=== count_game_ctrl ===
==> config.mk <==
export PLATFORM = sky130hd
export DESIGN_NAME = count_game_ctrl
export DESIGN_NICKNAME = d
export VERILOG_FILES = /design/src/rtl/count_game_ctrl.sv
export SDC_FILE = /design/constraint.sdc
export NUM_CORES = 1
export LEC_CHECK = 0
export ABC_AREA = 1
export CORE_ASPECT_RATIO = 0.6
export CORE_UTILIZATION = 45
export CTS_BUF_LIST = sky130_fd_sc_hd__clkbuf_8
export CTS_CLUSTER_DIAMETER = 150
export DETAILED_ROUTE_END_ITERATION = 12
export PLACE_DENSITY = 0.67
export SYNTH_ARGS = -nofsm -noshare
export SYNTH_HDL_FRONTEND = slang
export SYNTH_HIERARCHICAL = 1
export SYNTH_SLANG_ARGS = --single-unit
==> constraint.sdc <==
create_clock -name clk -period 1.5 [get_ports clk]
set_input_delay 0.3 -clock clk [delete_from_list [all_inputs] [get_ports clk]]
set_output_delay 0.3 -clock clk [all_outputs]
set_load 0.01 [all_outputs]
==> src/rtl/count_game_ctrl.sv <==
// Round controller for count_game: key debounce, countdown value selection, counter clear/enable, scoring.
// Optional RAND_NUM_EN: sw_num==0 picks a pseudo-random countdown value from a 3-bit LFSR.

module count_game_deb #(
   parameter int DEB_CYC = 20
) (
   input  logic clk,
   input  logic rst,
   input  logic i_key,
   output logic o_pulse
);
   localparam int CW = $clog2(DEB_CYC + 1);

   logic [1:0]    r_sync;
   logic [CW-1:0] r_cnt;
   logic          r_pulse;

   // r_cnt saturates at DEB_CYC so a held key yields a single pulse
   always_ff @(posedge clk) begin
      if (rst) begin
         r_sync  <= '0;
         r_cnt   <= '0;
         r_pulse <= 1'b0;
      end else begin
         r_sync <= {r_sync[0], i_key};
         if (!r_sync[1]) begin
            r_cnt   <= '0;
            r_pulse <= 1'b0;
         end else if (r_cnt < CW'(DEB_CYC)) begin
            r_cnt   <= r_cnt + 1'b1;
            r_pulse <= (r_cnt == CW'(DEB_CYC - 1));
         end else begin
            r_pulse <= 1'b0;
         end
      end
   end

   assign o_pulse = r_pulse;
endmodule

module count_game_ctrl #(
   parameter int DEB_CYC   = 20,
   parameter int ARM_CYC   = 2,
   parameter int ROUNDS    = 5,
   parameter int SCORE_MAX = 9
) (
   input  logic       clk,
   input  logic       rst,
   input  logic       btn_start,
   input  logic       btn_hit,
   input  logic [2:0] sw_num,
   input  logic       over,
   output logic [2:0] num,
   output logic       cst,
   output logic       dzst,
   output logic [3:0] score,
   output logic [3:0] round_no,
   output logic       win,
   output logic       lose,
   output logic       game_done
);
   typedef enum logic [2:0] {S_IDLE, S_ARM, S_RUN, S_RESULT, S_DONE} state_t;

   localparam int AW = $clog2(ARM_CYC + 1);

   state_t        r_state;
   logic [2:0]    r_num;
   logic          r_cst;
   logic          r_dzst;
   logic [3:0]    r_score;
   logic [3:0]    r_round;
   logic          r_win;
   logic          r_lose;
   logic          r_done;
   logic [AW-1:0] r_arm_cnt;

   logic [2:0]    w_num_sel;
   logic          w_start_p;
   logic          w_hit_p;
   logic          w_last_round;
   logic          w_go_arm;

   count_game_deb #(.DEB_CYC(DEB_CYC)) u_deb_start (
      .clk     (clk),
      .rst     (rst),
      .i_key   (btn_start),
      .o_pulse (w_start_p)
   );

   count_game_deb #(.DEB_CYC(DEB_CYC)) u_deb_hit (
      .clk     (clk),
      .rst     (rst),
      .i_key   (btn_hit),
      .o_pulse (w_hit_p)
   );

`ifdef RAND_NUM_EN
   logic [2:0] r_lfsr;

   // x^3+x^2+1 cycles through all seven non-zero values
   always_ff @(posedge clk) begin
      if (rst) r_lfsr <= 3'b001;
      else     r_lfsr <= {r_lfsr[1:0], r_lfsr[2] ^ r_lfsr[1]};
   end

   assign w_num_sel = (sw_num == 3'd0) ? r_lfsr : sw_num;
`else
   assign w_num_sel = (sw_num == 3'd0) ? 3'd1 : sw_num;
`endif

   assign w_last_round = (r_round == 4'(ROUNDS));
   assign w_go_arm     = w_start_p && ((r_state == S_IDLE) || (r_state == S_DONE) ||
                                       ((r_state == S_RESULT) && !w_last_round));

   always_ff @(posedge clk) begin
      if (rst) begin
         r_state   <= S_IDLE;
         r_num     <= 3'd1;
         r_cst     <= 1'b0;
         r_dzst    <= 1'b0;
         r_score   <= '0;
         r_round   <= '0;
         r_win     <= 1'b0;
         r_lose    <= 1'b0;
         r_done    <= 1'b0;
         r_arm_cnt <= '0;
      end else if (w_go_arm) begin
         r_state   <= S_ARM;
         r_num     <= w_num_sel;
         r_cst     <= 1'b0;
         r_dzst    <= 1'b1;
         r_win     <= 1'b0;
         r_lose    <= 1'b0;
         r_done    <= 1'b0;
         r_arm_cnt <= AW'(1);
         if (r_state == S_DONE) begin
            r_score <= '0;
            r_round <= '0;
         end
      end else begin
         case (r_state)
            S_ARM: begin
               if (r_arm_cnt == AW'(ARM_CYC)) begin
                  r_state <= S_RUN;
                  r_cst   <= 1'b1;
               end else begin
                  r_arm_cnt <= r_arm_cnt + 1'b1;
               end
            end
            S_RUN: begin
               // a timeout in the same cycle as a hit counts as a loss
               if (over) begin
                  r_state <= S_RESULT;
                  r_lose  <= 1'b1;
                  r_round <= r_round + 4'd1;
               end else if (w_hit_p) begin
                  r_state <= S_RESULT;
                  r_win   <= 1'b1;
                  r_round <= r_round + 4'd1;
                  if (r_score < 4'(SCORE_MAX)) r_score <= r_score + 4'd1;
               end
            end
            S_RESULT: begin
               if (w_last_round) begin
                  r_state <= S_DONE;
                  r_done  <= 1'b1;
                  r_win   <= 1'b0;
                  r_lose  <= 1'b0;
               end
            end
            default: ;
         endcase
      end
   end

   assign num       = r_num;
   assign cst       = r_cst;
   assign dzst      = r_dzst;
   assign score     = r_score;
   assign round_no  = r_round;
   assign win       = r_win;
   assign lose      = r_lose;
   assign game_done = r_done;
endmodule

**count_game_ctrl: local utilization**

(6 px per µm) The die is cut into 8 by 5 equal tiles; dark blue is low, red is high, 0 to 100% covered.
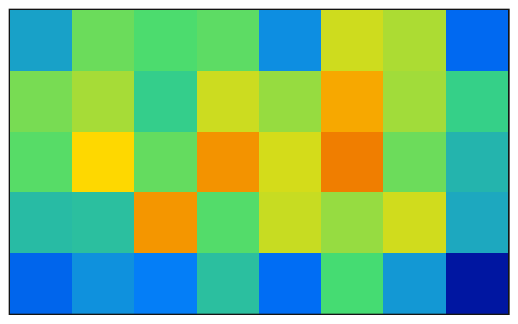
The mean over all tiles is 52%. The densest ninth of the die: centre. The fullest tile reaches 86%. 13% of the tiles are over 75% full.

==> results.cfg <==
; physical design summary
[yosys]
ys_seq_elements = 37
mux_share = 0
yosysCellCount = 245
post-synth-top-area-cell = dfxtp_1
postSynth.asyncResetShare = 0
syn_area_um2 = 1770

[worst_setup_path]
cp.arrival_ns = 1.15

[route]
drt_first_pass_iters = 5

[timing]
period_needed_ns = 1.45
period_used_share = 0.968
setup_tns_ns = 0
fmax_mhz = 689

[final_layout]
clock_area_frac = 0.0368
stdcell_area_um2 = 2240
seq_share = 0.331
nClkBuffers = 5
stdcell_count = 335
flop_area_um2 = 743
comb_cells = 161
antenna_cells = 0
final_net_count = 302

[clock_network]
h-tree-depth = 2
cts.sinks = 37

[run_status]
run_status = completed

[power_and_ir_drop]
p_int_mw = 1.53
ir_drop_uv = 698
p_switching_mw = 0.733

[grt]
grt_pass1_vias = 1315
grt-busiest-layer = met1

[placement]
dp_hpwl_mm = 2.73
place_area_um2 = 2120

[worst_hold_path]
worstHoldPathCells = 2
**count_game_ctrl: clock wires, drivers and flops**

(6 px per µm)
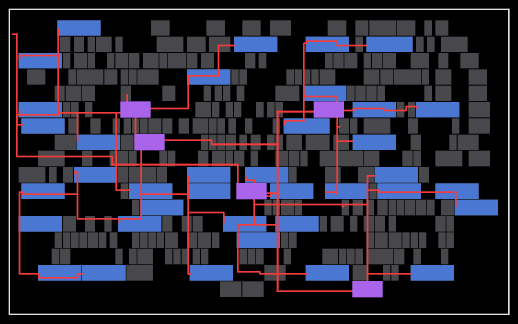
flip-flops: shown in blue, count 37. clock-net drivers: shown in purple, count 5. clock wires: shown in red, length 523 µm.
There are 6 routed clock nets.


=== multi_clock_divider_flat ===
**multi_clock_divider_flat: track usage over the die**

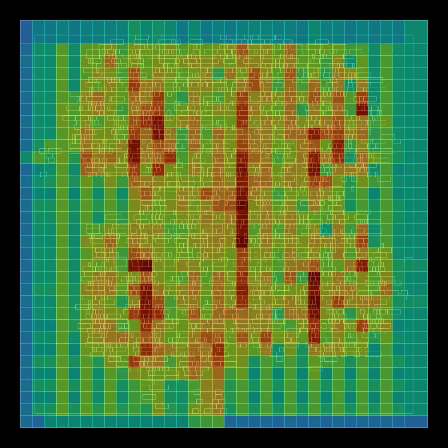
**multi_clock_divider_flat: wires at chosen ports, followed through buffers**

(1 px per µm)
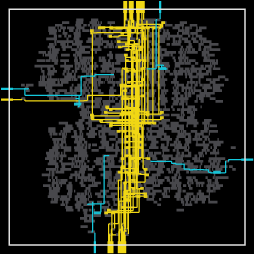
**config.mk**
```make
export PLATFORM = sky130hd
export DESIGN_NAME = multi_clock_divider_flat
export DESIGN_NICKNAME = d
export VERILOG_FILES = /design/src/rtl/clkdiv_pkg.sv /design/src/rtl/multi_clock_divider_if.sv /design/src/rtl/clkdiv_channel.sv /design/src/rtl/multi_clock_divider.sv /design/src/flat_wrapper.sv
export SDC_FILE = /design/constraint.sdc
export NUM_CORES = 1
export LEC_CHECK = 0
export CORE_MARGIN = 8
export CORE_UTILIZATION = 36
export CTS_CLUSTER_SIZE = 30
export DETAILED_ROUTE_END_ITERATION = 7
export SLEW_MARGIN = 20
export SYNTH_ARGS = -nofsm -noshare
export SYNTH_HDL_FRONTEND = slang
export SYNTH_HIERARCHICAL = 1
export SYNTH_SLANG_ARGS = --single-unit
export TNS_END_PERCENT = 10
```
**constraint.sdc**
```tcl
create_clock -name clk_in -period 4.9 [get_ports clk_in]
set_clock_uncertainty 0.2 [all_clocks]
set_input_delay 0.98 -clock clk_in [delete_from_list [all_inputs] [get_ports clk_in]]
set_output_delay 0.98 -clock clk_in [all_outputs]
set_load 0.05 [all_outputs]
```
**src/rtl/clkdiv_pkg.sv**
```systemverilog
// clkdiv_pkg: shared constants and channel-index width helper for multi_clock_divider.
package clkdiv_pkg;
  localparam int unsigned DEFAULT_HALF_1HZ = 50_000_000;
  localparam int unsigned HALF_1KHZ_SCAN = 50_000;
  localparam int unsigned HALF_VGA_25MHZ = 2;
  function automatic int ch_width(input int n);
    return (n > 1) ? $clog2(n) : 1;
  endfunction
endpackage

```
**src/rtl/multi_clock_divider_if.sv**
```systemverilog
// multi_clock_divider_if: divisor write port and per-channel divided outputs.
interface multi_clock_divider_if import clkdiv_pkg::*; #(
  parameter int CHANNELS = 4,
  parameter int WIDTH = 26
);
  localparam int CH_W = ch_width(CHANNELS);
  logic wr_en;
  logic [CH_W-1:0] wr_ch;
  logic [WIDTH-1:0] wr_half;
  logic wr_ack;
  logic [CHANNELS-1:0] pend;
  logic [CHANNELS-1:0] clk_out;
  logic [CHANNELS-1:0] tick;
  modport master (output wr_en, wr_ch, wr_half, input wr_ack, pend, clk_out, tick);
  modport slave (input wr_en, wr_ch, wr_half, output wr_ack, pend, clk_out, tick);
endinterface

```
**src/rtl/clkdiv_channel.sv**
```systemverilog
// clkdiv_channel: one half-period counter with shadowed divisor, square-wave output and rise tick.
module clkdiv_channel #(
  parameter int WIDTH = 26,
  parameter logic [WIDTH-1:0] DEFAULT_HALF = '0
) (
  input  logic clk_in,
  input  logic rst,
  input  logic wr,
  input  logic restart,
  input  logic [WIDTH-1:0] wr_half,
  output logic pend,
  output logic clk_out,
  output logic tick
);
  logic [WIDTH-1:0] cnt_q, cnt_d, act_q, act_d, shd_q, shd_d;
  logic pend_q, pend_d, clk_q, clk_d, tick_q, tick_d;
  logic boundary, apply, kill;
  always_comb begin
    boundary = act_q != '0 && cnt_q == act_q - 1'b1;
    apply = pend_q && (restart || boundary || act_q == '0);
    kill = apply && shd_q == '0;
    shd_d = wr ? wr_half : shd_q;
    pend_d = wr || (pend_q && !apply);
    act_d = apply ? shd_q : act_q;
    cnt_d = (restart || act_q == '0 || boundary) ? '0 : cnt_q + 1'b1;
    clk_d = (restart || act_q == '0 || kill) ? 1'b0 : boundary ? ~clk_q : clk_q;
    tick_d = !restart && boundary && !clk_q && !kill;
  end
  always_ff @(posedge clk_in) begin
    if (rst) begin
      cnt_q <= '0;
      act_q <= DEFAULT_HALF;
      shd_q <= '0;
      pend_q <= 1'b0;
      clk_q <= 1'b0;
      tick_q <= 1'b0;
    end else begin
      cnt_q <= cnt_d;
      act_q <= act_d;
      shd_q <= shd_d;
      pend_q <= pend_d;
      clk_q <= clk_d;
      tick_q <= tick_d;
    end
  end
  assign pend = pend_q;
  assign clk_out = clk_q;
  assign tick = tick_q;
endmodule

```
**src/rtl/multi_clock_divider.sv**
```systemverilog
// multi_clock_divider: CHANNELS programmable clock dividers sharing clk_in.
// SYNC_RESTART_EN adds sync_restart, which applies pending divisors and phase-aligns all channels.
module multi_clock_divider import clkdiv_pkg::*; #(
  parameter int CHANNELS = 4,
  parameter int WIDTH = 26,
  parameter logic [WIDTH-1:0] DEFAULT_HALF = WIDTH'(DEFAULT_HALF_1HZ)
) (
  input logic clk_in,
  input logic rst,
`ifdef SYNC_RESTART_EN
  input logic sync_restart,
`endif
  multi_clock_divider_if.slave bus
);
  localparam int CH_W = ch_width(CHANNELS);
  logic wr_ok, wr_ack_d, wr_ack_q, restart;
  logic [CHANNELS-1:0] pend, clk_out, tick;
`ifdef SYNC_RESTART_EN
  assign restart = sync_restart;
`else
  assign restart = 1'b0;
`endif
  always_comb begin
    wr_ok = bus.wr_en && ({1'b0, bus.wr_ch} < (CH_W+1)'(CHANNELS));
    wr_ack_d = wr_ok;
  end
  always_ff @(posedge clk_in) begin
    wr_ack_q <= rst ? 1'b0 : wr_ack_d;
  end
  genvar i;
  generate
    for (i = 0; i < CHANNELS; i++) begin : g_ch
      clkdiv_channel #(.WIDTH(WIDTH), .DEFAULT_HALF(DEFAULT_HALF)) u_ch (
        .clk_in(clk_in),
        .rst(rst),
        .wr(wr_ok && bus.wr_ch == CH_W'(i)),
        .restart(restart),
        .wr_half(bus.wr_half),
        .pend(pend[i]),
        .clk_out(clk_out[i]),
        .tick(tick[i])
      );
    end
  endgenerate
  assign bus.wr_ack = wr_ack_q;
  assign bus.pend = pend;
  assign bus.clk_out = clk_out;
  assign bus.tick = tick;
endmodule

```
**src/flat_wrapper.sv**
```systemverilog
// flat-port wrapper written by rule: the top's interface ports become plain ports
module multi_clock_divider_flat import clkdiv_pkg::*;
#(
  parameter int CHANNELS = 4,
  parameter int WIDTH = 26,
  parameter logic [WIDTH-1:0] DEFAULT_HALF = WIDTH'(DEFAULT_HALF_1HZ)
)
  (clk_in, rst, bus_wr_en, bus_wr_ch, bus_wr_half, bus_wr_ack, bus_pend, bus_clk_out, bus_tick);
  multi_clock_divider_if #(.CHANNELS(CHANNELS), .WIDTH(WIDTH)) bus_i ();
  input logic clk_in;
  input logic rst;
  input wire logic [$bits(bus_i.wr_en)-1:0] bus_wr_en;
  input wire logic [$bits(bus_i.wr_ch)-1:0] bus_wr_ch;
  input wire logic [$bits(bus_i.wr_half)-1:0] bus_wr_half;
  output wire logic [$bits(bus_i.wr_ack)-1:0] bus_wr_ack;
  output wire logic [$bits(bus_i.pend)-1:0] bus_pend;
  output wire logic [$bits(bus_i.clk_out)-1:0] bus_clk_out;
  output wire logic [$bits(bus_i.tick)-1:0] bus_tick;
  assign bus_i.wr_en = bus_wr_en;
  assign bus_i.wr_ch = bus_wr_ch;
  assign bus_i.wr_half = bus_wr_half;
  assign bus_wr_ack = bus_i.wr_ack;
  assign bus_pend = bus_i.pend;
  assign bus_clk_out = bus_i.clk_out;
  assign bus_tick = bus_i.tick;
  multi_clock_divider #(.CHANNELS(CHANNELS), .WIDTH(WIDTH), .DEFAULT_HALF(DEFAULT_HALF)) u_core (.clk_in(clk_in), .rst(rst), .bus(bus_i));
endmodule
```
==> results.cfg <==
; physical design summary
[run_status]
run_status = completed

[yosys]
synthSimpleGateAreaFrac = 0.285
ys_seq_elements = 325

[final_layout]
antenna_cells = 0
stdcell_area_um2 = 19200
bufAreaShareNonClock = 0.0299
final_common_cell = nor2_1
flop_area_um2 = 6510

[power_and_ir_drop]
p_int_mw = 4.59
powerDensity_nw_per_um2 = 312
p_leak_nw = 6.48
ir_drop_uv = 186

[timing]
grt_setup_unrepaired = false
maxSlewHeadroom = 0.360
period_needed_ns = 4.12

[floorplanning]
fp_util = 0.362
rows = 80

[grt]
grt_pass1_wl_mm = 67.5
grt_max_degree = 167

[worst_setup_path]
start_kind = register
cp_max_fo = 26
required_ns = 5.17

[clock_network]
clkTransAtPathRegs_ns = 0.06
post_cts_resized = 0
cts_setup_buffers = 0

[worst_hold_path]
hold_path_class = register to register
## Picture notes: 'track usage over the die' of multi_clock_divider_flat
M2 GR Usage: 0.244
M3 GR Usage: 0.0204
Total GRT Usage: 0.151
met1 Use GR: 0.199

## Picture notes: 'wires at chosen ports, followed through buffers' of multi_clock_divider_flat
bus_wr_half: shown in yellow, bits 26, direction input, end cells 104, wire 4920 µm. bus_pend: shown in cyan, bits 4, direction output, end cells 4, wire 475 µm.


=== i2c_reg_controller ===
**i2c_reg_controller: clock wires, drivers and flops**

(6 px per µm)
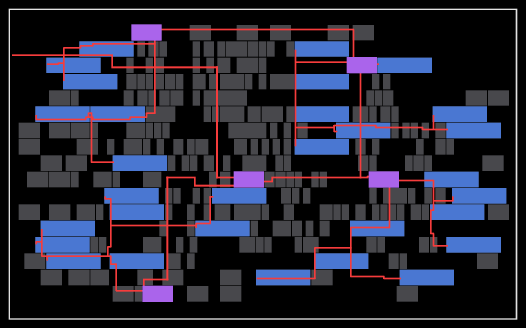
**i2c_reg_controller: local utilization**

(6 px per µm) The die is cut into 8 by 5 equal tiles; dark blue is low, red is high, 0 to 100% covered.
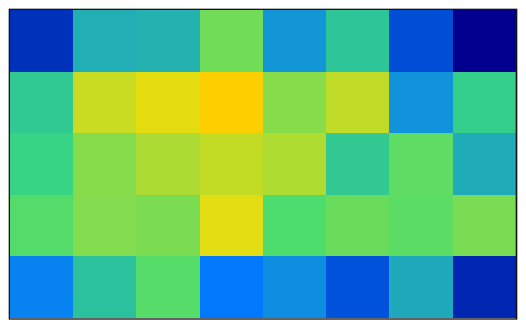
--- config.mk ---
export PLATFORM = sky130hd
export DESIGN_NAME = i2c_reg_controller
export DESIGN_NICKNAME = d
export VERILOG_FILES = /design/src/rtl/i2c_reg_controller.sv
export SDC_FILE = /design/constraint.sdc
export NUM_CORES = 1
export LEC_CHECK = 0
export ABC_AREA = 1
export CORE_ASPECT_RATIO = 0.6
export CORE_UTILIZATION = 40
export CTS_CLUSTER_SIZE = 40
export DETAILED_ROUTE_END_ITERATION = 12
export GPL_ROUTABILITY_DRIVEN = 1
export PLACE_DENSITY_LB_ADDON = 0.2
export SYNTH_ARGS = -nofsm -noshare
export SYNTH_HDL_FRONTEND = slang
export SYNTH_SLANG_ARGS = --single-unit
--- constraint.sdc ---
create_clock -name clk -period 2.7 [get_ports clk]
set_input_delay 0.54 -clock clk [delete_from_list [all_inputs] [get_ports clk]]
set_output_delay 0.54 -clock clk [all_outputs]
set_load 0.03 [all_outputs]
--- src/rtl/i2c_reg_controller.sv ---
// Byte-level I2C target controller: decodes device address, register pointer
// and data bytes into register-bus write/read requests with a completion pulse.
package i2c_pkg;
  typedef struct packed {
    logic [7:0] addr;
    logic [7:0] data;
    logic       write_en;
    logic       read_en;
  } reg_bus_t;
endpackage

module i2c_reg_controller
  import i2c_pkg::*;
#(
  parameter logic [6:0] DEVICE_ADDR = 7'h40
) (
  input  logic       clk,
  input  logic       reset,
  input  logic       sleep,
  input  logic       start,
  input  logic       stop,
  input  logic       rx_valid,
  input  logic [7:0] rx_data,
  output reg_bus_t   reg_bus,
  output logic       transaction_done
);

  typedef enum logic [2:0] {
    IDLE   = 3'd0,
    ADDR   = 3'd1,
    REG    = 3'd2,
    DATA   = 3'd3,
    READ   = 3'd4,
    IGNORE = 3'd5
  } state_t;

  state_t     state;
  state_t     next_state;
  logic [7:0] ptr;
  logic [7:0] ptr_next;
  reg_bus_t   bus_next;
  logic       done_next;

  logic addr_match;
  logic byte_ok;
  logic in_txn;

  // A byte counts only when no higher-priority event shares its cycle.
  assign addr_match = (rx_data[7:1] == DEVICE_ADDR);
  assign byte_ok    = rx_valid && !stop && !start && !sleep;
  assign in_txn     = (state == ADDR) || (state == REG) ||
                      (state == DATA) || (state == READ);

  // State, pointer and registered outputs.
  always_ff @(posedge clk or posedge reset) begin
    if (reset) begin
      state            <= IDLE;
      ptr              <= 8'h00;
      reg_bus          <= '0;
      transaction_done <= 1'b0;
    end else begin
      state            <= next_state;
      ptr              <= ptr_next;
      reg_bus          <= bus_next;
      transaction_done <= done_next;
    end
  end

  // Next-state logic; priority sleep > start > stop > rx_valid.
  always_comb begin
    next_state = state;
    if (sleep) begin
      next_state = IDLE;
    end else if (start) begin
      next_state = ADDR;
    end else if (stop) begin
      next_state = IDLE;
    end else if (rx_valid) begin
      case (state)
        ADDR: begin
          if (!addr_match)     next_state = IGNORE;
          else if (rx_data[0]) next_state = READ;
          else                 next_state = REG;
        end
        REG:     next_state = DATA;
        default: next_state = state;
      endcase
    end
  end

  // Output/datapath next values; addr and data hold between requests.
  always_comb begin
    ptr_next          = ptr;
    bus_next          = reg_bus;
    bus_next.write_en = 1'b0;
    bus_next.read_en  = 1'b0;
    done_next         = 1'b0;
    if (!sleep && !start && stop && in_txn) begin
      done_next = 1'b1;
    end
    if (byte_ok) begin
      case (state)
        ADDR: begin
          if (addr_match && rx_data[0]) begin
            bus_next.addr    = ptr;
            bus_next.read_en = 1'b1;
          end
        end
        REG: ptr_next = rx_data;
        DATA: begin
          bus_next.addr     = ptr;
          bus_next.data     = rx_data;
          bus_next.write_en = 1'b1;
          ptr_next          = ptr + 8'd1;
        end
        default: ;
      endcase
    end
  end

endmodule

==> results.cfg <==
; physical design summary
[timing]
fin_ws_ns = 0.812
skew_ns = 0.00253
setup_tns_ns = 0

[final_layout]
comb_share = 0.357
final_net_count = 254
layout-drive-gt1-share = 0.139
area.combinational_um2 = 736
comb_cells = 141
nClkBuffers = 6
non_clock_inverter_count = 28

[yosys]
postSynth.asyncResetShare = 1.00
yosysWarnings = 0
netlist_instances = 202

[floorplanning]
fp_util = 0.429
rows = 17
taps = 47

[power_and_ir_drop]
p_comb_mw = 0.0710
top_power_group = registers
p_seq_frac = 0.515

[clock_network]
cts_root_buf = clkbuf_8
cts.sinks = 30
hold_buffers = 0

[run_status]
run_status = completed

[placement]
place_area_um2 = 1980
placedCellCount = 279
pre_cts_slack_ns = 0.732
dp_hpwl_mm = 2.61

[worst_setup_path]
cp.arrival_ns = 1.35
worst-path-buf-inv = 1

[route]
drc = 0
top_layer_used = met4

[worst_hold_path]
hold_path_class = register to register
hold_end = reg_bus[3]$_DFFE_PP0P_
Notes on 'clock wires, drivers and flops' of i2c_reg_controller above:
flip-flops: shown in blue, count 30. clock-net drivers: shown in purple, count 5. clock wires: shown in red, length 458 µm.
There are 6 routed clock nets.

Notes on 'local utilization' of i2c_reg_controller above:
The fullest tile reaches 77%. The densest ninth of the die: centre. 2.5% of the tiles are over 75% full. 2.5% of the tiles are nearly empty.


=== conv_psum_fold ===
<file path="src/rtl/conv_pkg.sv">
// Shared widths, the folded-result payload and the lane sign-extension helper
// for the conv partial-sum fold path.
package conv_pkg;

    localparam int unsigned CONV_TAPS = 9;
    localparam int unsigned CONV_DW   = 16;
    localparam int unsigned CONV_LN   = 3;
    localparam int unsigned CONV_AW   = 14;
    localparam int unsigned CONV_ACCW = 20;
    localparam int unsigned CONV_CW   = 4;

    // Payload carried by the output register slice: address in the low bits.
    typedef struct packed {
        logic [CONV_ACCW*CONV_LN-1:0] acc;
        logic [CONV_AW-1:0]           addr;
    } fold_res_t;

    // Pull lane `lane` out of a packed psum beat and sign-extend it to ACCW.
    function automatic logic [CONV_ACCW-1:0] lane_sext(
        input logic [CONV_DW*CONV_LN-1:0] v,
        input int unsigned                lane
    );
        logic [CONV_DW-1:0] x;
        x = v[CONV_DW*lane +: CONV_DW];
        return CONV_ACCW'($signed(x));
    endfunction

endpackage

</file>
<file path="src/rtl/axi_frs.sv">
// Forward register slice: registers data/valid, accepts a new beat when empty
// or when the held beat drains in the same cycle.
module axi_frs #(
    parameter int unsigned DW = 8
) (
    input  logic          clk,
    input  logic          rst_n,
    input  logic [DW-1:0] m_data,
    input  logic          m_valid,
    output logic          m_ready,
    output logic [DW-1:0] s_data,
    output logic          s_valid,
    input  logic          s_ready
);

    assign m_ready = ~s_valid | s_ready;

    always_ff @(posedge clk or negedge rst_n) begin
        if (!rst_n) begin
            s_valid <= 1'b0;
            s_data  <= '0;
        end else if (m_valid && m_ready) begin
            s_valid <= 1'b1;
            s_data  <= m_data;
        end else if (s_ready) begin
            s_valid <= 1'b0;
        end
    end

endmodule

</file>
<file path="src/rtl/conv_psum_fold.sv">
// Folds 9-tap partial-sum groups (or single non-fc beats) into one accumulated
// result per output address; result leaves through a forward register slice.
module conv_psum_fold
    import conv_pkg::*;
#(
    parameter int unsigned DW   = CONV_DW,
    parameter int unsigned LN   = CONV_LN,
    parameter int unsigned AW   = CONV_AW,
    parameter int unsigned ACCW = CONV_ACCW  // >= DW+4 so nine taps never wrap
) (
    input  logic               clk,
    input  logic               rst_n,
    input  logic [DW*LN-1:0]   m_psum,
    input  logic [AW-1:0]      m_addr,
    input  logic               m_fc,
    input  logic               m_valid,
    output logic               m_ready,
    output logic [ACCW*LN-1:0] s_acc,
    output logic [AW-1:0]      s_addr,
    output logic               s_valid,
    input  logic               s_ready,
    output logic               err
);

    localparam int unsigned CW = CONV_CW;
    localparam int unsigned FW = ACCW*LN + AW;

    logic [CW-1:0]      cnt, cnt_nxt;
    logic [ACCW*LN-1:0] acc, acc_nxt, sum_c;
    logic [AW-1:0]      grp_addr, grp_addr_nxt, out_addr_c;
    logic               err_nxt;
    logic               final_c, hs_c, frs_ready, frs_valid;
    fold_res_t          frs_in, frs_out;

    // Running sum including the beat on the input; acc is zero at cnt=0.
    always_comb begin
        sum_c = '0;
        for (int unsigned i = 0; i < LN; i++) begin
            sum_c[ACCW*i +: ACCW] = acc[ACCW*i +: ACCW] + lane_sext(m_psum, i);
        end
    end

    assign final_c    = (cnt == CW'(CONV_TAPS - 1)) || ((cnt == '0) && !m_fc);
    assign m_ready    = final_c ? frs_ready : 1'b1;
    assign hs_c       = m_valid && m_ready;
    assign out_addr_c = (cnt == '0) ? m_addr : grp_addr;
    assign frs_valid  = m_valid && final_c;

    always_comb begin
        frs_in      = '0;
        frs_in.acc  = sum_c;
        frs_in.addr = out_addr_c;
    end

    // Tap counter, accumulator, group address and sticky error.
    always_comb begin
        cnt_nxt      = cnt;
        acc_nxt      = acc;
        grp_addr_nxt = grp_addr;
        err_nxt      = err;
        if (hs_c) begin
            if ((cnt != '0) && ((m_addr != grp_addr) || !m_fc)) begin
                err_nxt = 1'b1;
            end
            if (final_c) begin
                cnt_nxt = '0;
                acc_nxt = '0;
            end else begin
                cnt_nxt = cnt + CW'(1);
                acc_nxt = sum_c;
                if (cnt == '0) begin
                    grp_addr_nxt = m_addr;
                end
            end
        end
    end

    always_ff @(posedge clk or negedge rst_n) begin
        if (!rst_n) begin
            cnt      <= '0;
            acc      <= '0;
            grp_addr <= '0;
            err      <= 1'b0;
        end else begin
            cnt      <= cnt_nxt;
            acc      <= acc_nxt;
            grp_addr <= grp_addr_nxt;
            err      <= err_nxt;
        end
    end

    axi_frs #(
        .DW (FW)
    ) u_frs (
        .clk     (clk),
        .rst_n   (rst_n),
        .m_data  (frs_in),
        .m_valid (frs_valid),
        .m_ready (frs_ready),
        .s_data  (frs_out),
        .s_valid (s_valid),
        .s_ready (s_ready)
    );

    assign s_acc  = frs_out.acc;
    assign s_addr = frs_out.addr;

endmodule

</file>
<file path="config.mk">
export PLATFORM = sky130hd
export DESIGN_NAME = conv_psum_fold
export DESIGN_NICKNAME = d
export VERILOG_FILES = /design/src/rtl/conv_pkg.sv /design/src/rtl/axi_frs.sv /design/src/rtl/conv_psum_fold.sv
export SDC_FILE = /design/constraint.sdc
export NUM_CORES = 1
export LEC_CHECK = 0
export CORE_ASPECT_RATIO = 1.75
export CORE_MARGIN = 8
export CORE_UTILIZATION = 38
export DETAILED_ROUTE_END_ITERATION = 12
export SLEW_MARGIN = 20
export SYNTH_ARGS = -nofsm -noshare
export SYNTH_HDL_FRONTEND = slang
export SYNTH_SLANG_ARGS = --single-unit
</file>
<file path="constraint.sdc">
create_clock -name clk -period 3.8 [get_ports clk]
set_input_delay 0.95 -clock clk [delete_from_list [all_inputs] [get_ports clk]]
set_output_delay 0.95 -clock clk [all_outputs]
set_load 0.01 [all_outputs]
</file>
==> results.cfg <==
; physical design summary
[timing]
skew_ns = 0.00682
holdWs_ns = 0.475

[yosys]
ys_sh_adder = 0.0918
syn_avg_cell_area_um2 = 10.6
post-synth-top-area-cell = dfrtp_1
synth_compound_gate_area_share = 0.182
mux_share = 0.0964
ys_chip_area_um2 = 8690
common_cells = dfrtp_1 (154), nand2_1 (69), o21ai_0 (67), mux2_2 (62), ha_1 (59)

[grt]
grtUsageMet3 = 0.0393
use_met2 = 0.311
gr-usage-all-layers = 0.166

[worst_setup_path]
r2r_start = acc[40]$_DFFE_PN0P_
path_cells = clkdlybuf4s50_1 -> ha_1 -> fa_1 -> a211oi_1 -> o21ai_0 -> o21ai_0 -> nor4_1 -> o221a_2 -> o41ai_1 -> xnor2_1 -> mux2_2
critPathMaxStageDelay_ns = 0.43
cpMostUsedCell = o21ai_0

[run_status]
run_status = completed

[floorplanning]
io_pins = 144
fp_util = 0.385
die_h_um = 216

[clock_network]
cts_setup_buffers = 0
tritoncts = yes

[placement]
pre_cts_slack_ns = 0.0229

[job]
cap_violations = 0

[power_and_ir_drop]
top_power_group = combinational cells
powerDensity_nw_per_um2 = 905

[route]
met2_wirelength_mm = 12.3

[final_layout]
seq_share = 0.343
stdcell_count = 1273
**conv_psum_fold: wires at chosen ports, followed through buffers**

(1.5 px per µm)
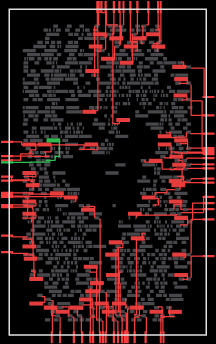
s_acc: shown in red, bits 60, direction output, end cells 60, wire 2280 µm. s_valid: shown in green, bits 1, direction output, end cells 1, wire 49.7 µm.

**conv_psum_fold: clock wires, drivers and flops**

(2 px per µm)
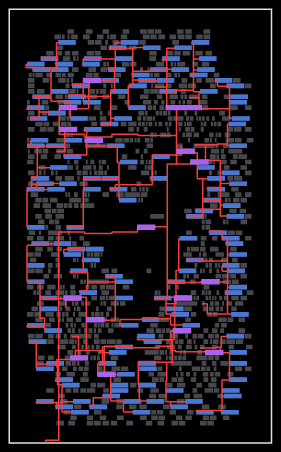
flip-flops: shown in blue, count 154. clock wires: shown in red, length 2310 µm. clock-net drivers: shown in purple, count 17.
Position of the flops: widely spread. There are 18 routed clock nets.


=== sub_8_bit_serial_flat ===
$ cat config.mk
export PLATFORM = sky130hd
export DESIGN_NAME = sub_8_bit_serial_flat
export DESIGN_NICKNAME = d
export VERILOG_FILES = /design/src/rtl/sub_8_bit_serial_pkg.sv /design/src/rtl/sub_8_bit_serial_if.sv /design/src/rtl/sub_8_bit_serial_fs.sv /design/src/rtl/sub_8_bit_serial.sv /design/src/flat_wrapper.sv
export SDC_FILE = /design/constraint.sdc
export NUM_CORES = 1
export LEC_CHECK = 0
export CORE_MARGIN = 4
export CORE_UTILIZATION = 45
export CTS_CLUSTER_SIZE = 20
export DETAILED_ROUTE_END_ITERATION = 16
export PLACE_DENSITY = 0.81
export SLEW_MARGIN = 5
export SYNTH_ARGS = -nofsm -noshare
export SYNTH_HDL_FRONTEND = slang
export SYNTH_SLANG_ARGS = --single-unit
$ cat constraint.sdc
create_clock -name Clk -period 2.15 [get_ports Clk]
set_input_delay 0.645 -clock Clk [delete_from_list [all_inputs] [get_ports Clk]]
set_output_delay 0.645 -clock Clk [all_outputs]
set_load 0.01 [all_outputs]
$ cat src/rtl/sub_8_bit_serial_pkg.sv
// Shared constants and state encoding for the bit-serial 8-bit subtractor.
package sub_8_bit_serial_pkg;

  localparam int SUB_W = 8;
  localparam int CNT_W = $clog2(SUB_W);
  localparam logic [CNT_W-1:0] CNT_MAX = CNT_W'(SUB_W - 1);

  typedef enum logic [1:0] {
    S_IDLE  = 2'd0,
    S_SHIFT = 2'd1,
    S_NEG   = 2'd2,
    S_DONE  = 2'd3
  } state_e;

endpackage

$ cat src/rtl/sub_8_bit_serial_if.sv
// Operand/result bundle of the serial subtractor with requester (master) and
// subtractor (slave) views.
interface sub_8_bit_serial_if
  import sub_8_bit_serial_pkg::*;
();

  // Start is sampled only while idle; Busy covers the whole operation including
  // the Done cycle; Done is a one-cycle pulse after which D/Bout/Neg hold.
  logic             Start;
  logic [SUB_W-1:0] A;
  logic [SUB_W-1:0] B;
  logic [SUB_W-1:0] D;
  logic             Bout;
  logic             Neg;
  logic             Busy;
  logic             Done;

  modport master (output Start, A, B, input D, Bout, Neg, Busy, Done);
  modport slave  (input Start, A, B, output D, Bout, Neg, Busy, Done);

endinterface

$ cat src/rtl/sub_8_bit_serial_fs.sv
// 1-bit full subtractor: d = a - b - bin, with borrow out.
module sub_8_bit_serial_fs (
  input  logic a_i,
  input  logic b_i,
  input  logic bin_i,
  output logic d_o,
  output logic bout_o
);

  assign d_o    = a_i ^ b_i ^ bin_i;
  assign bout_o = (~a_i & b_i) | (~(a_i ^ b_i) & bin_i);

endmodule

$ cat src/rtl/sub_8_bit_serial.sv
// Bit-serial 8-bit subtractor, LSB first, one bit per cycle.
// Define SUB_ABS_EN to report the magnitude |A-B| with a Neg flag.
module sub_8_bit_serial
  import sub_8_bit_serial_pkg::*;
(
  input  logic                      Clk,
  input  logic                      Rst,
  sub_8_bit_serial_if.slave         bus,
  output state_e                    dbg_state_o
);

  state_e           state_q, state_d;
  logic [SUB_W-1:0] a_q, a_d, b_q, b_d, r_q, r_d, d_q, d_d;
  logic [CNT_W-1:0] cnt_q, cnt_d;
  logic             bw_q, bw_d, bout_q, bout_d;
  logic             fs_a, fs_b, fs_bin, fs_d, fs_bout;

  // Negation reuses the subtractor as 0 - r, which equals invert-plus-one.
`ifdef SUB_ABS_EN
  logic neg_q, neg_d;
  assign fs_a = (state_q == S_NEG) ? 1'b0 : a_q[0];
  assign fs_b = (state_q == S_NEG) ? r_q[0] : b_q[0];
`else
  assign fs_a = a_q[0];
  assign fs_b = b_q[0];
`endif
  assign fs_bin = bw_q;

  sub_8_bit_serial_fs u_fs (
    .a_i    (fs_a),
    .b_i    (fs_b),
    .bin_i  (fs_bin),
    .d_o    (fs_d),
    .bout_o (fs_bout)
  );

  always_comb begin
    state_d = state_q;
    a_d     = a_q;
    b_d     = b_q;
    r_d     = r_q;
    bw_d    = bw_q;
    cnt_d   = cnt_q;
    d_d     = d_q;
    bout_d  = bout_q;
`ifdef SUB_ABS_EN
    neg_d   = neg_q;
`endif
    unique case (state_q)
      S_IDLE: begin
        if (bus.Start) begin
          a_d     = bus.A;
          b_d     = bus.B;
          bw_d    = 1'b0;
          cnt_d   = '0;
          state_d = S_SHIFT;
        end
      end
      S_SHIFT: begin
        a_d   = a_q >> 1;
        b_d   = b_q >> 1;
        r_d   = {fs_d, r_q[SUB_W-1:1]};
        bw_d  = fs_bout;
        cnt_d = cnt_q + 1'b1;
        if (cnt_q == CNT_MAX) begin
`ifdef SUB_ABS_EN
          if (fs_bout) begin
            state_d = S_NEG;
            cnt_d   = '0;
            bw_d    = 1'b0;
          end else
`endif
          begin
            state_d = S_DONE;
            d_d     = {fs_d, r_q[SUB_W-1:1]};
            bout_d  = fs_bout;
`ifdef SUB_ABS_EN
            neg_d   = 1'b0;
`endif
          end
        end
      end
`ifdef SUB_ABS_EN
      S_NEG: begin
        r_d   = {fs_d, r_q[SUB_W-1:1]};
        bw_d  = fs_bout;
        cnt_d = cnt_q + 1'b1;
        if (cnt_q == CNT_MAX) begin
          state_d = S_DONE;
          d_d     = {fs_d, r_q[SUB_W-1:1]};
          bout_d  = 1'b1;
          neg_d   = 1'b1;
        end
      end
`endif
      S_DONE:  state_d = S_IDLE;
      default: state_d = S_IDLE;
    endcase
  end

  always_ff @(posedge Clk) begin
    if (Rst) begin
      state_q <= S_IDLE;
      a_q     <= '0;
      b_q     <= '0;
      r_q     <= '0;
      bw_q    <= 1'b0;
      cnt_q   <= '0;
      d_q     <= '0;
      bout_q  <= 1'b0;
`ifdef SUB_ABS_EN
      neg_q   <= 1'b0;
`endif
    end else begin
      state_q <= state_d;
      a_q     <= a_d;
      b_q     <= b_d;
      r_q     <= r_d;
      bw_q    <= bw_d;
      cnt_q   <= cnt_d;
      d_q     <= d_d;
      bout_q  <= bout_d;
`ifdef SUB_ABS_EN
      neg_q   <= neg_d;
`endif
    end
  end

  assign bus.D       = d_q;
  assign bus.Bout    = bout_q;
`ifdef SUB_ABS_EN
  assign bus.Neg     = neg_q;
`else
  assign bus.Neg     = 1'b0;
`endif
  assign bus.Busy    = (state_q != S_IDLE);
  assign bus.Done    = (state_q == S_DONE);
  assign dbg_state_o = state_q;

endmodule

$ cat src/flat_wrapper.sv
// flat-port wrapper written by rule: the top's interface ports become plain ports
module sub_8_bit_serial_flat import sub_8_bit_serial_pkg::*;
  (Clk, Rst, dbg_state_o, bus_Start, bus_A, bus_B, bus_D, bus_Bout, bus_Neg, bus_Busy, bus_Done);
  sub_8_bit_serial_if bus_i ();
  input  logic Clk;
  input  logic Rst;
  output state_e dbg_state_o;
  input wire logic [$bits(bus_i.Start)-1:0] bus_Start;
  input wire logic [$bits(bus_i.A)-1:0] bus_A;
  input wire logic [$bits(bus_i.B)-1:0] bus_B;
  output wire logic [$bits(bus_i.D)-1:0] bus_D;
  output wire logic [$bits(bus_i.Bout)-1:0] bus_Bout;
  output wire logic [$bits(bus_i.Neg)-1:0] bus_Neg;
  output wire logic [$bits(bus_i.Busy)-1:0] bus_Busy;
  output wire logic [$bits(bus_i.Done)-1:0] bus_Done;
  assign bus_i.Start = bus_Start;
  assign bus_i.A = bus_A;
  assign bus_i.B = bus_B;
  assign bus_D = bus_i.D;
  assign bus_Bout = bus_i.Bout;
  assign bus_Neg = bus_i.Neg;
  assign bus_Busy = bus_i.Busy;
  assign bus_Done = bus_i.Done;
  sub_8_bit_serial u_core (.Clk(Clk), .Rst(Rst), .bus(bus_i), .dbg_state_o(dbg_state_o));
endmodule
**sub_8_bit_serial_flat: clock wires, drivers and flops**

(6 px per µm)
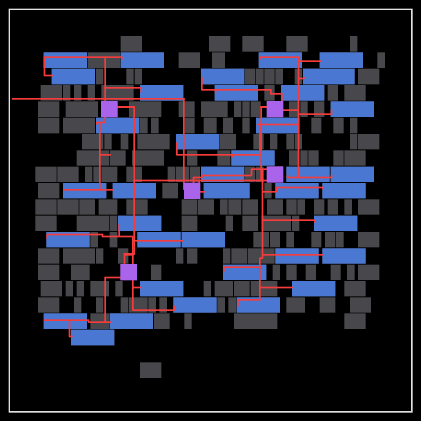
clock wires: shown in red, length 440 µm. flip-flops: shown in blue, count 38. clock-net drivers: shown in purple, count 5.
There are 6 routed clock nets.

**sub_8_bit_serial_flat: local utilization**

(6 px per µm) The die is cut into 7 by 7 equal tiles; dark blue is low, red is high, 0 to 100% covered.
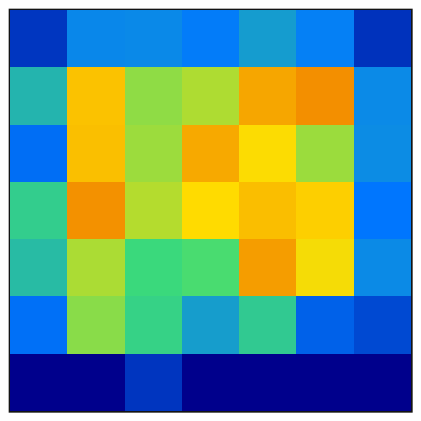
The mean over all tiles is 43%. The emptiest ninth of the die: lower right. 20% of the tiles are over 75% full.

==> results.cfg <==
; physical design summary
[grt]
grt_use_met1 = 0.197
grtUsageMet3 = 0.0405
grt_pass1_wl_mm = 5.26

[clock_network]
cts_made_buffers = 5
cts_root_buf = clkbuf_4

[placement]
placedCellCount = 245
place_congestion = 0.786
dp_hpwl_mm = 2.24
io_buffers = 31

[worst_setup_path]
worst-path-buf-inv = 1
path_cells = and2_1 -> clkdlybuf4s50_1
r2r_setup_slack_ns = 0.54
reg2reg_to = u_core.bus.D[0]$_SDFFE_PP0P_
endpoint = bus_Done
critPathMaxStageDelay_ns = 0.52

[power_and_ir_drop]
ir_drop_uv = 372
p_comb_mw = 0.174
p_clk_mw = 0.399
p_int_mw = 0.980
top_power_group = registers
p_total_mw = 1.33

[route]
drt_first_pass_iters = 4
drc = 0
vias = 1295

[yosys]
mux_share = 0
yosysCellCount = 174
synth_compound_gate_area_share = 0.223
post-synth-top-area-cell = dfxtp_1
synth_seq_share = 0.488
ff_type = dfxtp_1

[timing]
holdWs_ns = 0.461
period_used_share = 0.951
grt_setup_unrepaired = false
skew_ns = 0.0110

[final_layout]
area.combinational_um2 = 706
nClkBuffers = 6
comb_share = 0.356
flop_area_um2 = 766
comb_cells = 118
final_common_cell = dfxtp_1

[worst_hold_path]
worstHoldPathCells = 2
worstHoldStart = u_core.bus.D[7]$_SDFFE_PP0P_

[floorplanning]
coreArea_um2 = 3340

[run_status]
run_status = completed

=== rc_decode_arbiter ===
**config.mk**
```make
export PLATFORM = sky130hd
export DESIGN_NAME = rc_decode_arbiter
export DESIGN_NICKNAME = d
export VERILOG_FILES = /design/src/rtl/rc_decode_arbiter.sv
export SDC_FILE = /design/constraint.sdc
export NUM_CORES = 1
export LEC_CHECK = 0
export ABC_AREA = 1
export CAP_MARGIN = 25
export CORE_MARGIN = 10
export CORE_UTILIZATION = 37
export CTS_BUF_LIST = sky130_fd_sc_hd__clkbuf_8
export CTS_CLUSTER_SIZE = 30
export DETAILED_ROUTE_END_ITERATION = 8
export MAX_ROUTING_LAYER = met4
export PLACE_DENSITY = 0.82
export SLEW_MARGIN = 10
export SYNTH_ARGS = -nofsm -noshare
export SYNTH_HDL_FRONTEND = slang
export SYNTH_SLANG_ARGS = --single-unit
export TNS_END_PERCENT = 30
```
**constraint.sdc**
```tcl
create_clock -name iCLK -period 1.9 [get_ports iCLK]
set_clock_uncertainty 0.1 [all_clocks]
set_input_delay 0.285 -clock iCLK [delete_from_list [all_inputs] [get_ports iCLK]]
set_output_delay 0.285 -clock iCLK [all_outputs]
set_load 0.02 [all_outputs]
```
**src/rtl/rc_decode_arbiter.sv**
```systemverilog
// Round-robin burst arbiter feeding one decoder stream from NREQ accumulators.
// Define RC_ARB_STAT_EN to add the oBeats output-handshake counter.
module rc_decode_arbiter #(
    parameter int NREQ      = 4,
    parameter int WIDTH     = 32,
    parameter int BURST_LEN = 4
) (
    input  logic                    iCLK,
    input  logic                    iRST,
    input  logic [NREQ-1:0]         iValid_AS,
    output logic [NREQ-1:0]         oReady_AS,
    input  logic [NREQ*WIDTH-1:0]   iData_AS,
    output logic                    oValid_BM,
    input  logic                    iReady_BM,
    output logic [WIDTH-1:0]        oData_BM,
    output logic [$clog2(NREQ)-1:0] oSrc,
    output logic [NREQ-1:0]         oGrant
`ifdef RC_ARB_STAT_EN
    ,
    output logic [31:0]             oBeats
`endif
);

    localparam int SW = $clog2(NREQ);
    localparam int CW = $clog2(BURST_LEN + 1);

    typedef enum logic {
        IDLE,
        BUSY
    } state_t;

    state_t        state, stateNext;
    logic [SW-1:0] ptr, ptrNext;
    logic [SW-1:0] g, gNext;
    logic [CW-1:0] cnt, cntNext;
    logic [SW-1:0] pick;
    logic          found;
    logic          slotFree;
    logic          accept;
    logic          lastBeat;

    // Output slot can take a new beat if empty or draining this cycle
    assign slotFree = ~oValid_BM | iReady_BM;
    assign accept   = (state == BUSY) & iValid_AS[g] & slotFree;
    assign lastBeat = (cnt == CW'(BURST_LEN - 1));

    always_comb begin
        pick  = '0;
        found = 1'b0;
        for (int i = 1; i <= NREQ; i++) begin
            if (!found && iValid_AS[(int'(ptr) + i) % NREQ]) begin
                found = 1'b1;
                pick  = SW'((int'(ptr) + i) % NREQ);
            end
        end
    end

    always_comb begin
        oReady_AS = '0;
        oGrant    = '0;
        if (state == BUSY) begin
            oReady_AS[g] = slotFree;
            oGrant[g]    = 1'b1;
        end
    end

    always_comb begin
        stateNext = state;
        ptrNext   = ptr;
        gNext     = g;
        cntNext   = cnt;
        case (state)
            IDLE: begin
                if (found) begin
                    gNext     = pick;
                    cntNext   = '0;
                    stateNext = BUSY;
                end
            end
            BUSY: begin
                if (accept) begin
                    cntNext = cnt + CW'(1);
                    if (lastBeat) begin
                        stateNext = IDLE;
                        ptrNext   = g;
                    end
                end else if (!iValid_AS[g]) begin
                    stateNext = IDLE;
                    ptrNext   = g;
                end
            end
            default: stateNext = IDLE;
        endcase
    end

    always_ff @(posedge iCLK or posedge iRST) begin
        if (iRST) begin
            state <= IDLE;
            ptr   <= SW'(NREQ - 1);
            g     <= '0;
            cnt   <= '0;
        end else begin
            state <= stateNext;
            ptr   <= ptrNext;
            g     <= gNext;
            cnt   <= cntNext;
        end
    end

    always_ff @(posedge iCLK or posedge iRST) begin
        if (iRST) begin
            oValid_BM <= 1'b0;
            oData_BM  <= '0;
            oSrc      <= '0;
        end else if (accept) begin
            oValid_BM <= 1'b1;
            oData_BM  <= iData_AS[int'(g)*WIDTH +: WIDTH];
            oSrc      <= g;
        end else if (iReady_BM) begin
            oValid_BM <= 1'b0;
        end
    end

`ifdef RC_ARB_STAT_EN
    always_ff @(posedge iCLK or posedge iRST) begin
        if (iRST) begin
            oBeats <= '0;
        end else if (oValid_BM && iReady_BM) begin
            oBeats <= oBeats + 32'd1;
        end
    end
`endif

endmodule

```
**rc_decode_arbiter: local utilization**

(4 px per µm) The die is cut into 11 by 11 equal tiles; dark blue is low, red is high, 0 to 100% covered.
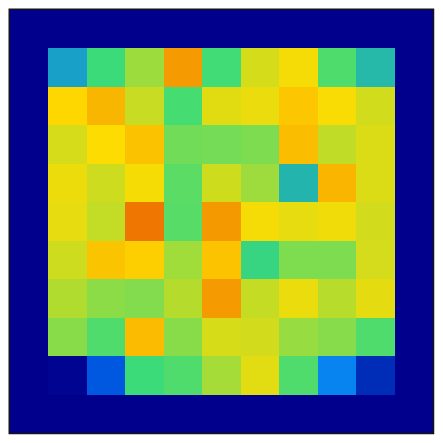
The mean over all tiles is 42%. The fullest tile reaches 87%. The densest ninth of the die: centre. 12% of the tiles are over 75% full. 34% of the tiles are nearly empty.

==> results.cfg <==
; physical design summary
[grt]
grt_max_degree = 36
grt_pass1_vias = 3600

[clock_network]
post_cts_resized = 17
clock_latency_ns = 0.30
cts_made_buffers = 5
cts_setup_buffers = 0

[route]
antenna_left = 0
wl_mm = 11.4
vias = 3458

[run_status]
run_status = completed

[worst_setup_path]
path_cells = buf_4 -> nand2_1 -> nor3_1 -> clkdlybuf4s15_1
critPathMaxStageDelay_ns = 0.35
r2r_setup_slack_ns = 0.09
cp_max_fo = 8
reg2reg_to = cnt[0]$_DFFE_PP0P_
cp.depth = 4
crit_path_start = g[0]$_DFFE_PP0P_
setup.worst_path.end_class = primary output

[timing]
hold_violations = 0
period_needed_ns = 1.84
grt_setup_unrepaired = true
setup_tns_ns = 0

[yosys]
synthTopCellsByArea = dfrtp_1 (38%), nand2_1 (21%), nand3_1 (14%)
synthSimpleGateAreaFrac = 0.390
edf_count = 0
syn-num-nets = 546
syn_area_um2 = 2720
post_synth_num_cell_types = 21

[final_layout]
area.combinational_um2 = 1440
seq_share = 0.222
flop_area_um2 = 1080
area_growth_pct = 78.6
non_clock_inverter_count = 20
layout-drive-gt1-share = 0.0903
layout_top_cells = clkdlybuf4s50_1 (169), nand2_1 (153), nand3_1 (77), dfrtp_1 (40), a21oi_1 (34)
bufAreaShareNonClock = 0.411

[floorplanning]
coreArea_um2 = 7210
rows = 31

[power_and_ir_drop]
p_leak_nw = 2.22

[worst_hold_path]
hold_path_class = input pin to async pin

=== apb_bridge_arbiter_flat ===
**apb_bridge_arbiter_flat: signal wires on met3**

(4 px per µm) Cells faint in the background.
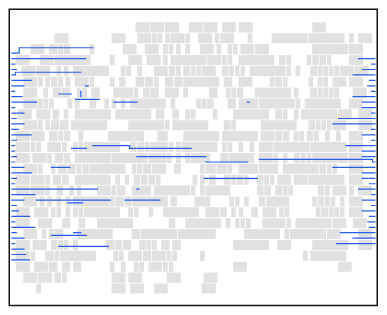
**apb_bridge_arbiter_flat: wires at chosen ports, followed through buffers**

(3 px per µm)
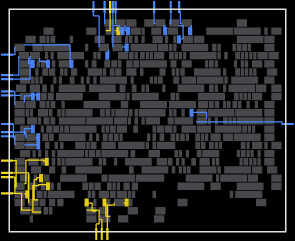
`config.mk`:
```
export PLATFORM = sky130hd
export DESIGN_NAME = apb_bridge_arbiter_flat
export DESIGN_NICKNAME = d
export VERILOG_FILES = /design/src/rtl/apb_bridge_arbiter_if.sv /design/src/rtl/apb_bridge_arbiter.sv /design/src/flat_wrapper.sv
export SDC_FILE = /design/constraint.sdc
export NUM_CORES = 1
export LEC_CHECK = 0
export ABC_AREA = 1
export CORE_ASPECT_RATIO = 0.8
export CORE_UTILIZATION = 44
export DETAILED_ROUTE_END_ITERATION = 8
export PLACE_DENSITY = 0.92
export RECOVER_POWER = 100
export SYNTH_ARGS = -nofsm -noshare
export SYNTH_HDL_FRONTEND = slang
export SYNTH_SLANG_ARGS = --single-unit
```
`constraint.sdc`:
```
create_clock -name PClk -period 2.2 [get_ports PClk]
set_input_delay 0.33 -clock PClk [delete_from_list [all_inputs] [get_ports PClk]]
set_output_delay 0.33 -clock PClk [all_outputs]
set_load 0.01 [all_outputs]
```
`src/rtl/apb_bridge_arbiter_if.sv`:
```
// Requester and APB bus bundle for the two-port APB master.
// master: the arbiter/bridge side. slave: everything around it
// (both requesters and the APB completer).
interface apb_bridge_arbiter_if #(
    parameter int ADDR_W = 16,
    parameter int DATA_W = 8
);
    // requester side
    logic              req0, req1;
    logic              we0, we1;
    logic [ADDR_W-1:0] addr0, addr1;
    logic [DATA_W-1:0] wdata0, wdata1;
    logic              ack0, ack1;
    logic              err0, err1;
    logic [DATA_W-1:0] rdata0, rdata1;
    logic              busy;

    // APB side
    logic [ADDR_W-1:0] PAddr;
    logic              PSelx;
    logic              PEnable;
    logic              PWrite;
    logic [DATA_W-1:0] PWData;
    logic              PReady;
    logic [DATA_W-1:0] PRData;

    modport master (
        input  req0, req1, we0, we1, addr0, addr1, wdata0, wdata1,
        output ack0, ack1, err0, err1, rdata0, rdata1, busy,
        output PAddr, PSelx, PEnable, PWrite, PWData,
        input  PReady, PRData
    );

    modport slave (
        output req0, req1, we0, we1, addr0, addr1, wdata0, wdata1,
        input  ack0, ack1, err0, err1, rdata0, rdata1, busy,
        input  PAddr, PSelx, PEnable, PWrite, PWData,
        output PReady, PRData
    );
endinterface

```
`src/rtl/apb_bridge_arbiter.sv`:
```
// Two-port round-robin APB master: shares one APB bus between port 0
// (CPU) and port 1 (DMA/debug), sequences IDLE/SETUP/ACCESS, and ends
// transfers that see no PReady within TIMEOUT ACCESS cycles with an error.

// Per-port completion response: one-cycle ack/err, read data holding register.
module apb_bridge_arbiter_port #(
    parameter int DATA_W = 8
) (
    input  logic              PClk,
    input  logic              PResetn,
    input  logic              done,
    input  logic              timeout,
    input  logic              rd,
    input  logic [DATA_W-1:0] prdata,
    output logic              ack,
    output logic              err,
    output logic [DATA_W-1:0] rdata
);
    // ack/err pulse only on this port's completion edge; rdata only moves on reads
    always_ff @(posedge PClk or negedge PResetn) begin
        if (!PResetn) begin
            ack   <= 1'b0;
            err   <= 1'b0;
            rdata <= '0;
        end else begin
            ack <= done;
            err <= done & timeout;
            if (done && rd)
                rdata <= timeout ? '0 : prdata;
        end
    end
endmodule

module apb_bridge_arbiter #(
    parameter int ADDR_W  = 16,
    parameter int DATA_W  = 8,
    parameter int TIMEOUT = 15
) (
    input  logic                 PClk,
    input  logic                 PResetn,
    apb_bridge_arbiter_if.master bus
);
    localparam int NUM_PORTS = 2;
    localparam int CNT_W     = $clog2(TIMEOUT + 1);
    localparam logic [CNT_W-1:0] CNT_LAST = CNT_W'(TIMEOUT - 1);

    typedef enum logic [1:0] {
        IDLE   = 2'd0,
        SETUP  = 2'd1,
        ACCESS = 2'd2
    } state_t;

    state_t state, state_nxt;

    logic [NUM_PORTS-1:0]             req, we, ack, err, elig, done_vec;
    logic [NUM_PORTS-1:0][ADDR_W-1:0] addr;
    logic [NUM_PORTS-1:0][DATA_W-1:0] wdata, rdata;

    // last doubles as the owner of the transfer in flight: it is updated
    // on every grant, so during SETUP/ACCESS it names the current port.
    logic              last;
    logic              win, other, load, done, tmo;
    logic [CNT_W-1:0]  wait_cnt;
    logic [ADDR_W-1:0] paddr;
    logic              pwrite;
    logic [DATA_W-1:0] pwdata;

    assign req   = {bus.req1, bus.req0};
    assign we    = {bus.we1, bus.we0};
    assign addr  = {bus.addr1, bus.addr0};
    assign wdata = {bus.wdata1, bus.wdata0};

    // a port being acked this cycle is ignored so it has time to drop req
    assign elig  = req & ~ack;
    assign other = ~last;

    // next state, grant decision and completion detection
    always_comb begin
        state_nxt = state;
        win       = last;
        load      = 1'b0;
        done      = 1'b0;
        tmo       = 1'b0;
        case (state)
            IDLE: begin
                if (|elig) begin
                    state_nxt = SETUP;
                    load      = 1'b1;
                    win       = (&elig) ? ~last : elig[1];
                end
            end
            SETUP: state_nxt = ACCESS;
            ACCESS: begin
                if (bus.PReady || (wait_cnt == CNT_LAST)) begin
                    done = 1'b1;
                    tmo  = ~bus.PReady;
                    // the finishing port cannot win back-to-back, so only
                    // the other port can chain straight into SETUP
                    if (req[other]) begin
                        state_nxt = SETUP;
                        load      = 1'b1;
                        win       = other;
                    end else begin
                        state_nxt = IDLE;
                    end
                end
            end
            default: state_nxt = IDLE;
        endcase
    end

    // state register, grant pointer and ACCESS wait counter
    always_ff @(posedge PClk or negedge PResetn) begin
        if (!PResetn) begin
            state    <= IDLE;
            last     <= 1'b1;
            wait_cnt <= '0;
        end else begin
            state <= state_nxt;
            if (load)
                last <= win;
            if (load)
                wait_cnt <= '0;
            else if (state == ACCESS && !done)
                wait_cnt <= wait_cnt + 1'b1;
        end
    end

    // winner's request is captured on grant and held until the next grant
    always_ff @(posedge PClk or negedge PResetn) begin
        if (!PResetn) begin
            paddr  <= '0;
            pwrite <= 1'b0;
            pwdata <= '0;
        end else if (load) begin
            paddr  <= addr[win];
            pwrite <= we[win];
            pwdata <= wdata[win];
        end
    end

    for (genvar i = 0; i < NUM_PORTS; i++) begin : g_port
        assign done_vec[i] = done & ((i == 0) ? ~last : last);

        apb_bridge_arbiter_port #(.DATA_W(DATA_W)) u_port (
            .PClk    (PClk),
            .PResetn (PResetn),
            .done    (done_vec[i]),
            .timeout (tmo),
            .rd      (~pwrite),
            .prdata  (bus.PRData),
            .ack     (ack[i]),
            .err     (err[i]),
            .rdata   (rdata[i])
        );
    end

    assign bus.ack0    = ack[0];
    assign bus.ack1    = ack[1];
    assign bus.err0    = err[0];
    assign bus.err1    = err[1];
    assign bus.rdata0  = rdata[0];
    assign bus.rdata1  = rdata[1];
    assign bus.busy    = (state != IDLE);
    assign bus.PSelx   = (state != IDLE);
    assign bus.PEnable = (state == ACCESS);
    assign bus.PAddr   = paddr;
    assign bus.PWrite  = pwrite;
    assign bus.PWData  = pwdata;
endmodule

```
`src/flat_wrapper.sv`:
```
// flat-port wrapper written by rule: the top's interface ports become plain ports
module apb_bridge_arbiter_flat 
#(
    parameter int ADDR_W  = 16,
    parameter int DATA_W  = 8,
    parameter int TIMEOUT = 15
)
  (PClk, PResetn, bus_req0, bus_req1, bus_we0, bus_we1, bus_addr0, bus_addr1, bus_wdata0, bus_wdata1, bus_ack0, bus_ack1, bus_err0, bus_err1, bus_rdata0, bus_rdata1, bus_busy, bus_PAddr, bus_PSelx, bus_PEnable, bus_PWrite, bus_PWData, bus_PReady, bus_PRData);
  apb_bridge_arbiter_if #(.ADDR_W(ADDR_W), .DATA_W(DATA_W)) bus_i ();
  input  logic PClk;
  input  logic PResetn;
  input wire logic [$bits(bus_i.req0)-1:0] bus_req0;
  input wire logic [$bits(bus_i.req1)-1:0] bus_req1;
  input wire logic [$bits(bus_i.we0)-1:0] bus_we0;
  input wire logic [$bits(bus_i.we1)-1:0] bus_we1;
  input wire logic [$bits(bus_i.addr0)-1:0] bus_addr0;
  input wire logic [$bits(bus_i.addr1)-1:0] bus_addr1;
  input wire logic [$bits(bus_i.wdata0)-1:0] bus_wdata0;
  input wire logic [$bits(bus_i.wdata1)-1:0] bus_wdata1;
  output wire logic [$bits(bus_i.ack0)-1:0] bus_ack0;
  output wire logic [$bits(bus_i.ack1)-1:0] bus_ack1;
  output wire logic [$bits(bus_i.err0)-1:0] bus_err0;
  output wire logic [$bits(bus_i.err1)-1:0] bus_err1;
  output wire logic [$bits(bus_i.rdata0)-1:0] bus_rdata0;
  output wire logic [$bits(bus_i.rdata1)-1:0] bus_rdata1;
  output wire logic [$bits(bus_i.busy)-1:0] bus_busy;
  output wire logic [$bits(bus_i.PAddr)-1:0] bus_PAddr;
  output wire logic [$bits(bus_i.PSelx)-1:0] bus_PSelx;
  output wire logic [$bits(bus_i.PEnable)-1:0] bus_PEnable;
  output wire logic [$bits(bus_i.PWrite)-1:0] bus_PWrite;
  output wire logic [$bits(bus_i.PWData)-1:0] bus_PWData;
  input wire logic [$bits(bus_i.PReady)-1:0] bus_PReady;
  input wire logic [$bits(bus_i.PRData)-1:0] bus_PRData;
  assign bus_i.req0 = bus_req0;
  assign bus_i.req1 = bus_req1;
  assign bus_i.we0 = bus_we0;
  assign bus_i.we1 = bus_we1;
  assign bus_i.addr0 = bus_addr0;
  assign bus_i.addr1 = bus_addr1;
  assign bus_i.wdata0 = bus_wdata0;
  assign bus_i.wdata1 = bus_wdata1;
  assign bus_ack0 = bus_i.ack0;
  assign bus_ack1 = bus_i.ack1;
  assign bus_err0 = bus_i.err0;
  assign bus_err1 = bus_i.err1;
  assign bus_rdata0 = bus_i.rdata0;
  assign bus_rdata1 = bus_i.rdata1;
  assign bus_busy = bus_i.busy;
  assign bus_PAddr = bus_i.PAddr;
  assign bus_PSelx = bus_i.PSelx;
  assign bus_PEnable = bus_i.PEnable;
  assign bus_PWrite = bus_i.PWrite;
  assign bus_PWData = bus_i.PWData;
  assign bus_i.PReady = bus_PReady;
  assign bus_i.PRData = bus_PRData;
  apb_bridge_arbiter #(.ADDR_W(ADDR_W), .DATA_W(DATA_W), .TIMEOUT(TIMEOUT)) u_core (.PClk(PClk), .PResetn(PResetn), .bus(bus_i));
endmodule
```
==> results.cfg <==
; physical design summary
[grt]
grt_antenna_before_repair = 0
gr-usage-all-layers = 0.228
grt_pass1_vias = 2583
grt_overflow = 0

[clock_network]
hold_buffers = 1

[final_layout]
layout_top_cells = nand2_1 (96), inv_1 (85), clkdlybuf4s50_1 (64), dfrtp_1 (51), dlygate4sd3_1 (46)
nClkBuffers = 8
stdcell_count = 557
area.combinational_um2 = 1040
flop_area_um2 = 1300
clock_area_frac = 0.0225
nNonClkBuffers = 117

[worst_setup_path]
setup.worst_path.end_class = primary output
worst-path-buf-inv = 2
crit_family = buffers and inverters
r2r_setup_slack_ns = 0.31
required_ns = 1.87

[yosys]
edf_count = 0
post_synth_num_cell_types = 24
synth_top_area_share = 0.451
netlist_instances = 367
yosysCellCount = 367
mux_share = 0

[timing]
skew_ns = 0.00535
holdWs_ns = 0.486
slew_viol_final = 0
hold_violations = 0

[power_and_ir_drop]
p_leak_nw = 2.09
p_switching_mw = 2.11
p_clk_frac = 0.111
p_seq_frac = 0.345
p_total_mw = 4.94

[placement]
place_area_um2 = 3950
place_congestion = 0.767

[run_status]
run_status = completed

[job]
cap_violations = 0

[floorplanning]
io_pins = 111

[route]
post_drt_wl_per_cell_um = 13.0
antenna_left = 0
Notes on 'signal wires on met3' of apb_bridge_arbiter_flat above:
The layer holds 6.5% of the routed length. 85 nets have wire on it. The layer carries 466 µm of wire. The wires run mostly horizontal.

Notes on 'wires at chosen ports, followed through buffers' of apb_bridge_arbiter_flat above:
bus_wdata0: shown in yellow, bits 8, direction input, end cells 8, wire 139 µm. bus_addr0: shown in blue, bits 16, direction input, end cells 16, wire 206 µm.


=== ddc_cic ===
**ddc_cic: local utilization**

(1.5 px per µm) The die is cut into 22 by 26 equal tiles; dark blue is low, red is high, 0 to 100% covered.
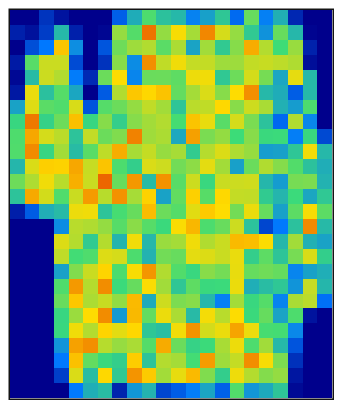
<file path="config.mk">
export PLATFORM = sky130hd
export DESIGN_NAME = ddc_cic
export DESIGN_NICKNAME = d
export VERILOG_FILES = /design/src/rtl/ddc_pkg.sv /design/src/rtl/cic_chain.sv /design/src/rtl/ddc_cic.sv
export SDC_FILE = /design/constraint.sdc
export NUM_CORES = 1
export LEC_CHECK = 0
export ABC_AREA = 0
export CORE_AREA = 2 2 213 257
export CTS_CLUSTER_DIAMETER = 30
export DETAILED_ROUTE_END_ITERATION = 8
export DIE_AREA = 0 0 215 259
export HOLD_SLACK_MARGIN = 0.15
export PLACE_DENSITY_LB_ADDON = 0.2
export SYNTH_ARGS = -nofsm -noshare
export SYNTH_HDL_FRONTEND = slang
export SYNTH_HIERARCHICAL = 1
export SYNTH_SLANG_ARGS = --single-unit
</file>
<file path="constraint.sdc">
create_clock -name CLK -period 23.8 [get_ports CLK]
set_input_delay 4.76 -clock CLK [delete_from_list [all_inputs] [get_ports CLK]]
set_output_delay 4.76 -clock CLK [all_outputs]
set_load 0.02 [all_outputs]
</file>
<file path="src/rtl/ddc_pkg.sv">
// ddc_pkg -- shared constants and types for the 1-bit-RF digital down-converter.
//
// Contents:
//   PHASE_W / ACC_W   NCO and CIC datapath widths (20 bits)
//   GAIN_W            width of the output gain select
//   CIC_N             number of integrator/comb stages
//   DECIM_LOG2        log2 of the decimation ratio (R = 64)
//   OUT_W             baseband output sample width
//   BASE_SHIFT        right shift applied at gain = 0
//   acc_t             signed CIC datapath word
//   saturate()        clamps a CIC word to the signed OUT_W range
package ddc_pkg;

  localparam int PHASE_W    = 20;
  localparam int GAIN_W     = 3;
  localparam int CIC_N      = 3;
  localparam int DECIM_LOG2 = 6;
  localparam int ACC_W      = 20;
  localparam int OUT_W      = 8;
  localparam int BASE_SHIFT = 12;

  typedef logic signed [ACC_W-1:0] acc_t;

  localparam acc_t OUT_MAX = acc_t'((1 <<< (OUT_W - 1)) - 1);
  localparam acc_t OUT_MIN = acc_t'(-(1 <<< (OUT_W - 1)));

  function automatic logic [OUT_W-1:0] saturate(input acc_t v);
    if (v > OUT_MAX)      return OUT_MAX[OUT_W-1:0];
    else if (v < OUT_MIN) return OUT_MIN[OUT_W-1:0];
    else                  return v[OUT_W-1:0];
  endfunction

endpackage

</file>
<file path="src/rtl/cic_chain.sv">
// cic_chain -- one channel of the decimating CIC filter (3 integrators, 3 combs,
// gain shift and saturation).
//
// Ports:
//   CLK         system clock
//   RSTb        synchronous active-low reset
//   sample_pos  mixer output for this cycle: 1 = +1, 0 = -1
//   dump        high in the last cycle of a decimation frame
//   gain        shadowed gain select; result is shifted right by BASE_SHIFT - gain
//   result      signed, saturated output sample, updated the cycle after dump
module cic_chain
  import ddc_pkg::*;
(
  input  logic              CLK,
  input  logic              RSTb,
  input  logic              sample_pos,
  input  logic              dump,
  input  logic [GAIN_W-1:0] gain,
  output logic [OUT_W-1:0]  result
);

  acc_t       x;
  acc_t       integ      [CIC_N];
  acc_t       integ_next [CIC_N];
  acc_t       comb_dly   [CIC_N];
  acc_t       comb_val   [CIC_N];
  acc_t       shifted;
  logic [3:0] shamt;

  // The integrators are a true cascade: each stage adds the *new* value of the
  // stage before it, so the frame-end dump already contains this cycle's sample.
  // NOTE: every always_comb output gets a value on every path (here each element
  // unconditionally), otherwise synthesis infers a latch.
  always_comb begin
    x = sample_pos ? 20'sd1 : -20'sd1;
    integ_next[0] = integ[0] + x;
    for (int s = 1; s < CIC_N; s++) begin
      integ_next[s] = integ[s] + integ_next[s-1];
    end
    comb_val[0] = integ_next[CIC_N-1] - comb_dly[0];
    for (int s = 1; s < CIC_N; s++) begin
      comb_val[s] = comb_val[s-1] - comb_dly[s];
    end
    shamt   = 4'(BASE_SHIFT) - 4'(gain);
    shifted = comb_val[CIC_N-1] >>> shamt;
  end

  // NOTE: sequential state uses non-blocking assignments so every register
  // samples the pre-edge values and the cascade does not ripple within a cycle.
  always_ff @(posedge CLK) begin
    if (!RSTb) begin
      // NOTE: the comb delay words are cleared as well as the integrators; a
      // stale delay word would corrupt the first frames after reset.
      for (int s = 0; s < CIC_N; s++) begin
        integ[s]    <= '0;
        comb_dly[s] <= '0;
      end
      result <= '0;
    end else begin
      for (int s = 0; s < CIC_N; s++) begin
        integ[s] <= integ_next[s];
      end
      if (dump) begin
        comb_dly[0] <= integ_next[CIC_N-1];
        for (int s = 1; s < CIC_N; s++) begin
          comb_dly[s] <= comb_val[s-1];
        end
        result <= saturate(shifted);
      end
    end
  end

endmodule

</file>
<file path="src/rtl/ddc_cic.sv">
// ddc_cic -- 1-bit RF digital down-converter: NCO, quadrature mixer and two
// CIC decimators (R = 64, N = 3).
//
// Ports:
//   CLK        system clock, one RF sample per rising edge
//   RSTb       synchronous active-low reset
//   rf_in      comparator sample, 1 = +1, 0 = -1
//   phase_inc  NCO tuning word (shadowed at frame boundaries)
//   gain       output gain select (shadowed at frame boundaries)
//   out_i      signed in-phase baseband sample, held between strobes
//   out_q      signed quadrature baseband sample, held between strobes
//   out_valid  one-cycle strobe, once every 64 cycles
module ddc_cic
  import ddc_pkg::*;
(
  input  logic               CLK,
  input  logic               RSTb,
  input  logic               rf_in,
  input  logic [PHASE_W-1:0] phase_inc,
  input  logic [GAIN_W-1:0]  gain,
  output logic [OUT_W-1:0]   out_i,
  output logic [OUT_W-1:0]   out_q,
  output logic               out_valid
);

  logic [PHASE_W-1:0]    acc;
  logic [PHASE_W-1:0]    phase_inc_s;
  logic [GAIN_W-1:0]     gain_s;
  logic [DECIM_LOG2-1:0] cnt;
  logic                  frame_end;
  logic                  lo_i_neg;
  logic                  lo_q_neg;
  logic                  mix_i_pos;
  logic                  mix_q_pos;

  assign frame_end = (cnt == '1);

  // Square-wave LO: I is the quadrant sign of cos, Q the sign of sin.
  assign lo_i_neg = acc[PHASE_W-1] ^ acc[PHASE_W-2];
  assign lo_q_neg = acc[PHASE_W-1];

  // rf_in XNOR (NOT lo_neg) reduces to rf_in XOR lo_neg.
  assign mix_i_pos = rf_in ^ lo_i_neg;
  assign mix_q_pos = rf_in ^ lo_q_neg;

  always_ff @(posedge CLK) begin
    if (!RSTb) begin
      acc       <= '0;
      cnt       <= '0;
      out_valid <= 1'b0;
    end else begin
      acc       <= acc + phase_inc_s;
      cnt       <= cnt + DECIM_LOG2'(1);
      out_valid <= frame_end;
    end
  end

  // Shadows follow the configuration inputs throughout reset and otherwise only
  // at the frame boundary, so a frame is always processed with one setting.
  always_ff @(posedge CLK) begin
    if (!RSTb || frame_end) begin
      phase_inc_s <= phase_inc;
      gain_s      <= gain;
    end
  end

  cic_chain u_cic_i (
    .CLK        (CLK),
    .RSTb       (RSTb),
    .sample_pos (mix_i_pos),
    .dump       (frame_end),
    .gain       (gain_s),
    .result     (out_i)
  );

  cic_chain u_cic_q (
    .CLK        (CLK),
    .RSTb       (RSTb),
    .sample_pos (mix_q_pos),
    .dump       (frame_end),
    .gain       (gain_s),
    .result     (out_q)
  );

endmodule

</file>
==> results.cfg <==
; physical design summary
[worst_setup_path]
cp.depth = 50
critPathMaxStageDelay_ns = 0.58
cp_max_fo = 19
crit_path_start = rf_in

[route]
met2_wirelength_mm = 25.5
drt_iter0_drc = 826
antenna_left = 0
drc = 0
top_layer_used = met4

[grt]
grtUsageMet3 = 0.0289
grt_pass1_wl_mm = 87.0

[yosys]
ys_chip_area_um2 = 23700
common_cells = ha_1 (248), inv_1 (234), nor2_1 (221), a21oi_1 (208), dfxtp_1 (163)
syn_avg_cell_area_um2 = 8.80
xor_area_frac = 0.0816
synth_top_area_share = 0.181
ff_type = dfxtp_1

[final_layout]
clock_area_frac = 0.105
num-fill-cells = 4960
non_clock_inverter_count = 238
bufAreaShareNonClock = 0.0192
comb_share = 0.540
comb_cells = 2077
final_common_cell = ha_1

[floorplanning]
die_w_um = 215
io_pins = 43
rows = 93

[clock_network]
tritoncts = yes
post_cts_resized = 0

[timing]
grt_setup_unrepaired = false
setup_viol = 0
setup_tns_ns = 0

[job]
openroad.warnings = 26

[run_status]
run_status = completed
## Picture notes: 'local utilization' of ddc_cic
The fullest tile reaches 88%. 12% of the tiles are nearly empty. 11% of the tiles are over 75% full.


=== tristate_pad_serializer ===
**tristate_pad_serializer: clock wires, drivers and flops**

(8 px per µm)
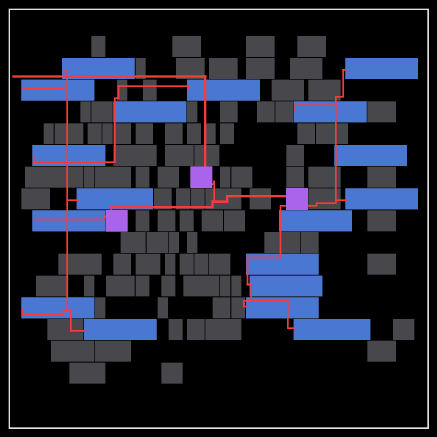
**tristate_pad_serializer: wires at chosen ports, followed through buffers**

(6 px per µm)
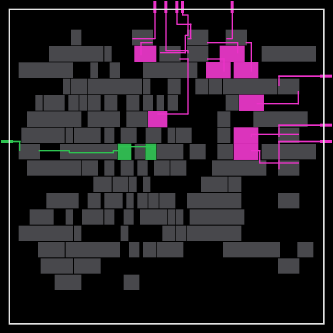
File: src/rtl/tristate_pad_serializer.sv
// tristate_pad_serializer
// Upstream driver for a tri-state pad buffer on a shared half-duplex line.
// Each accepted word is sent LSB first, CLK_DIV clocks per bit, framed by
// TURN_CYC guard cycles at IDLE_LVL before and after the burst.
// pad_o / pad_t come straight from flops and follow the state by one cycle.
// Optional feature macro: PARITY_EN appends an even-parity bit after the MSB.
// rst_n asserts asynchronously; its release is expected to be synchronous to clk.
module tristate_pad_serializer #(
  parameter int   DATA_W   = 8,
  parameter int   CLK_DIV  = 4,
  parameter int   TURN_CYC = 2,
  parameter logic IDLE_LVL = 1'b1
) (
  input  logic              clk,
  input  logic              rst_n,
  input  logic [DATA_W-1:0] s_data,
  input  logic              s_valid,
  output logic              s_ready,
  output logic              pad_o,
  output logic              pad_t,
  output logic              busy
);

`ifdef PARITY_EN
  localparam int SR_W = DATA_W + 1;
`else
  localparam int SR_W = DATA_W;
`endif
  localparam int CNT_MAX = (CLK_DIV > TURN_CYC) ? CLK_DIV : TURN_CYC;
  localparam int CNT_W   = (CNT_MAX > 1) ? $clog2(CNT_MAX) : 1;
  localparam int BIT_W   = (SR_W > 1) ? $clog2(SR_W) : 1;

  localparam logic [1:0] ST_IDLE  = 2'd0;
  localparam logic [1:0] ST_LEAD  = 2'd1;
  localparam logic [1:0] ST_SHIFT = 2'd2;
  localparam logic [1:0] ST_TRAIL = 2'd3;

  logic [1:0]       state_q, state_d;
  logic [SR_W-1:0]  shreg_q, shreg_d;
  logic [CNT_W-1:0] cnt_q, cnt_d;
  logic [BIT_W-1:0] bit_q, bit_d;
  logic             pad_o_q, pad_o_d;
  logic             pad_t_q, pad_t_d;
  logic             ready_en_q;
  logic [SR_W-1:0]  load_word;
  logic             div_last, bit_last, turn_last, accept;

  // The parity bit rides at the top of the shift register so it leaves after the MSB.
`ifdef PARITY_EN
  assign load_word = {^s_data, s_data};
`else
  assign load_word = s_data;
`endif

  assign div_last  = (cnt_q == CNT_W'(CLK_DIV - 1));
  assign turn_last = (cnt_q == CNT_W'(TURN_CYC - 1));
  assign bit_last  = (bit_q == BIT_W'(SR_W - 1));

  // Ready in IDLE, or in the final cycle of the final bit for a gap-free reload.
  assign s_ready = ready_en_q &&
                   ((state_q == ST_IDLE) || ((state_q == ST_SHIFT) && div_last && bit_last));
  assign accept  = s_valid && s_ready;
  assign busy    = (state_q != ST_IDLE);
  assign pad_o   = pad_o_q;
  assign pad_t   = pad_t_q;

  // Pad values for the cycle after this one, decoded from the current state.
  assign pad_t_d = (state_q == ST_IDLE);
  assign pad_o_d = (state_q == ST_SHIFT) ? shreg_q[0] : IDLE_LVL;

  // Next-state, counter and shift-register update.
  always_comb begin
    // NOTE: every signal written here gets a default first, so no latch can be inferred.
    state_d = state_q;
    shreg_d = shreg_q;
    cnt_d   = cnt_q;
    bit_d   = bit_q;
    case (state_q)
      ST_IDLE: begin
        if (accept) begin
          shreg_d = load_word;
          cnt_d   = '0;
          bit_d   = '0;
          state_d = (TURN_CYC == 0) ? ST_SHIFT : ST_LEAD;
        end
      end
      ST_LEAD: begin
        if (turn_last) begin
          state_d = ST_SHIFT;
          cnt_d   = '0;
          bit_d   = '0;
        end else begin
          cnt_d = cnt_q + CNT_W'(1);
        end
      end
      ST_SHIFT: begin
        if (!div_last) begin
          cnt_d = cnt_q + CNT_W'(1);
        end else begin
          cnt_d = '0;
          if (!bit_last) begin
            bit_d   = bit_q + BIT_W'(1);
            shreg_d = shreg_q >> 1;
          end else begin
            bit_d = '0;
            if (accept) begin
              // Back-to-back word: stay in SHIFT, line remains driven.
              shreg_d = load_word;
            end else begin
              state_d = (TURN_CYC == 0) ? ST_IDLE : ST_TRAIL;
            end
          end
        end
      end
      ST_TRAIL: begin
        if (turn_last) begin
          state_d = ST_IDLE;
          cnt_d   = '0;
        end else begin
          cnt_d = cnt_q + CNT_W'(1);
        end
      end
      default: begin
        state_d = ST_IDLE;
        cnt_d   = '0;
        bit_d   = '0;
      end
    endcase
  end

  // State, datapath and pad flops; reset releases the line immediately.
  always_ff @(posedge clk or negedge rst_n) begin
    if (!rst_n) begin
      state_q    <= ST_IDLE;
      // NOTE: the shift register is reset too; it is tiny and never carries X afterwards.
      shreg_q    <= '0;
      cnt_q      <= '0;
      bit_q      <= '0;
      pad_o_q    <= IDLE_LVL;
      pad_t_q    <= 1'b1;
      ready_en_q <= 1'b0;
    end else begin
      // NOTE: non-blocking assignments so every flop samples pre-edge values.
      state_q    <= state_d;
      shreg_q    <= shreg_d;
      cnt_q      <= cnt_d;
      bit_q      <= bit_d;
      pad_o_q    <= pad_o_d;
      pad_t_q    <= pad_t_d;
      ready_en_q <= 1'b1;
    end
  end

endmodule

File: config.mk
export PLATFORM = sky130hd
export DESIGN_NAME = tristate_pad_serializer
export DESIGN_NICKNAME = d
export VERILOG_FILES = /design/src/rtl/tristate_pad_serializer.sv
export SDC_FILE = /design/constraint.sdc
export NUM_CORES = 1
export LEC_CHECK = 0
export CAP_MARGIN = 20
export CORE_UTILIZATION = 40
export DETAILED_ROUTE_END_ITERATION = 16
export GPL_ROUTABILITY_DRIVEN = 0
export PLACE_DENSITY = 0.73
export SLEW_MARGIN = 25
export SYNTH_ARGS = -nofsm -noshare
export SYNTH_HDL_FRONTEND = slang
export SYNTH_SLANG_ARGS = --single-unit
File: constraint.sdc
create_clock -name clk -period 2.1 [get_ports clk]
set_input_delay 0.21 -clock clk [delete_from_list [all_inputs] [get_ports clk]]
set_output_delay 0.21 -clock clk [all_outputs]
set_load 0.05 [all_outputs]
==> results.cfg <==
; physical design summary
[run_status]
run_status = completed

[timing]
holdWs_ns = 0.237
grt_setup_unrepaired = false

[power_and_ir_drop]
p_clk_mw = 0.167
p_leak_nw = 0.533
top_power_group = combinational cells
p_int_mw = 0.990
ir_drop_uv = 784
p_comb_mw = 0.911

[yosys]
synth_seq_share = 0.450
mux_share = 0.0211
xor_area_frac = 0
post-synth-top-area-cell = dfrtp_1
netlist_instances = 97

[clock_network]
cts_made_buffers = 3
clock_latency_ns = 0.29
clkTransAtPathRegs_ns = 0.10

[final_layout]
stdcell_count = 144
dominant_cells = combinational gates
comb_cells = 71
final_net_count = 139
flop_area_um2 = 453

[worst_setup_path]
endpoint = s_ready
path_class = register to primary output
critPathSlowestCell = dfrtp_1
r2r_start = state_q[0]$_DFFE_PN0P_
critPathMaxStageDelay_ns = 0.43
crit_path_start = state_q[0]$_DFFE_PN0P_

[grt]
grt_pass1_wl_mm = 3.56

[route]
top_layer_used = met4
antenna_left = 0
drt_iter0_drc = 21
met2_wirelength_um = 932

[floorplanning]
fp_util = 0.438

[worst_hold_path]
hold_path_class = input pin to async pin
About 'clock wires, drivers and flops' of tristate_pad_serializer:
clock wires: shown in red, length 218 µm. flip-flops: shown in blue, count 18. clock-net drivers: shown in purple, count 3.
There are 4 routed clock nets.

About 'wires at chosen ports, followed through buffers' of tristate_pad_serializer:
s_data: shown in magenta, bits 8, direction input, end cells 8, wire 137 µm. s_valid: shown in green, bits 1, direction input, end cells 2, wire 24.2 µm.


=== alu_seq ===
**alu_seq: local utilization**

(4 px per µm) The die is cut into 8 by 8 equal tiles; dark blue is low, red is high, 0 to 100% covered.
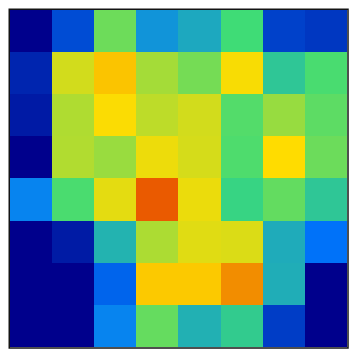
==> src/rtl/alu_seq.sv <==
// Registered, handshaked ALU: single-cycle logic/shift/add ops, iterative shift-add MUL and restoring DIV.
// Optional flag outputs (zero/negative/overflow) are enabled by defining ALU_SEQ_FLAGS_EN.
module alu_seq #(
  parameter int WIDTH = 4,
  parameter int CNT_W = $clog2(WIDTH) + 1
) (
  input  logic             clk,
  input  logic             rst_n,
  input  logic             in_valid,
  output logic             in_ready,
  input  logic [WIDTH-1:0] a,
  input  logic [WIDTH-1:0] b,
  input  logic [3:0]       sel,
  output logic             out_valid,
  input  logic             out_ready,
  output logic [WIDTH-1:0] result,
`ifdef ALU_SEQ_FLAGS_EN
  output logic             zero,
  output logic             negative,
  output logic             overflow,
`endif
  output logic             carry_out
);

  typedef enum logic [1:0] {IDLE, CALC, DONE} state_t;

  state_t           state;
  logic [WIDTH-1:0] op_a, op_b, hi, lo;
  logic             op_div;
  logic [CNT_W-1:0] cnt;

  logic [WIDTH:0]   sum_w, dif_w;
  logic [WIDTH-1:0] sc_res;
  logic             sc_c;
  logic [WIDTH:0]   mul_sum, div_sh, div_df;
  logic [WIDTH-1:0] hi_n, lo_n;
  logic             it_c;

  assign sum_w = {1'b0, a} + {1'b0, b};
  assign dif_w = {1'b0, a} - {1'b0, b};

  always_comb begin
    sc_res = '0;
    sc_c   = 1'b0;
    case (sel)
      4'h0: begin sc_res = sum_w[WIDTH-1:0]; sc_c = sum_w[WIDTH]; end
      4'h1: begin sc_res = dif_w[WIDTH-1:0]; sc_c = dif_w[WIDTH]; end
      4'h4: begin sc_res = {a[WIDTH-2:0], 1'b0}; sc_c = a[WIDTH-1]; end
      4'h5: begin sc_res = {1'b0, a[WIDTH-1:1]}; sc_c = a[0]; end
      4'h6: begin sc_res = {a[WIDTH-2:0], a[WIDTH-1]}; sc_c = a[WIDTH-1]; end
      4'h7: begin sc_res = {a[0], a[WIDTH-1:1]}; sc_c = a[0]; end
      4'h8: sc_res = a & b;
      4'h9: sc_res = a | b;
      4'hA: sc_res = a ^ b;
      4'hB: sc_res = ~(a | b);
      4'hC: sc_res = ~(a & b);
      4'hD: sc_res = ~(a ^ b);
      4'hE: sc_res = {{(WIDTH-1){1'b0}}, (a < b)};
      4'hF: sc_res = {{(WIDTH-1){1'b0}}, (a == b)};
      default: ;
    endcase
  end

`ifdef ALU_SEQ_FLAGS_EN
  logic sc_ov;
  always_comb begin
    sc_ov = 1'b0;
    if (sel == 4'h0)
      sc_ov = (a[WIDTH-1] == b[WIDTH-1]) && (sum_w[WIDTH-1] != a[WIDTH-1]);
    else if (sel == 4'h1)
      sc_ov = (a[WIDTH-1] != b[WIDTH-1]) && (dif_w[WIDTH-1] != a[WIDTH-1]);
  end
`endif

  // hi/lo hold {product high, multiplier->product low} for MUL, {remainder, dividend->quotient} for DIV
  assign mul_sum = {1'b0, hi} + (lo[0] ? {1'b0, op_a} : '0);
  assign div_sh  = {hi, lo[WIDTH-1]};
  assign div_df  = div_sh - {1'b0, op_b};

  always_comb begin
    if (op_div) begin
      if (!div_df[WIDTH]) begin
        hi_n = div_df[WIDTH-1:0];
        lo_n = {lo[WIDTH-2:0], 1'b1};
      end else begin
        hi_n = div_sh[WIDTH-1:0];
        lo_n = {lo[WIDTH-2:0], 1'b0};
      end
      it_c = (op_b == '0);
    end else begin
      hi_n = mul_sum[WIDTH:1];
      lo_n = {mul_sum[0], lo[WIDTH-1:1]};
      it_c = (hi_n != '0);
    end
  end

  always_ff @(posedge clk or negedge rst_n) begin
    if (!rst_n) begin
      state     <= IDLE;
      in_ready  <= 1'b1;
      out_valid <= 1'b0;
      result    <= '0;
      carry_out <= 1'b0;
      op_a      <= '0;
      op_b      <= '0;
      op_div    <= 1'b0;
      hi        <= '0;
      lo        <= '0;
      cnt       <= '0;
`ifdef ALU_SEQ_FLAGS_EN
      zero      <= 1'b0;
      negative  <= 1'b0;
      overflow  <= 1'b0;
`endif
    end else begin
      case (state)
        IDLE: if (in_valid && in_ready) begin
          op_a     <= a;
          op_b     <= b;
          op_div   <= sel[0];
          in_ready <= 1'b0;
          if (sel == 4'h2 || sel == 4'h3) begin
            hi    <= '0;
            lo    <= sel[0] ? a : b;
            cnt   <= CNT_W'(WIDTH);
            state <= CALC;
          end else begin
            result    <= sc_res;
            carry_out <= sc_c;
`ifdef ALU_SEQ_FLAGS_EN
            zero      <= (sc_res == '0);
            negative  <= sc_res[WIDTH-1];
            overflow  <= sc_ov;
`endif
            out_valid <= 1'b1;
            state     <= DONE;
          end
        end
        CALC: begin
          hi  <= hi_n;
          lo  <= lo_n;
          cnt <= cnt - CNT_W'(1);
          if (cnt == CNT_W'(1)) begin
            result    <= lo_n;
            carry_out <= it_c;
`ifdef ALU_SEQ_FLAGS_EN
            zero      <= (lo_n == '0);
            negative  <= lo_n[WIDTH-1];
            overflow  <= 1'b0;
`endif
            out_valid <= 1'b1;
            state     <= DONE;
          end
        end
        DONE: if (out_ready) begin
          out_valid <= 1'b0;
          in_ready  <= 1'b1;
          state     <= IDLE;
        end
        default: state <= IDLE;
      endcase
    end
  end

endmodule

==> config.mk <==
export PLATFORM = sky130hd
export DESIGN_NAME = alu_seq
export DESIGN_NICKNAME = d
export VERILOG_FILES = /design/src/rtl/alu_seq.sv
export SDC_FILE = /design/constraint.sdc
export NUM_CORES = 1
export LEC_CHECK = 0
export CAP_MARGIN = 15
export CORE_UTILIZATION = 37
export DETAILED_ROUTE_END_ITERATION = 7
export PLACE_DENSITY = 0.66
export SLEW_MARGIN = 40
export SYNTH_ARGS = -nofsm -noshare
export SYNTH_HDL_FRONTEND = slang
export SYNTH_SLANG_ARGS = --single-unit
==> constraint.sdc <==
create_clock -name clk -period 2.5 [get_ports clk]
set_input_delay 0.75 -clock clk [delete_from_list [all_inputs] [get_ports clk]]
set_output_delay 0.75 -clock clk [all_outputs]
set_load 0.03 [all_outputs]
==> results.cfg <==
; physical design summary
[run_status]
run_status = finished, violations left
violations = design-rule violations

[worst_setup_path]
worst-path-buf-inv = 4
endpoint = result[0]$_DFFE_PN0P_
cp_max_fo = 3

[route]
top_layer_used = met4
drc = 4
wl_met3_um = 215
wl_mm = 6.49

[clock_network]
hold_buffers = 0
tritoncts = yes
clkTransAtPathRegs_ns = 0.07

[final_layout]
area_growth_pct = 28.6
postLayoutCoreUtil = 0.499
non_clock_inverter_count = 25
num-fill-cells = 623
stdcell_area_um2 = 3230

[yosys]
mux_share = 0.0474
netlist_instances = 291
synth_seq_share = 0.290

[job]
openroad.warnings = 36

[placement]
place_area_um2 = 3100
io_buffers = 22

[timing]
grt_setup_unrepaired = false
setup_viol = 0
fin_ws_ns = 0.161

[grt]
grtUsageMet3 = 0.0285

[power_and_ir_drop]
p_switching_mw = 0.312
ir_drop_uv = 194

[floorplanning]
die_w_um = 84.3
io_pins = 23
dieArea_um2 = 7110
## Picture notes: 'local utilization' of alu_seq
14% of the tiles are nearly empty. The densest ninth of the die: centre. 7.8% of the tiles are over 75% full. The emptiest ninth of the die: lower left. The mean over all tiles is 44%. The fullest tile reaches 90%.


=== fsm_dispatcher ===
**fsm_dispatcher: clock wires, drivers and flops**

(6 px per µm)
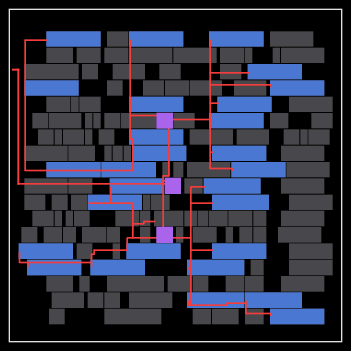
--- src/rtl/fsm_dispatcher.sv ---
// -----------------------------------------------------------------------------
// fsm_dispatcher
//
// Initiator for the downstream FSM start/flag_done handshake. A job offered on
// the valid/ready port is turned into a single-cycle start pulse. The block
// then waits for flag_done under a watchdog and reports each completion with
// the job ID and an error qualifier. Successful completions are counted, and
// timeouts and out-of-window flag_done strobes are latched as sticky errors.
//
// Optional feature (compile-time macro DISPATCH_QUEUE_EN):
//   Adds a one-entry pending-job slot. This lets the next job be accepted
//   while one is in flight and issued straight out of COOL.
//
// Parameters:
//   TIMEOUT_CYCLES : WAIT cycles allowed without flag_done (>= 2)
//   ID_W           : job ID width
//   CNT_W          : completion counter width
//
// Ports:
//   clk          in   rising-edge clock
//   rst          in   asynchronous active-high reset
//   job_valid    in   job request
//   job_id       in   ID of the offered job
//   job_ready    out  dispatcher can accept a job
//   start        out  one-cycle start pulse to the FSM (registered)
//   flag_done    in   completion strobe from the FSM
//   busy         out  a job is in flight (state other than IDLE)
//   done_valid   out  one-cycle completion strobe (registered)
//   done_id      out  ID of the completed job, held until the next done_valid
//   done_err     out  qualifies done_valid: 1 means the job timed out
//   timeout_err  out  sticky, set on any timeout
//   spurious_err out  sticky, set when flag_done arrives outside WAIT
//   err_clr      in   synchronous clear of both sticky flags (set wins)
//   job_count    out  count of successful completions, wraps
// -----------------------------------------------------------------------------
module fsm_dispatcher #(
  parameter int TIMEOUT_CYCLES = 16,
  parameter int ID_W           = 4,
  parameter int CNT_W          = 8
) (
  input  logic             clk,
  input  logic             rst,
  input  logic             job_valid,
  input  logic [ID_W-1:0]  job_id,
  output logic             job_ready,
  output logic             start,
  input  logic             flag_done,
  output logic             busy,
  output logic             done_valid,
  output logic [ID_W-1:0]  done_id,
  output logic             done_err,
  output logic             timeout_err,
  output logic             spurious_err,
  input  logic             err_clr,
  output logic [CNT_W-1:0] job_count
);

  localparam int WCNT_W = (TIMEOUT_CYCLES > 2) ? $clog2(TIMEOUT_CYCLES) : 1;
  localparam logic [WCNT_W-1:0] WAIT_LAST = WCNT_W'(TIMEOUT_CYCLES - 1);

  typedef enum logic [1:0] {
    IDLE  = 2'd0,
    ISSUE = 2'd1,
    WAIT  = 2'd2,
    COOL  = 2'd3
  } state_t;

  state_t            state_r;
  logic [WCNT_W-1:0] wait_cnt_r;
  // The first WAIT cycle is the FSM's start-capture cycle, so it is not
  // charged against the watchdog budget.
  logic              wait_grace_r;
  logic [ID_W-1:0]   inflight_id_r;
  logic              accept_s;

`ifdef DISPATCH_QUEUE_EN
  logic              pend_valid_r;
  logic [ID_W-1:0]   pend_id_r;

  // The slot may be refilled in the same COOL cycle that drains it.
  assign job_ready = !pend_valid_r || (state_r == COOL);
`else
  assign job_ready = (state_r == IDLE);
`endif

  assign accept_s = job_valid && job_ready;
  assign busy     = (state_r != IDLE);

  // Dispatcher FSM, watchdog, completion reporting and sticky error flags.
  always_ff @(posedge clk or posedge rst) begin
    if (rst) begin
      state_r       <= IDLE;
      wait_cnt_r    <= '0;
      wait_grace_r  <= 1'b0;
      inflight_id_r <= '0;
      start         <= 1'b0;
      done_valid    <= 1'b0;
      done_id       <= '0;
      done_err      <= 1'b0;
      timeout_err   <= 1'b0;
      spurious_err  <= 1'b0;
      job_count     <= '0;
`ifdef DISPATCH_QUEUE_EN
      pend_valid_r  <= 1'b0;
      pend_id_r     <= '0;
`endif
    end else begin
      // Strobes default low; they are raised for exactly one cycle below.
      start      <= 1'b0;
      done_valid <= 1'b0;

      // Clear first so that any set further down in this block wins.
      if (err_clr) begin
        timeout_err  <= 1'b0;
        spurious_err <= 1'b0;
      end

      if (flag_done && (state_r != WAIT)) begin
        spurious_err <= 1'b1;
      end

      case (state_r)
        IDLE: begin
          if (accept_s) begin
            inflight_id_r <= job_id;
            start         <= 1'b1;
            state_r       <= ISSUE;
          end
        end

        ISSUE: begin
          wait_cnt_r   <= '0;
          wait_grace_r <= 1'b1;
          state_r      <= WAIT;
`ifdef DISPATCH_QUEUE_EN
          if (accept_s) begin
            pend_valid_r <= 1'b1;
            pend_id_r    <= job_id;
          end
`endif
        end

        WAIT: begin
`ifdef DISPATCH_QUEUE_EN
          if (accept_s) begin
            pend_valid_r <= 1'b1;
            pend_id_r    <= job_id;
          end
`endif
          // flag_done is tested first so it wins a tie with the timeout.
          if (flag_done) begin
            done_valid <= 1'b1;
            done_err   <= 1'b0;
            done_id    <= inflight_id_r;
            job_count  <= job_count + CNT_W'(1);
            state_r    <= COOL;
          end else if (wait_grace_r) begin
            wait_grace_r <= 1'b0;
          end else if (wait_cnt_r == WAIT_LAST) begin
            done_valid  <= 1'b1;
            done_err    <= 1'b1;
            done_id     <= inflight_id_r;
            timeout_err <= 1'b1;
            state_r     <= COOL;
          end else begin
            wait_cnt_r <= wait_cnt_r + WCNT_W'(1);
          end
        end

        COOL: begin
          // COOL covers the FSM's DONE state so that start never lands
          // while the FSM is outside IDLE.
`ifdef DISPATCH_QUEUE_EN
          if (pend_valid_r) begin
            inflight_id_r <= pend_id_r;
            start         <= 1'b1;
            state_r       <= ISSUE;
            if (accept_s) begin
              pend_id_r <= job_id;
            end else begin
              pend_valid_r <= 1'b0;
            end
          end else if (accept_s) begin
            inflight_id_r <= job_id;
            start         <= 1'b1;
            state_r       <= ISSUE;
          end else begin
            state_r <= IDLE;
          end
`else
          state_r <= IDLE;
`endif
        end

        default: begin
          state_r <= IDLE;
        end
      endcase
    end
  end

endmodule

--- config.mk ---
export PLATFORM = sky130hd
export DESIGN_NAME = fsm_dispatcher
export DESIGN_NICKNAME = d
export VERILOG_FILES = /design/src/rtl/fsm_dispatcher.sv
export SDC_FILE = /design/constraint.sdc
export NUM_CORES = 1
export LEC_CHECK = 0
export ABC_CLOCK_PERIOD_IN_PS = 1600
export CORE_UTILIZATION = 44
export DETAILED_ROUTE_END_ITERATION = 8
export PLACE_DENSITY = 0.74
export SKIP_LAST_GASP = 1
export SYNTH_ARGS = -nofsm -noshare
export SYNTH_HDL_FRONTEND = slang
export SYNTH_SLANG_ARGS = --single-unit
--- constraint.sdc ---
create_clock -name clk -period 1.6 [get_ports clk]
set_input_delay 0.48 -clock clk [delete_from_list [all_inputs] [get_ports clk]]
set_output_delay 0.48 -clock clk [all_outputs]
set_load 0.1 [all_outputs]
==> results.cfg <==
; physical design summary
[final_layout]
antenna_cells = 0
final_common_cell = dfrtp_1
flop_area_um2 = 707
dominant_cells = sequential cells

[yosys]
synthTopLogicFamily = AND-OR/OR-AND gates
xor_area_frac = 0.0493
synthSimpleGateAreaFrac = 0.0905
yosysWarnings = 0

[job]
cap_violations = 0

[clock_network]
cts.sinks = 28

[run_status]
run_status = finished, violations left
violations = negative setup slack

[route]
drt_first_pass_iters = 4

[floorplanning]
taps = 30

[timing]
setup_viol = 7
fin_ws_ns = -0.220

[worst_setup_path]
path_cells = inv_2 -> buf_6 -> ha_4 -> clkinvlp_4 -> buf_12

[grt]
grt_pass1_wl_mm = 4.11
Notes on 'clock wires, drivers and flops' of fsm_dispatcher above:
clock wires: shown in red, length 294 µm. clock-net drivers: shown in purple, count 3. flip-flops: shown in blue, count 28.
There are 4 routed clock nets. Position of the flops: widely spread.


=== dmi_req_arb ===
==> config.mk <==
export PLATFORM = sky130hd
export DESIGN_NAME = dmi_req_arb
export DESIGN_NICKNAME = d
export VERILOG_FILES = /design/src/rtl/dmi_pkg.sv /design/src/rtl/dmi_rr_arb2.sv /design/src/rtl/dmi_req_arb.sv
export SDC_FILE = /design/constraint.sdc
export NUM_CORES = 1
export LEC_CHECK = 0
export ABC_AREA = 1
export ABC_CLOCK_PERIOD_IN_PS = 3400
export CAP_MARGIN = 20
export CORE_ASPECT_RATIO = 1.25
export CORE_UTILIZATION = 35
export DETAILED_ROUTE_END_ITERATION = 7
export HOLD_SLACK_MARGIN = 0.02
export PLACE_DENSITY = 0.81
export SETUP_SLACK_MARGIN = 0.02
export SLEW_MARGIN = 20
export SYNTH_ARGS = -nofsm -noshare
export SYNTH_HDL_FRONTEND = slang
export SYNTH_SLANG_ARGS = --single-unit
export TNS_END_PERCENT = 20
==> constraint.sdc <==
create_clock -name clk -period 3.4 [get_ports clk]
set_input_delay 0.51 -clock clk [delete_from_list [all_inputs] [get_ports clk]]
set_output_delay 0.51 -clock clk [all_outputs]
set_load 0.05 [all_outputs]
==> src/rtl/dmi_pkg.sv <==
// rtl/dmi_pkg.sv - shared DMI sequencer state and status encodings
package dmi_pkg;

   typedef enum logic [1:0] {
      IDLE  = 2'd0,
      ISSUE = 2'd1,
      WAIT  = 2'd2,
      RESP  = 2'd3
   } dmi_state_e;

   localparam logic [1:0] DMI_OK      = 2'b00;
   localparam logic [1:0] DMI_FAILED  = 2'b10;
   localparam logic [1:0] DMI_ABORTED = 2'b11;

endpackage

==> src/rtl/dmi_rr_arb2.sv <==
// rtl/dmi_rr_arb2.sv - two-way round-robin pick, pointer owned by the caller
module dmi_rr_arb2 (
   input  logic [1:0] valid,
   input  logic       ptr,
   output logic [1:0] grant
);

   // A lone requester always wins; the pointer only breaks a tie.
   always_comb begin
      grant = valid;
      if (valid == 2'b11) begin
         grant      = 2'b00;
         grant[ptr] = 1'b1;
      end
   end

endmodule

==> src/rtl/dmi_req_arb.sv <==
// rtl/dmi_req_arb.sv - two-requester arbiter/sequencer for the single DMI port
module dmi_req_arb
   import dmi_pkg::*;
#(
   parameter int ADDR_W  = 7,
   parameter int TMO_CYC = 255,
   parameter int TMO_W   = 8
) (
   input  logic                   clk,
   input  logic                   rst,
   input  logic [1:0]             req_valid,
   output logic [1:0]             req_ready,
   input  logic [1:0]             req_write,
   input  logic [1:0][ADDR_W-1:0] req_addr,
   input  logic [1:0][31:0]       req_wdata,
   output logic [1:0]             rsp_valid,
   output logic [31:0]            rsp_rdata,
   output logic [1:0]             rsp_status,
   output logic                   dmi_en,
   output logic                   dmi_wr_en,
   output logic [ADDR_W-1:0]      dmi_addr,
   output logic [31:0]            dmi_wdata,
   input  logic [31:0]            dmi_rdata,
   input  logic                   dmi_rsp,
   input  logic                   dmi_hard_reset,
   output logic                   busy
);

   localparam logic [TMO_W-1:0] TMO_LIM = TMO_W'(TMO_CYC);

   dmi_state_e       state;
   logic             ptr;
   logic             owner;
   logic [TMO_W-1:0] timer;
   logic [TMO_W-1:0] timer_inc;
   logic [1:0]       grant;
   logic [1:0]       owner_onehot;

   dmi_rr_arb2 u_pick (
      .valid (req_valid),
      .ptr   (ptr),
      .grant (grant)
   );

   assign req_ready    = (state == IDLE) ? grant : 2'b00;
   assign busy         = (state != IDLE);
   assign timer_inc    = timer + TMO_W'(1);
   assign owner_onehot = owner ? 2'b10 : 2'b01;

   // Abort beats a same-cycle response; a response beats the timeout.
   always_ff @(posedge clk or posedge rst) begin
      if (rst) begin
         state      <= IDLE;
         ptr        <= 1'b0;
         owner      <= 1'b0;
         timer      <= '0;
         rsp_valid  <= 2'b00;
         rsp_rdata  <= '0;
         rsp_status <= DMI_OK;
         dmi_en     <= 1'b0;
         dmi_wr_en  <= 1'b0;
         dmi_addr   <= '0;
         dmi_wdata  <= '0;
      end else begin
         dmi_en    <= 1'b0;
         dmi_wr_en <= 1'b0;
         rsp_valid <= 2'b00;
         case (state)
            IDLE: begin
               if (|req_valid) begin
                  owner     <= grant[1];
                  ptr       <= ~grant[1];
                  dmi_addr  <= req_addr[grant[1]];
                  dmi_wdata <= req_wdata[grant[1]];
                  dmi_en    <= 1'b1;
                  dmi_wr_en <= req_write[grant[1]];
                  state     <= ISSUE;
               end
            end
            ISSUE, WAIT: begin
               timer <= (state == ISSUE) ? '0 : timer_inc;
               if (dmi_hard_reset) begin
                  rsp_valid  <= owner_onehot;
                  rsp_rdata  <= '0;
                  rsp_status <= DMI_ABORTED;
                  state      <= RESP;
               end else if (dmi_rsp) begin
                  rsp_valid  <= owner_onehot;
                  rsp_rdata  <= dmi_rdata;
                  rsp_status <= DMI_OK;
                  state      <= RESP;
               end else if (state == WAIT && timer_inc == TMO_LIM) begin
                  rsp_valid  <= owner_onehot;
                  rsp_rdata  <= '0;
                  rsp_status <= DMI_FAILED;
                  state      <= RESP;
               end else begin
                  state <= WAIT;
               end
            end
            RESP: begin
               state <= IDLE;
            end
            default: begin
               state <= IDLE;
            end
         endcase
      end
   end

endmodule

==> results.cfg <==
; physical design summary
[grt]
grtUsageMet3 = 0.0509
grt_overflow = 0
grt-busiest-layer = met2

[route]
antenna_left = 0
viasPerCell = 4.91

[floorplanning]
coreArea_um2 = 10800

[clock_network]
cts_root_buf = clkbuf_16
h-tree-depth = 3
post_cts_resized = 0
cts.sinks = 89

[yosys]
syn_area_um2 = 3940
synth_compound_gate_area_share = 0.0248

[worst_setup_path]
path_class = register to primary output

[final_layout]
layout_top_cells = nand2_1 (213), clkdlybuf4s50_1 (195), dfrtp_1 (89), nand3_1 (45), nand4_1 (34)
stdcell_count = 790
non_clock_inverter_count = 18

[worst_hold_path]
worstHoldStart = owner$_DFFE_PP0P_

[timing]
grt_setup_unrepaired = false

[run_status]
run_status = completed
**dmi_req_arb: track usage over the die**

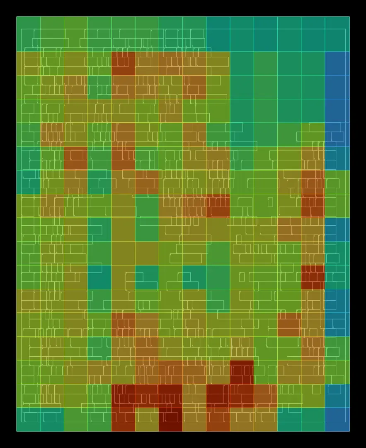
M2 GR Usage: 0.340
Avg WL per Cell: 13.9 µm
Final Util: 0.584

**dmi_req_arb: the metal 4 layer**

(3 px per µm) Supply wires on this layer in grey.
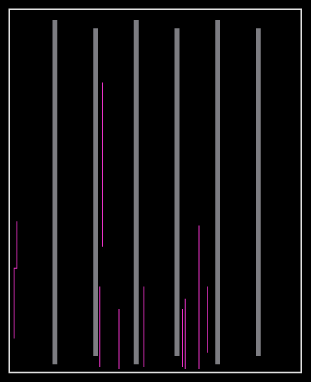
9 nets have wire on it. The wires run mostly vertical.


=== axi_arbiter_flat ===
**config.mk**
```make
export PLATFORM = sky130hd
export DESIGN_NAME = axi_arbiter_flat
export DESIGN_NICKNAME = d
export VERILOG_FILES = /design/src/rtl/axi_arbiter_if.sv /design/src/rtl/axi_arbiter.sv /design/src/flat_wrapper.sv
export SDC_FILE = /design/constraint.sdc
export NUM_CORES = 1
export LEC_CHECK = 0
export ABC_AREA = 1
export CAP_MARGIN = 10
export CORE_AREA = 2 2 287 289
export DETAILED_ROUTE_END_ITERATION = 12
export DIE_AREA = 0 0 289 291
export GPL_ROUTABILITY_DRIVEN = 0
export GPL_TIMING_DRIVEN = 0
export SETUP_SLACK_MARGIN = 0.2
export SLEW_MARGIN = 5
export SYNTH_ARGS = -nofsm -noshare
export SYNTH_HDL_FRONTEND = slang
export SYNTH_SLANG_ARGS = --single-unit
```
**constraint.sdc**
```tcl
create_clock -name clk -period 2.19 [get_ports clk]
set_clock_uncertainty 0.15 [all_clocks]
set_input_delay 0.657 -clock clk [delete_from_list [all_inputs] [get_ports clk]]
set_output_delay 0.657 -clock clk [all_outputs]
set_load 0.02 [all_outputs]
```
**src/rtl/axi_arbiter_if.sv**
```systemverilog
// AXI3 request/response bundle types and the arbiter-side interface grouping the
// per-requester bundles with the shared external master port.
package axi_arbiter_pkg;

   typedef struct packed {
      logic [3:0]  arid;
      logic [31:0] araddr;
      logic [3:0]  arlen;
      logic [2:0]  arsize;
      logic [1:0]  arburst;
      logic        arvalid;
      logic [3:0]  awid;
      logic [31:0] awaddr;
      logic [3:0]  awlen;
      logic [2:0]  awsize;
      logic [1:0]  awburst;
      logic        awvalid;
      logic [3:0]  wid;
      logic [31:0] wdata;
      logic [3:0]  wstrb;
      logic        wlast;
      logic        wvalid;
      logic        rready;
      logic        bready;
   } axi_req_t;

   typedef struct packed {
      logic        arready;
      logic [3:0]  rid;
      logic [31:0] rdata;
      logic [1:0]  rresp;
      logic        rlast;
      logic        rvalid;
      logic        awready;
      logic        wready;
      logic [3:0]  bid;
      logic [1:0]  bresp;
      logic        bvalid;
   } axi_resp_t;

endpackage

interface axi_arbiter_if #(parameter int NUM_REQ = 3);
   import axi_arbiter_pkg::*;

   axi_req_t  [NUM_REQ-1:0] req;
   axi_resp_t [NUM_REQ-1:0] resp;
   axi_req_t                m_req;
   axi_resp_t               m_resp;

   // slave: the arbiter's view; master: the requesters plus the external port model
   modport slave  (input req, output resp, output m_req, input m_resp);
   modport master (output req, input resp, input m_req, output m_resp);

endinterface

```
**src/rtl/axi_arbiter.sv**
```systemverilog
// Three-requester AXI3 arbiter: independent read and write channels, one outstanding
// transaction each. Define AXI_ARB_RR_EN for round-robin, otherwise fixed priority 2 > 1 > 0.
module axi_arbiter
   import axi_arbiter_pkg::*;
#(
   parameter int NUM_REQ = 3
) (
   input  logic        clk,
   input  logic        reset,
   axi_arbiter_if.slave bus
);

   localparam int IDX_W = (NUM_REQ > 1) ? $clog2(NUM_REQ) : 1;
   typedef logic [IDX_W-1:0] idx_t;

   typedef enum logic [1:0] {R_IDLE, R_ADDR, R_DATA} r_state_t;
   typedef enum logic [1:0] {W_IDLE, W_ADDR, W_DATA, W_RESP} w_state_t;

   r_state_t r_state, r_state_next;
   w_state_t w_state, w_state_next;
   idx_t     rgrant, rgrant_next;
   idx_t     wgrant, wgrant_next;
   idx_t     r_win, w_win;

   logic [NUM_REQ-1:0] ar_pending;
   logic [NUM_REQ-1:0] aw_pending;

   logic win_arvalid, win_rready;
   logic win_awvalid, win_wvalid, win_wlast, win_bready;
   logic ar_hs, r_hs, aw_hs, w_hs, b_hs;

   always_comb begin
      ar_pending = '0;
      aw_pending = '0;
      for (int i = 0; i < NUM_REQ; i++) begin
         ar_pending[i] = bus.req[i].arvalid;
         aw_pending[i] = bus.req[i].awvalid;
      end
   end

`ifdef AXI_ARB_RR_EN
   idx_t r_ptr, w_ptr;

   // Search upward from the pointer, wrapping, so the last winner goes to the back.
   function automatic idx_t pick(input logic [NUM_REQ-1:0] pending, input idx_t ptr);
      int   idx;
      logic found;
      pick  = ptr;
      found = 1'b0;
      for (int k = 0; k < NUM_REQ; k++) begin
         idx = (int'(ptr) + k) % NUM_REQ;
         if (!found && pending[idx]) begin
            pick  = idx_t'(idx);
            found = 1'b1;
         end
      end
   endfunction

   function automatic idx_t next_ptr(input idx_t win);
      return (int'(win) == NUM_REQ - 1) ? '0 : win + idx_t'(1);
   endfunction

   assign r_win = pick(ar_pending, r_ptr);
   assign w_win = pick(aw_pending, w_ptr);

   always_ff @(posedge clk) begin
      if (reset) begin
         r_ptr <= '0;
         w_ptr <= '0;
      end else begin
         if (r_state == R_IDLE && |ar_pending) r_ptr <= next_ptr(r_win);
         if (w_state == W_IDLE && |aw_pending) w_ptr <= next_ptr(w_win);
      end
   end
`else
   // Highest index wins: uncached over dcache over icache.
   function automatic idx_t pick(input logic [NUM_REQ-1:0] pending);
      pick = '0;
      for (int k = 0; k < NUM_REQ; k++) begin
         if (pending[k]) pick = idx_t'(k);
      end
   endfunction

   assign r_win = pick(ar_pending);
   assign w_win = pick(aw_pending);
`endif

   assign win_arvalid = bus.req[rgrant].arvalid;
   assign win_rready  = bus.req[rgrant].rready;
   assign win_awvalid = bus.req[wgrant].awvalid;
   assign win_wvalid  = bus.req[wgrant].wvalid;
   assign win_wlast   = bus.req[wgrant].wlast;
   assign win_bready  = bus.req[wgrant].bready;

   assign ar_hs = (r_state == R_ADDR) && win_arvalid && bus.m_resp.arready;
   assign r_hs  = (r_state == R_DATA) && bus.m_resp.rvalid && win_rready;
   assign aw_hs = (w_state == W_ADDR) && win_awvalid && bus.m_resp.awready;
   assign w_hs  = (w_state == W_DATA) && win_wvalid && bus.m_resp.wready;
   assign b_hs  = (w_state == W_RESP) && bus.m_resp.bvalid && win_bready;

   always_ff @(posedge clk) begin
      if (reset) begin
         r_state <= R_IDLE;
         rgrant  <= '0;
         w_state <= W_IDLE;
         wgrant  <= '0;
      end else begin
         r_state <= r_state_next;
         rgrant  <= rgrant_next;
         w_state <= w_state_next;
         wgrant  <= wgrant_next;
      end
   end

   // A grant is only taken in IDLE and is held until the last beat/response completes.
   always_comb begin
      r_state_next = r_state;
      rgrant_next  = rgrant;
      case (r_state)
         R_IDLE: begin
            if (|ar_pending) begin
               rgrant_next  = r_win;
               r_state_next = R_ADDR;
            end
         end
         R_ADDR:  if (ar_hs) r_state_next = R_DATA;
         R_DATA:  if (r_hs && bus.m_resp.rlast) r_state_next = R_IDLE;
         default: r_state_next = R_IDLE;
      endcase
   end

   always_comb begin
      w_state_next = w_state;
      wgrant_next  = wgrant;
      case (w_state)
         W_IDLE: begin
            if (|aw_pending) begin
               wgrant_next  = w_win;
               w_state_next = W_ADDR;
            end
         end
         W_ADDR:  if (aw_hs) w_state_next = W_DATA;
         W_DATA:  if (w_hs && win_wlast) w_state_next = W_RESP;
         W_RESP:  if (b_hs) w_state_next = W_IDLE;
         default: w_state_next = W_IDLE;
      endcase
   end

   // Payload follows the current grant; valids/readies come only from registered state.
   always_comb begin
      bus.m_req         = '0;
      bus.m_req.arid    = bus.req[rgrant].arid;
      bus.m_req.araddr  = bus.req[rgrant].araddr;
      bus.m_req.arlen   = bus.req[rgrant].arlen;
      bus.m_req.arsize  = bus.req[rgrant].arsize;
      bus.m_req.arburst = bus.req[rgrant].arburst;
      bus.m_req.arvalid = (r_state == R_ADDR) && win_arvalid;
      bus.m_req.rready  = (r_state == R_DATA) && win_rready;
      bus.m_req.awid    = bus.req[wgrant].awid;
      bus.m_req.awaddr  = bus.req[wgrant].awaddr;
      bus.m_req.awlen   = bus.req[wgrant].awlen;
      bus.m_req.awsize  = bus.req[wgrant].awsize;
      bus.m_req.awburst = bus.req[wgrant].awburst;
      bus.m_req.awvalid = (w_state == W_ADDR) && win_awvalid;
      bus.m_req.wid     = bus.req[wgrant].wid;
      bus.m_req.wdata   = bus.req[wgrant].wdata;
      bus.m_req.wstrb   = bus.req[wgrant].wstrb;
      bus.m_req.wlast   = win_wlast;
      bus.m_req.wvalid  = (w_state == W_DATA) && win_wvalid;
      bus.m_req.bready  = (w_state == W_RESP) && win_bready;
   end

   // Data and IDs are broadcast; only the granted requester sees valid/ready.
   always_comb begin
      for (int i = 0; i < NUM_REQ; i++) begin
         bus.resp[i]       = '0;
         bus.resp[i].rid   = bus.m_resp.rid;
         bus.resp[i].rdata = bus.m_resp.rdata;
         bus.resp[i].rresp = bus.m_resp.rresp;
         bus.resp[i].rlast = bus.m_resp.rlast;
         bus.resp[i].bid   = bus.m_resp.bid;
         bus.resp[i].bresp = bus.m_resp.bresp;
         if (idx_t'(i) == rgrant) begin
            bus.resp[i].arready = (r_state == R_ADDR) && bus.m_resp.arready;
            bus.resp[i].rvalid  = (r_state == R_DATA) && bus.m_resp.rvalid;
         end
         if (idx_t'(i) == wgrant) begin
            bus.resp[i].awready = (w_state == W_ADDR) && bus.m_resp.awready;
            bus.resp[i].wready  = (w_state == W_DATA) && bus.m_resp.wready;
            bus.resp[i].bvalid  = (w_state == W_RESP) && bus.m_resp.bvalid;
         end
      end
   end

endmodule

```
**src/flat_wrapper.sv**
```systemverilog
// flat-port wrapper written by rule: the top's interface ports become plain ports
module axi_arbiter_flat import axi_arbiter_pkg::*;
#(
   parameter int NUM_REQ = 3
)
  (clk, reset, bus_req, bus_resp, bus_m_req, bus_m_resp);
  axi_arbiter_if #(.NUM_REQ(NUM_REQ)) bus_i ();
  input  logic clk;
  input  logic reset;
  input wire logic [$bits(bus_i.req)-1:0] bus_req;
  output wire logic [$bits(bus_i.resp)-1:0] bus_resp;
  output wire logic [$bits(bus_i.m_req)-1:0] bus_m_req;
  input wire logic [$bits(bus_i.m_resp)-1:0] bus_m_resp;
  assign bus_i.req = bus_req;
  assign bus_resp = bus_i.resp;
  assign bus_m_req = bus_i.m_req;
  assign bus_i.m_resp = bus_m_resp;
  axi_arbiter #(.NUM_REQ(NUM_REQ)) u_core (.clk(clk), .reset(reset), .bus(bus_i));
endmodule
```
**axi_arbiter_flat: track usage over the die**

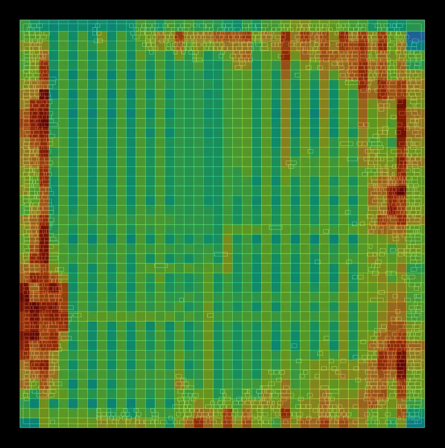
Avg WL per Cell: 21.0 µm
met1 Use GR: 0.116
Total GRT Usage: 0.116

==> results.cfg <==
; physical design summary
[final_layout]
postLayoutCoreUtil = 0.209
seq_share = 0.0103
layout-drive-gt1-share = 0.538
final_net_count = 2042
dominant_cells = buffers
nClkBuffers = 3
bufAreaShareNonClock = 0.626

[run_status]
run_status = finished, violations left
violations = negative setup slack

[timing]
period_needed_ns = 2.49
fin_ws_ns = -0.298
setup_viol = 146

[job]
openroad.warnings = 33

[worst_hold_path]
worstHoldPathCells = 2
hold_end = u_core.w_state[0]$_SDFFE_PP0P_
hold_path_class = register to register

[route]
met2_wirelength_mm = 28.6
drt_first_pass_iters = 4
vias = 8772

[clock_network]
cts_made_buffers = 3

[worst_setup_path]
endpoint = bus_m_req[84]
reg2reg_to = u_core.w_state[1]$_SDFFE_PP0P_

[floorplanning]
dieArea_um2 = 84100

[power_and_ir_drop]
swShare = 0.474
p_switching_mw = 4.47

[yosys]
most_common_cell = nand2_1
xor_area_frac = 0

=== sha256_compressor_flat ===
**sha256_compressor_flat: wires at chosen ports, followed through buffers**

(1 px per µm)
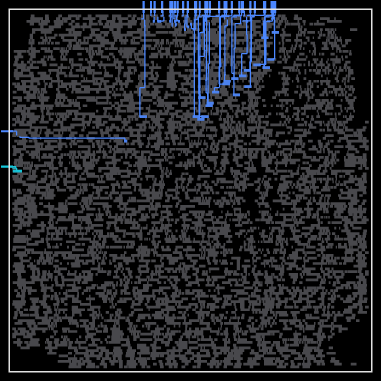
**sha256_compressor_flat: local utilization**

(1 px per µm) The die is cut into 36 by 36 equal tiles; dark blue is low, red is high, 0 to 100% covered.
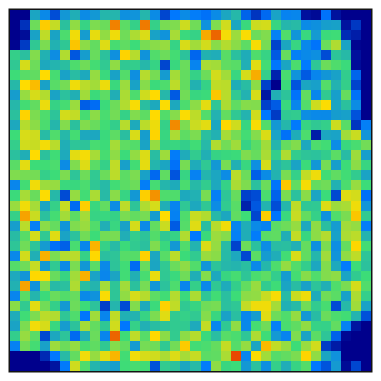
===== src/rtl/sha256_pkg.sv =====
// Shared SHA-256 constants, working-variable type, FSM states and round functions.
// Working variables are packed {a,b,c,d,e,f,g,h} with a in the top word.
package sha256_pkg;

    localparam int WORD_W = 32;
    localparam int RND_W  = 6;

    typedef logic [7:0][WORD_W-1:0] vars_t;

    typedef enum logic [1:0] {
        IDLE,
        ROUND,
        FINAL
    } state_t;

    localparam vars_t IV = {
        32'h6a09e667, 32'hbb67ae85, 32'h3c6ef372, 32'ha54ff53a,
        32'h510e527f, 32'h9b05688c, 32'h1f83d9ab, 32'h5be0cd19
    };

    localparam logic [WORD_W-1:0] K [64] = '{
        32'h428a2f98, 32'h71374491, 32'hb5c0fbcf, 32'he9b5dba5, 32'h3956c25b, 32'h59f111f1, 32'h923f82a4, 32'hab1c5ed5,
        32'hd807aa98, 32'h12835b01, 32'h243185be, 32'h550c7dc3, 32'h72be5d74, 32'h80deb1fe, 32'h9bdc06a7, 32'hc19bf174,
        32'he49b69c1, 32'hefbe4786, 32'h0fc19dc6, 32'h240ca1cc, 32'h2de92c6f, 32'h4a7484aa, 32'h5cb0a9dc, 32'h76f988da,
        32'h983e5152, 32'ha831c66d, 32'hb00327c8, 32'hbf597fc7, 32'hc6e00bf3, 32'hd5a79147, 32'h06ca6351, 32'h14292967,
        32'h27b70a85, 32'h2e1b2138, 32'h4d2c6dfc, 32'h53380d13, 32'h650a7354, 32'h766a0abb, 32'h81c2c92e, 32'h92722c85,
        32'ha2bfe8a1, 32'ha81a664b, 32'hc24b8b70, 32'hc76c51a3, 32'hd192e819, 32'hd6990624, 32'hf40e3585, 32'h106aa070,
        32'h19a4c116, 32'h1e376c08, 32'h2748774c, 32'h34b0bcb5, 32'h391c0cb3, 32'h4ed8aa4a, 32'h5b9cca4f, 32'h682e6ff3,
        32'h748f82ee, 32'h78a5636f, 32'h84c87814, 32'h8cc70208, 32'h90befffa, 32'ha4506ceb, 32'hbef9a3f7, 32'hc67178f2
    };

    function automatic logic [WORD_W-1:0] rotr(input logic [WORD_W-1:0] x, input int unsigned n);
        return (x >> n) | (x << (WORD_W - n));
    endfunction

    function automatic logic [WORD_W-1:0] bsig0(input logic [WORD_W-1:0] x);
        return rotr(x, 2) ^ rotr(x, 13) ^ rotr(x, 22);
    endfunction

    function automatic logic [WORD_W-1:0] bsig1(input logic [WORD_W-1:0] x);
        return rotr(x, 6) ^ rotr(x, 11) ^ rotr(x, 25);
    endfunction

    function automatic logic [WORD_W-1:0] ch(input logic [WORD_W-1:0] x, input logic [WORD_W-1:0] y,
                                             input logic [WORD_W-1:0] z);
        return (x & y) ^ (~x & z);
    endfunction

    function automatic logic [WORD_W-1:0] maj(input logic [WORD_W-1:0] x, input logic [WORD_W-1:0] y,
                                              input logic [WORD_W-1:0] z);
        return (x & y) ^ (x & z) ^ (y & z);
    endfunction

    // Word-wise mod-2^32 add used for the chaining-value update.
    function automatic vars_t add_vars(input vars_t x, input vars_t y);
        vars_t s;
        for (int i = 0; i < 8; i++) s[i] = x[i] + y[i];
        return s;
    endfunction

endpackage


===== src/rtl/sha256_compressor_if.sv =====
// Block-start / Wt input and digest output bundle of the SHA-256 compressor.
// master drives start/first/Wt (scheduler side); slave is the compressor.
interface sha256_compressor_if;
    import sha256_pkg::*;

    logic                start_i;
    logic                first_i;
    logic [WORD_W-1:0]   wt_i;
    logic                ready_o;
    logic [RND_W-1:0]    round_o;
    logic                done_o;
    logic [8*WORD_W-1:0] digest_o;

    modport master (
        output start_i, first_i, wt_i,
        input  ready_o, round_o, done_o, digest_o
    );

    modport slave (
        input  start_i, first_i, wt_i,
        output ready_o, round_o, done_o, digest_o
    );
endinterface


===== src/rtl/sha256_round.sv =====
// One FIPS 180-4 compression round, purely combinational.
// Latency: zero cycles; no flow control.
module sha256_round
    import sha256_pkg::*;
(
    input  vars_t             i_vars,
    input  logic [WORD_W-1:0] i_k,
    input  logic [WORD_W-1:0] i_w,
    output vars_t             o_vars
);
    logic [WORD_W-1:0] w_a, w_b, w_c, w_d, w_e, w_f, w_g, w_h;
    logic [WORD_W-1:0] w_t1, w_t2;

    assign {w_a, w_b, w_c, w_d, w_e, w_f, w_g, w_h} = i_vars;

    assign w_t1 = w_h + bsig1(w_e) + ch(w_e, w_f, w_g) + i_k + i_w;
    assign w_t2 = bsig0(w_a) + maj(w_a, w_b, w_c);

    assign o_vars = {w_t1 + w_t2, w_a, w_b, w_c, w_d + w_t1, w_e, w_f, w_g};
endmodule


===== src/rtl/sha256_compressor.sv =====
// SHA-256 compression of one 512-bit block per 66 cycles, Wt streamed one word per round.
// Start accepted only in IDLE (ready_o); done_o pulses with the new digest one cycle after FINAL.
module sha256_compressor
    import sha256_pkg::*;
#(
    parameter int NUM_ROUNDS = 64,
    parameter int WORD_W     = 32
) (
    input  logic                clk_i,
    input  logic                reset_n_i,
    sha256_compressor_if.slave  bus
);
    localparam int                CNT_W = $clog2(NUM_ROUNDS);
    localparam logic [CNT_W-1:0] LAST  = CNT_W'(NUM_ROUNDS - 1);

    state_t             r_state;
    state_t             w_state_nxt;
    logic [CNT_W-1:0]   r_cnt;
    vars_t              r_vars;
    vars_t              r_h;
    vars_t              r_digest;
    logic               r_done;

    logic               w_accept;
    logic [CNT_W-1:0]   w_round;
    logic [WORD_W-1:0]  w_k;
    vars_t              w_vars_nxt;
    vars_t              w_h_sum;

    assign w_k     = K[r_cnt];
    assign w_h_sum = add_vars(r_h, r_vars);

    sha256_round u_round (
        .i_vars (r_vars),
        .i_k    (w_k),
        .i_w    (bus.wt_i),
        .o_vars (w_vars_nxt)
    );

    always_ff @(posedge clk_i or negedge reset_n_i) begin
        if (!reset_n_i) r_state <= IDLE;
        else            r_state <= w_state_nxt;
    end

    always_comb begin
        w_state_nxt = r_state;
        w_accept    = 1'b0;
        w_round     = '0;
        case (r_state)
            IDLE: begin
                w_accept = bus.start_i;
                if (bus.start_i) w_state_nxt = ROUND;
            end
            ROUND: begin
                w_round = r_cnt;
                if (r_cnt == LAST) w_state_nxt = FINAL;
            end
            FINAL: begin
                w_round     = LAST;
                w_state_nxt = IDLE;
            end
            default: w_state_nxt = IDLE;
        endcase
    end

    // The digest has its own register so an IV reload on the next accept
    // does not disturb the presented result before the next done_o.
    always_ff @(posedge clk_i or negedge reset_n_i) begin
        if (!reset_n_i) begin
            r_cnt    <= '0;
            r_vars   <= '0;
            r_h      <= '0;
            r_digest <= '0;
            r_done   <= 1'b0;
        end else begin
            r_done <= (r_state == FINAL);
            case (r_state)
                IDLE: begin
                    if (w_accept) begin
                        r_vars <= bus.first_i ? IV : r_h;
                        if (bus.first_i) r_h <= IV;
                        r_cnt <= '0;
                    end
                end
                ROUND: begin
                    r_vars <= w_vars_nxt;
                    if (r_cnt != LAST) r_cnt <= r_cnt + 1'b1;
                end
                FINAL: begin
                    r_h      <= w_h_sum;
                    r_digest <= w_h_sum;
                end
                default: ;
            endcase
        end
    end

    assign bus.ready_o  = (r_state == IDLE);
    assign bus.round_o  = w_round;
    assign bus.done_o   = r_done;
    assign bus.digest_o = r_digest;
endmodule

===== src/flat_wrapper.sv =====
// flat-port wrapper written by rule: the top's interface ports become plain ports
module sha256_compressor_flat import sha256_pkg::*;
#(
    parameter int NUM_ROUNDS = 64,
    parameter int WORD_W     = 32
)
  (clk_i, reset_n_i, bus_start_i, bus_first_i, bus_wt_i, bus_ready_o, bus_round_o, bus_done_o, bus_digest_o);
  sha256_compressor_if bus_i ();
  input  logic clk_i;
  input  logic reset_n_i;
  input wire logic [$bits(bus_i.start_i)-1:0] bus_start_i;
  input wire logic [$bits(bus_i.first_i)-1:0] bus_first_i;
  input wire logic [$bits(bus_i.wt_i)-1:0] bus_wt_i;
  output wire logic [$bits(bus_i.ready_o)-1:0] bus_ready_o;
  output wire logic [$bits(bus_i.round_o)-1:0] bus_round_o;
  output wire logic [$bits(bus_i.done_o)-1:0] bus_done_o;
  output wire logic [$bits(bus_i.digest_o)-1:0] bus_digest_o;
  assign bus_i.start_i = bus_start_i;
  assign bus_i.first_i = bus_first_i;
  assign bus_i.wt_i = bus_wt_i;
  assign bus_ready_o = bus_i.ready_o;
  assign bus_round_o = bus_i.round_o;
  assign bus_done_o = bus_i.done_o;
  assign bus_digest_o = bus_i.digest_o;
  sha256_compressor #(.NUM_ROUNDS(NUM_ROUNDS), .WORD_W(WORD_W)) u_core (.clk_i(clk_i), .reset_n_i(reset_n_i), .bus(bus_i));
endmodule

===== config.mk =====
export PLATFORM = sky130hd
export DESIGN_NAME = sha256_compressor_flat
export DESIGN_NICKNAME = d
export VERILOG_FILES = /design/src/rtl/sha256_pkg.sv /design/src/rtl/sha256_compressor_if.sv /design/src/rtl/sha256_round.sv /design/src/rtl/sha256_compressor.sv /design/src/flat_wrapper.sv
export SDC_FILE = /design/constraint.sdc
export NUM_CORES = 2
export LEC_CHECK = 0
export CELL_PAD_IN_SITES_DETAIL_PLACEMENT = 0
export CELL_PAD_IN_SITES_GLOBAL_PLACEMENT = 1
export CORE_MARGIN = 2
export CORE_UTILIZATION = 43
export DETAILED_ROUTE_END_ITERATION = 10
export HOLD_SLACK_MARGIN = 0.02
export PLACE_DENSITY_LB_ADDON = 0.1
export SLEW_MARGIN = 20
export SYNTH_ARGS = -nofsm -noshare
export SYNTH_HDL_FRONTEND = slang
export SYNTH_SLANG_ARGS = --single-unit

===== constraint.sdc =====
create_clock -name clk_i -period 9 [get_ports clk_i]
set_input_delay 1.35 -clock clk_i [delete_from_list [all_inputs] [get_ports clk_i]]
set_output_delay 1.35 -clock clk_i [all_outputs]
set_load 0.02 [all_outputs]

==> results.cfg <==
; physical design summary
[placement]
dp_hpwl_mm = 162
place_area_um2 = 60100

[yosys]
postSynth.asyncResetShare = 1.00
ys_chip_area_um2 = 54800
netlist_instances = 5881
ys_sh_adder = 0.132

[run_status]
run_status = completed

[clock_network]
clkTransAtPathRegs_ns = 0.07

[worst_setup_path]
cp_max_fo = 19
setup.worst_path.end_class = register

[job]
openroad.warnings = 60

[floorplanning]
rows = 130
die_w_um = 361

[worst_hold_path]
worstHoldPathCells = 2

[final_layout]
final_net_count = 6625
## Picture notes: 'wires at chosen ports, followed through buffers' of sha256_compressor_flat
bus_done_o: shown in cyan, bits 1, direction output, end cells 1, wire 18.1 µm. bus_wt_i: shown in blue, bits 32, direction input, end cells 32, wire 2000 µm.

## Picture notes: 'local utilization' of sha256_compressor_flat
2.9% of the tiles are nearly empty. The emptiest ninth of the die: upper right. 3.2% of the tiles are over 75% full. The mean over all tiles is 47%.


=== shift_compare_reg ===
**shift_compare_reg: track usage over the die**

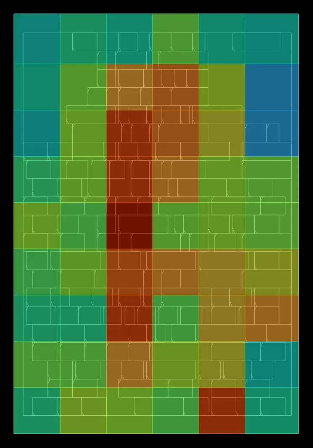
**shift_compare_reg: signal wires on met3**

(8 px per µm) Cells faint in the background.
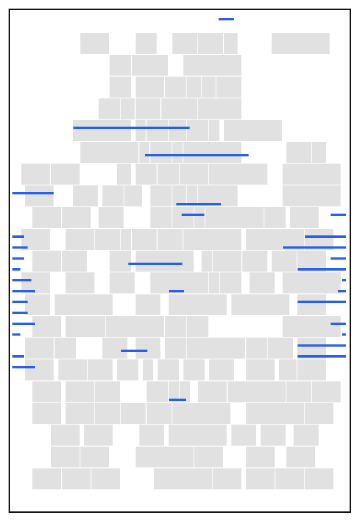
### config.mk
export PLATFORM = sky130hd
export DESIGN_NAME = shift_compare_reg
export DESIGN_NICKNAME = d
export VERILOG_FILES = /design/src/rtl/spartanxl_pkg.sv /design/src/rtl/shift_compare_cell.sv /design/src/rtl/shift_compare_reg.sv
export SDC_FILE = /design/constraint.sdc
export NUM_CORES = 1
export LEC_CHECK = 0
export CORE_ASPECT_RATIO = 1.5
export CORE_UTILIZATION = 39
export DETAILED_ROUTE_END_ITERATION = 8
export MAX_ROUTING_LAYER = met4
export PLACE_DENSITY = 0.82
export SLEW_MARGIN = 30
export SYNTH_ARGS = -nofsm -noshare
export SYNTH_HDL_FRONTEND = slang
export SYNTH_SLANG_ARGS = --single-unit
export TNS_END_PERCENT = 100
### constraint.sdc
create_clock -name clk -period 1.6 [get_ports clk]
set_clock_uncertainty 0.2 [all_clocks]
set_input_delay 0.24 -clock clk [delete_from_list [all_inputs] [get_ports clk]]
set_output_delay 0.24 -clock clk [all_outputs]
set_load 0.05 [all_outputs]
### src/rtl/spartanxl_pkg.sv
//------------------------------------------------------------------------------
// Module   : spartanxl_pkg
// Brief    : Op codes shared by the shift/compare register and its bit cells.
// Revision : 1.0 - initial release
//------------------------------------------------------------------------------
`default_nettype none

package spartanxl_pkg;

  localparam logic [1:0] OP_HOLD  = 2'd0;
  localparam logic [1:0] OP_LOAD  = 2'd1;
  localparam logic [1:0] OP_SHIFT = 2'd2;
  localparam logic [1:0] OP_CLEAR = 2'd3;

  typedef enum logic [1:0] {
    OPC_HOLD  = 2'd0,
    OPC_LOAD  = 2'd1,
    OPC_SHIFT = 2'd2,
    OPC_CLEAR = 2'd3
  } op_e;

  // True for the ops that restart a shift count.
  function automatic logic is_restart(input logic [1:0] op);
    return (op == OP_LOAD) || (op == OP_CLEAR);
  endfunction

endpackage

`default_nettype wire

### src/rtl/shift_compare_cell.sv
//------------------------------------------------------------------------------
// Module   : shift_compare_cell
// Brief    : One register bit: 4:1 next-value mux (hold/load/shift/init) + FF.
// Revision : 1.0 - initial release
//------------------------------------------------------------------------------
`default_nettype none

module shift_compare_cell
  import spartanxl_pkg::*;
(
  input  logic       clk,
  input  logic       reset,
  input  logic       ce,
  input  logic [1:0] op,
  input  logic       load_bit,
  input  logic       shift_bit,
  input  logic       init_bit,
  output logic       q
);

  always_ff @(posedge clk) begin
    if (reset) begin
      q <= init_bit;
    end else if (ce) begin
      case (op)
        OP_LOAD:  q <= load_bit;
        OP_SHIFT: q <= shift_bit;
        OP_CLEAR: q <= init_bit;
        default:  q <= q;
      endcase
    end
  end

endmodule

`default_nettype wire

### src/rtl/shift_compare_reg.sv
//------------------------------------------------------------------------------
// Module   : shift_compare_reg
// Brief    : Word register with muxed load, serial shift, shift counter with
//            done pulse and a registered masked pattern comparator.
// Revision : 1.0 - initial release
//------------------------------------------------------------------------------
`default_nettype none

module shift_compare_reg
  import spartanxl_pkg::*;
#(
  parameter int          WIDTH     = 8,
  parameter logic [31:0] INIT      = 32'h0,
  parameter bit          MSB_FIRST = 1'b1
) (
  input  logic             clk,
  input  logic             reset,
  input  logic             clkEn,
  input  logic [1:0]       op,
  input  logic             sel,
  input  logic             invert,
  input  logic [WIDTH-1:0] valueA,
  input  logic [WIDTH-1:0] valueB,
  input  logic             serialIn,
  input  logic [WIDTH-1:0] pattern,
  input  logic [WIDTH-1:0] mask,
  output logic [WIDTH-1:0] valueOut,
  output logic             serialOut,
  output logic             match,
  output logic             done
);

  localparam int                   CNT_WIDTH = $clog2(WIDTH + 1);
  localparam logic [CNT_WIDTH-1:0] CNT_LAST  = CNT_WIDTH'(WIDTH - 1);
  localparam logic [WIDTH-1:0]     INIT_VAL  = INIT[WIDTH-1:0];

  logic [WIDTH-1:0]     load_val;
  logic [WIDTH-1:0]     shift_val;
  logic [CNT_WIDTH-1:0] cnt;

  assign load_val = (sel ? valueB : valueA) ^ {WIDTH{invert}};

  // Each cell takes its shift input from the neighbour on the serialIn side.
  for (genvar i = 0; i < WIDTH; i++) begin : g_bit
    if (MSB_FIRST) begin : g_msb
      if (i == 0) begin : g_end
        assign shift_val[i] = serialIn;
      end else begin : g_mid
        assign shift_val[i] = valueOut[i-1];
      end
    end else begin : g_lsb
      if (i == WIDTH - 1) begin : g_end
        assign shift_val[i] = serialIn;
      end else begin : g_mid
        assign shift_val[i] = valueOut[i+1];
      end
    end

    shift_compare_cell u_cell (
      .clk       (clk),
      .reset     (reset),
      .ce        (clkEn),
      .op        (op),
      .load_bit  (load_val[i]),
      .shift_bit (shift_val[i]),
      .init_bit  (INIT_VAL[i]),
      .q         (valueOut[i])
    );
  end

  assign serialOut = MSB_FIRST ? valueOut[WIDTH-1] : valueOut[0];

  // Counter pauses on HOLD and clkEn=0; done is a single-cycle pulse.
  always_ff @(posedge clk) begin
    if (reset) begin
      cnt  <= '0;
      done <= 1'b0;
    end else if (!clkEn) begin
      done <= 1'b0;
    end else if (op == OP_SHIFT) begin
      if (cnt == CNT_LAST) begin
        cnt  <= '0;
        done <= 1'b1;
      end else begin
        cnt  <= cnt + CNT_WIDTH'(1);
        done <= 1'b0;
      end
    end else begin
      if (is_restart(op)) begin
        cnt <= '0;
      end
      done <= 1'b0;
    end
  end

  always_ff @(posedge clk) begin
    if (reset) begin
      match <= 1'b0;
    end else begin
      match <= ~|((valueOut ^ pattern) & mask);
    end
  end

endmodule

`default_nettype wire

==> results.cfg <==
; physical design summary
[power_and_ir_drop]
combPwrFrac = 0.408
p_clk_frac = 0.231
swShare = 0.295
p_int_mw = 0.763

[timing]
maxSlewHeadroom = 0.814
setup_viol = 0

[worst_setup_path]
path_class = input pin to register
cp.arrival_ns = 1.53

[final_layout]
area.combinational_um2 = 572
bufAreaShareNonClock = 0.446
nClkBuffers = 4

[yosys]
edf_count = 0

[clock_network]
clkTransAtPathRegs_ns = 0.08
post_cts_resized = 2

[run_status]
run_status = completed
About 'track usage over the die' of shift_compare_reg:
global route hottest layer: met2
Total GRT Usage: 0.203
Final Util: 0.727
M2 GR Usage: 0.385

About 'signal wires on met3' of shift_compare_reg:
The longest straight run is 14.3 µm. The layer carries 115 µm of wire. The layer holds 4.7% of the routed length.


=== pipeline_stall_ctrl ===
**pipeline_stall_ctrl: wires at chosen ports, followed through buffers**

(3 px per µm)
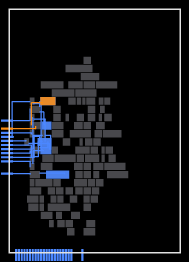
**pipeline_stall_ctrl: signal wires on met3**

(6 px per µm) Cells faint in the background.
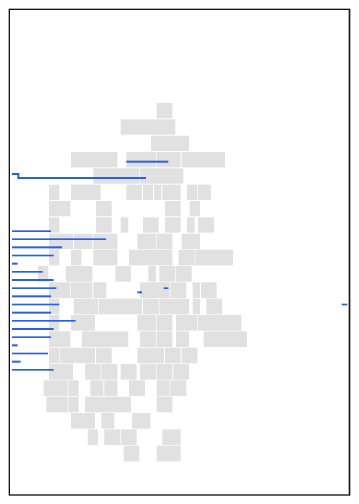
**pipeline_stall_ctrl: clock wires, drivers and flops**

(4 px per µm)
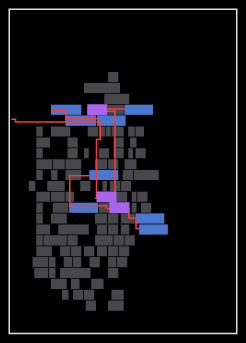
--- src/rtl/pipeline_stall_ctrl_pkg.sv ---
// pipeline_stall_ctrl_pkg: opcode/aluop constants, mul/div wait FSM encoding and decode helper.
package pipeline_stall_ctrl_pkg;
    localparam logic [4:0] OP_RTYPE  = 5'b00000;
    localparam logic [4:0] OP_ADDI   = 5'b00101;
    localparam logic [4:0] OP_SW     = 5'b00111;
    localparam logic [4:0] OP_LW     = 5'b01000;
    localparam logic [4:0] ALUOP_MUL = 5'b00110;
    localparam logic [4:0] ALUOP_DIV = 5'b00111;
    typedef enum logic {IDLE = 1'b0, MD_WAIT = 1'b1} md_state_t;
    function automatic logic is_rtype_alu(input logic [31:0] insn, input logic [4:0] aluop);
        return insn[31:27] == OP_RTYPE && insn[6:2] == aluop;
    endfunction
endpackage

--- src/rtl/pipeline_stall_ctrl_md_wait_fsm.sv ---
// md_wait_fsm: multdiv start pulses, wait state with bounded counter, release/timeout detection.
module md_wait_fsm
    import pipeline_stall_ctrl_pkg::*;
#(
    parameter int MD_TIMEOUT = 64,
    parameter int CNT_W      = 7
) (
    input  logic i_clock,
    input  logic i_reset,
    input  logic i_is_mul,
    input  logic i_is_div,
    input  logic i_branch_taken,
    input  logic i_md_ready,
    output logic o_md_ctrl_mult,
    output logic o_md_ctrl_div,
    output logic o_md_busy,
    output logic o_release,
    output logic o_md_timeout
);
    md_state_t        r_state;
    logic [CNT_W-1:0] r_md_cnt;
    logic             w_idle;
    logic             w_cnt_hit;
    assign w_idle    = !i_reset && r_state == IDLE;
    assign w_cnt_hit = r_md_cnt == CNT_W'(MD_TIMEOUT - 1);
    // A taken branch squashes the mul/div sitting in DX, so it must not start.
    assign o_md_ctrl_mult = w_idle && !i_branch_taken && i_is_mul;
    assign o_md_ctrl_div  = w_idle && !i_branch_taken && i_is_div;
    assign o_md_busy      = !i_reset && r_state == MD_WAIT;
    assign o_release      = o_md_busy && (i_md_ready || w_cnt_hit);
    assign o_md_timeout   = o_md_busy && w_cnt_hit && !i_md_ready;
    always_ff @(posedge i_clock) begin
        if (i_reset) begin
            r_state  <= IDLE;
            r_md_cnt <= '0;
        end else begin
            r_state  <= (r_state == IDLE) ? ((o_md_ctrl_mult || o_md_ctrl_div) ? MD_WAIT : IDLE)
                                          : (o_release ? IDLE : MD_WAIT);
            r_md_cnt <= (r_state == IDLE || o_release) ? '0 : r_md_cnt + 1'b1;
        end
    end
endmodule

--- src/rtl/pipeline_stall_ctrl.sv ---
// pipeline_stall_ctrl: priority mux of pipeline enables/flushes/bubbles over branch, mul/div and RAW hazards.
// Optional perf counters enabled by defining PIPE_STALL_PERF_EN.
module pipeline_stall_ctrl
    import pipeline_stall_ctrl_pkg::*;
#(
    parameter int MD_TIMEOUT = 64,
    parameter int CNT_W      = 7
) (
    input  logic        clock,
    input  logic        reset,
    input  logic [31:0] dx_insn,
    input  logic        data_hazard,
    input  logic        branch_taken,
    input  logic        md_ready,
    output logic        pc_we,
    output logic        fd_we,
    output logic        dx_we,
    output logic        fd_flush,
    output logic        dx_bubble,
    output logic        xm_bubble,
    output logic        md_ctrl_mult,
    output logic        md_ctrl_div,
    output logic        md_busy,
    output logic        md_timeout
`ifdef PIPE_STALL_PERF_EN
    ,
    output logic [31:0] perf_hazard_cyc,
    output logic [31:0] perf_md_cyc,
    output logic [31:0] perf_flush_cnt
`endif
);
    logic w_is_mul;
    logic w_is_div;
    logic w_release;
    logic w_start;
    logic w_unused;
    assign w_is_mul = is_rtype_alu(dx_insn, ALUOP_MUL);
    assign w_is_div = is_rtype_alu(dx_insn, ALUOP_DIV);
    assign w_unused = ^{dx_insn[26:7], dx_insn[1:0]};
    assign w_start  = md_ctrl_mult || md_ctrl_div;

    md_wait_fsm #(.MD_TIMEOUT(MD_TIMEOUT), .CNT_W(CNT_W)) u_md_wait_fsm (
        .i_clock        (clock),
        .i_reset        (reset),
        .i_is_mul       (w_is_mul),
        .i_is_div       (w_is_div),
        .i_branch_taken (branch_taken),
        .i_md_ready     (md_ready),
        .o_md_ctrl_mult (md_ctrl_mult),
        .o_md_ctrl_div  (md_ctrl_div),
        .o_md_busy      (md_busy),
        .o_release      (w_release),
        .o_md_timeout   (md_timeout)
    );

    // The release cycle falls through to the hazard check so a RAW stall still applies.
    always_comb begin
        pc_we     = 1'b1;
        fd_we     = 1'b1;
        dx_we     = 1'b1;
        fd_flush  = 1'b0;
        dx_bubble = 1'b0;
        xm_bubble = 1'b0;
        if (reset) begin
            {pc_we, fd_we, dx_we}           = 3'b000;
            {fd_flush, dx_bubble, xm_bubble} = 3'b111;
        end else if (md_busy && !w_release) begin
            {pc_we, fd_we, dx_we} = 3'b000;
            xm_bubble             = 1'b1;
        end else if (!md_busy && branch_taken) begin
            fd_flush  = 1'b1;
            dx_bubble = 1'b1;
        end else if (w_start) begin
            {pc_we, fd_we, dx_we} = 3'b000;
            xm_bubble             = 1'b1;
        end else if (data_hazard) begin
            pc_we     = 1'b0;
            fd_we     = 1'b0;
            dx_bubble = 1'b1;
        end
    end

`ifdef PIPE_STALL_PERF_EN
    logic w_hz_evt;
    logic w_flush_evt;
    assign w_hz_evt    = !reset && !md_busy && !branch_taken && !w_start && data_hazard;
    assign w_flush_evt = !reset && !md_busy && branch_taken;
    always_ff @(posedge clock) begin
        if (reset) begin
            perf_hazard_cyc <= '0;
            perf_md_cyc     <= '0;
            perf_flush_cnt  <= '0;
        end else begin
            if (w_hz_evt && perf_hazard_cyc != '1) perf_hazard_cyc <= perf_hazard_cyc + 1'b1;
            if (md_busy && perf_md_cyc != '1) perf_md_cyc <= perf_md_cyc + 1'b1;
            if (w_flush_evt && perf_flush_cnt != '1) perf_flush_cnt <= perf_flush_cnt + 1'b1;
        end
    end
`endif
endmodule

--- config.mk ---
export PLATFORM = sky130hd
export DESIGN_NAME = pipeline_stall_ctrl
export DESIGN_NICKNAME = d
export VERILOG_FILES = /design/src/rtl/pipeline_stall_ctrl_pkg.sv /design/src/rtl/pipeline_stall_ctrl_md_wait_fsm.sv /design/src/rtl/pipeline_stall_ctrl.sv
export SDC_FILE = /design/constraint.sdc
export NUM_CORES = 1
export LEC_CHECK = 0
export CAP_MARGIN = 15
export CELL_PAD_IN_SITES_DETAIL_PLACEMENT = 0
export CELL_PAD_IN_SITES_GLOBAL_PLACEMENT = 2
export CORE_ASPECT_RATIO = 1.5
export CORE_MARGIN = 4
export CORE_UTILIZATION = 12
export CTS_CLUSTER_DIAMETER = 50
export DETAILED_ROUTE_END_ITERATION = 8
export PLACE_DENSITY = 0.8
export SYNTH_ARGS = -nofsm -noshare
export SYNTH_HDL_FRONTEND = slang
export SYNTH_SLANG_ARGS = --single-unit
--- constraint.sdc ---
create_clock -name clock -period 2.3 [get_ports clock]
set_clock_uncertainty 0.15 [all_clocks]
set_input_delay 0.575 -clock clock [delete_from_list [all_inputs] [get_ports clock]]
set_output_delay 0.575 -clock clock [all_outputs]
set_load 0.02 [all_outputs]
==> results.cfg <==
; physical design summary
[clock_network]
clkTransAtPathRegs_ns = 0.04
cts.sinks = 8
cts_root_buf = clkbuf_8
clock_path_buffers = 2
hold_buffers = 0

[yosys]
synthTopLogicFamily = simple AND/OR/NAND/NOR gates
synthTopCellsByArea = dfxtp_1 (38%), nor3_1 (4.7%), nor2b_1 (4.4%)
xor_area_frac = 0.0621
syn_area_um2 = 423
ff_type = dfxtp_1
mux_share = 0

[timing]
period_used_share = 1.05
fin_ws_ns = -0.110
setup_viol = 4
fmax_mhz = 415

[power_and_ir_drop]
p_comb_mw = 0.0542
top_power_group = the clock network
ir_drop_uv = 212
swShare = 0.211

[final_layout]
stdcell_area_um2 = 1050
largest_reg_flops = 7
nClkBuffers = 3
dominant_cells = buffers
layout_top_cells = buf_4 (32), clkbuf_2 (6), buf_6 (6), dfxtp_1 (6), nor2_1 (4)
reg_top3 = u_md_wait_fsm.r_md_cnt x7, u_md_wait_fsm.r_state x1
seq_share = 0.155
flop_area_um2 = 163

[worst_setup_path]
cpMostUsedCell = buf_4
worst-path-buf-inv = 2

[route]
met2_wirelength_um = 923
drc = 0

[floorplanning]
taps = 42
dieArea_um2 = 4560
die_h_um = 80.7

[worst_hold_path]
worstHoldPathCells = 2
hold_end = u_md_wait_fsm.r_md_cnt[0]$_SDFF_PP0_

[grt]
grt_pass1_vias = 673
use_met2 = 0.159
grtUsageMet3 = 0.0305
grt_use_met1 = 0.0535
gr-usage-all-layers = 0.0770

[run_status]
violations = negative setup slack
run_status = finished, violations left

[job]
cap_violations = 0
## Picture notes: 'wires at chosen ports, followed through buffers' of pipeline_stall_ctrl
md_ctrl_mult: shown in orange, bits 1, direction output, end cells 1, wire 20.4 µm. dx_insn: shown in blue, bits 32, direction input, end cells 5, wire 195 µm.

## Picture notes: 'signal wires on met3' of pipeline_stall_ctrl
21 nets have wire on it. The layer holds 8.9% of the routed length.

## Picture notes: 'clock wires, drivers and flops' of pipeline_stall_ctrl
clock wires: shown in red, length 135 µm. flip-flops: shown in blue, count 8. clock-net drivers: shown in purple, count 3.
There are 4 routed clock nets.


=== axi_led_regs ===
**axi_led_regs: clock wires, drivers and flops**

(2 px per µm)
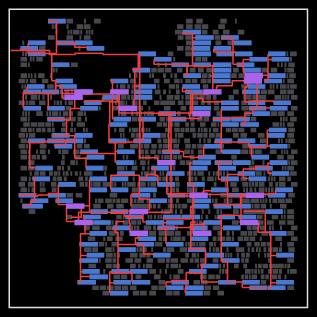
**axi_led_regs: local utilization**

(2 px per µm) The die is cut into 15 by 15 equal tiles; dark blue is low, red is high, 0 to 100% covered.
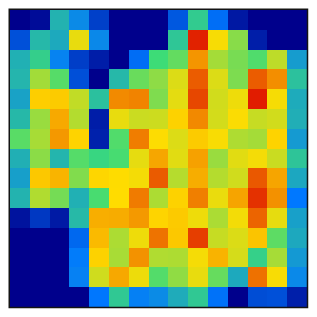
## config.mk

```make
export PLATFORM = sky130hd
export DESIGN_NAME = axi_led_regs
export DESIGN_NICKNAME = d
export VERILOG_FILES = /design/src/rtl/pl_pkg.sv /design/src/rtl/led_blink.sv /design/src/rtl/axi_led_regs.sv
export SDC_FILE = /design/constraint.sdc
export NUM_CORES = 1
export LEC_CHECK = 0
export ABC_CLOCK_PERIOD_IN_PS = 5550
export CORE_MARGIN = 4
export CORE_UTILIZATION = 46
export DETAILED_ROUTE_END_ITERATION = 8
export GPL_ROUTABILITY_DRIVEN = 0
export PLACE_DENSITY = 0.78
export SYNTH_ARGS = -nofsm -noshare
export SYNTH_HDL_FRONTEND = slang
export SYNTH_HIERARCHICAL = 1
export SYNTH_SLANG_ARGS = --single-unit
```

## constraint.sdc

```tcl
create_clock -name i_clk -period 5.55 [get_ports i_clk]
set_input_delay 0.555 -clock i_clk [delete_from_list [all_inputs] [get_ports i_clk]]
set_output_delay 0.555 -clock i_clk [all_outputs]
set_load 0.02 [all_outputs]
```

## src/rtl/pl_pkg.sv

```systemverilog
// Shared definitions for the PL LED register block.
// Word offsets (addr[3:2]), the read-only ID constant, the PRESCALE reset
// value, AXI response codes, FSM state types and a byte-strobe merge helper.
package pl_pkg;

  localparam logic [1:0]  REG_LED      = 2'd0;
  localparam logic [1:0]  REG_BLINK    = 2'd1;
  localparam logic [1:0]  REG_PRESCALE = 2'd2;
  localparam logic [1:0]  REG_ID       = 2'd3;

  localparam logic [31:0] ID_VALUE     = 32'h4C454438;
  localparam logic [31:0] PRESCALE_RST = 32'd50_000_000;

  localparam logic [1:0]  RESP_OKAY    = 2'b00;
  localparam logic [1:0]  RESP_SLVERR  = 2'b10;

  typedef enum logic [1:0] {W_IDLE, W_DATA, W_RESP} w_state_t;
  typedef enum logic       {R_IDLE, R_DATA}         r_state_t;

  // Replace the byte lanes of old selected by strb with those of data.
  function automatic logic [31:0] apply_strb(input logic [31:0] old,
                                             input logic [31:0] data,
                                             input logic [3:0]  strb);
    logic [31:0] r;
    r = old;
    for (int unsigned i = 0; i < 4; i++) begin
      if (strb[i]) r[8*i +: 8] = data[8*i +: 8];
    end
    return r;
  endfunction

endpackage

```

## src/rtl/led_blink.sv

```systemverilog
// Blink phase generator.
// Ports: clk, rst_n (async active-low), prescale (terminal count),
//        prescale_wr (pulse when PRESCALE is written), phase (blink phase).
// The counter runs 0..prescale, then clears and toggles phase, so phase
// toggles every prescale+1 cycles. prescale==0 parks counter and phase at 0.
module led_blink (
  input  logic        clk,
  input  logic        rst_n,
  input  logic [31:0] prescale,
  input  logic        prescale_wr,
  output logic        phase
);

  logic [31:0] count;

  always_ff @(posedge clk or negedge rst_n) begin
    if (!rst_n) begin
      count <= '0;
      phase <= 1'b0;
    end else if (prescale == '0) begin
      count <= '0;
      phase <= 1'b0;
    end else if (prescale_wr) begin
      count <= '0;
    end else if (count == prescale) begin
      count <= '0;
      phase <= ~phase;
    end else begin
      count <= count + 32'd1;
    end
  end

endmodule

```

## src/rtl/axi_led_regs.sv

```systemverilog
// AXI3 slave register block driving eight LEDs (GP0 port).
// Ports: i_clk/i_rst_n; AW/W/B write channels; AR/R read channels;
//        o_led (registered LED drive).
// Registers (addr[3:2]): LED, BLINK, PRESCALE, ID (RO). addr[11:4] != 0
// answers SLVERR. Bursts are INCR/4-byte with the address wrapping in [11:0].
module axi_led_regs
  import pl_pkg::*;
#(
  parameter int         C_ID_W    = 12,
  parameter logic [7:0] C_LED_RST = 8'h55
) (
  input  logic              i_clk,
  input  logic              i_rst_n,
  input  logic              i_AWVALID,
  output logic              o_AWREADY,
  input  logic [C_ID_W-1:0] i_AWID,
  input  logic [31:0]       i_AWADDR,
  input  logic [3:0]        i_AWLEN,
  input  logic              i_WVALID,
  output logic              o_WREADY,
  input  logic [31:0]       i_WDATA,
  input  logic [3:0]        i_WSTRB,
  output logic              o_BVALID,
  input  logic              i_BREADY,
  output logic [C_ID_W-1:0] o_BID,
  output logic [1:0]        o_BRESP,
  input  logic              i_ARVALID,
  output logic              o_ARREADY,
  input  logic [C_ID_W-1:0] i_ARID,
  input  logic [31:0]       i_ARADDR,
  input  logic [3:0]        i_ARLEN,
  output logic              o_RVALID,
  input  logic              i_RREADY,
  output logic [C_ID_W-1:0] o_RID,
  output logic [31:0]       o_RDATA,
  output logic [1:0]        o_RRESP,
  output logic              o_RLAST,
  output logic [7:0]        o_led
);

  // Only the low 12 address bits take part in decoding.
  logic unused_addr_bits;
  assign unused_addr_bits = ^{i_AWADDR[31:12], i_ARADDR[31:12]};

  // Reset asserts asynchronously and releases two clocks later.
  logic [1:0] rst_pipe;
  logic       rst_n;

  always_ff @(posedge i_clk or negedge i_rst_n) begin
    if (!i_rst_n) rst_pipe <= '0;
    else          rst_pipe <= {rst_pipe[0], 1'b1};
  end
  assign rst_n = rst_pipe[1];

  logic [7:0]  led_r;
  logic [7:0]  blink_r;
  logic [31:0] prescale_r;
  logic [31:0] rd_words [4];
  logic        phase;

  always_comb begin
    rd_words[REG_LED]      = {24'd0, led_r};
    rd_words[REG_BLINK]    = {24'd0, blink_r};
    rd_words[REG_PRESCALE] = prescale_r;
    rd_words[REG_ID]       = ID_VALUE;
  end

  // ---------------------------------------------------------------- write
  w_state_t          w_state, w_next;
  logic [C_ID_W-1:0] w_id;
  logic [11:0]       w_addr;
  logic [3:0]        w_len, w_beat;
  logic              w_err;
  logic              aw_hs, w_hs, wr_ok, prescale_wr;
  logic [31:0]       wr_merged;

  always_comb begin
    w_next    = w_state;
    o_AWREADY = 1'b0;
    o_WREADY  = 1'b0;
    o_BVALID  = 1'b0;
    case (w_state)
      W_IDLE: begin
        // Held low until the synchronised reset has released.
        o_AWREADY = rst_n;
        if (i_AWVALID && rst_n) w_next = W_DATA;
      end
      W_DATA: begin
        o_WREADY = 1'b1;
        if (i_WVALID && (w_beat == w_len)) w_next = W_RESP;
      end
      W_RESP: begin
        o_BVALID = 1'b1;
        if (i_BREADY) w_next = W_IDLE;
      end
      default: w_next = W_IDLE;
    endcase
  end

  assign aw_hs       = i_AWVALID & o_AWREADY;
  assign w_hs        = i_WVALID & o_WREADY;
  assign wr_ok       = w_hs && (w_addr[11:4] == 8'd0);
  assign wr_merged   = apply_strb(rd_words[w_addr[3:2]], i_WDATA, i_WSTRB);
  assign prescale_wr = wr_ok && (w_addr[3:2] == REG_PRESCALE) && (i_WSTRB != 4'd0);
  assign o_BID       = w_id;
  assign o_BRESP     = w_err ? RESP_SLVERR : RESP_OKAY;

  always_ff @(posedge i_clk or negedge rst_n) begin
    if (!rst_n) begin
      w_state <= W_IDLE;
      w_id    <= '0;
      w_addr  <= '0;
      w_len   <= '0;
      w_beat  <= '0;
      w_err   <= 1'b0;
    end else begin
      w_state <= w_next;
      if (aw_hs) begin
        w_id   <= i_AWID;
        w_addr <= i_AWADDR[11:0];
        w_len  <= i_AWLEN;
        w_beat <= '0;
        w_err  <= 1'b0;
      end else if (w_hs) begin
        w_addr <= w_addr + 12'd4;
        w_beat <= w_beat + 4'd1;
        if (w_addr[11:4] != 8'd0) w_err <= 1'b1;
      end
    end
  end

  always_ff @(posedge i_clk or negedge rst_n) begin
    if (!rst_n) begin
      led_r      <= C_LED_RST;
      blink_r    <= '0;
      prescale_r <= PRESCALE_RST;
    end else if (wr_ok) begin
      case (w_addr[3:2])
        REG_LED:      led_r      <= wr_merged[7:0];
        REG_BLINK:    blink_r    <= wr_merged[7:0];
        REG_PRESCALE: prescale_r <= wr_merged;
        default: ;
      endcase
    end
  end

  // ----------------------------------------------------------------- read
  r_state_t          r_state, r_next;
  logic [C_ID_W-1:0] r_id;
  logic [11:0]       r_addr, r_load_addr;
  logic [3:0]        r_len, r_beat;
  logic              ar_hs, r_hs, r_load_ok;

  always_comb begin
    r_next    = r_state;
    o_ARREADY = 1'b0;
    o_RVALID  = 1'b0;
    case (r_state)
      R_IDLE: begin
        o_ARREADY = rst_n;
        if (i_ARVALID && rst_n) r_next = R_DATA;
      end
      R_DATA: begin
        o_RVALID = 1'b1;
        if (i_RREADY && o_RLAST) r_next = R_IDLE;
      end
      default: r_next = R_IDLE;
    endcase
  end

  assign ar_hs       = i_ARVALID & o_ARREADY;
  assign r_hs        = o_RVALID & i_RREADY;
  // Beat data is captured into the output registers one beat ahead, so a
  // same-edge write is not yet visible to the read.
  assign r_load_addr = ar_hs ? i_ARADDR[11:0] : (r_addr + 12'd4);
  assign r_load_ok   = (r_load_addr[11:4] == 8'd0);
  assign o_RID       = r_id;

  always_ff @(posedge i_clk or negedge rst_n) begin
    if (!rst_n) begin
      r_state <= R_IDLE;
      r_id    <= '0;
      r_addr  <= '0;
      r_len   <= '0;
      r_beat  <= '0;
      o_RDATA <= '0;
      o_RRESP <= RESP_OKAY;
      o_RLAST <= 1'b0;
    end else begin
      r_state <= r_next;
      if (ar_hs || (r_hs && !o_RLAST)) begin
        r_addr  <= r_load_addr;
        o_RDATA <= r_load_ok ? rd_words[r_load_addr[3:2]] : 32'd0;
        o_RRESP <= r_load_ok ? RESP_OKAY : RESP_SLVERR;
      end
      if (ar_hs) begin
        r_id    <= i_ARID;
        r_len   <= i_ARLEN;
        r_beat  <= '0;
        o_RLAST <= (i_ARLEN == 4'd0);
      end else if (r_hs && !o_RLAST) begin
        r_beat  <= r_beat + 4'd1;
        o_RLAST <= ((r_beat + 4'd1) == r_len);
      end
    end
  end

  // ------------------------------------------------------------------ LED
  led_blink u_blink (
    .clk         (i_clk),
    .rst_n       (rst_n),
    .prescale    (prescale_r),
    .prescale_wr (prescale_wr),
    .phase       (phase)
  );

  always_ff @(posedge i_clk or negedge rst_n) begin
    if (!rst_n) o_led <= C_LED_RST;
    else        o_led <= led_r ^ (blink_r & {8{phase}});
  end

endmodule

```

==> results.cfg <==
; physical design summary
[run_status]
run_status = completed

[timing]
setup_viol = 0
skew_ns = 0.0130
setup_tns_ns = 0

[final_layout]
final_net_count = 1198
reg_top3 = o_RDATA x32, prescale_r x32, u_blink/count x32
clock_area_frac = 0.0508
nClkBuffers = 21
comb_share = 0.349
stdcell_count = 1329

[yosys]
most_common_cell = nand2_1
post_synth_num_cell_types = 63
postSynth.asyncResetShare = 1.00
post-synth-top-area-cell = dfrtp_1
synth_top_area_share = 0.466
yosysWarnings = 6
syn_avg_cell_area_um2 = 10.0
synth_seq_share = 0.524

[route]
drc = 0
vias = 7270
wl_met3_mm = 1.79

[worst_setup_path]
crit_family = buffers and inverters
path_cells = buf_12 -> nor2b_1 -> clkdlybuf4s50_1
r2r_start = rst_pipe[1]$_DFF_PN0_
crit_path_start = rst_pipe[1]$_DFF_PN0_

[worst_hold_path]
hold_path_class = input pin to async pin

[power_and_ir_drop]
p_switching_mw = 1.65
combPwrFrac = 0.316

[grt]
grt_use_met1 = 0.282
grt_overflow = 0
use_met2 = 0.332

[clock_network]
cts_made_buffers = 17

[floorplanning]
die_h_um = 148
dieArea_um2 = 22000

[placement]
place_area_um2 = 10900
Notes on 'clock wires, drivers and flops' of axi_led_regs above:
clock wires: shown in red, length 2140 µm. flip-flops: shown in blue, count 189. clock-net drivers: shown in purple, count 17.
Position of the flops: widely spread. There are 18 routed clock nets.

Notes on 'local utilization' of axi_led_regs above:
The mean over all tiles is 51%. The fullest tile reaches 97%. 12% of the tiles are nearly empty. 23% of the tiles are over 75% full.


=== frac_lut4_cfg_loader_flat ===
--- src/rtl/frac_lut4_cfg_loader_if.sv ---
`default_nettype none
// ============================================================================
// Module      : frac_lut4_cfg_loader_if
// Description : Programming-side bus of the frac_lut4 configuration loader:
//               load control pulses plus the valid/ready word handshake.
// Revision    : 1.0 - initial release
// ============================================================================
interface frac_lut4_cfg_loader_if #(
  parameter int WORD_W = 8
);
  logic              start;
  logic              abort;
  logic              in_valid;
  logic [WORD_W-1:0] in_data;
  logic              in_ready;

  // Programming source side
  modport master (
    output start,
    output abort,
    output in_valid,
    output in_data,
    input  in_ready
  );

  // Loader side
  modport slave (
    input  start,
    input  abort,
    input  in_valid,
    input  in_data,
    output in_ready
  );
endinterface
`default_nettype wire

--- src/rtl/frac_lut4_cfg_loader.sv ---
`default_nettype none
// ============================================================================
// Module      : frac_lut4_cfg_loader
// Description : Accepts configuration words over a valid/ready handshake and
//               serializes them LSB-first onto the frac_lut4 ccff chain.
//               Reports completion and words offered after completion.
// Revision    : 1.0 - initial release
// ============================================================================
module frac_lut4_cfg_loader #(
  parameter int NUM_LUT      = 4,
  parameter int BITS_PER_LUT = 17,
  parameter int WORD_W       = 8
) (
  input  logic                        prog_clk,
  input  logic                        pReset_n,
  frac_lut4_cfg_loader_if.slave       cfg,
  output logic                        ccff_head,
  output logic                        ccff_en,
  output logic                        busy,
  output logic                        cfg_done,
  output logic                        err_overrun
);

  localparam int CHAIN_LEN = NUM_LUT * BITS_PER_LUT;
  localparam int BC_W      = $clog2(CHAIN_LEN + 1);
  localparam int WL_W      = $clog2(WORD_W + 1);

  localparam logic [BC_W-1:0] CHAIN_LEN_C = BC_W'(CHAIN_LEN);
  localparam logic [BC_W-1:0] WORD_W_BC   = BC_W'(WORD_W);
  localparam logic [WL_W-1:0] WORD_W_WL   = WL_W'(WORD_W);

  typedef enum logic [1:0] {
    ST_IDLE  = 2'd0,
    ST_LOAD  = 2'd1,
    ST_SHIFT = 2'd2,
    ST_DONE  = 2'd3
  } state_t;

  state_t            state_q,       state_d;
  logic [WORD_W-1:0] shreg_q,       shreg_d;
  logic [BC_W-1:0]   bit_cnt_q,     bit_cnt_d;
  logic [WL_W-1:0]   word_left_q,   word_left_d;
  logic              cfg_done_q,    cfg_done_d;
  logic              err_overrun_q, err_overrun_d;

  // Bits still owed to the chain; the final word is clipped to this count so
  // its unused high bits never reach the chain.
  logic [BC_W-1:0]   bits_remaining;
  logic [WL_W-1:0]   word_len;
  logic [BC_W-1:0]   bit_cnt_inc;

  assign bits_remaining = CHAIN_LEN_C - bit_cnt_q;
  assign word_len       = (bits_remaining >= WORD_W_BC) ? WORD_W_WL
                                                        : WL_W'(bits_remaining);
  assign bit_cnt_inc    = bit_cnt_q + BC_W'(1);

  // Next-state and register update decode; abort overrides every transition
  always_comb begin
    state_d       = state_q;
    shreg_d       = shreg_q;
    bit_cnt_d     = bit_cnt_q;
    word_left_d   = word_left_q;
    cfg_done_d    = cfg_done_q;
    err_overrun_d = err_overrun_q;

    if (cfg.abort) begin
      state_d    = ST_IDLE;
      cfg_done_d = 1'b0;
    end else begin
      case (state_q)
        ST_IDLE: begin
          if (cfg.start) begin
            state_d       = ST_LOAD;
            bit_cnt_d     = '0;
            cfg_done_d    = 1'b0;
            err_overrun_d = 1'b0;
          end else if (cfg.in_valid && cfg_done_q) begin
            err_overrun_d = 1'b1;
          end
        end
        ST_LOAD: begin
          if (cfg.in_valid) begin
            shreg_d     = cfg.in_data;
            word_left_d = word_len;
            state_d     = ST_SHIFT;
          end
        end
        ST_SHIFT: begin
          shreg_d     = shreg_q >> 1;
          bit_cnt_d   = bit_cnt_inc;
          word_left_d = word_left_q - WL_W'(1);
          if (word_left_q == WL_W'(1)) begin
            if (bit_cnt_inc == CHAIN_LEN_C) begin
              state_d    = ST_DONE;
              cfg_done_d = 1'b1;
            end else begin
              state_d = ST_LOAD;
            end
          end
        end
        ST_DONE: begin
          state_d = ST_IDLE;
        end
        default: begin
          state_d = ST_IDLE;
        end
      endcase
    end
  end

  // State and datapath registers with asynchronous active-low reset
  always_ff @(posedge prog_clk or negedge pReset_n) begin
    if (!pReset_n) begin
      state_q       <= ST_IDLE;
      shreg_q       <= '0;
      bit_cnt_q     <= '0;
      word_left_q   <= '0;
      cfg_done_q    <= 1'b0;
      err_overrun_q <= 1'b0;
    end else begin
      state_q       <= state_d;
      shreg_q       <= shreg_d;
      bit_cnt_q     <= bit_cnt_d;
      word_left_q   <= word_left_d;
      cfg_done_q    <= cfg_done_d;
      err_overrun_q <= err_overrun_d;
    end
  end

  // Outputs decode registered state only, so no input reaches an output
  assign cfg.in_ready = (state_q == ST_LOAD);
  assign ccff_en      = (state_q == ST_SHIFT);
  assign ccff_head    = (state_q == ST_SHIFT) & shreg_q[0];
  assign busy         = (state_q == ST_LOAD) || (state_q == ST_SHIFT);
  assign cfg_done     = cfg_done_q;
  assign err_overrun  = err_overrun_q;

endmodule
`default_nettype wire

--- src/flat_wrapper.sv ---
// flat-port wrapper written by rule: the top's interface ports become plain ports
module frac_lut4_cfg_loader_flat 
#(
  parameter int NUM_LUT      = 4,
  parameter int BITS_PER_LUT = 17,
  parameter int WORD_W       = 8
)
  (prog_clk, pReset_n, ccff_head, ccff_en, busy, cfg_done, err_overrun, cfg_start, cfg_abort, cfg_in_valid, cfg_in_data, cfg_in_ready);
  frac_lut4_cfg_loader_if #(.WORD_W(WORD_W)) cfg_i ();
  input  logic prog_clk;
  input  logic pReset_n;
  output logic ccff_head;
  output logic ccff_en;
  output logic busy;
  output logic cfg_done;
  output logic err_overrun;
  input wire logic [$bits(cfg_i.start)-1:0] cfg_start;
  input wire logic [$bits(cfg_i.abort)-1:0] cfg_abort;
  input wire logic [$bits(cfg_i.in_valid)-1:0] cfg_in_valid;
  input wire logic [$bits(cfg_i.in_data)-1:0] cfg_in_data;
  output wire logic [$bits(cfg_i.in_ready)-1:0] cfg_in_ready;
  assign cfg_i.start = cfg_start;
  assign cfg_i.abort = cfg_abort;
  assign cfg_i.in_valid = cfg_in_valid;
  assign cfg_i.in_data = cfg_in_data;
  assign cfg_in_ready = cfg_i.in_ready;
  frac_lut4_cfg_loader #(.NUM_LUT(NUM_LUT), .BITS_PER_LUT(BITS_PER_LUT), .WORD_W(WORD_W)) u_core (.prog_clk(prog_clk), .pReset_n(pReset_n), .cfg(cfg_i), .ccff_head(ccff_head), .ccff_en(ccff_en), .busy(busy), .cfg_done(cfg_done), .err_overrun(err_overrun));
endmodule
--- config.mk ---
export PLATFORM = sky130hd
export DESIGN_NAME = frac_lut4_cfg_loader_flat
export DESIGN_NICKNAME = d
export VERILOG_FILES = /design/src/rtl/frac_lut4_cfg_loader_if.sv /design/src/rtl/frac_lut4_cfg_loader.sv /design/src/flat_wrapper.sv
export SDC_FILE = /design/constraint.sdc
export NUM_CORES = 1
export LEC_CHECK = 0
export CAP_MARGIN = 10
export CORE_MARGIN = 2
export CORE_UTILIZATION = 49
export CTS_BUF_LIST = sky130_fd_sc_hd__clkbuf_16
export DETAILED_ROUTE_END_ITERATION = 8
export GPL_TIMING_DRIVEN = 0
export PLACE_DENSITY = 0.75
export SYNTH_ARGS = -nofsm -noshare
export SYNTH_HDL_FRONTEND = slang
export SYNTH_SLANG_ARGS = --single-unit
--- constraint.sdc ---
create_clock -name prog_clk -period 1.86 [get_ports prog_clk]
set_input_delay 0.372 -clock prog_clk [delete_from_list [all_inputs] [get_ports prog_clk]]
set_output_delay 0.372 -clock prog_clk [all_outputs]
set_load 0.05 [all_outputs]
**frac_lut4_cfg_loader_flat: clock wires, drivers and flops**

(6 px per µm)
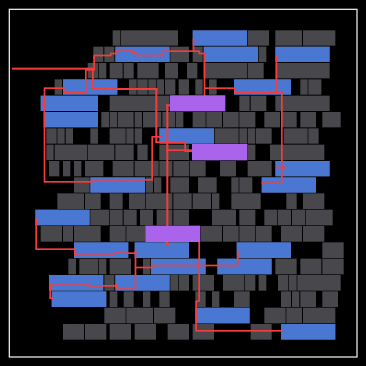
clock-net drivers: shown in purple, count 3. clock wires: shown in red, length 317 µm. flip-flops: shown in blue, count 23.
There are 4 routed clock nets. Position of the flops: widely spread.

==> results.cfg <==
; physical design summary
[yosys]
ys_seq_elements = 23
synthTopLogicFamily = simple AND/OR/NAND/NOR gates
edf_count = 0
synth_compound_gate_area_share = 0.188
synthSimpleGateAreaFrac = 0.195
syn_avg_cell_area_um2 = 9.12

[floorplanning]
rows = 19
die_h_um = 57.7

[job]
cap_violations = 0
openroad.warnings = 34

[final_layout]
nNonClkBuffers = 42
antenna_cells = 0
flop_area_um2 = 578
reg_top3 = u_core.shreg_q x8, u_core.bit_cnt_q x7, u_core.word_left_q x4

[timing]
setup_viol = 0
grt_setup_unrepaired = true
fin_ws_ns = 0.0312

[worst_setup_path]
required_ns = 1.49
path_class = register to primary output
r2r_start = u_core.state_q[0]$_DFFE_PN0P_
rr_worst_depth = 6

[route]
wl_met1_mm = 1.58
drt_first_pass_iters = 4
vias = 1348
wl_mm = 3.80
wl_met3_um = 271

[power_and_ir_drop]
p_seq_frac = 0.285
top_power_group = combinational cells
p_comb_mw = 1.48
p_total_mw = 2.73
p_clk_frac = 0.171

[placement]
place_area_um2 = 1670
io_buffers = 18
place_congestion = 0.848

[grt]
grt_overflow = 0
gr-usage-all-layers = 0.229
grt_use_met1 = 0.296

[clock_network]
cts.sinks = 23
clock_path_buffers = 2

[run_status]
run_status = completed
**frac_lut4_cfg_loader_flat: track usage over the die**

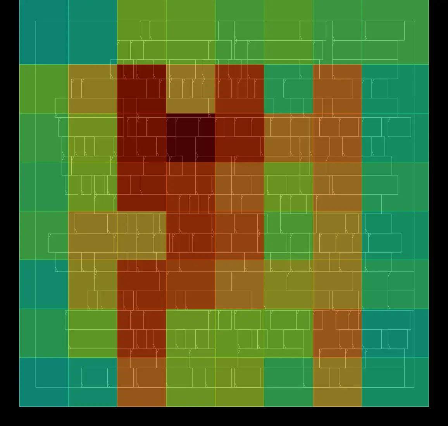
Final Util: 0.724
Avg WL per Cell: 17.1 µm
M2 GR Usage: 0.381


=== seg_scan_driver ===
**seg_scan_driver: local utilization**

(4 px per µm) The die is cut into 8 by 8 equal tiles; dark blue is low, red is high, 0 to 100% covered.
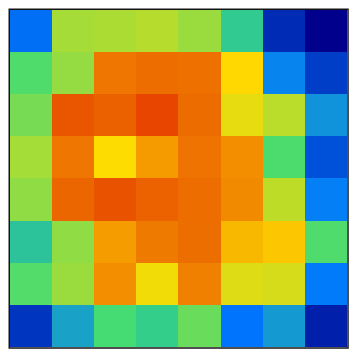
**seg_scan_driver: the metal 4 layer**

(4 px per µm) Supply wires on this layer in grey.
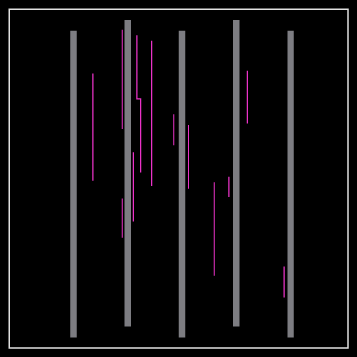
--- src/rtl/seg_pkg.sv ---
// Shared constants, FSM state type and digit-select helper for the
// 7-segment scan driver. Segment patterns are active-high here (1 = lit).
// The pins are active-low.
package seg_pkg;

  localparam int unsigned SEG_W      = 7;
  localparam int unsigned NUM_DIGITS = 6;
  localparam int unsigned DISP_W     = 42;

  // Bit positions of each segment inside a 7-bit pattern
  localparam int unsigned SEG_A = 0;
  localparam int unsigned SEG_B = 1;
  localparam int unsigned SEG_C = 2;
  localparam int unsigned SEG_D = 3;
  localparam int unsigned SEG_E = 4;
  localparam int unsigned SEG_F = 5;
  localparam int unsigned SEG_G = 6;

  // Idle pin levels: every segment and every anode released
  localparam logic [SEG_W-1:0]      SEG_BLANK_N = 7'h7F;
  localparam logic [NUM_DIGITS-1:0] AN_OFF_N    = 6'h3F;

  // Slot phase. BLANK keeps all anodes off to stop ghosting between digits.
  typedef enum logic {
    BLANK = 1'b0,
    DRIVE = 1'b1
  } scan_state_e;

  // Pick digit i out of the 42-bit display word. Digit 0 is rightmost.
  function automatic logic [SEG_W-1:0] digit_sel(input logic [DISP_W-1:0] word,
                                                 input logic [2:0]        idx);
    logic [SEG_W-1:0] pat;
    pat = word[6:0];
    case (idx)
      3'd0:    pat = word[6:0];
      3'd1:    pat = word[13:7];
      3'd2:    pat = word[20:14];
      3'd3:    pat = word[27:21];
      3'd4:    pat = word[34:28];
      3'd5:    pat = word[41:35];
      default: pat = word[6:0];
    endcase
    return pat;
  endfunction

endpackage

--- src/rtl/scan_prescaler.sv ---
// Free-running modulo-DIV counter. It counts 0..DIV-1 and then wraps.
// slot_end_o is high during the wrap cycle (count == DIV-1).
// count_next_o is the value the counter takes on the next edge. The
// consumers use it to line up their own state changes with the counter.
module scan_prescaler #(
  parameter int unsigned DIV   = 50000,
  parameter int unsigned CNT_W = 16
) (
  input  logic             clk,
  input  logic             rst_n,
  output logic [CNT_W-1:0] count_o,
  output logic             slot_end_o,
  output logic [CNT_W-1:0] count_next_o
);

  localparam logic [CNT_W-1:0] LAST = CNT_W'(DIV - 1);

  logic [CNT_W-1:0] cnt_q;
  logic [CNT_W-1:0] cnt_d;

  // Next count: wrap to zero at the last value
  always_comb begin
    cnt_d = cnt_q + 1'b1;
    if (cnt_q == LAST) cnt_d = '0;
  end

  // Counter register
  always_ff @(posedge clk or negedge rst_n) begin
    if (!rst_n) cnt_q <= '0;
    else        cnt_q <= cnt_d;
  end

  assign count_o      = cnt_q;
  assign slot_end_o   = (cnt_q == LAST);
  assign count_next_o = cnt_d;

endmodule

--- src/rtl/seg_scan_driver.sv ---
// Six-digit common-anode 7-segment scan driver.
// The display word is captured into a shadow register once per frame, so a
// frame never mixes old and new digits. Each digit slot lasts SCAN_DIV
// cycles. The first BLANK_CYCLES cycles of a slot keep every anode off.
// All pins are registered, so they lag the counter state by one cycle.
// Optional build macro SEG_DIM_EN adds a brightness input. That input
// gates the anode with a 3-bit PWM.
module seg_scan_driver
  import seg_pkg::*;
#(
  parameter int unsigned SCAN_DIV     = 50000,
  parameter int unsigned BLANK_CYCLES = 500
) (
  input  logic                  clk,
  input  logic                  rst_n,
  input  logic [DISP_W-1:0]     display,
  input  logic                  en,
`ifdef SEG_DIM_EN
  input  logic [2:0]            brightness,
`endif
  output logic [SEG_W-1:0]      seg_n,
  output logic [NUM_DIGITS-1:0] an_n,
  output logic                  frame_tick,
  output logic                  dbg_state_o
);

  localparam int unsigned      CNT_W   = 16;
  localparam logic [CNT_W-1:0] BLANK_C = CNT_W'(BLANK_CYCLES);
  localparam logic [2:0]       LAST_IDX = 3'(NUM_DIGITS - 1);

  logic [CNT_W-1:0] cnt;
  logic [CNT_W-1:0] cnt_next;
  logic             slot_end;

  scan_prescaler #(
    .DIV   (SCAN_DIV),
    .CNT_W (CNT_W)
  ) u_prescaler (
    .clk          (clk),
    .rst_n        (rst_n),
    .count_o      (cnt),
    .slot_end_o   (slot_end),
    .count_next_o (cnt_next)
  );

  logic [2:0]            idx_q,    idx_d;
  logic [DISP_W-1:0]     shadow_q, shadow_d;
  logic                  first_q;
  logic                  ft_q,     ft_d;
  scan_state_e           state_q,  state_d;
  logic [SEG_W-1:0]      seg_q,    seg_d;
  logic [NUM_DIGITS-1:0] an_q,     an_d;
  logic                  frame_wrap;
  logic                  pwm_on;

  // The frame ends when the last digit's slot ends
  assign frame_wrap = slot_end && (idx_q == LAST_IDX);

`ifdef SEG_DIM_EN
  logic [2:0] pwm_q;

  // Free-running PWM phase. Its period is 8 cycles.
  always_ff @(posedge clk or negedge rst_n) begin
    if (!rst_n) pwm_q <= 3'd0;
    else        pwm_q <= pwm_q + 3'd1;
  end

  // Anode on for brightness+1 of every 8 cycles
  assign pwm_on = ({1'b0, pwm_q} < ({1'b0, brightness} + 4'd1));
`else
  assign pwm_on = 1'b1;
`endif

  // Digit index, shadow capture and frame pulse
  always_comb begin
    idx_d    = idx_q;
    shadow_d = shadow_q;
    ft_d     = frame_wrap;
    if (slot_end) begin
      if (idx_q == LAST_IDX) idx_d = 3'd0;
      else                   idx_d = idx_q + 3'd1;
    end
    if (first_q || frame_wrap) shadow_d = display;
  end

  // Scan bookkeeping registers
  always_ff @(posedge clk or negedge rst_n) begin
    if (!rst_n) begin
      idx_q    <= 3'd0;
      shadow_q <= '0;
      first_q  <= 1'b1;
      ft_q     <= 1'b0;
    end else begin
      idx_q    <= idx_d;
      shadow_q <= shadow_d;
      first_q  <= 1'b0;
      ft_q     <= ft_d;
    end
  end

  // Slot-phase FSM next state. It tracks whether the prescaler is past the blank window.
  always_comb begin
    state_d = state_q;
    case (state_q)
      BLANK: if (cnt_next >= BLANK_C) state_d = DRIVE;
      DRIVE: if (slot_end) state_d = (BLANK_C == '0) ? DRIVE : BLANK;
      default: state_d = BLANK;
    endcase
  end

  // Slot-phase FSM state register
  always_ff @(posedge clk or negedge rst_n) begin
    if (!rst_n) state_q <= BLANK;
    else        state_q <= state_d;
  end

  // Pin values for the next cycle. Pins stay blank unless enabled and in DRIVE.
  always_comb begin
    seg_d = SEG_BLANK_N;
    an_d  = AN_OFF_N;
    if (en && (state_q == DRIVE)) begin
      seg_d = ~digit_sel(shadow_q, idx_q);
      if (pwm_on) an_d = ~(6'b000001 << idx_q);
    end
  end

  // Output pin registers. Reset releases the pins without waiting for clk.
  always_ff @(posedge clk or negedge rst_n) begin
    if (!rst_n) begin
      seg_q <= SEG_BLANK_N;
      an_q  <= AN_OFF_N;
    end else begin
      seg_q <= seg_d;
      an_q  <= an_d;
    end
  end

  assign seg_n       = seg_q;
  assign an_n        = an_q;
  assign frame_tick  = ft_q;
  assign dbg_state_o = state_q;

endmodule
--- config.mk ---
export PLATFORM = sky130hd
export DESIGN_NAME = seg_scan_driver
export DESIGN_NICKNAME = d
export VERILOG_FILES = /design/src/rtl/seg_pkg.sv /design/src/rtl/scan_prescaler.sv /design/src/rtl/seg_scan_driver.sv
export SDC_FILE = /design/constraint.sdc
export NUM_CORES = 1
export LEC_CHECK = 0
export ABC_AREA = 1
export CAP_MARGIN = 5
export CORE_MARGIN = 2
export CORE_UTILIZATION = 57
export CTS_BUF_LIST = sky130_fd_sc_hd__clkbuf_8 sky130_fd_sc_hd__clkbuf_16
export DETAILED_ROUTE_END_ITERATION = 12
export PLACE_DENSITY = 0.88
export SYNTH_ARGS = -nofsm -noshare
export SYNTH_HDL_FRONTEND = slang
export SYNTH_SLANG_ARGS = --single-unit
--- constraint.sdc ---
create_clock -name clk -period 3.7 [get_ports clk]
set_input_delay 0.74 -clock clk [delete_from_list [all_inputs] [get_ports clk]]
set_output_delay 0.74 -clock clk [all_outputs]
set_load 0.02 [all_outputs]
==> results.cfg <==
; physical design summary
[job]
openroad.warnings = 26
cap_violations = 0

[timing]
period_used_share = 0.641

[worst_hold_path]
worstHoldPathCells = 1

[final_layout]
nNonClkBuffers = 59
largest_register = shadow_q
non_clock_inverter_count = 83
stdcell_area_um2 = 4440
antenna_cells = 0
layout-drive-gt1-share = 0.122
num-fill-cells = 469
area_growth_pct = 20.7

[yosys]
yosysCellCount = 434
ff_type = dfrtp_1
netlist_instances = 434
ys_sh_adder = 0.00680
post-synth-top-area-cell = dfrtp_1

[run_status]
run_status = completed

[clock_network]
post_cts_resized = 0
cts.sinks = 77
cts_setup_buffers = 0
cts_root_buf = clkbuf_8

[worst_setup_path]
worst-path-buf-inv = 0
endpoint = shadow_q[29]$_DFFE_PN0P_
cp.depth = 8

[power_and_ir_drop]
p_clk_frac = 0.356
p_leak_nw = 2.17
seq-power_mw = 0.901

[placement]
pre_cts_slack_ns = 1.38
place_congestion = 0.997

[grt]
grt_antenna_before_repair = 0
grt_pass1_vias = 2945
## Picture notes: 'local utilization' of seg_scan_driver
The emptiest ninth of the die: upper right. The mean over all tiles is 61%. The densest ninth of the die: centre. The fullest tile reaches 92%. 38% of the tiles are over 75% full. 1.6% of the tiles are nearly empty.

## Picture notes: 'the metal 4 layer' of seg_scan_driver
The longest straight run is 36.0 µm. The layer holds 2.7% of the routed length. 10 nets have wire on it. The layer carries 220 µm of wire.


=== reg_scoreboard ===
**reg_scoreboard: track usage over the die**

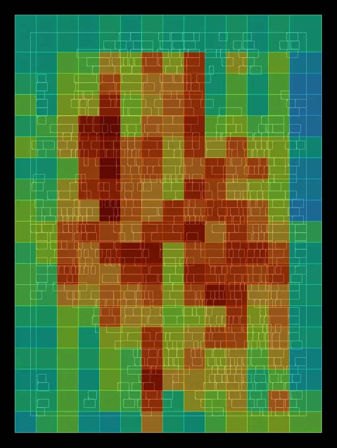
<file path="config.mk">
export PLATFORM = sky130hd
export DESIGN_NAME = reg_scoreboard
export DESIGN_NICKNAME = d
export VERILOG_FILES = /design/src/rtl/reg_scoreboard_pkg.sv /design/src/rtl/reg_scoreboard_sat_counter.sv /design/src/rtl/reg_scoreboard.sv
export SDC_FILE = /design/constraint.sdc
export NUM_CORES = 1
export LEC_CHECK = 0
export CORE_ASPECT_RATIO = 1.4
export CORE_MARGIN = 5
export CORE_UTILIZATION = 41
export CTS_BUF_LIST = sky130_fd_sc_hd__clkbuf_4 sky130_fd_sc_hd__clkbuf_8
export DETAILED_ROUTE_END_ITERATION = 8
export GPL_TIMING_DRIVEN = 0
export PLACE_DENSITY = 0.81
export SYNTH_ARGS = -nofsm -noshare
export SYNTH_HDL_FRONTEND = slang
export SYNTH_SLANG_ARGS = --single-unit
</file>
<file path="constraint.sdc">
create_clock -name clk -period 8.8 [get_ports clk]
set_input_delay 2.2 -clock clk [delete_from_list [all_inputs] [get_ports clk]]
set_output_delay 2.2 -clock clk [all_outputs]
set_load 0.01 [all_outputs]
</file>
<file path="src/rtl/reg_scoreboard_pkg.sv">
// Shared register-file geometry and hazard helper for the issue-side scoreboard.
// Imported by the scoreboard top and its saturating counter.
package reg_scoreboard_pkg;

    localparam int REG_ADDR_W = 5;
    localparam int NUM_REGS   = 32;
    localparam int XLEN       = 32;

    localparam logic [REG_ADDR_W-1:0] REG_ZERO = 5'd0;

    // x0 is hardwired zero, so reading it can never depend on an in-flight write
    function automatic logic hazard(input logic [NUM_REGS-1:0] mask,
                                    input logic [REG_ADDR_W-1:0] rs);
        return (rs != REG_ZERO) && mask[rs];
    endfunction

endpackage

</file>
<file path="src/rtl/reg_scoreboard_sat_counter.sv">
// Saturating up-counter with synchronous reset; holds at all-ones.
module reg_scoreboard_sat_counter #(
    parameter int WIDTH = 32
) (
    input  logic             clk,
    input  logic             rst,
    input  logic             inc,
    output logic [WIDTH-1:0] count
);

    localparam logic [WIDTH-1:0] MAX_C = '1;

    logic [WIDTH-1:0] count_r;

    // count register: clears on reset, stops at the top value
    always_ff @(posedge clk) begin
        if (rst) begin
            count_r <= '0;
        end else if (inc && (count_r != MAX_C)) begin
            count_r <= count_r + WIDTH'(1);
        end else begin
            count_r <= count_r;
        end
    end

    assign count = count_r;

endmodule

</file>
<file path="src/rtl/reg_scoreboard.sv">
// Issue-side register scoreboard: tracks in-flight destination writes, holds issue on
// RAW/WAW hazards or when the in-flight budget is used, and drives the regfile write port.
module reg_scoreboard
    import reg_scoreboard_pkg::*;
#(
    parameter int MAX_OUTSTANDING = 4,
    parameter int CNT_W           = 32
) (
    input  logic                                   clk,
    input  logic                                   rst,
    input  logic                                   issueValid,
    input  logic [REG_ADDR_W-1:0]                  issueRs1,
    input  logic [REG_ADDR_W-1:0]                  issueRs2,
    input  logic [REG_ADDR_W-1:0]                  issueRd,
    input  logic                                   issueUsesRd,
    output logic                                   issueReady,
    input  logic                                   wbValid,
    input  logic [REG_ADDR_W-1:0]                  wbRd,
    input  logic [XLEN-1:0]                        wbData,
    output logic                                   rfIsWrite,
    output logic [REG_ADDR_W-1:0]                  rfRd,
    output logic [XLEN-1:0]                        rfWriteData,
    output logic [NUM_REGS-1:0]                    pendingMask,
    output logic [$clog2(MAX_OUTSTANDING+1)-1:0]   outstanding,
    output logic [CNT_W-1:0]                       stallCount,
    output logic                                   wbError
);

    localparam int OUT_W = $clog2(MAX_OUTSTANDING + 1);
    localparam logic [OUT_W-1:0]    MAX_OUT_C  = OUT_W'(MAX_OUTSTANDING);
    localparam logic [NUM_REGS-1:0] X0_KEEP_C  = ~{{(NUM_REGS-1){1'b0}}, 1'b1};

    logic [NUM_REGS-1:0] pending_r;
    logic [NUM_REGS-1:0] pending_nxt_s;
    logic [NUM_REGS-1:0] set_vec_s;
    logic [NUM_REGS-1:0] clr_vec_s;
    logic [OUT_W-1:0]    outstanding_r;
    logic [OUT_W-1:0]    outstanding_nxt_s;
    logic                wb_error_r;

    logic dest_s;
    logic haz_raw_s;
    logic haz_waw_s;
    logic full_s;
    logic ready_s;
    logic set_s;
    logic wb_live_s;
    logic clr_s;
    logic wb_err_s;
    logic stall_s;

    // Hazards look only at registered pending state; a same-cycle writeback releases next cycle.
    assign dest_s    = issueUsesRd && (issueRd != REG_ZERO);
    assign haz_raw_s = hazard(pending_r, issueRs1) || hazard(pending_r, issueRs2);
    assign haz_waw_s = dest_s && pending_r[issueRd];
    assign full_s    = dest_s && (outstanding_r == MAX_OUT_C);
    assign ready_s   = !haz_raw_s && !haz_waw_s && !full_s;
    assign set_s     = issueValid && ready_s && dest_s;
    assign stall_s   = issueValid && !ready_s;

    assign wb_live_s = wbValid && (wbRd != REG_ZERO);
    assign clr_s     = wb_live_s && pending_r[wbRd];
    assign wb_err_s  = wb_live_s && !pending_r[wbRd];

    assign set_vec_s     = set_s ? (NUM_REGS'(1) << issueRd) : '0;
    assign clr_vec_s     = clr_s ? (NUM_REGS'(1) << wbRd) : '0;
    assign pending_nxt_s = (pending_r | set_vec_s) & ~clr_vec_s & X0_KEEP_C;

    // outstanding tracks popcount of the pending mask through set/clear events
    always_comb begin
        outstanding_nxt_s = outstanding_r;
        case ({set_s, clr_s})
            2'b10:   outstanding_nxt_s = outstanding_r + OUT_W'(1);
            2'b01:   outstanding_nxt_s = outstanding_r - OUT_W'(1);
            default: outstanding_nxt_s = outstanding_r;
        endcase
    end

    // pending/outstanding/error state; reset wins over same-cycle issue or writeback
    always_ff @(posedge clk) begin
        if (rst) begin
            pending_r     <= '0;
            outstanding_r <= '0;
            wb_error_r    <= 1'b0;
        end else begin
            pending_r     <= pending_nxt_s;
            outstanding_r <= outstanding_nxt_s;
            wb_error_r    <= wb_error_r | wb_err_s;
        end
    end

    reg_scoreboard_sat_counter #(
        .WIDTH (CNT_W)
    ) u_stall_cnt (
        .clk   (clk),
        .rst   (rst),
        .inc   (stall_s),
        .count (stallCount)
    );

    assign issueReady  = ready_s;
    assign rfIsWrite   = wb_live_s;
    assign rfRd        = wbRd;
    assign rfWriteData = wbData;
    assign pendingMask = pending_r;
    assign outstanding = outstanding_r;
    assign wbError     = wb_error_r;

endmodule

</file>
==> results.cfg <==
; physical design summary
[grt]
grt_pass1_vias = 4870
grt-busiest-layer = met2
grt_antenna_before_repair = 0

[timing]
fmax_mhz = 138
worst_pin_slew_ns = 1.06
setup_viol = 0
maxSlewHeadroom = 0.286
hold_violations = 0

[placement]
pre_cts_slack_ns = 1.60
io_buffers = 121

[final_layout]
area_growth_pct = 33.8
area.combinational_um2 = 2790
comb_cells = 382
num-fill-cells = 1031
nNonClkBuffers = 195

[route]
vias = 5013
wl_met1_mm = 5.60
drc = 0
drt_iter0_drc = 437

[clock_network]
clkTransAtPathRegs_ns = 0.07
post_cts_resized = 0
clock_latency_ns = 0.37
cts_made_buffers = 9

[yosys]
synthTopLogicFamily = simple AND/OR/NAND/NOR gates
common_cells = dfxtp_1 (67), a21oi_1 (46), nor2_1 (46), buf_4 (44), nand2_1 (28)
syn_area_um2 = 4670
synthSimpleGateAreaFrac = 0.217
post_synth_num_cell_types = 56

[worst_setup_path]
cp_max_fo = 10
critPathSlowestCell = nor4_1
start_kind = input pin

[floorplanning]
io_pins = 164
die_h_um = 136

[power_and_ir_drop]
swShare = 0.292
ir_drop_uv = 69.5

[run_status]
run_status = completed

[worst_hold_path]
worstHoldStart = wbError$_SDFF_PP0_
hold_end = wbError$_SDFF_PP0_

[job]
openroad.warnings = 26
## Picture notes: 'track usage over the die' of reg_scoreboard
M2 GR Usage: 0.417
Total GRT Usage: 0.234
Final Util: 0.554
Avg WL per Cell: 20.2 µm
met1 Use GR: 0.254


=== dllp_tx_scheduler ===
==> config.mk <==
export PLATFORM = sky130hd
export DESIGN_NAME = dllp_tx_scheduler
export DESIGN_NICKNAME = d
export VERILOG_FILES = /design/src/rtl/dl_tx_pkg.sv /design/src/rtl/dllp_prio_sel.sv /design/src/rtl/dllp_tx_scheduler.sv
export SDC_FILE = /design/constraint.sdc
export NUM_CORES = 1
export LEC_CHECK = 0
export CELL_PAD_IN_SITES_DETAIL_PLACEMENT = 2
export CELL_PAD_IN_SITES_GLOBAL_PLACEMENT = 2
export CORE_MARGIN = 2
export CORE_UTILIZATION = 41
export CTS_CLUSTER_SIZE = 14
export DETAILED_ROUTE_END_ITERATION = 8
export DONT_BUFFER_PORTS = 1
export GPL_ROUTABILITY_DRIVEN = 0
export PLACE_DENSITY = 0.87
export SETUP_SLACK_MARGIN = 0.4
export SLEW_MARGIN = 20
export SYNTH_ARGS = -nofsm -noshare
export SYNTH_HDL_FRONTEND = slang
export SYNTH_HIERARCHICAL = 1
export SYNTH_SLANG_ARGS = --single-unit
==> constraint.sdc <==
create_clock -name clk -period 6.4 [get_ports clk]
set_input_delay 1.28 -clock clk [delete_from_list [all_inputs] [get_ports clk]]
set_output_delay 1.28 -clock clk [all_outputs]
set_load 0.005 [all_outputs]
==> src/rtl/dl_tx_pkg.sv <==
// Shared types and default sizing for the TX data link layer DLLP scheduling logic.
package dl_tx_pkg;

    localparam int unsigned SEQ_NUM_WIDTH_DEF  = 12;
    localparam int unsigned ACK_LAT_CYCLES_DEF = 64;
    localparam int unsigned ACK_COALESCE_DEF   = 4;
    localparam int unsigned UPDFC_PERIOD_DEF   = 1024;
    localparam int unsigned TIMER_W_DEF        = 11;

    typedef enum logic [2:0] {
        DK_NONE,
        DK_NAK,
        DK_ACK,
        DK_PM,
        DK_UPDFC
    } dllp_kind_e;

    typedef enum logic [1:0] {
        IDLE,
        REQ,
        ISSUE
    } sched_state_e;

    typedef enum logic [1:0] {
        PM_ENTER_L1         = 2'd0,
        PM_ENTER_L23        = 2'd1,
        PM_ACTIVE_STATE_REQ = 2'd2,
        PM_REQUEST_ACK      = 2'd3
    } pm_type_e;

    // Bit order: {request_ack, active_state_req, enter_l23, enter_l1}
    function automatic logic [3:0] pm_onehot(input pm_type_e t);
        pm_onehot = 4'b0001 << t;
    endfunction

endpackage

==> src/rtl/dllp_prio_sel.sv <==
// Fixed-priority pick among pending DLLP types: Nak, then Ack, then PM, then UpdateFC.
module dllp_prio_sel
    import dl_tx_pkg::*;
(
    input  logic       nak_pend,
    input  logic       ack_pend,
    input  logic       pm_pend,
    input  logic       upd_pend,
    output dllp_kind_e kind
);

    always_comb begin
        kind = DK_NONE;
        if (nak_pend) begin
            kind = DK_NAK;
        end else if (ack_pend) begin
            kind = DK_ACK;
        end else if (pm_pend) begin
            kind = DK_PM;
        end else if (upd_pend) begin
            kind = DK_UPDFC;
        end
    end

endmodule

==> src/rtl/dllp_tx_scheduler.sv <==
// Schedules Ack/Nak/PM/UpdateFC DLLPs: Ack coalescing, periodic UpdateFC timer,
// and a req/gnt handshake with the TX arbiter that yields one-cycle creator strobes.
module dllp_tx_scheduler
    import dl_tx_pkg::*;
#(
    parameter int unsigned SEQ_NUM_WIDTH  = SEQ_NUM_WIDTH_DEF,
    parameter int unsigned ACK_LAT_CYCLES = ACK_LAT_CYCLES_DEF,
    parameter int unsigned ACK_COALESCE   = ACK_COALESCE_DEF,
    parameter int unsigned UPDFC_PERIOD   = UPDFC_PERIOD_DEF,
    parameter int unsigned TIMER_W        = TIMER_W_DEF
) (
    input  logic                     clk,
    input  logic                     rst,
    input  logic                     dl_active,
    input  logic                     rx_tlp_good,
    input  logic [SEQ_NUM_WIDTH-1:0] rx_seq_num,
    input  logic                     rx_tlp_bad,
    input  logic                     fc_update_req,
    input  logic                     pm_req,
    input  logic [1:0]               pm_type,
    input  logic                     dllp_gnt,
    output logic                     dllp_req,
    output logic                     gen_ack,
    output logic                     gen_nak,
    output logic                     gen_pm,
    output logic                     pm_enter_l1,
    output logic                     pm_enter_l23,
    output logic                     pm_active_state_req,
    output logic                     pm_request_ack,
    output logic                     transmit_update_dllp,
    output logic [SEQ_NUM_WIDTH-1:0] ack_nak_seq_num
);

    localparam int unsigned CNT_W = $clog2(ACK_COALESCE + 1);
    localparam logic [TIMER_W-1:0] ACK_LAST   = TIMER_W'(ACK_LAT_CYCLES - 1);
    localparam logic [TIMER_W-1:0] FC_LAST    = TIMER_W'(UPDFC_PERIOD - 1);
    localparam logic [CNT_W-1:0]   CNT_MAX    = '1;
    localparam logic [CNT_W-1:0]   COALESCE_N = CNT_W'(ACK_COALESCE);

    sched_state_e state, state_next;
    dllp_kind_e   winner, sel_kind, issue_kind;
    logic         grant;

    logic [SEQ_NUM_WIDTH-1:0] last_good_seq, seq_next;
    logic [CNT_W-1:0]         unack_cnt, unack_base, unack_next;
    logic [TIMER_W-1:0]       ack_tmr, ack_tmr_next;
    logic [TIMER_W-1:0]       fc_tmr, fc_tmr_next;
    logic                     ack_pend, ack_pend_next, ack_clr;
    logic                     nak_pend, nak_pend_next, nak_accept;
    logic                     nak_scheduled, sched_after_good, nak_sched_next;
    logic                     pm_pend, pm_pend_next;
    logic                     upd_pend, upd_pend_next;
    pm_type_e                 pm_type_q;

    dllp_prio_sel u_prio_sel (
        .nak_pend (nak_pend),
        .ack_pend (ack_pend),
        .pm_pend  (pm_pend),
        .upd_pend (upd_pend),
        .kind     (sel_kind)
    );

    always_ff @(posedge clk) begin
        if (!rst) begin
            state <= IDLE;
        end else begin
            state <= state_next;
        end
    end

    always_comb begin
        state_next           = state;
        grant                = 1'b0;
        issue_kind           = DK_NONE;
        dllp_req             = 1'b0;
        gen_ack              = 1'b0;
        gen_nak              = 1'b0;
        gen_pm               = 1'b0;
        transmit_update_dllp = 1'b0;
        {pm_request_ack, pm_active_state_req, pm_enter_l23, pm_enter_l1} = 4'b0000;
        case (state)
            IDLE: begin
                if (dl_active && (sel_kind != DK_NONE)) begin
                    state_next = REQ;
                end
            end
            REQ: begin
                dllp_req = 1'b1;
                if (!dl_active) begin
                    state_next = IDLE;
                end else if (dllp_gnt && (sel_kind != DK_NONE)) begin
                    grant      = 1'b1;
                    state_next = ISSUE;
                end
            end
            ISSUE: begin
                state_next = IDLE;
                // A link drop during the issue cycle suppresses the strobe.
                if (dl_active) begin
                    issue_kind = winner;
                    case (winner)
                        DK_ACK:   gen_ack = 1'b1;
                        DK_NAK:   gen_nak = 1'b1;
                        DK_PM: begin
                            gen_pm = 1'b1;
                            {pm_request_ack, pm_active_state_req, pm_enter_l23, pm_enter_l1} =
                                pm_onehot(pm_type_q);
                        end
                        DK_UPDFC: transmit_update_dllp = 1'b1;
                        default:  ;
                    endcase
                end
            end
            default: state_next = IDLE;
        endcase
    end

    always_comb begin
        seq_next = rx_tlp_good ? rx_seq_num : last_good_seq;

        // Flags are cleared at the end of the issue cycle; a new event in that cycle re-sets them.
        ack_clr    = (issue_kind == DK_ACK) || (issue_kind == DK_NAK);
        unack_base = ack_clr ? '0 : unack_cnt;
        unack_next = unack_base;
        if (rx_tlp_good && (unack_base != CNT_MAX)) begin
            unack_next = unack_base + 1'b1;
        end

        ack_tmr_next = '0;
        if (unack_base != '0) begin
            ack_tmr_next = (ack_tmr == ACK_LAST) ? ack_tmr : ack_tmr + 1'b1;
        end
        ack_pend_next = (unack_next >= COALESCE_N)
                     || ((unack_next != '0) && (ack_tmr_next == ACK_LAST))
                     || (ack_pend && !ack_clr);

        sched_after_good = rx_tlp_good ? 1'b0 : nak_scheduled;
        nak_accept       = rx_tlp_bad && !sched_after_good;
        nak_sched_next   = nak_accept || sched_after_good;
        nak_pend_next    = nak_accept || (nak_pend && (issue_kind != DK_NAK));

        pm_pend_next = pm_req || (pm_pend && (issue_kind != DK_PM));

        fc_tmr_next = fc_tmr + 1'b1;
        if ((grant && (sel_kind == DK_UPDFC)) || (fc_tmr == FC_LAST)) begin
            fc_tmr_next = '0;
        end
        upd_pend_next = fc_update_req || (fc_tmr_next == FC_LAST)
                     || (upd_pend && (issue_kind != DK_UPDFC));
    end

    always_ff @(posedge clk) begin
        if (!rst) begin
            winner          <= DK_NONE;
            last_good_seq   <= '1;
            ack_nak_seq_num <= '0;
            unack_cnt       <= '0;
            ack_tmr         <= '0;
            fc_tmr          <= '0;
            ack_pend        <= 1'b0;
            nak_pend        <= 1'b0;
            nak_scheduled   <= 1'b0;
            pm_pend         <= 1'b0;
            upd_pend        <= 1'b0;
            pm_type_q       <= PM_ENTER_L1;
        end else if (!dl_active) begin
            unack_cnt     <= '0;
            ack_tmr       <= '0;
            fc_tmr        <= '0;
            ack_pend      <= 1'b0;
            nak_pend      <= 1'b0;
            nak_scheduled <= 1'b0;
            pm_pend       <= 1'b0;
            upd_pend      <= 1'b0;
        end else begin
            if (grant) begin
                winner <= sel_kind;
                if ((sel_kind == DK_ACK) || (sel_kind == DK_NAK)) begin
                    ack_nak_seq_num <= seq_next;
                end
            end
            last_good_seq <= seq_next;
            unack_cnt     <= unack_next;
            ack_tmr       <= ack_tmr_next;
            fc_tmr        <= fc_tmr_next;
            ack_pend      <= ack_pend_next;
            nak_pend      <= nak_pend_next;
            nak_scheduled <= nak_sched_next;
            pm_pend       <= pm_pend_next;
            upd_pend      <= upd_pend_next;
            if (pm_req) begin
                pm_type_q <= pm_type_e'(pm_type);
            end
        end
    end

endmodule

**dllp_tx_scheduler: clock wires, drivers and flops**

(4 px per µm)
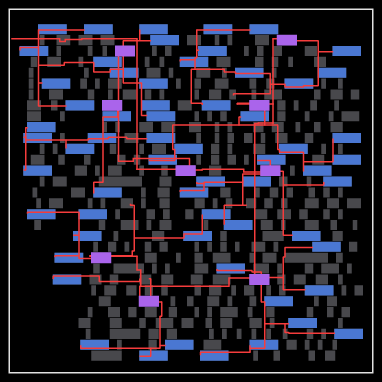
clock wires: shown in red, length 991 µm. flip-flops: shown in blue, count 61. clock-net drivers: shown in purple, count 9.
There are 10 routed clock nets.

**dllp_tx_scheduler: wires at chosen ports, followed through buffers**

(3 px per µm)
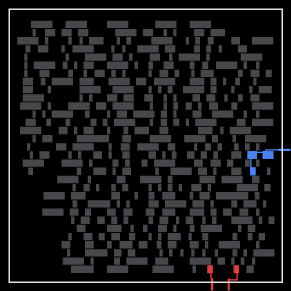
pm_type: shown in red, bits 2, direction input, end cells 2, wire 9.70 µm. dllp_gnt: shown in blue, bits 1, direction input, end cells 3, wire 20.3 µm.

==> results.cfg <==
; physical design summary
[clock_network]
clkTransAtPathRegs_ns = 0.07
cts_made_buffers = 9

[worst_setup_path]
r2r_setup_slack_ns = 3.84
path_cells = and4bb_2 -> nand3_1 -> inv_1 -> nand2_1 -> nor2_1
critPathSlowestCell = and4bb_2
endpoint = pm_active_state_req

[yosys]
post_synth_num_cell_types = 57
edf_count = 0

[route]
wl_mm = 8.66
post_drt_wl_per_cell_um = 18.9
viasPerCell = 5.79

[grt]
use_met2 = 0.382

[power_and_ir_drop]
p_clk_mw = 0.398
seq-power_mw = 0.396

[run_status]
run_status = completed

[final_layout]
nNonClkBuffers = 1

=== pwm_multi_channel ===
**pwm_multi_channel: clock wires, drivers and flops**

(3 px per µm)
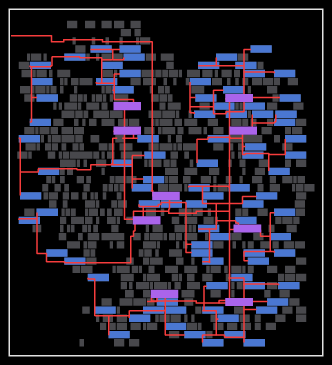
**pwm_multi_channel: track usage over the die**

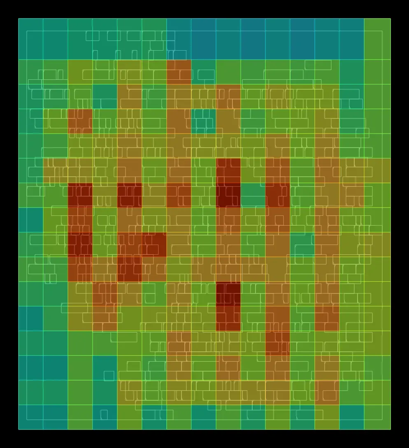
### src/rtl/pwm_multi_channel_pkg.sv
// ---------------------------------------------------------------------------
// pwm_multi_channel_pkg
//   Shared definitions for the multi-channel PWM generator: counting mode and
//   counter direction encodings, plus the helper that sizes the channel-select
//   port (at least one bit, even for a single channel).
// ---------------------------------------------------------------------------
package pwm_multi_channel_pkg;

    typedef enum logic {
        MODE_EDGE   = 1'b0,
        MODE_CENTER = 1'b1
    } mode_e;

    typedef enum logic {
        DIR_UP   = 1'b0,
        DIR_DOWN = 1'b1
    } dir_e;

    // Width of the channel index port: clog2(CH), never below one bit.
    function automatic int ch_idx_width(input int ch);
        return (ch > 1) ? $clog2(ch) : 1;
    endfunction

endpackage

### src/rtl/pwm_multi_channel_channel.sv
// ---------------------------------------------------------------------------
// pwm_multi_channel_channel
//   One PWM channel: pending (shadow) duty register, active duty register,
//   duty-vs-counter compare, live polarity inversion and registered output.
//
//   clk       in  1  clock, posedge
//   rst       in  1  synchronous reset, active-low
//   en        in  1  timebase running; when low the output rests at polarity
//   boundary  in  1  period boundary strobe from the timebase
//   wr_sel    in  1  write strobe already decoded for this channel
//   wr_duty   in  W  duty value to write
//   ctr       in  W  shared timebase counter
//   polarity  in  1  output inversion, applied live
//   pwm       out 1  registered PWM output
// ---------------------------------------------------------------------------
module pwm_multi_channel_channel #(
    parameter int W = 8
) (
    input  logic         clk,
    input  logic         rst,
    input  logic         en,
    input  logic         boundary,
    input  logic         wr_sel,
    input  logic [W-1:0] wr_duty,
    input  logic [W-1:0] ctr,
    input  logic         polarity,
    output logic         pwm
);

    logic [W-1:0] pending_reg;
    logic [W-1:0] pending_next;
    logic [W-1:0] active_reg;
    logic         pwm_reg;
    logic         raw;

    // The active register loads from pending_next rather than pending_reg so a
    // write landing in the boundary cycle is taken into the new period.
    always_comb begin
        pending_next = pending_reg;
        if (wr_sel) begin
            pending_next = wr_duty;
        end
    end

    // D=0 never exceeds ctr (always inactive); D>P always exceeds it.
    assign raw = (active_reg > ctr);

    always_ff @(posedge clk) begin
        if (!rst) begin
            pending_reg <= '0;
            active_reg  <= '0;
            pwm_reg     <= 1'b0;
        end else begin
            pending_reg <= pending_next;
            if (boundary) begin
                active_reg <= pending_next;
            end
            pwm_reg <= en ? (raw ^ polarity) : polarity;
        end
    end

    assign pwm = pwm_reg;

endmodule

### src/rtl/pwm_multi_channel.sv
// ---------------------------------------------------------------------------
// pwm_multi_channel
//   CH-channel PWM generator on one shared W-bit timebase. Edge-aligned
//   (0..P, period P+1) or center-aligned (0..P..1, period 2P) counting.
//   Period, mode and duty are double-buffered and only take effect at a
//   period boundary (the posedge where the next counter value is 0).
//
//   clk          in  1   clock, posedge
//   rst          in  1   synchronous reset, active-low
//   en           in  1   1 = timebase runs, 0 = idle (counter held at 0)
//   center_mode  in  1   0 = edge-aligned, 1 = center-aligned (shadowed)
//   period       in  W   period value P (shadowed)
//   wr_en        in  1   duty write strobe
//   wr_ch        in  CW  channel index for the write (out of range ignored)
//   wr_duty      in  W   duty value D
//   polarity     in  CH  per-channel output inversion, live
//   pwm          out CH  registered PWM outputs
//   period_tick  out 1   registered pulse for each cycle with ctr==0 and en=1
// ---------------------------------------------------------------------------
module pwm_multi_channel
    import pwm_multi_channel_pkg::*;
#(
    parameter  int CH = 4,
    parameter  int W  = 8,
    localparam int CW = ch_idx_width(CH)
) (
    input  logic          clk,
    input  logic          rst,
    input  logic          en,
    input  logic          center_mode,
    input  logic [W-1:0]  period,
    input  logic          wr_en,
    input  logic [CW-1:0] wr_ch,
    input  logic [W-1:0]  wr_duty,
    input  logic [CH-1:0] polarity,
    output logic [CH-1:0] pwm,
    output logic          period_tick
);

    localparam logic [W-1:0] ONE = W'(1);

    logic [W-1:0] ctr_reg;
    logic [W-1:0] ctr_next;
    dir_e         dir_reg;
    dir_e         dir_next;
    logic [W-1:0] period_reg;
    mode_e        mode_reg;
    logic         tick_reg;
    logic         boundary;

    // Timebase. Idle, P==0 and the end of every period all fall through to
    // the default of ctr=0/up, which is what makes them boundaries.
    always_comb begin
        ctr_next = '0;
        dir_next = DIR_UP;
        if (en && (period_reg != '0)) begin
            if (mode_reg == MODE_EDGE) begin
                if (ctr_reg < period_reg) begin
                    ctr_next = ctr_reg + ONE;
                end
            end else if ((dir_reg == DIR_UP) && (ctr_reg < period_reg)) begin
                ctr_next = ctr_reg + ONE;
                dir_next = DIR_UP;
            end else if (ctr_reg > ONE) begin
                // Turning at the top or already descending. Reaching 1 on
                // the way down wraps straight to 0 (handled by the default),
                // so ctr==0 appears once per period and P=1 gives 0,1,0,1.
                ctr_next = ctr_reg - ONE;
                dir_next = DIR_DOWN;
            end
        end
    end

    assign boundary = (ctr_next == '0);

    always_ff @(posedge clk) begin
        if (!rst) begin
            ctr_reg    <= '0;
            dir_reg    <= DIR_UP;
            period_reg <= '0;
            mode_reg   <= MODE_EDGE;
            tick_reg   <= 1'b0;
        end else begin
            ctr_reg  <= ctr_next;
            dir_reg  <= dir_next;
            tick_reg <= en && (ctr_reg == '0);
            if (boundary) begin
                period_reg <= period;
                mode_reg   <= mode_e'(center_mode);
            end
        end
    end

    assign period_tick = tick_reg;

    // Channel indices at or above CH match no slice, so those writes vanish.
    genvar gi;
    generate
        for (gi = 0; gi < CH; gi++) begin : g_ch
            logic wr_sel;
            assign wr_sel = wr_en && (wr_ch == CW'(gi));

            pwm_multi_channel_channel #(
                .W(W)
            ) u_ch (
                .clk      (clk),
                .rst      (rst),
                .en       (en),
                .boundary (boundary),
                .wr_sel   (wr_sel),
                .wr_duty  (wr_duty),
                .ctr      (ctr_reg),
                .polarity (polarity[gi]),
                .pwm      (pwm[gi])
            );
        end
    endgenerate

endmodule

### config.mk
export PLATFORM = sky130hd
export DESIGN_NAME = pwm_multi_channel
export DESIGN_NICKNAME = d
export VERILOG_FILES = /design/src/rtl/pwm_multi_channel_pkg.sv /design/src/rtl/pwm_multi_channel_channel.sv /design/src/rtl/pwm_multi_channel.sv
export SDC_FILE = /design/constraint.sdc
export NUM_CORES = 1
export LEC_CHECK = 0
export CORE_AREA = 2 2 102 113
export CTS_CLUSTER_DIAMETER = 200
export CTS_CLUSTER_SIZE = 8
export DETAILED_ROUTE_END_ITERATION = 16
export DIE_AREA = 0 0 104 115
export PLACE_DENSITY = 0.63
export SYNTH_ARGS = -nofsm -noshare
export SYNTH_HDL_FRONTEND = slang
export SYNTH_HIERARCHICAL = 1
export SYNTH_SLANG_ARGS = --single-unit
### constraint.sdc
create_clock -name clk -period 4.03 [get_ports clk]
set_clock_uncertainty 0.2 [all_clocks]
set_input_delay 0.403 -clock clk [delete_from_list [all_inputs] [get_ports clk]]
set_output_delay 0.403 -clock clk [all_outputs]
set_load 0.05 [all_outputs]
==> results.cfg <==
; physical design summary
[yosys]
edf_count = 0
synthTopLogicFamily = simple AND/OR/NAND/NOR gates
most_common_cell = dfxtp_1
syn-num-nets = 585
mux_share = 0.0988
syn_avg_cell_area_um2 = 9.23

[route]
wl_met1_mm = 5.01
drt_first_pass_iters = 4
drc = 0
met2_wirelength_mm = 4.93

[timing]
holdWs_ns = 0.279
slew_viol_final = 0

[power_and_ir_drop]
p_comb_mw = 1.91
p_leak_nw = 2.49
p_seq_frac = 0.302

[worst_setup_path]
cp.depth = 11
crit_family = AND-OR/OR-AND gates
critPathSlowestCell = dfxtp_1

[grt]
grtUsageMet3 = 0.0323
use_met2 = 0.303

[placement]
dp_hpwl_mm = 7.56

[final_layout]
final_common_cell = dfxtp_1
stdcell_area_um2 = 5530

[run_status]
run_status = completed

[clock_network]
cts_root_buf = clkbuf_16
cts_setup_buffers = 0

[worst_hold_path]
worstHoldPathCells = 2

[floorplanning]
rows = 40
About 'clock wires, drivers and flops' of pwm_multi_channel:
clock-net drivers: shown in purple, count 9. clock wires: shown in red, length 1080 µm. flip-flops: shown in blue, count 87.
There are 10 routed clock nets. Position of the flops: widely spread.

About 'track usage over the die' of pwm_multi_channel:
Final Util: 0.511
Avg WL per Cell: 15.3 µm
global route hottest layer: met2


=== ahb_lite_arbiter ===
[config.mk]
export PLATFORM = sky130hd
export DESIGN_NAME = ahb_lite_arbiter
export DESIGN_NICKNAME = d
export VERILOG_FILES = /design/src/rtl/ahb_lite_pkg.sv /design/src/rtl/arb_rr2.sv /design/src/rtl/ahb_lite_arbiter.sv
export SDC_FILE = /design/constraint.sdc
export NUM_CORES = 1
export LEC_CHECK = 0
export CORE_MARGIN = 4
export CORE_UTILIZATION = 40
export CTS_CLUSTER_SIZE = 10
export DETAILED_ROUTE_END_ITERATION = 10
export GPL_TIMING_DRIVEN = 1
export PLACE_DENSITY = 0.79
export SETUP_SLACK_MARGIN = 0.5
export SYNTH_ARGS = -nofsm -noshare
export SYNTH_HDL_FRONTEND = slang
export SYNTH_SLANG_ARGS = --single-unit
[constraint.sdc]
create_clock -name clock -period 2 [get_ports clock]
set_clock_uncertainty 0.05 [all_clocks]
set_input_delay 0.2 -clock clock [delete_from_list [all_inputs] [get_ports clock]]
set_output_delay 0.2 -clock clock [all_outputs]
set_load 0.03 [all_outputs]
[src/rtl/ahb_lite_pkg.sv]
// Shared types for the two-master AHB-lite arbiter: FSM state encoding and default bus widths.
package ahb_lite_pkg;

  localparam int ADDR_W_DEF = 8;
  localparam int DATA_W_DEF = 8;

  typedef enum logic [1:0] {
    ST_IDLE = 2'd0,
    ST_ADDR = 2'd1,
    ST_WAIT = 2'd2
  } state_e;

endpackage

[src/rtl/arb_rr2.sv]
// Two-way round-robin picker: on a tie, the master that was not granted last wins.
module arb_rr2 (
  input  logic req0,
  input  logic req1,
  input  logic last_grant,
  output logic grant,
  output logic valid
);

  assign valid = req0 | req1;
  assign grant = (req0 & req1) ? ~last_grant : req1;

endmodule

[src/rtl/ahb_lite_arbiter.sv]
// Two-master AHB-lite style arbiter with registered bus and response outputs.
// Optional WAIT timeout abort enabled with `define ARB_TIMEOUT_EN.
//
// state   | meaning
// IDLE    | arbitrate; latch winner's request and raise trans
// ADDR    | single address-phase cycle, trans drops at exit
// WAIT    | hold bus, wait for readyout (or timeout abort)
module ahb_lite_arbiter
  import ahb_lite_pkg::*;
#(
  parameter int ADDR_W  = ADDR_W_DEF,
  parameter int DATA_W  = DATA_W_DEF,
  parameter int TIMEOUT = 15
) (
  input  logic              clock,
  input  logic              reset_n,
  input  logic              req0,
  input  logic              req1,
  input  logic              write0,
  input  logic              write1,
  input  logic [ADDR_W-1:0] addr0,
  input  logic [ADDR_W-1:0] addr1,
  input  logic [DATA_W-1:0] wdata0,
  input  logic [DATA_W-1:0] wdata1,
  output logic              done0,
  output logic              done1,
  output logic [DATA_W-1:0] rdata0,
  output logic [DATA_W-1:0] rdata1,
  output logic              err,
  output logic              write,
  output logic              trans,
  output logic [ADDR_W-1:0] waddr,
  output logic [DATA_W-1:0] wdata,
  input  logic              readyout,
  input  logic [DATA_W-1:0] rdata
);

  state_e            state_q, state_d;
  logic              last_grant_q, last_grant_d;
  logic              gnt_q, gnt_d;
  logic              write_q, write_d;
  logic              trans_q, trans_d;
  logic [ADDR_W-1:0] waddr_q, waddr_d;
  logic [DATA_W-1:0] wdata_q, wdata_d;
  logic [DATA_W-1:0] rdata0_q, rdata0_d;
  logic [DATA_W-1:0] rdata1_q, rdata1_d;
  logic              done0_q, done0_d;
  logic              done1_q, done1_d;
  logic              arb_grant, arb_valid;
  logic              timeout_hit;

  arb_rr2 u_arb (
    .req0       (req0),
    .req1       (req1),
    .last_grant (last_grant_q),
    .grant      (arb_grant),
    .valid      (arb_valid)
  );

`ifdef ARB_TIMEOUT_EN
  localparam int CNT_W = (TIMEOUT > 1) ? $clog2(TIMEOUT) : 1;

  logic [CNT_W-1:0] cnt_q, cnt_d;
  logic             err_q, err_d;

  // Down-counter loaded in ADDR; reaching zero with readyout still low aborts.
  assign timeout_hit = (state_q == ST_WAIT) && !readyout && (cnt_q == '0);

  always_comb begin
    cnt_d = cnt_q;
    err_d = timeout_hit;
    if (state_q == ST_ADDR) begin
      cnt_d = CNT_W'(TIMEOUT - 1);
    end else if (state_q == ST_WAIT) begin
      cnt_d = (readyout || timeout_hit) ? '0 : cnt_q - 1'b1;
    end
  end

  always_ff @(posedge clock or negedge reset_n) begin
    if (!reset_n) begin
      cnt_q <= '0;
      err_q <= 1'b0;
    end else begin
      cnt_q <= cnt_d;
      err_q <= err_d;
    end
  end

  assign err = err_q;
`else
  logic unused_timeout;
  assign unused_timeout = (TIMEOUT != 0);
  assign timeout_hit    = 1'b0;
  assign err            = 1'b0;
`endif

  always_ff @(posedge clock or negedge reset_n) begin
    if (!reset_n) state_q <= ST_IDLE;
    else          state_q <= state_d;
  end

  always_comb begin
    state_d = state_q;
    case (state_q)
      ST_IDLE: if (arb_valid) state_d = ST_ADDR;
      ST_ADDR: state_d = ST_WAIT;
      ST_WAIT: if (readyout || timeout_hit) state_d = ST_IDLE;
      default: state_d = ST_IDLE;
    endcase
  end

  always_comb begin
    last_grant_d = last_grant_q;
    gnt_d        = gnt_q;
    write_d      = write_q;
    trans_d      = 1'b0;
    waddr_d      = waddr_q;
    wdata_d      = wdata_q;
    rdata0_d     = rdata0_q;
    rdata1_d     = rdata1_q;
    done0_d      = 1'b0;
    done1_d      = 1'b0;
    case (state_q)
      ST_IDLE: begin
        if (arb_valid) begin
          gnt_d        = arb_grant;
          last_grant_d = arb_grant;
          trans_d      = 1'b1;
          write_d      = arb_grant ? write1 : write0;
          waddr_d      = arb_grant ? addr1  : addr0;
          wdata_d      = arb_grant ? wdata1 : wdata0;
        end
      end
      ST_WAIT: begin
        if (readyout) begin
          done0_d = ~gnt_q;
          done1_d = gnt_q;
          if (!write_q) begin
            if (gnt_q) rdata1_d = rdata;
            else       rdata0_d = rdata;
          end
        end
        // Bus request is released whenever the transfer ends, normally or by abort.
        if (readyout || timeout_hit) begin
          write_d = 1'b0;
          waddr_d = '0;
          wdata_d = '0;
        end
      end
      default: ;
    endcase
  end

  always_ff @(posedge clock or negedge reset_n) begin
    if (!reset_n) begin
      last_grant_q <= 1'b1;
      gnt_q        <= 1'b0;
      write_q      <= 1'b0;
      trans_q      <= 1'b0;
      waddr_q      <= '0;
      wdata_q      <= '0;
      rdata0_q     <= '0;
      rdata1_q     <= '0;
      done0_q      <= 1'b0;
      done1_q      <= 1'b0;
    end else begin
      last_grant_q <= last_grant_d;
      gnt_q        <= gnt_d;
      write_q      <= write_d;
      trans_q      <= trans_d;
      waddr_q      <= waddr_d;
      wdata_q      <= wdata_d;
      rdata0_q     <= rdata0_d;
      rdata1_q     <= rdata1_d;
      done0_q      <= done0_d;
      done1_q      <= done1_d;
    end
  end

  assign done0  = done0_q;
  assign done1  = done1_q;
  assign rdata0 = rdata0_q;
  assign rdata1 = rdata1_q;
  assign write  = write_q;
  assign trans  = trans_q;
  assign waddr  = waddr_q;
  assign wdata  = wdata_q;

endmodule

**ahb_lite_arbiter: signal wires on met3**

(6 px per µm) Cells faint in the background.
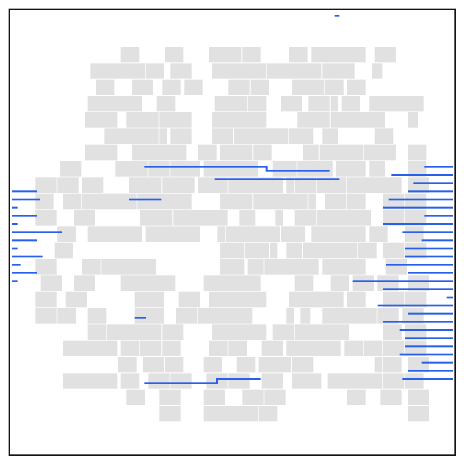
The layer holds 7.6% of the routed length. The wires run mostly horizontal. 42 nets have wire on it.

**ahb_lite_arbiter: wires at chosen ports, followed through buffers**

(4 px per µm)
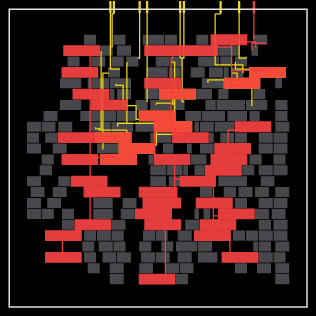
reset_n: shown in red, bits 1, direction input, end cells 40, wire 261 µm. rdata1: shown in yellow, bits 8, direction output, end cells 8, wire 334 µm.

==> results.cfg <==
; physical design summary
[timing]
fin_ws_ns = 0.524
slew_viol_final = 0
worst_pin_slew_ns = 0.862

[final_layout]
comb_cells = 65
area_growth_pct = 56.4
final_common_cell = clkdlybuf4s50_1
bufAreaShareNonClock = 0.317
postLayoutCoreUtil = 0.664
seq_share = 0.367

[yosys]
synthTopLogicFamily = multiplexers
netlist_instances = 116
ff_type = dfrtp_1
post-synth-top-area-cell = dfrtp_1
synth_top_area_share = 0.559

[clock_network]
clock_path_buffers = 2
tritoncts = yes
cts.sinks = 40

[power_and_ir_drop]
combPwrFrac = 0.513
p_clk_mw = 0.549
seq-power_mw = 1.44
powerDensity_nw_per_um2 = 1490

[worst_setup_path]
crit_family = flip-flops
worst-path-buf-inv = 2
cp_max_fo = 4
path_class = register to register
cp.arrival_ns = 1.60

[run_status]
run_status = completed

[route]
post_drt_wl_per_cell_um = 17.3
drc = 0

[grt]
grt_pass1_vias = 1347
grt_use_met1 = 0.176

[placement]
pre_cts_slack_ns = 0.179

[worst_hold_path]
hold_end = waddr[1]$_DFFE_PN0P_
worstHoldPathCells = 1

[floorplanning]
die_h_um = 74.1

=== decoder_nto2n_seq ===
File: src/rtl/decoder_nto2n_seq.sv
`default_nettype none
// ============================================================================
// Module   : decoder_nto2n_seq
// Purpose  : Registered N-to-2^N decoder with one-hot, thermometer and timed
//            scan modes, handshake input and optional active-low outputs.
// Revision : 1.0 - initial release
// ============================================================================
module decoder_nto2n_seq #(
    parameter int N          = 2,
    parameter int DWELL      = 4,
    parameter bit ACTIVE_LOW = 1'b0
) (
    input  logic                 clk,
    input  logic                 rst_n,
    input  logic                 en,
    input  logic                 in_valid,
    output logic                 in_ready,
    input  logic [N-1:0]         sel,
    input  logic [1:0]           mode,
    output logic [(1<<N)-1:0]    y,
    output logic                 y_valid,
    output logic                 busy,
    output logic                 err
);

    localparam int c_width = 1 << N;
    localparam int c_cnt_w = $clog2(DWELL + 1);
    localparam logic [c_cnt_w-1:0] c_dwell_last = c_cnt_w'(DWELL - 1);
    localparam logic [c_cnt_w-1:0] c_dwell_one  = c_cnt_w'(1);

    localparam logic [1:0] c_mode_onehot = 2'b00;
    localparam logic [1:0] c_mode_thermo = 2'b01;
    localparam logic [1:0] c_mode_scan   = 2'b10;

    typedef enum logic [1:0] {
        ST_IDLE = 2'd0,
        ST_HOLD = 2'd1,
        ST_SCAN = 2'd2
    } state_t;

    state_t               r_state;
    logic [c_width-1:0]   r_y;
    logic                 r_y_valid;
    logic                 r_busy;
    logic                 r_err;
    logic [c_cnt_w-1:0]   r_dwell;
    logic [N-1:0]         r_pos;
    logic [N-1:0]         r_start;

    state_t               w_state_nx;
    logic [c_width-1:0]   w_y_nx;
    logic                 w_y_valid_nx;
    logic                 w_busy_nx;
    logic                 w_err_nx;
    logic [c_cnt_w-1:0]   w_dwell_nx;
    logic [N-1:0]         w_pos_nx;
    logic [N-1:0]         w_start_nx;

    logic                 w_accept;
    logic [N-1:0]         w_pos_inc;
    logic [c_width-1:0]   w_sel_onehot;
    logic [c_width-1:0]   w_sel_thermo;
    logic [c_width-1:0]   w_inc_onehot;

    assign in_ready  = en && ((r_state == ST_IDLE) || (r_state == ST_HOLD));
    assign w_accept  = in_valid && in_ready;
    assign w_pos_inc = r_pos + N'(1);

    generate
        for (genvar k = 0; k < c_width; k++) begin : g_decode
            assign w_sel_onehot[k] = (sel == N'(k));
            assign w_sel_thermo[k] = (N'(k) <= sel);
            assign w_inc_onehot[k] = (w_pos_inc == N'(k));
        end
    endgenerate

    always_ff @(posedge clk) begin
        if (!rst_n) begin
            r_state   <= ST_IDLE;
            r_y       <= '0;
            r_y_valid <= 1'b0;
            r_busy    <= 1'b0;
            r_err     <= 1'b0;
            r_dwell   <= '0;
            r_pos     <= '0;
            r_start   <= '0;
        end else begin
            r_state   <= w_state_nx;
            r_y       <= w_y_nx;
            r_y_valid <= w_y_valid_nx;
            r_busy    <= w_busy_nx;
            r_err     <= w_err_nx;
            r_dwell   <= w_dwell_nx;
            r_pos     <= w_pos_nx;
            r_start   <= w_start_nx;
        end
    end

    always_comb begin
        w_state_nx   = r_state;
        w_y_nx       = r_y;
        w_y_valid_nx = r_y_valid;
        w_busy_nx    = r_busy;
        w_err_nx     = 1'b0;
        w_dwell_nx   = r_dwell;
        w_pos_nx     = r_pos;
        w_start_nx   = r_start;

        if (!en) begin
            w_state_nx   = ST_IDLE;
            w_y_nx       = '0;
            w_y_valid_nx = 1'b0;
            w_busy_nx    = 1'b0;
            w_dwell_nx   = '0;
            w_pos_nx     = '0;
        end else if (w_accept) begin
            case (mode)
                c_mode_onehot: begin
                    w_state_nx   = ST_HOLD;
                    w_y_nx       = w_sel_onehot;
                    w_y_valid_nx = 1'b1;
                    w_busy_nx    = 1'b0;
                    w_dwell_nx   = '0;
                end
                c_mode_thermo: begin
                    w_state_nx   = ST_HOLD;
                    w_y_nx       = w_sel_thermo;
                    w_y_valid_nx = 1'b1;
                    w_busy_nx    = 1'b0;
                    w_dwell_nx   = '0;
                end
                c_mode_scan: begin
                    w_state_nx   = ST_SCAN;
                    w_y_nx       = w_sel_onehot;
                    w_y_valid_nx = 1'b1;
                    w_busy_nx    = 1'b1;
                    w_dwell_nx   = '0;
                    w_pos_nx     = sel;
                    w_start_nx   = sel;
                end
                default: begin
                    w_err_nx = 1'b1;
                end
            endcase
        end else if (r_state == ST_SCAN) begin
            if (r_dwell == c_dwell_last) begin
                w_dwell_nx = '0;
                // Wrapping back onto the start index means every position has been shown.
                if (w_pos_inc == r_start) begin
                    w_state_nx   = ST_IDLE;
                    w_y_nx       = '0;
                    w_y_valid_nx = 1'b0;
                    w_busy_nx    = 1'b0;
                    w_pos_nx     = '0;
                end else begin
                    w_pos_nx = w_pos_inc;
                    w_y_nx   = w_inc_onehot;
                end
            end else begin
                w_dwell_nx = r_dwell + c_dwell_one;
            end
        end
    end

    generate
        if (ACTIVE_LOW) begin : g_active_low
            assign y = ~r_y;
        end else begin : g_active_high
            assign y = r_y;
        end
    endgenerate

    assign y_valid = r_y_valid;
    assign busy    = r_busy;
    assign err     = r_err;

endmodule
`default_nettype wire

File: config.mk
export PLATFORM = sky130hd
export DESIGN_NAME = decoder_nto2n_seq
export DESIGN_NICKNAME = d
export VERILOG_FILES = /design/src/rtl/decoder_nto2n_seq.sv
export SDC_FILE = /design/constraint.sdc
export NUM_CORES = 1
export LEC_CHECK = 0
export CAP_MARGIN = 15
export CORE_MARGIN = 1
export CORE_UTILIZATION = 40
export DETAILED_ROUTE_END_ITERATION = 12
export SYNTH_ARGS = -nofsm -noshare
export SYNTH_HDL_FRONTEND = slang
export SYNTH_SLANG_ARGS = --single-unit
File: constraint.sdc
create_clock -name clk -period 1.98 [get_ports clk]
set_input_delay 0.594 -clock clk [delete_from_list [all_inputs] [get_ports clk]]
set_output_delay 0.594 -clock clk [all_outputs]
set_load 0.02 [all_outputs]
**decoder_nto2n_seq: track usage over the die**

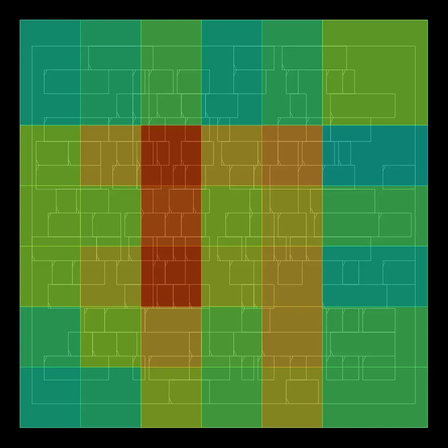
M2 GR Usage: 0.308
global route hottest layer: met2
Total GRT Usage: 0.203
M3 GR Usage: 0.0353
Final Util: 0.613

==> results.cfg <==
; physical design summary
[placement]
pre_cts_slack_ns = -0.422

[final_layout]
stdcell_count = 147
stdcell_area_um2 = 1090
ff_count = 15
seq_share = 0.275
clock_area_frac = 0.0252

[route]
viasPerCell = 5.26
drt_iter0_drc = 13
wl_met3_um = 65

[timing]
slew_viol_final = 0
fmax_mhz = 513
skew_ns = 0.00821

[power_and_ir_drop]
p_int_mw = 0.434
p_comb_mw = 0.0995
p_switching_mw = 0.154

[clock_network]
tritoncts = yes
h-tree-depth = 1
clock_path_buffers = 2
post_cts_resized = 5

[floorplanning]
fp_util = 0.444
io_pins = 16

[job]
openroad.warnings = 30

[run_status]
run_status = completed

[yosys]
netlist_instances = 91
post-synth-top-area-cell = dfxtp_1
ys_seq_elements = 15
most_common_cell = dfxtp_1

[worst_setup_path]
cpMostUsedCell = buf_4
**decoder_nto2n_seq: clock wires, drivers and flops**

(8 px per µm)
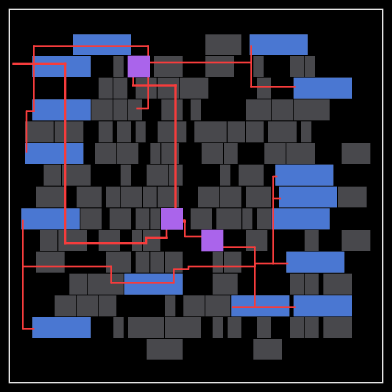
clock-net drivers: shown in purple, count 3. flip-flops: shown in blue, count 15. clock wires: shown in red, length 223 µm.
Position of the flops: widely spread. There are 4 routed clock nets.


=== ad_capture_sched ===
**ad_capture_sched: wires at chosen ports, followed through buffers**

(2 px per µm)
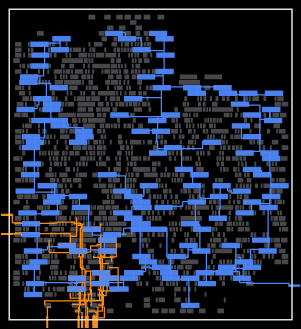
**ad_capture_sched: clock wires, drivers and flops**

(2 px per µm)
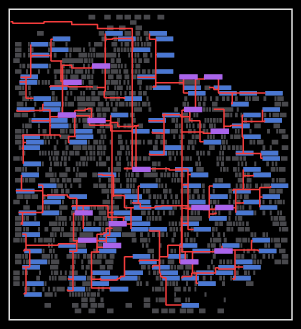
[src/rtl/ad_capture_sched.sv]
// Capture scheduler for the dual-channel ADC front end: synchronises hsync/vsync,
// times the per-line sample strobes and divided ADC clock, and tracks line/frame position.
module ad_capture_sched #(
  parameter int unsigned DIV_W = 5,
  parameter int unsigned DLY_W = 32,
  parameter int unsigned SPL_W = 12,
  parameter int unsigned LPF_W = 10
) (
  input  logic             clk,
  input  logic             reset_n,
  input  logic             enable_i,
  input  logic             ext_hsync_i,
  input  logic             ext_vsync_i,
  input  logic [DIV_W-1:0] sample_clock_i,
  input  logic [DLY_W-1:0] delay_count_i,
  input  logic [SPL_W-1:0] samples_per_line_i,
  input  logic [LPF_W-1:0] lines_per_frame_i,
  output logic             ad_clk_o,
  output logic             sample_en_o,
  output logic             line_start_o,
  output logic             frame_start_o,
  output logic             frame_done_o,
  output logic [SPL_W-1:0] sample_idx_o,
  output logic [LPF_W-1:0] line_idx_o,
  output logic             busy_o,
  output logic             overrun_o
);

  typedef enum logic [2:0] {
    IDLE    = 3'd0,
    WAIT_VS = 3'd1,
    WAIT_HS = 3'd2,
    DELAY   = 3'd3,
    SAMPLE  = 3'd4
  } state_t;

  state_t           state_r, state_n, cur_s;
  logic [2:0]       hs_sync_r, vs_sync_r;
  logic             hs_event_s, vs_event_s;
  logic [DIV_W-1:0] div_r, div_n, phase_r, phase_n, half_s;
  logic [DLY_W-1:0] dly_cfg_r, dly_cfg_n, dly_cnt_r, dly_cnt_n;
  logic [SPL_W-1:0] spl_r, spl_n, sample_idx_r, sample_idx_n;
  logic [LPF_W-1:0] lpf_r, lpf_n, line_idx_r, line_idx_n, lpf_eff_s;
  logic [SPL_W:0]   strobe_cnt_s;
  logic             overrun_r, overrun_n, line_end_s;
  logic             line_start_n, frame_start_n, frame_done_n;
  logic             ad_clk_r, sample_en_r, line_start_r, frame_start_r, frame_done_r, busy_r;

  // Events fire on the rising (release) edge of the synchronised active-low syncs.
  assign hs_event_s = hs_sync_r[1] & ~hs_sync_r[2];
  assign vs_event_s = vs_sync_r[1] & ~vs_sync_r[2];
  assign lpf_eff_s  = (lpf_r == '0) ? {{(LPF_W-1){1'b0}}, 1'b1} : lpf_r;
  assign half_s     = DIV_W'(({1'b0, div_r} + (DIV_W+1)'(2)) >> 1);

  // Two-flop synchronisers plus the previous-value flop for edge detection.
  always_ff @(posedge clk or negedge reset_n) begin
    if (!reset_n) begin
      hs_sync_r <= 3'b111;
      vs_sync_r <= 3'b111;
    end else begin
      hs_sync_r <= {hs_sync_r[1:0], ext_hsync_i};
      vs_sync_r <= {vs_sync_r[1:0], ext_vsync_i};
    end
  end

  // Next-state logic: a frame event is applied first so a coincident line event sees the new frame.
  always_comb begin
    state_n       = state_r;
    cur_s         = state_r;
    div_n         = div_r;
    dly_cfg_n     = dly_cfg_r;
    spl_n         = spl_r;
    lpf_n         = lpf_r;
    dly_cnt_n     = dly_cnt_r;
    phase_n       = phase_r;
    sample_idx_n  = sample_idx_r;
    line_idx_n    = line_idx_r;
    overrun_n     = overrun_r;
    line_start_n  = 1'b0;
    frame_start_n = 1'b0;
    frame_done_n  = 1'b0;
    line_end_s    = 1'b0;
    strobe_cnt_s  = {1'b0, sample_idx_r} + {{SPL_W{1'b0}}, (phase_r == '0)};
    if (!enable_i) begin
      state_n   = IDLE;
      overrun_n = 1'b0;
    end else if (state_r == IDLE) begin
      state_n = WAIT_VS;
    end else begin
      if (vs_event_s) begin
        frame_start_n = 1'b1;
        line_idx_n    = '0;
        cur_s         = WAIT_HS;
        state_n       = WAIT_HS;
        div_n         = sample_clock_i;
        dly_cfg_n     = delay_count_i;
        spl_n         = samples_per_line_i;
        lpf_n         = lines_per_frame_i;
      end else begin
        cur_s = state_r;
      end
      if (hs_event_s && (cur_s != WAIT_VS)) begin
        if ((cur_s == DELAY) || (cur_s == SAMPLE)) begin
          overrun_n  = 1'b1;
          line_idx_n = line_idx_r + 1'b1;
        end else begin
          overrun_n  = overrun_r;
        end
        line_start_n = 1'b1;
        dly_cnt_n    = dly_cfg_n;
        sample_idx_n = '0;
        phase_n      = '0;
        state_n      = DELAY;
      end else begin
        case (cur_s)
          DELAY: begin
            if (dly_cnt_r != '0) begin
              dly_cnt_n = dly_cnt_r - 1'b1;
            end else if (spl_r == '0) begin
              line_end_s = 1'b1;
            end else begin
              state_n = SAMPLE;
              phase_n = '0;
            end
          end
          SAMPLE: begin
            if (phase_r == '0) begin
              sample_idx_n = sample_idx_r + 1'b1;
            end else begin
              sample_idx_n = sample_idx_r;
            end
            if (phase_r == div_r) begin
              phase_n    = '0;
              line_end_s = (strobe_cnt_s >= {1'b0, spl_r});
            end else begin
              phase_n = phase_r + 1'b1;
            end
          end
          default: line_end_s = 1'b0;
        endcase
      end
      if (line_end_s) begin
        line_idx_n = line_idx_r + 1'b1;
        if (({1'b0, line_idx_r} + 1'b1) >= {1'b0, lpf_eff_s}) begin
          frame_done_n = 1'b1;
          state_n      = WAIT_VS;
        end else begin
          state_n      = WAIT_HS;
        end
      end else begin
        line_idx_n = line_idx_n;
      end
    end
  end

  // State, counters, latched configuration and registered outputs.
  always_ff @(posedge clk or negedge reset_n) begin
    if (!reset_n) begin
      state_r       <= IDLE;
      div_r         <= '0;
      dly_cfg_r     <= '0;
      spl_r         <= '0;
      lpf_r         <= '0;
      dly_cnt_r     <= '0;
      phase_r       <= '0;
      sample_idx_r  <= '0;
      line_idx_r    <= '0;
      overrun_r     <= 1'b0;
      ad_clk_r      <= 1'b0;
      sample_en_r   <= 1'b0;
      line_start_r  <= 1'b0;
      frame_start_r <= 1'b0;
      frame_done_r  <= 1'b0;
      busy_r        <= 1'b0;
    end else begin
      state_r       <= state_n;
      div_r         <= div_n;
      dly_cfg_r     <= dly_cfg_n;
      spl_r         <= spl_n;
      lpf_r         <= lpf_n;
      dly_cnt_r     <= dly_cnt_n;
      phase_r       <= phase_n;
      sample_idx_r  <= sample_idx_n;
      line_idx_r    <= line_idx_n;
      overrun_r     <= overrun_n;
      ad_clk_r      <= (state_n == SAMPLE) && (phase_n < half_s);
      sample_en_r   <= (state_n == SAMPLE) && (phase_n == '0);
      line_start_r  <= line_start_n;
      frame_start_r <= frame_start_n;
      frame_done_r  <= frame_done_n;
      busy_r        <= (state_n == DELAY) || (state_n == SAMPLE);
    end
  end

  assign ad_clk_o      = ad_clk_r;
  assign sample_en_o   = sample_en_r;
  assign line_start_o  = line_start_r;
  assign frame_start_o = frame_start_r;
  assign frame_done_o  = frame_done_r;
  assign sample_idx_o  = sample_idx_r;
  assign line_idx_o    = line_idx_r;
  assign busy_o        = busy_r;
  assign overrun_o     = overrun_r;

endmodule

[config.mk]
export PLATFORM = sky130hd
export DESIGN_NAME = ad_capture_sched
export DESIGN_NICKNAME = d
export VERILOG_FILES = /design/src/rtl/ad_capture_sched.sv
export SDC_FILE = /design/constraint.sdc
export NUM_CORES = 1
export LEC_CHECK = 0
export ABC_AREA = 1
export CAP_MARGIN = 20
export CORE_ASPECT_RATIO = 1.1
export CORE_UTILIZATION = 38
export DETAILED_ROUTE_END_ITERATION = 8
export SYNTH_ARGS = -nofsm -noshare
export SYNTH_HDL_FRONTEND = slang
export SYNTH_SLANG_ARGS = --single-unit
[constraint.sdc]
create_clock -name clk -period 3 [get_ports clk]
set_clock_uncertainty 0.1 [all_clocks]
set_input_delay 0.75 -clock clk [delete_from_list [all_inputs] [get_ports clk]]
set_output_delay 0.75 -clock clk [all_outputs]
set_load 0.02 [all_outputs]
==> results.cfg <==
; physical design summary
[run_status]
run_status = finished, violations left
violations = negative setup slack

[yosys]
syn-num-nets = 1146
ys_sh_adder = 0.0545
synthSimpleGateAreaFrac = 0.245
yosysWarnings = 0
syn_avg_cell_area_um2 = 7.67
postSynth.asyncResetShare = 1.00
common_cells = nand2_1 (234), inv_1 (134), dfrtp_1 (128), o21ai_0 (121), nor2_1 (91)
post_synth_num_cell_types = 44
synth_top_area_share = 0.399

[route]
wl_mm = 19.9
drc = 0
top_layer_used = met4

[timing]
fin_ws_ns = -0.164
period_used_share = 1.05
setup_tns_ns = -1.65
setup_viol = 13

[clock_network]
cts_made_buffers = 17
h-tree-depth = 4
clock_latency_ns = 0.43

[worst_setup_path]
cpMostUsedCell = nand2_4
reg2reg_to = line_idx_o[7]$_DFFE_PN0P_
path_cells = inv_2 -> ha_4 -> nand3_4 -> inv_4 -> ha_4 -> ha_4 -> buf_4 -> buf_4 -> xor2_1 -> ha_1 -> nand2_1 -> nor3_2 -> nand3b_1 -> nand2_1 -> nand2_2 -> nand2_4 -> nand2_4 -> nand2_4 -> nand2_4 -> nand2_8 -> buf_12 -> o22ai_2
cp.depth = 22
required_ns = 3.26

[placement]
dp_hpwl_mm = 14.5
place_area_um2 = 9570
pre_cts_slack_ns = -0.198

[final_layout]
final_common_cell = nand2_1
reg_top3 = dly_cfg_r x32, dly_cnt_r x32
seq_share = 0.323
num-fill-cells = 1962
area.combinational_um2 = 4150

[grt]
grt_overflow = 0
gr-usage-all-layers = 0.192
grt-busiest-layer = met2

[power_and_ir_drop]
swShare = 0.338
powerDensity_nw_per_um2 = 670
ir_drop_uv = 429
p_seq_frac = 0.370
p_clk_frac = 0.330

[job]
openroad.warnings = 30
cap_violations = 0
About 'wires at chosen ports, followed through buffers' of ad_capture_sched:
reset_n: shown in blue, bits 1, direction input, end cells 134, wire 1110 µm. line_idx_o: shown in orange, bits 10, direction output, end cells 10, wire 582 µm.

About 'clock wires, drivers and flops' of ad_capture_sched:
clock wires: shown in red, length 1950 µm. flip-flops: shown in blue, count 134. clock-net drivers: shown in purple, count 17.
Position of the flops: widely spread.


=== reg_wb_arbiter ===
**reg_wb_arbiter: clock wires, drivers and flops**

(6 px per µm)
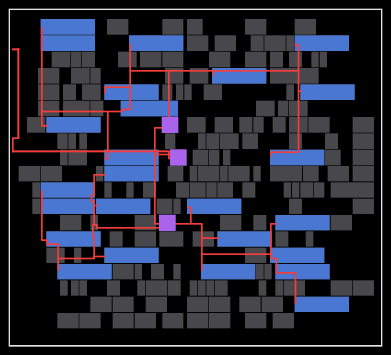
<file path="src/rtl/reg_wb_arbiter.sv">
// Round-robin write-back arbiter (ALU vs. memory load) for the 4 x 8-bit register group,
// with a per-register busy scoreboard for destination reservation and RAW stalls.
module reg_wb_arbiter (
    input  logic       clk,
    input  logic       rst_n,
    input  logic       flush,
    input  logic       rsv_valid,
    input  logic [1:0] rsv_dr,
    output logic       rsv_ok,
    input  logic       a_valid,
    input  logic [1:0] a_dr,
    input  logic [7:0] a_data,
    output logic       a_ready,
    input  logic       m_valid,
    input  logic [1:0] m_dr,
    input  logic [7:0] m_data,
    output logic       m_ready,
    output logic       rf_we,
    output logic [1:0] rf_dr,
    output logic [7:0] rf_i,
    output logic [3:0] busy,
    output logic       wb_err,
    output logic [7:0] wr_cnt
);

    localparam int unsigned NREG = 4;
    localparam int unsigned IW   = 2;
    localparam int unsigned DW   = 8;
    localparam int unsigned CW   = 8;

    logic            last_m;
    logic            xfer;
    logic            win_m;
    logic [IW-1:0]   win_dr;
    logic [DW-1:0]   win_data;
    logic [NREG-1:0] busy_nxt;

    // Grant: last_m set means M won last time, so A wins the next contention.
    always_comb begin
        rsv_ok   = ~busy[rsv_dr] & ~flush;
        a_ready  = ~flush & a_valid & (~m_valid | last_m);
        m_ready  = ~flush & m_valid & (~a_valid | ~last_m);
        win_m    = m_valid & m_ready;
        xfer     = (a_valid & a_ready) | win_m;
        win_dr   = win_m ? m_dr : a_dr;
        win_data = win_m ? m_data : a_data;
    end

    // Scoreboard: flush dominates, then clear the written register, then reserve.
    always_comb begin
        busy_nxt = busy;
        if (flush) begin
            busy_nxt = '0;
        end else begin
            if (xfer) begin
                busy_nxt[win_dr] = 1'b0;
            end
            if (rsv_valid && rsv_ok) begin
                busy_nxt[rsv_dr] = 1'b1;
            end
        end
    end

    always_ff @(posedge clk or negedge rst_n) begin
        if (!rst_n) begin
            rf_we  <= 1'b0;
            rf_dr  <= '0;
            rf_i   <= '0;
            busy   <= '0;
            wb_err <= 1'b0;
            wr_cnt <= '0;
            last_m <= 1'b1;
        end else begin
            rf_we <= xfer;
            busy  <= busy_nxt;
            if (xfer) begin
                rf_dr  <= win_dr;
                rf_i   <= win_data;
                wr_cnt <= CW'(wr_cnt + CW'(1));
                last_m <= win_m;
                if (!busy[win_dr]) begin
                    wb_err <= 1'b1;
                end
            end
        end
    end

endmodule

</file>
<file path="config.mk">
export PLATFORM = sky130hd
export DESIGN_NAME = reg_wb_arbiter
export DESIGN_NICKNAME = d
export VERILOG_FILES = /design/src/rtl/reg_wb_arbiter.sv
export SDC_FILE = /design/constraint.sdc
export NUM_CORES = 1
export LEC_CHECK = 0
export CORE_ASPECT_RATIO = 0.9
export CORE_UTILIZATION = 40
export DETAILED_ROUTE_END_ITERATION = 6
export PLACE_DENSITY_LB_ADDON = 0.12
export RECOVER_POWER = 100
export SYNTH_ARGS = -nofsm -noshare
export SYNTH_HDL_FRONTEND = slang
export SYNTH_SLANG_ARGS = --single-unit
</file>
<file path="constraint.sdc">
create_clock -name clk -period 2.41 [get_ports clk]
set_input_delay 0.241 -clock clk [delete_from_list [all_inputs] [get_ports clk]]
set_output_delay 0.241 -clock clk [all_outputs]
set_load 0.05 [all_outputs]
</file>
==> results.cfg <==
; physical design summary
[grt]
grt_pass1_wl_mm = 5.50
grt_overflow = 0
grt_antenna_before_repair = 0
use_met2 = 0.333

[floorplanning]
io_pins = 55
coreArea_um2 = 3070

[placement]
io_buffers = 54

[route]
post_drt_wl_per_cell_um = 14.3

[timing]
setup_viol = 0

[power_and_ir_drop]
combPwrFrac = 0.464

[final_layout]
ff_count = 25
seq_share = 0.337

[yosys]
ys_chip_area_um2 = 1290
edf_count = 0
most_common_cell = dfrtp_1

[run_status]
run_status = completed
About 'clock wires, drivers and flops' of reg_wb_arbiter:
clock-net drivers: shown in purple, count 3. flip-flops: shown in blue, count 25. clock wires: shown in red, length 291 µm.
There are 4 routed clock nets.


=== bc_stage_if_prefetch ===
**bc_stage_if_prefetch: wires at chosen ports, followed through buffers**

(1.5 px per µm)
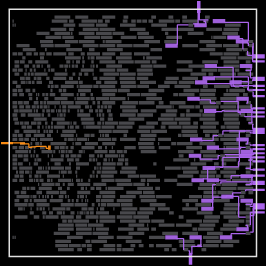
**bc_stage_if_prefetch: clock wires, drivers and flops**

(2 px per µm)
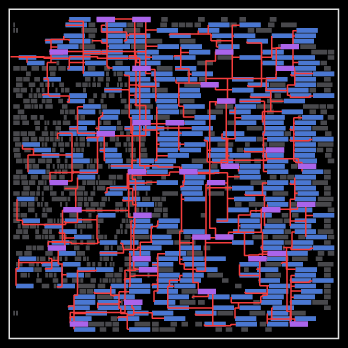
File: src/rtl/bc_if_pkg.sv
// Shared types and helpers for the prefetching instruction-fetch stage.
package bc_if_pkg;

  localparam int unsigned ADDR_WIDTH_DEF  = 32;
  localparam int unsigned INSTR_WIDTH_DEF = 32;
  localparam int unsigned INSTR_BYTES     = INSTR_WIDTH_DEF / 8;

  typedef struct packed {
    logic [ADDR_WIDTH_DEF-1:0]  pc;
    logic [INSTR_WIDTH_DEF-1:0] instr;
  } fetch_entry_t;

  // Clears the low lsb bits of an address (up to 64-bit addresses).
  function automatic logic [63:0] pc_align(input logic [63:0] addr, input int unsigned lsb);
    logic [63:0] mask;
    mask = ~((64'd1 << lsb) - 64'd1);
    return addr & mask;
  endfunction

endpackage

File: src/rtl/bc_stage_if_prefetch_fifo.sv
// Generic show-ahead FIFO: head entry is visible combinationally while not empty.
module bc_sync_fifo #(
  parameter int unsigned WIDTH = 64,
  parameter int unsigned DEPTH = 4
) (
  input  logic                         i_clk,
  input  logic                         i_rstn,
  input  logic                         push_i,
  input  logic [WIDTH-1:0]             wdata_i,
  input  logic                         pop_i,
  input  logic                         flush_i,
  output logic [WIDTH-1:0]             rdata_o,
  output logic                         full_o,
  output logic                         empty_o,
  output logic [$clog2(DEPTH+1)-1:0]   count_o
);

  localparam int unsigned PW = $clog2(DEPTH);
  localparam int unsigned CW = $clog2(DEPTH + 1);

  logic [WIDTH-1:0] mem [DEPTH];
  logic [PW-1:0]    wr_ptr_q, wr_ptr_d;
  logic [PW-1:0]    rd_ptr_q, rd_ptr_d;
  logic [CW-1:0]    count_q, count_d;
  logic             push_eff, pop_eff;

  assign empty_o  = (count_q == '0);
  assign full_o   = (count_q == CW'(DEPTH));
  assign count_o  = count_q;
  assign rdata_o  = mem[rd_ptr_q];
  assign pop_eff  = pop_i && !empty_o;
  // A full FIFO still accepts a push when the head leaves in the same cycle.
  assign push_eff = push_i && (!full_o || pop_eff);

  always_comb begin
    wr_ptr_d = wr_ptr_q;
    rd_ptr_d = rd_ptr_q;
    count_d  = count_q;
    if (flush_i) begin
      wr_ptr_d = '0;
      rd_ptr_d = '0;
      count_d  = '0;
    end else begin
      if (push_eff) wr_ptr_d = wr_ptr_q + PW'(1);
      if (pop_eff)  rd_ptr_d = rd_ptr_q + PW'(1);
      count_d = count_q + CW'(push_eff) - CW'(pop_eff);
    end
  end

  always_ff @(posedge i_clk or negedge i_rstn) begin
    if (!i_rstn) begin
      wr_ptr_q <= '0;
      rd_ptr_q <= '0;
      count_q  <= '0;
    end else begin
      wr_ptr_q <= wr_ptr_d;
      rd_ptr_q <= rd_ptr_d;
      count_q  <= count_d;
    end
  end

  always_ff @(posedge i_clk) begin
    if (push_eff && !flush_i) mem[wr_ptr_q] <= wdata_i;
  end

endmodule

File: src/rtl/bc_stage_if_prefetch.sv
// Instruction fetch stage with multiple reads in flight and a prefetch queue toward decode.
module bc_stage_if_prefetch
  import bc_if_pkg::*;
#(
  parameter int unsigned          ADDR_WIDTH      = 32,
  parameter int unsigned          INSTR_WIDTH     = 32,
  parameter int unsigned          FIFO_DEPTH      = 4,
  parameter int unsigned          MAX_OUTSTANDING = 2,
  parameter logic [ADDR_WIDTH-1:0] RESET_PC       = '0
) (
  input  logic                   i_clk,
  input  logic                   i_rstn,
  output logic [ADDR_WIDTH-1:0]  o_imem_raddr,
  output logic                   o_imem_raddr_valid,
  input  logic                   i_imem_raddr_ready,
  input  logic [INSTR_WIDTH-1:0] i_imem_rdata,
  input  logic                   i_imem_rdata_valid,
  output logic                   o_imem_rdata_ready,
  input  logic                   i_redirect,
  input  logic [ADDR_WIDTH-1:0]  i_redirect_pc,
  output logic                   o_instr_valid,
  input  logic                   i_instr_ready,
  output logic [INSTR_WIDTH-1:0] o_instr,
  output logic [ADDR_WIDTH-1:0]  o_pc
);

  localparam int unsigned BYTES = INSTR_WIDTH / 8;
  localparam int unsigned LSB   = $clog2(BYTES);
  localparam int unsigned OW    = $clog2(MAX_OUTSTANDING + 1);
  localparam int unsigned CW    = $clog2(FIFO_DEPTH + 1);
  localparam int unsigned EW    = ADDR_WIDTH + INSTR_WIDTH;
  localparam logic [ADDR_WIDTH-1:0] PC_STEP    = ADDR_WIDTH'(BYTES);
  localparam logic [63:0]           MASK64     = pc_align('1, LSB);
  localparam logic [ADDR_WIDTH-1:0] ALIGN_MASK = MASK64[ADDR_WIDTH-1:0];

  logic [ADDR_WIDTH-1:0] fetch_pc_q, fetch_pc_d;
  logic [ADDR_WIDTH-1:0] resp_pc_q, resp_pc_d;
  logic [OW-1:0]         outstanding_q, outstanding_d;
  logic [OW-1:0]         drop_cnt_q, drop_cnt_d;

  logic          fifo_push, fifo_pop, fifo_full, fifo_empty;
  logic [CW-1:0] fifo_count;
  logic [EW-1:0] fifo_wdata, fifo_rdata;

  logic credit_ok, issue_valid, issue_fire, rsp_fire;

  // Every in-flight read owns a queue slot, so responses never need back-pressure.
  assign credit_ok   = (32'(outstanding_q) < MAX_OUTSTANDING) &&
                       ((32'(outstanding_q) + 32'(fifo_count)) < FIFO_DEPTH) &&
                       !fifo_full;
  assign issue_valid = i_rstn && !i_redirect && credit_ok;
  assign issue_fire  = issue_valid && i_imem_raddr_ready;
  assign rsp_fire    = i_imem_rdata_valid;

  assign fifo_push  = rsp_fire && (drop_cnt_q == '0) && !i_redirect;
  assign fifo_pop   = !fifo_empty && i_instr_ready;
  assign fifo_wdata = {resp_pc_q, i_imem_rdata};

  assign o_imem_raddr       = fetch_pc_q;
  assign o_imem_raddr_valid = issue_valid;
  assign o_imem_rdata_ready = 1'b1;
  assign o_instr_valid      = !fifo_empty;
  assign {o_pc, o_instr}    = fifo_rdata;

  always_comb begin
    fetch_pc_d    = fetch_pc_q;
    resp_pc_d     = resp_pc_q;
    outstanding_d = outstanding_q;
    drop_cnt_d    = drop_cnt_q;
    if (i_redirect) begin
      // Everything still in flight after this edge belongs to the old stream.
      fetch_pc_d    = i_redirect_pc & ALIGN_MASK;
      resp_pc_d     = i_redirect_pc & ALIGN_MASK;
      outstanding_d = outstanding_q - OW'(rsp_fire);
      drop_cnt_d    = outstanding_q - OW'(rsp_fire);
    end else begin
      if (issue_fire) fetch_pc_d = fetch_pc_q + PC_STEP;
      if (rsp_fire) begin
        if (drop_cnt_q != '0) drop_cnt_d = drop_cnt_q - OW'(1);
        else                  resp_pc_d  = resp_pc_q + PC_STEP;
      end
      outstanding_d = outstanding_q + OW'(issue_fire) - OW'(rsp_fire);
    end
  end

  always_ff @(posedge i_clk or negedge i_rstn) begin
    if (!i_rstn) begin
      fetch_pc_q    <= RESET_PC;
      resp_pc_q     <= RESET_PC;
      outstanding_q <= '0;
      drop_cnt_q    <= '0;
    end else begin
      fetch_pc_q    <= fetch_pc_d;
      resp_pc_q     <= resp_pc_d;
      outstanding_q <= outstanding_d;
      drop_cnt_q    <= drop_cnt_d;
    end
  end

  bc_sync_fifo #(
    .WIDTH (EW),
    .DEPTH (FIFO_DEPTH)
  ) u_fifo (
    .i_clk   (i_clk),
    .i_rstn  (i_rstn),
    .push_i  (fifo_push),
    .wdata_i (fifo_wdata),
    .pop_i   (fifo_pop),
    .flush_i (i_redirect),
    .rdata_o (fifo_rdata),
    .full_o  (fifo_full),
    .empty_o (fifo_empty),
    .count_o (fifo_count)
  );

endmodule

File: config.mk
export PLATFORM = sky130hd
export DESIGN_NAME = bc_stage_if_prefetch
export DESIGN_NICKNAME = d
export VERILOG_FILES = /design/src/rtl/bc_if_pkg.sv /design/src/rtl/bc_stage_if_prefetch_fifo.sv /design/src/rtl/bc_stage_if_prefetch.sv
export SDC_FILE = /design/constraint.sdc
export NUM_CORES = 1
export LEC_CHECK = 0
export CORE_UTILIZATION = 50
export CTS_BUF_LIST = sky130_fd_sc_hd__clkbuf_16
export DETAILED_ROUTE_END_ITERATION = 10
export PLACE_DENSITY = 0.73
export SYNTH_ARGS = -nofsm -noshare
export SYNTH_HDL_FRONTEND = slang
export SYNTH_SLANG_ARGS = --single-unit
File: constraint.sdc
create_clock -name i_clk -period 7.6 [get_ports i_clk]
set_input_delay 1.14 -clock i_clk [delete_from_list [all_inputs] [get_ports i_clk]]
set_output_delay 1.14 -clock i_clk [all_outputs]
set_load 0.01 [all_outputs]
==> results.cfg <==
; physical design summary
[run_status]
run_status = completed

[route]
drt_first_pass_iters = 5
drt_iter0_drc = 571

[final_layout]
stdcell_count = 1272
stdcell_area_um2 = 16100
largest_reg_flops = 248

[yosys]
synth_top_area_share = 0.569
common_cells = edfxtp_1 (248), dfrtp_1 (71), mux4_2 (62), nand2_1 (34), xnor2_1 (33)
postSynth.asyncResetShare = 0.223
xor_area_frac = 0.0368

[power_and_ir_drop]
p_total_mw = 4.64
swShare = 0.251
p_seq_frac = 0.457

[clock_network]
post_cts_resized = 0
cts_root_buf = clkbuf_16
cts_made_buffers = 34

[worst_setup_path]
worst-path-buf-inv = 3
path_class = input pin to primary output
required_ns = 6.46

[grt]
grt_antenna_before_repair = 0

[placement]
pre_cts_slack_ns = 2.99

[floorplanning]
rows = 58

[job]
openroad.warnings = 31
## Picture notes: 'wires at chosen ports, followed through buffers' of bc_stage_if_prefetch
o_instr: shown in purple, bits 32, direction output, end cells 32, wire 791 µm. o_imem_raddr_valid: shown in orange, bits 1, direction output, end cells 1, wire 32.9 µm.

## Picture notes: 'clock wires, drivers and flops' of bc_stage_if_prefetch
clock wires: shown in red, length 3510 µm. flip-flops: shown in blue, count 319. clock-net drivers: shown in purple, count 34.
Position of the flops: widely spread. There are 35 routed clock nets.



==> notes/layouts.md <==
Pictures saved along the way, in no particular order.

Clock wires, drivers and flops.
image #1
(1 px per µm)
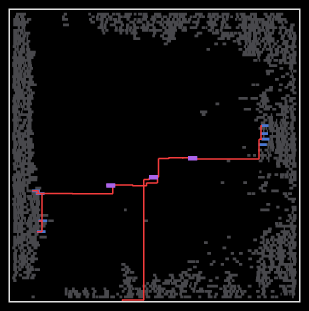
image #2
(1.5 px per µm)
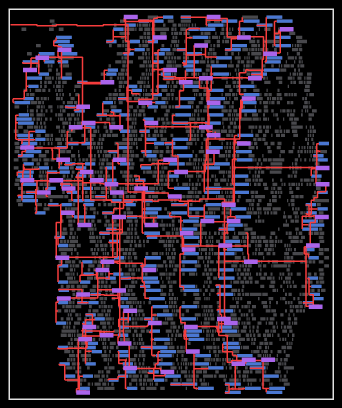
image #3
(3 px per µm)
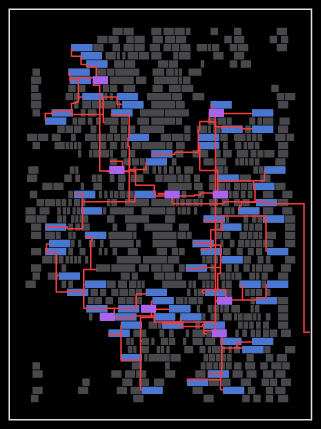
image #4
(4 px per µm)
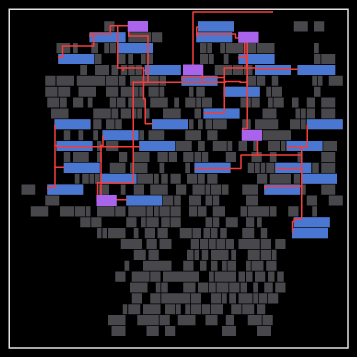
image #5
(1 px per µm)
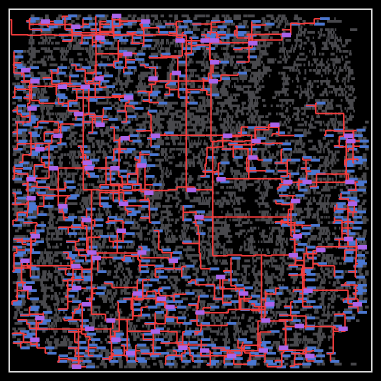
image #6
(1.5 px per µm)
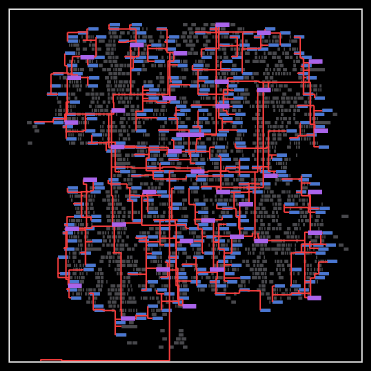
| picture | from |
|---|---|
| image #6 | multi_clock_divider_flat |
| image #5 | sha256_compressor_flat |
| image #2 | ddc_cic |
| image #3 | reg_scoreboard |
| image #1 | axi_arbiter_flat |
| image #4 | alu_seq |

Key to image #5:
flip-flops: shown in blue, count 777. clock-net drivers: shown in purple, count 95. clock wires: shown in red, length 12000 µm.
There are 96 routed clock nets.


==> notes/layouts.md <==
Pictures saved along the way, in no particular order.

The metal 4 layer.
Plate I
(1 px per µm) Supply wires on this layer in grey.
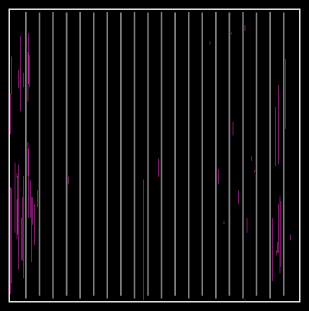
Plate II
(1 px per µm) Supply wires on this layer in grey.
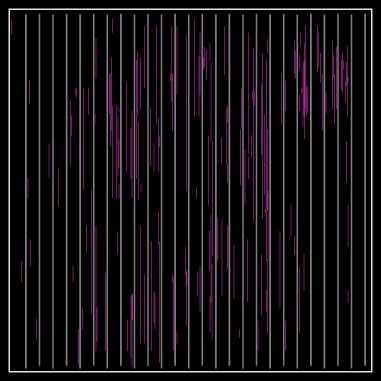
Plate III
(3 px per µm) Supply wires on this layer in grey.
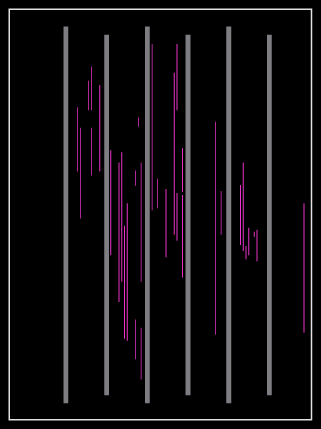
Plate IV
(1.5 px per µm) Supply wires on this layer in grey.
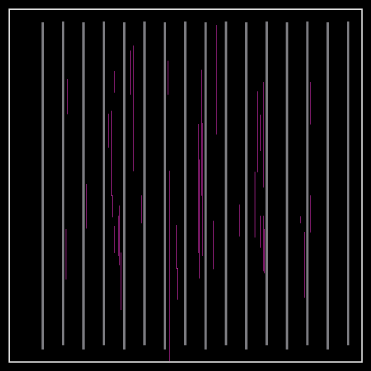
Plate V
(6 px per µm) Supply wires on this layer in grey.
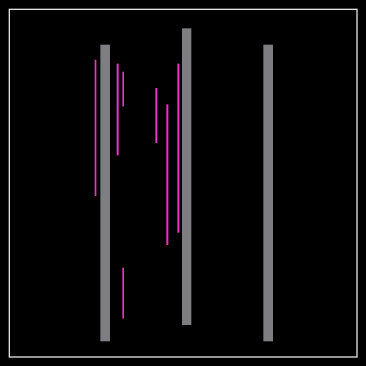
Plate VI
(2 px per µm) Supply wires on this layer in grey.
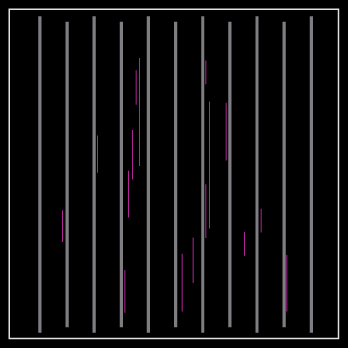
- smallest die: Plate V
- largest die: Plate II
frac_lut4_cfg_loader_flat -> Plate V
bc_stage_if_prefetch -> Plate VI
multi_clock_divider_flat -> Plate IV
axi_arbiter_flat -> Plate I
reg_scoreboard -> Plate III
sha256_compressor_flat -> Plate II

Key to Plate III:
The longest straight run is 70.7 µm. The layer carries 824 µm of wire. The layer holds 5.0% of the routed length. The wires run mostly vertical. 30 nets have wire on it.

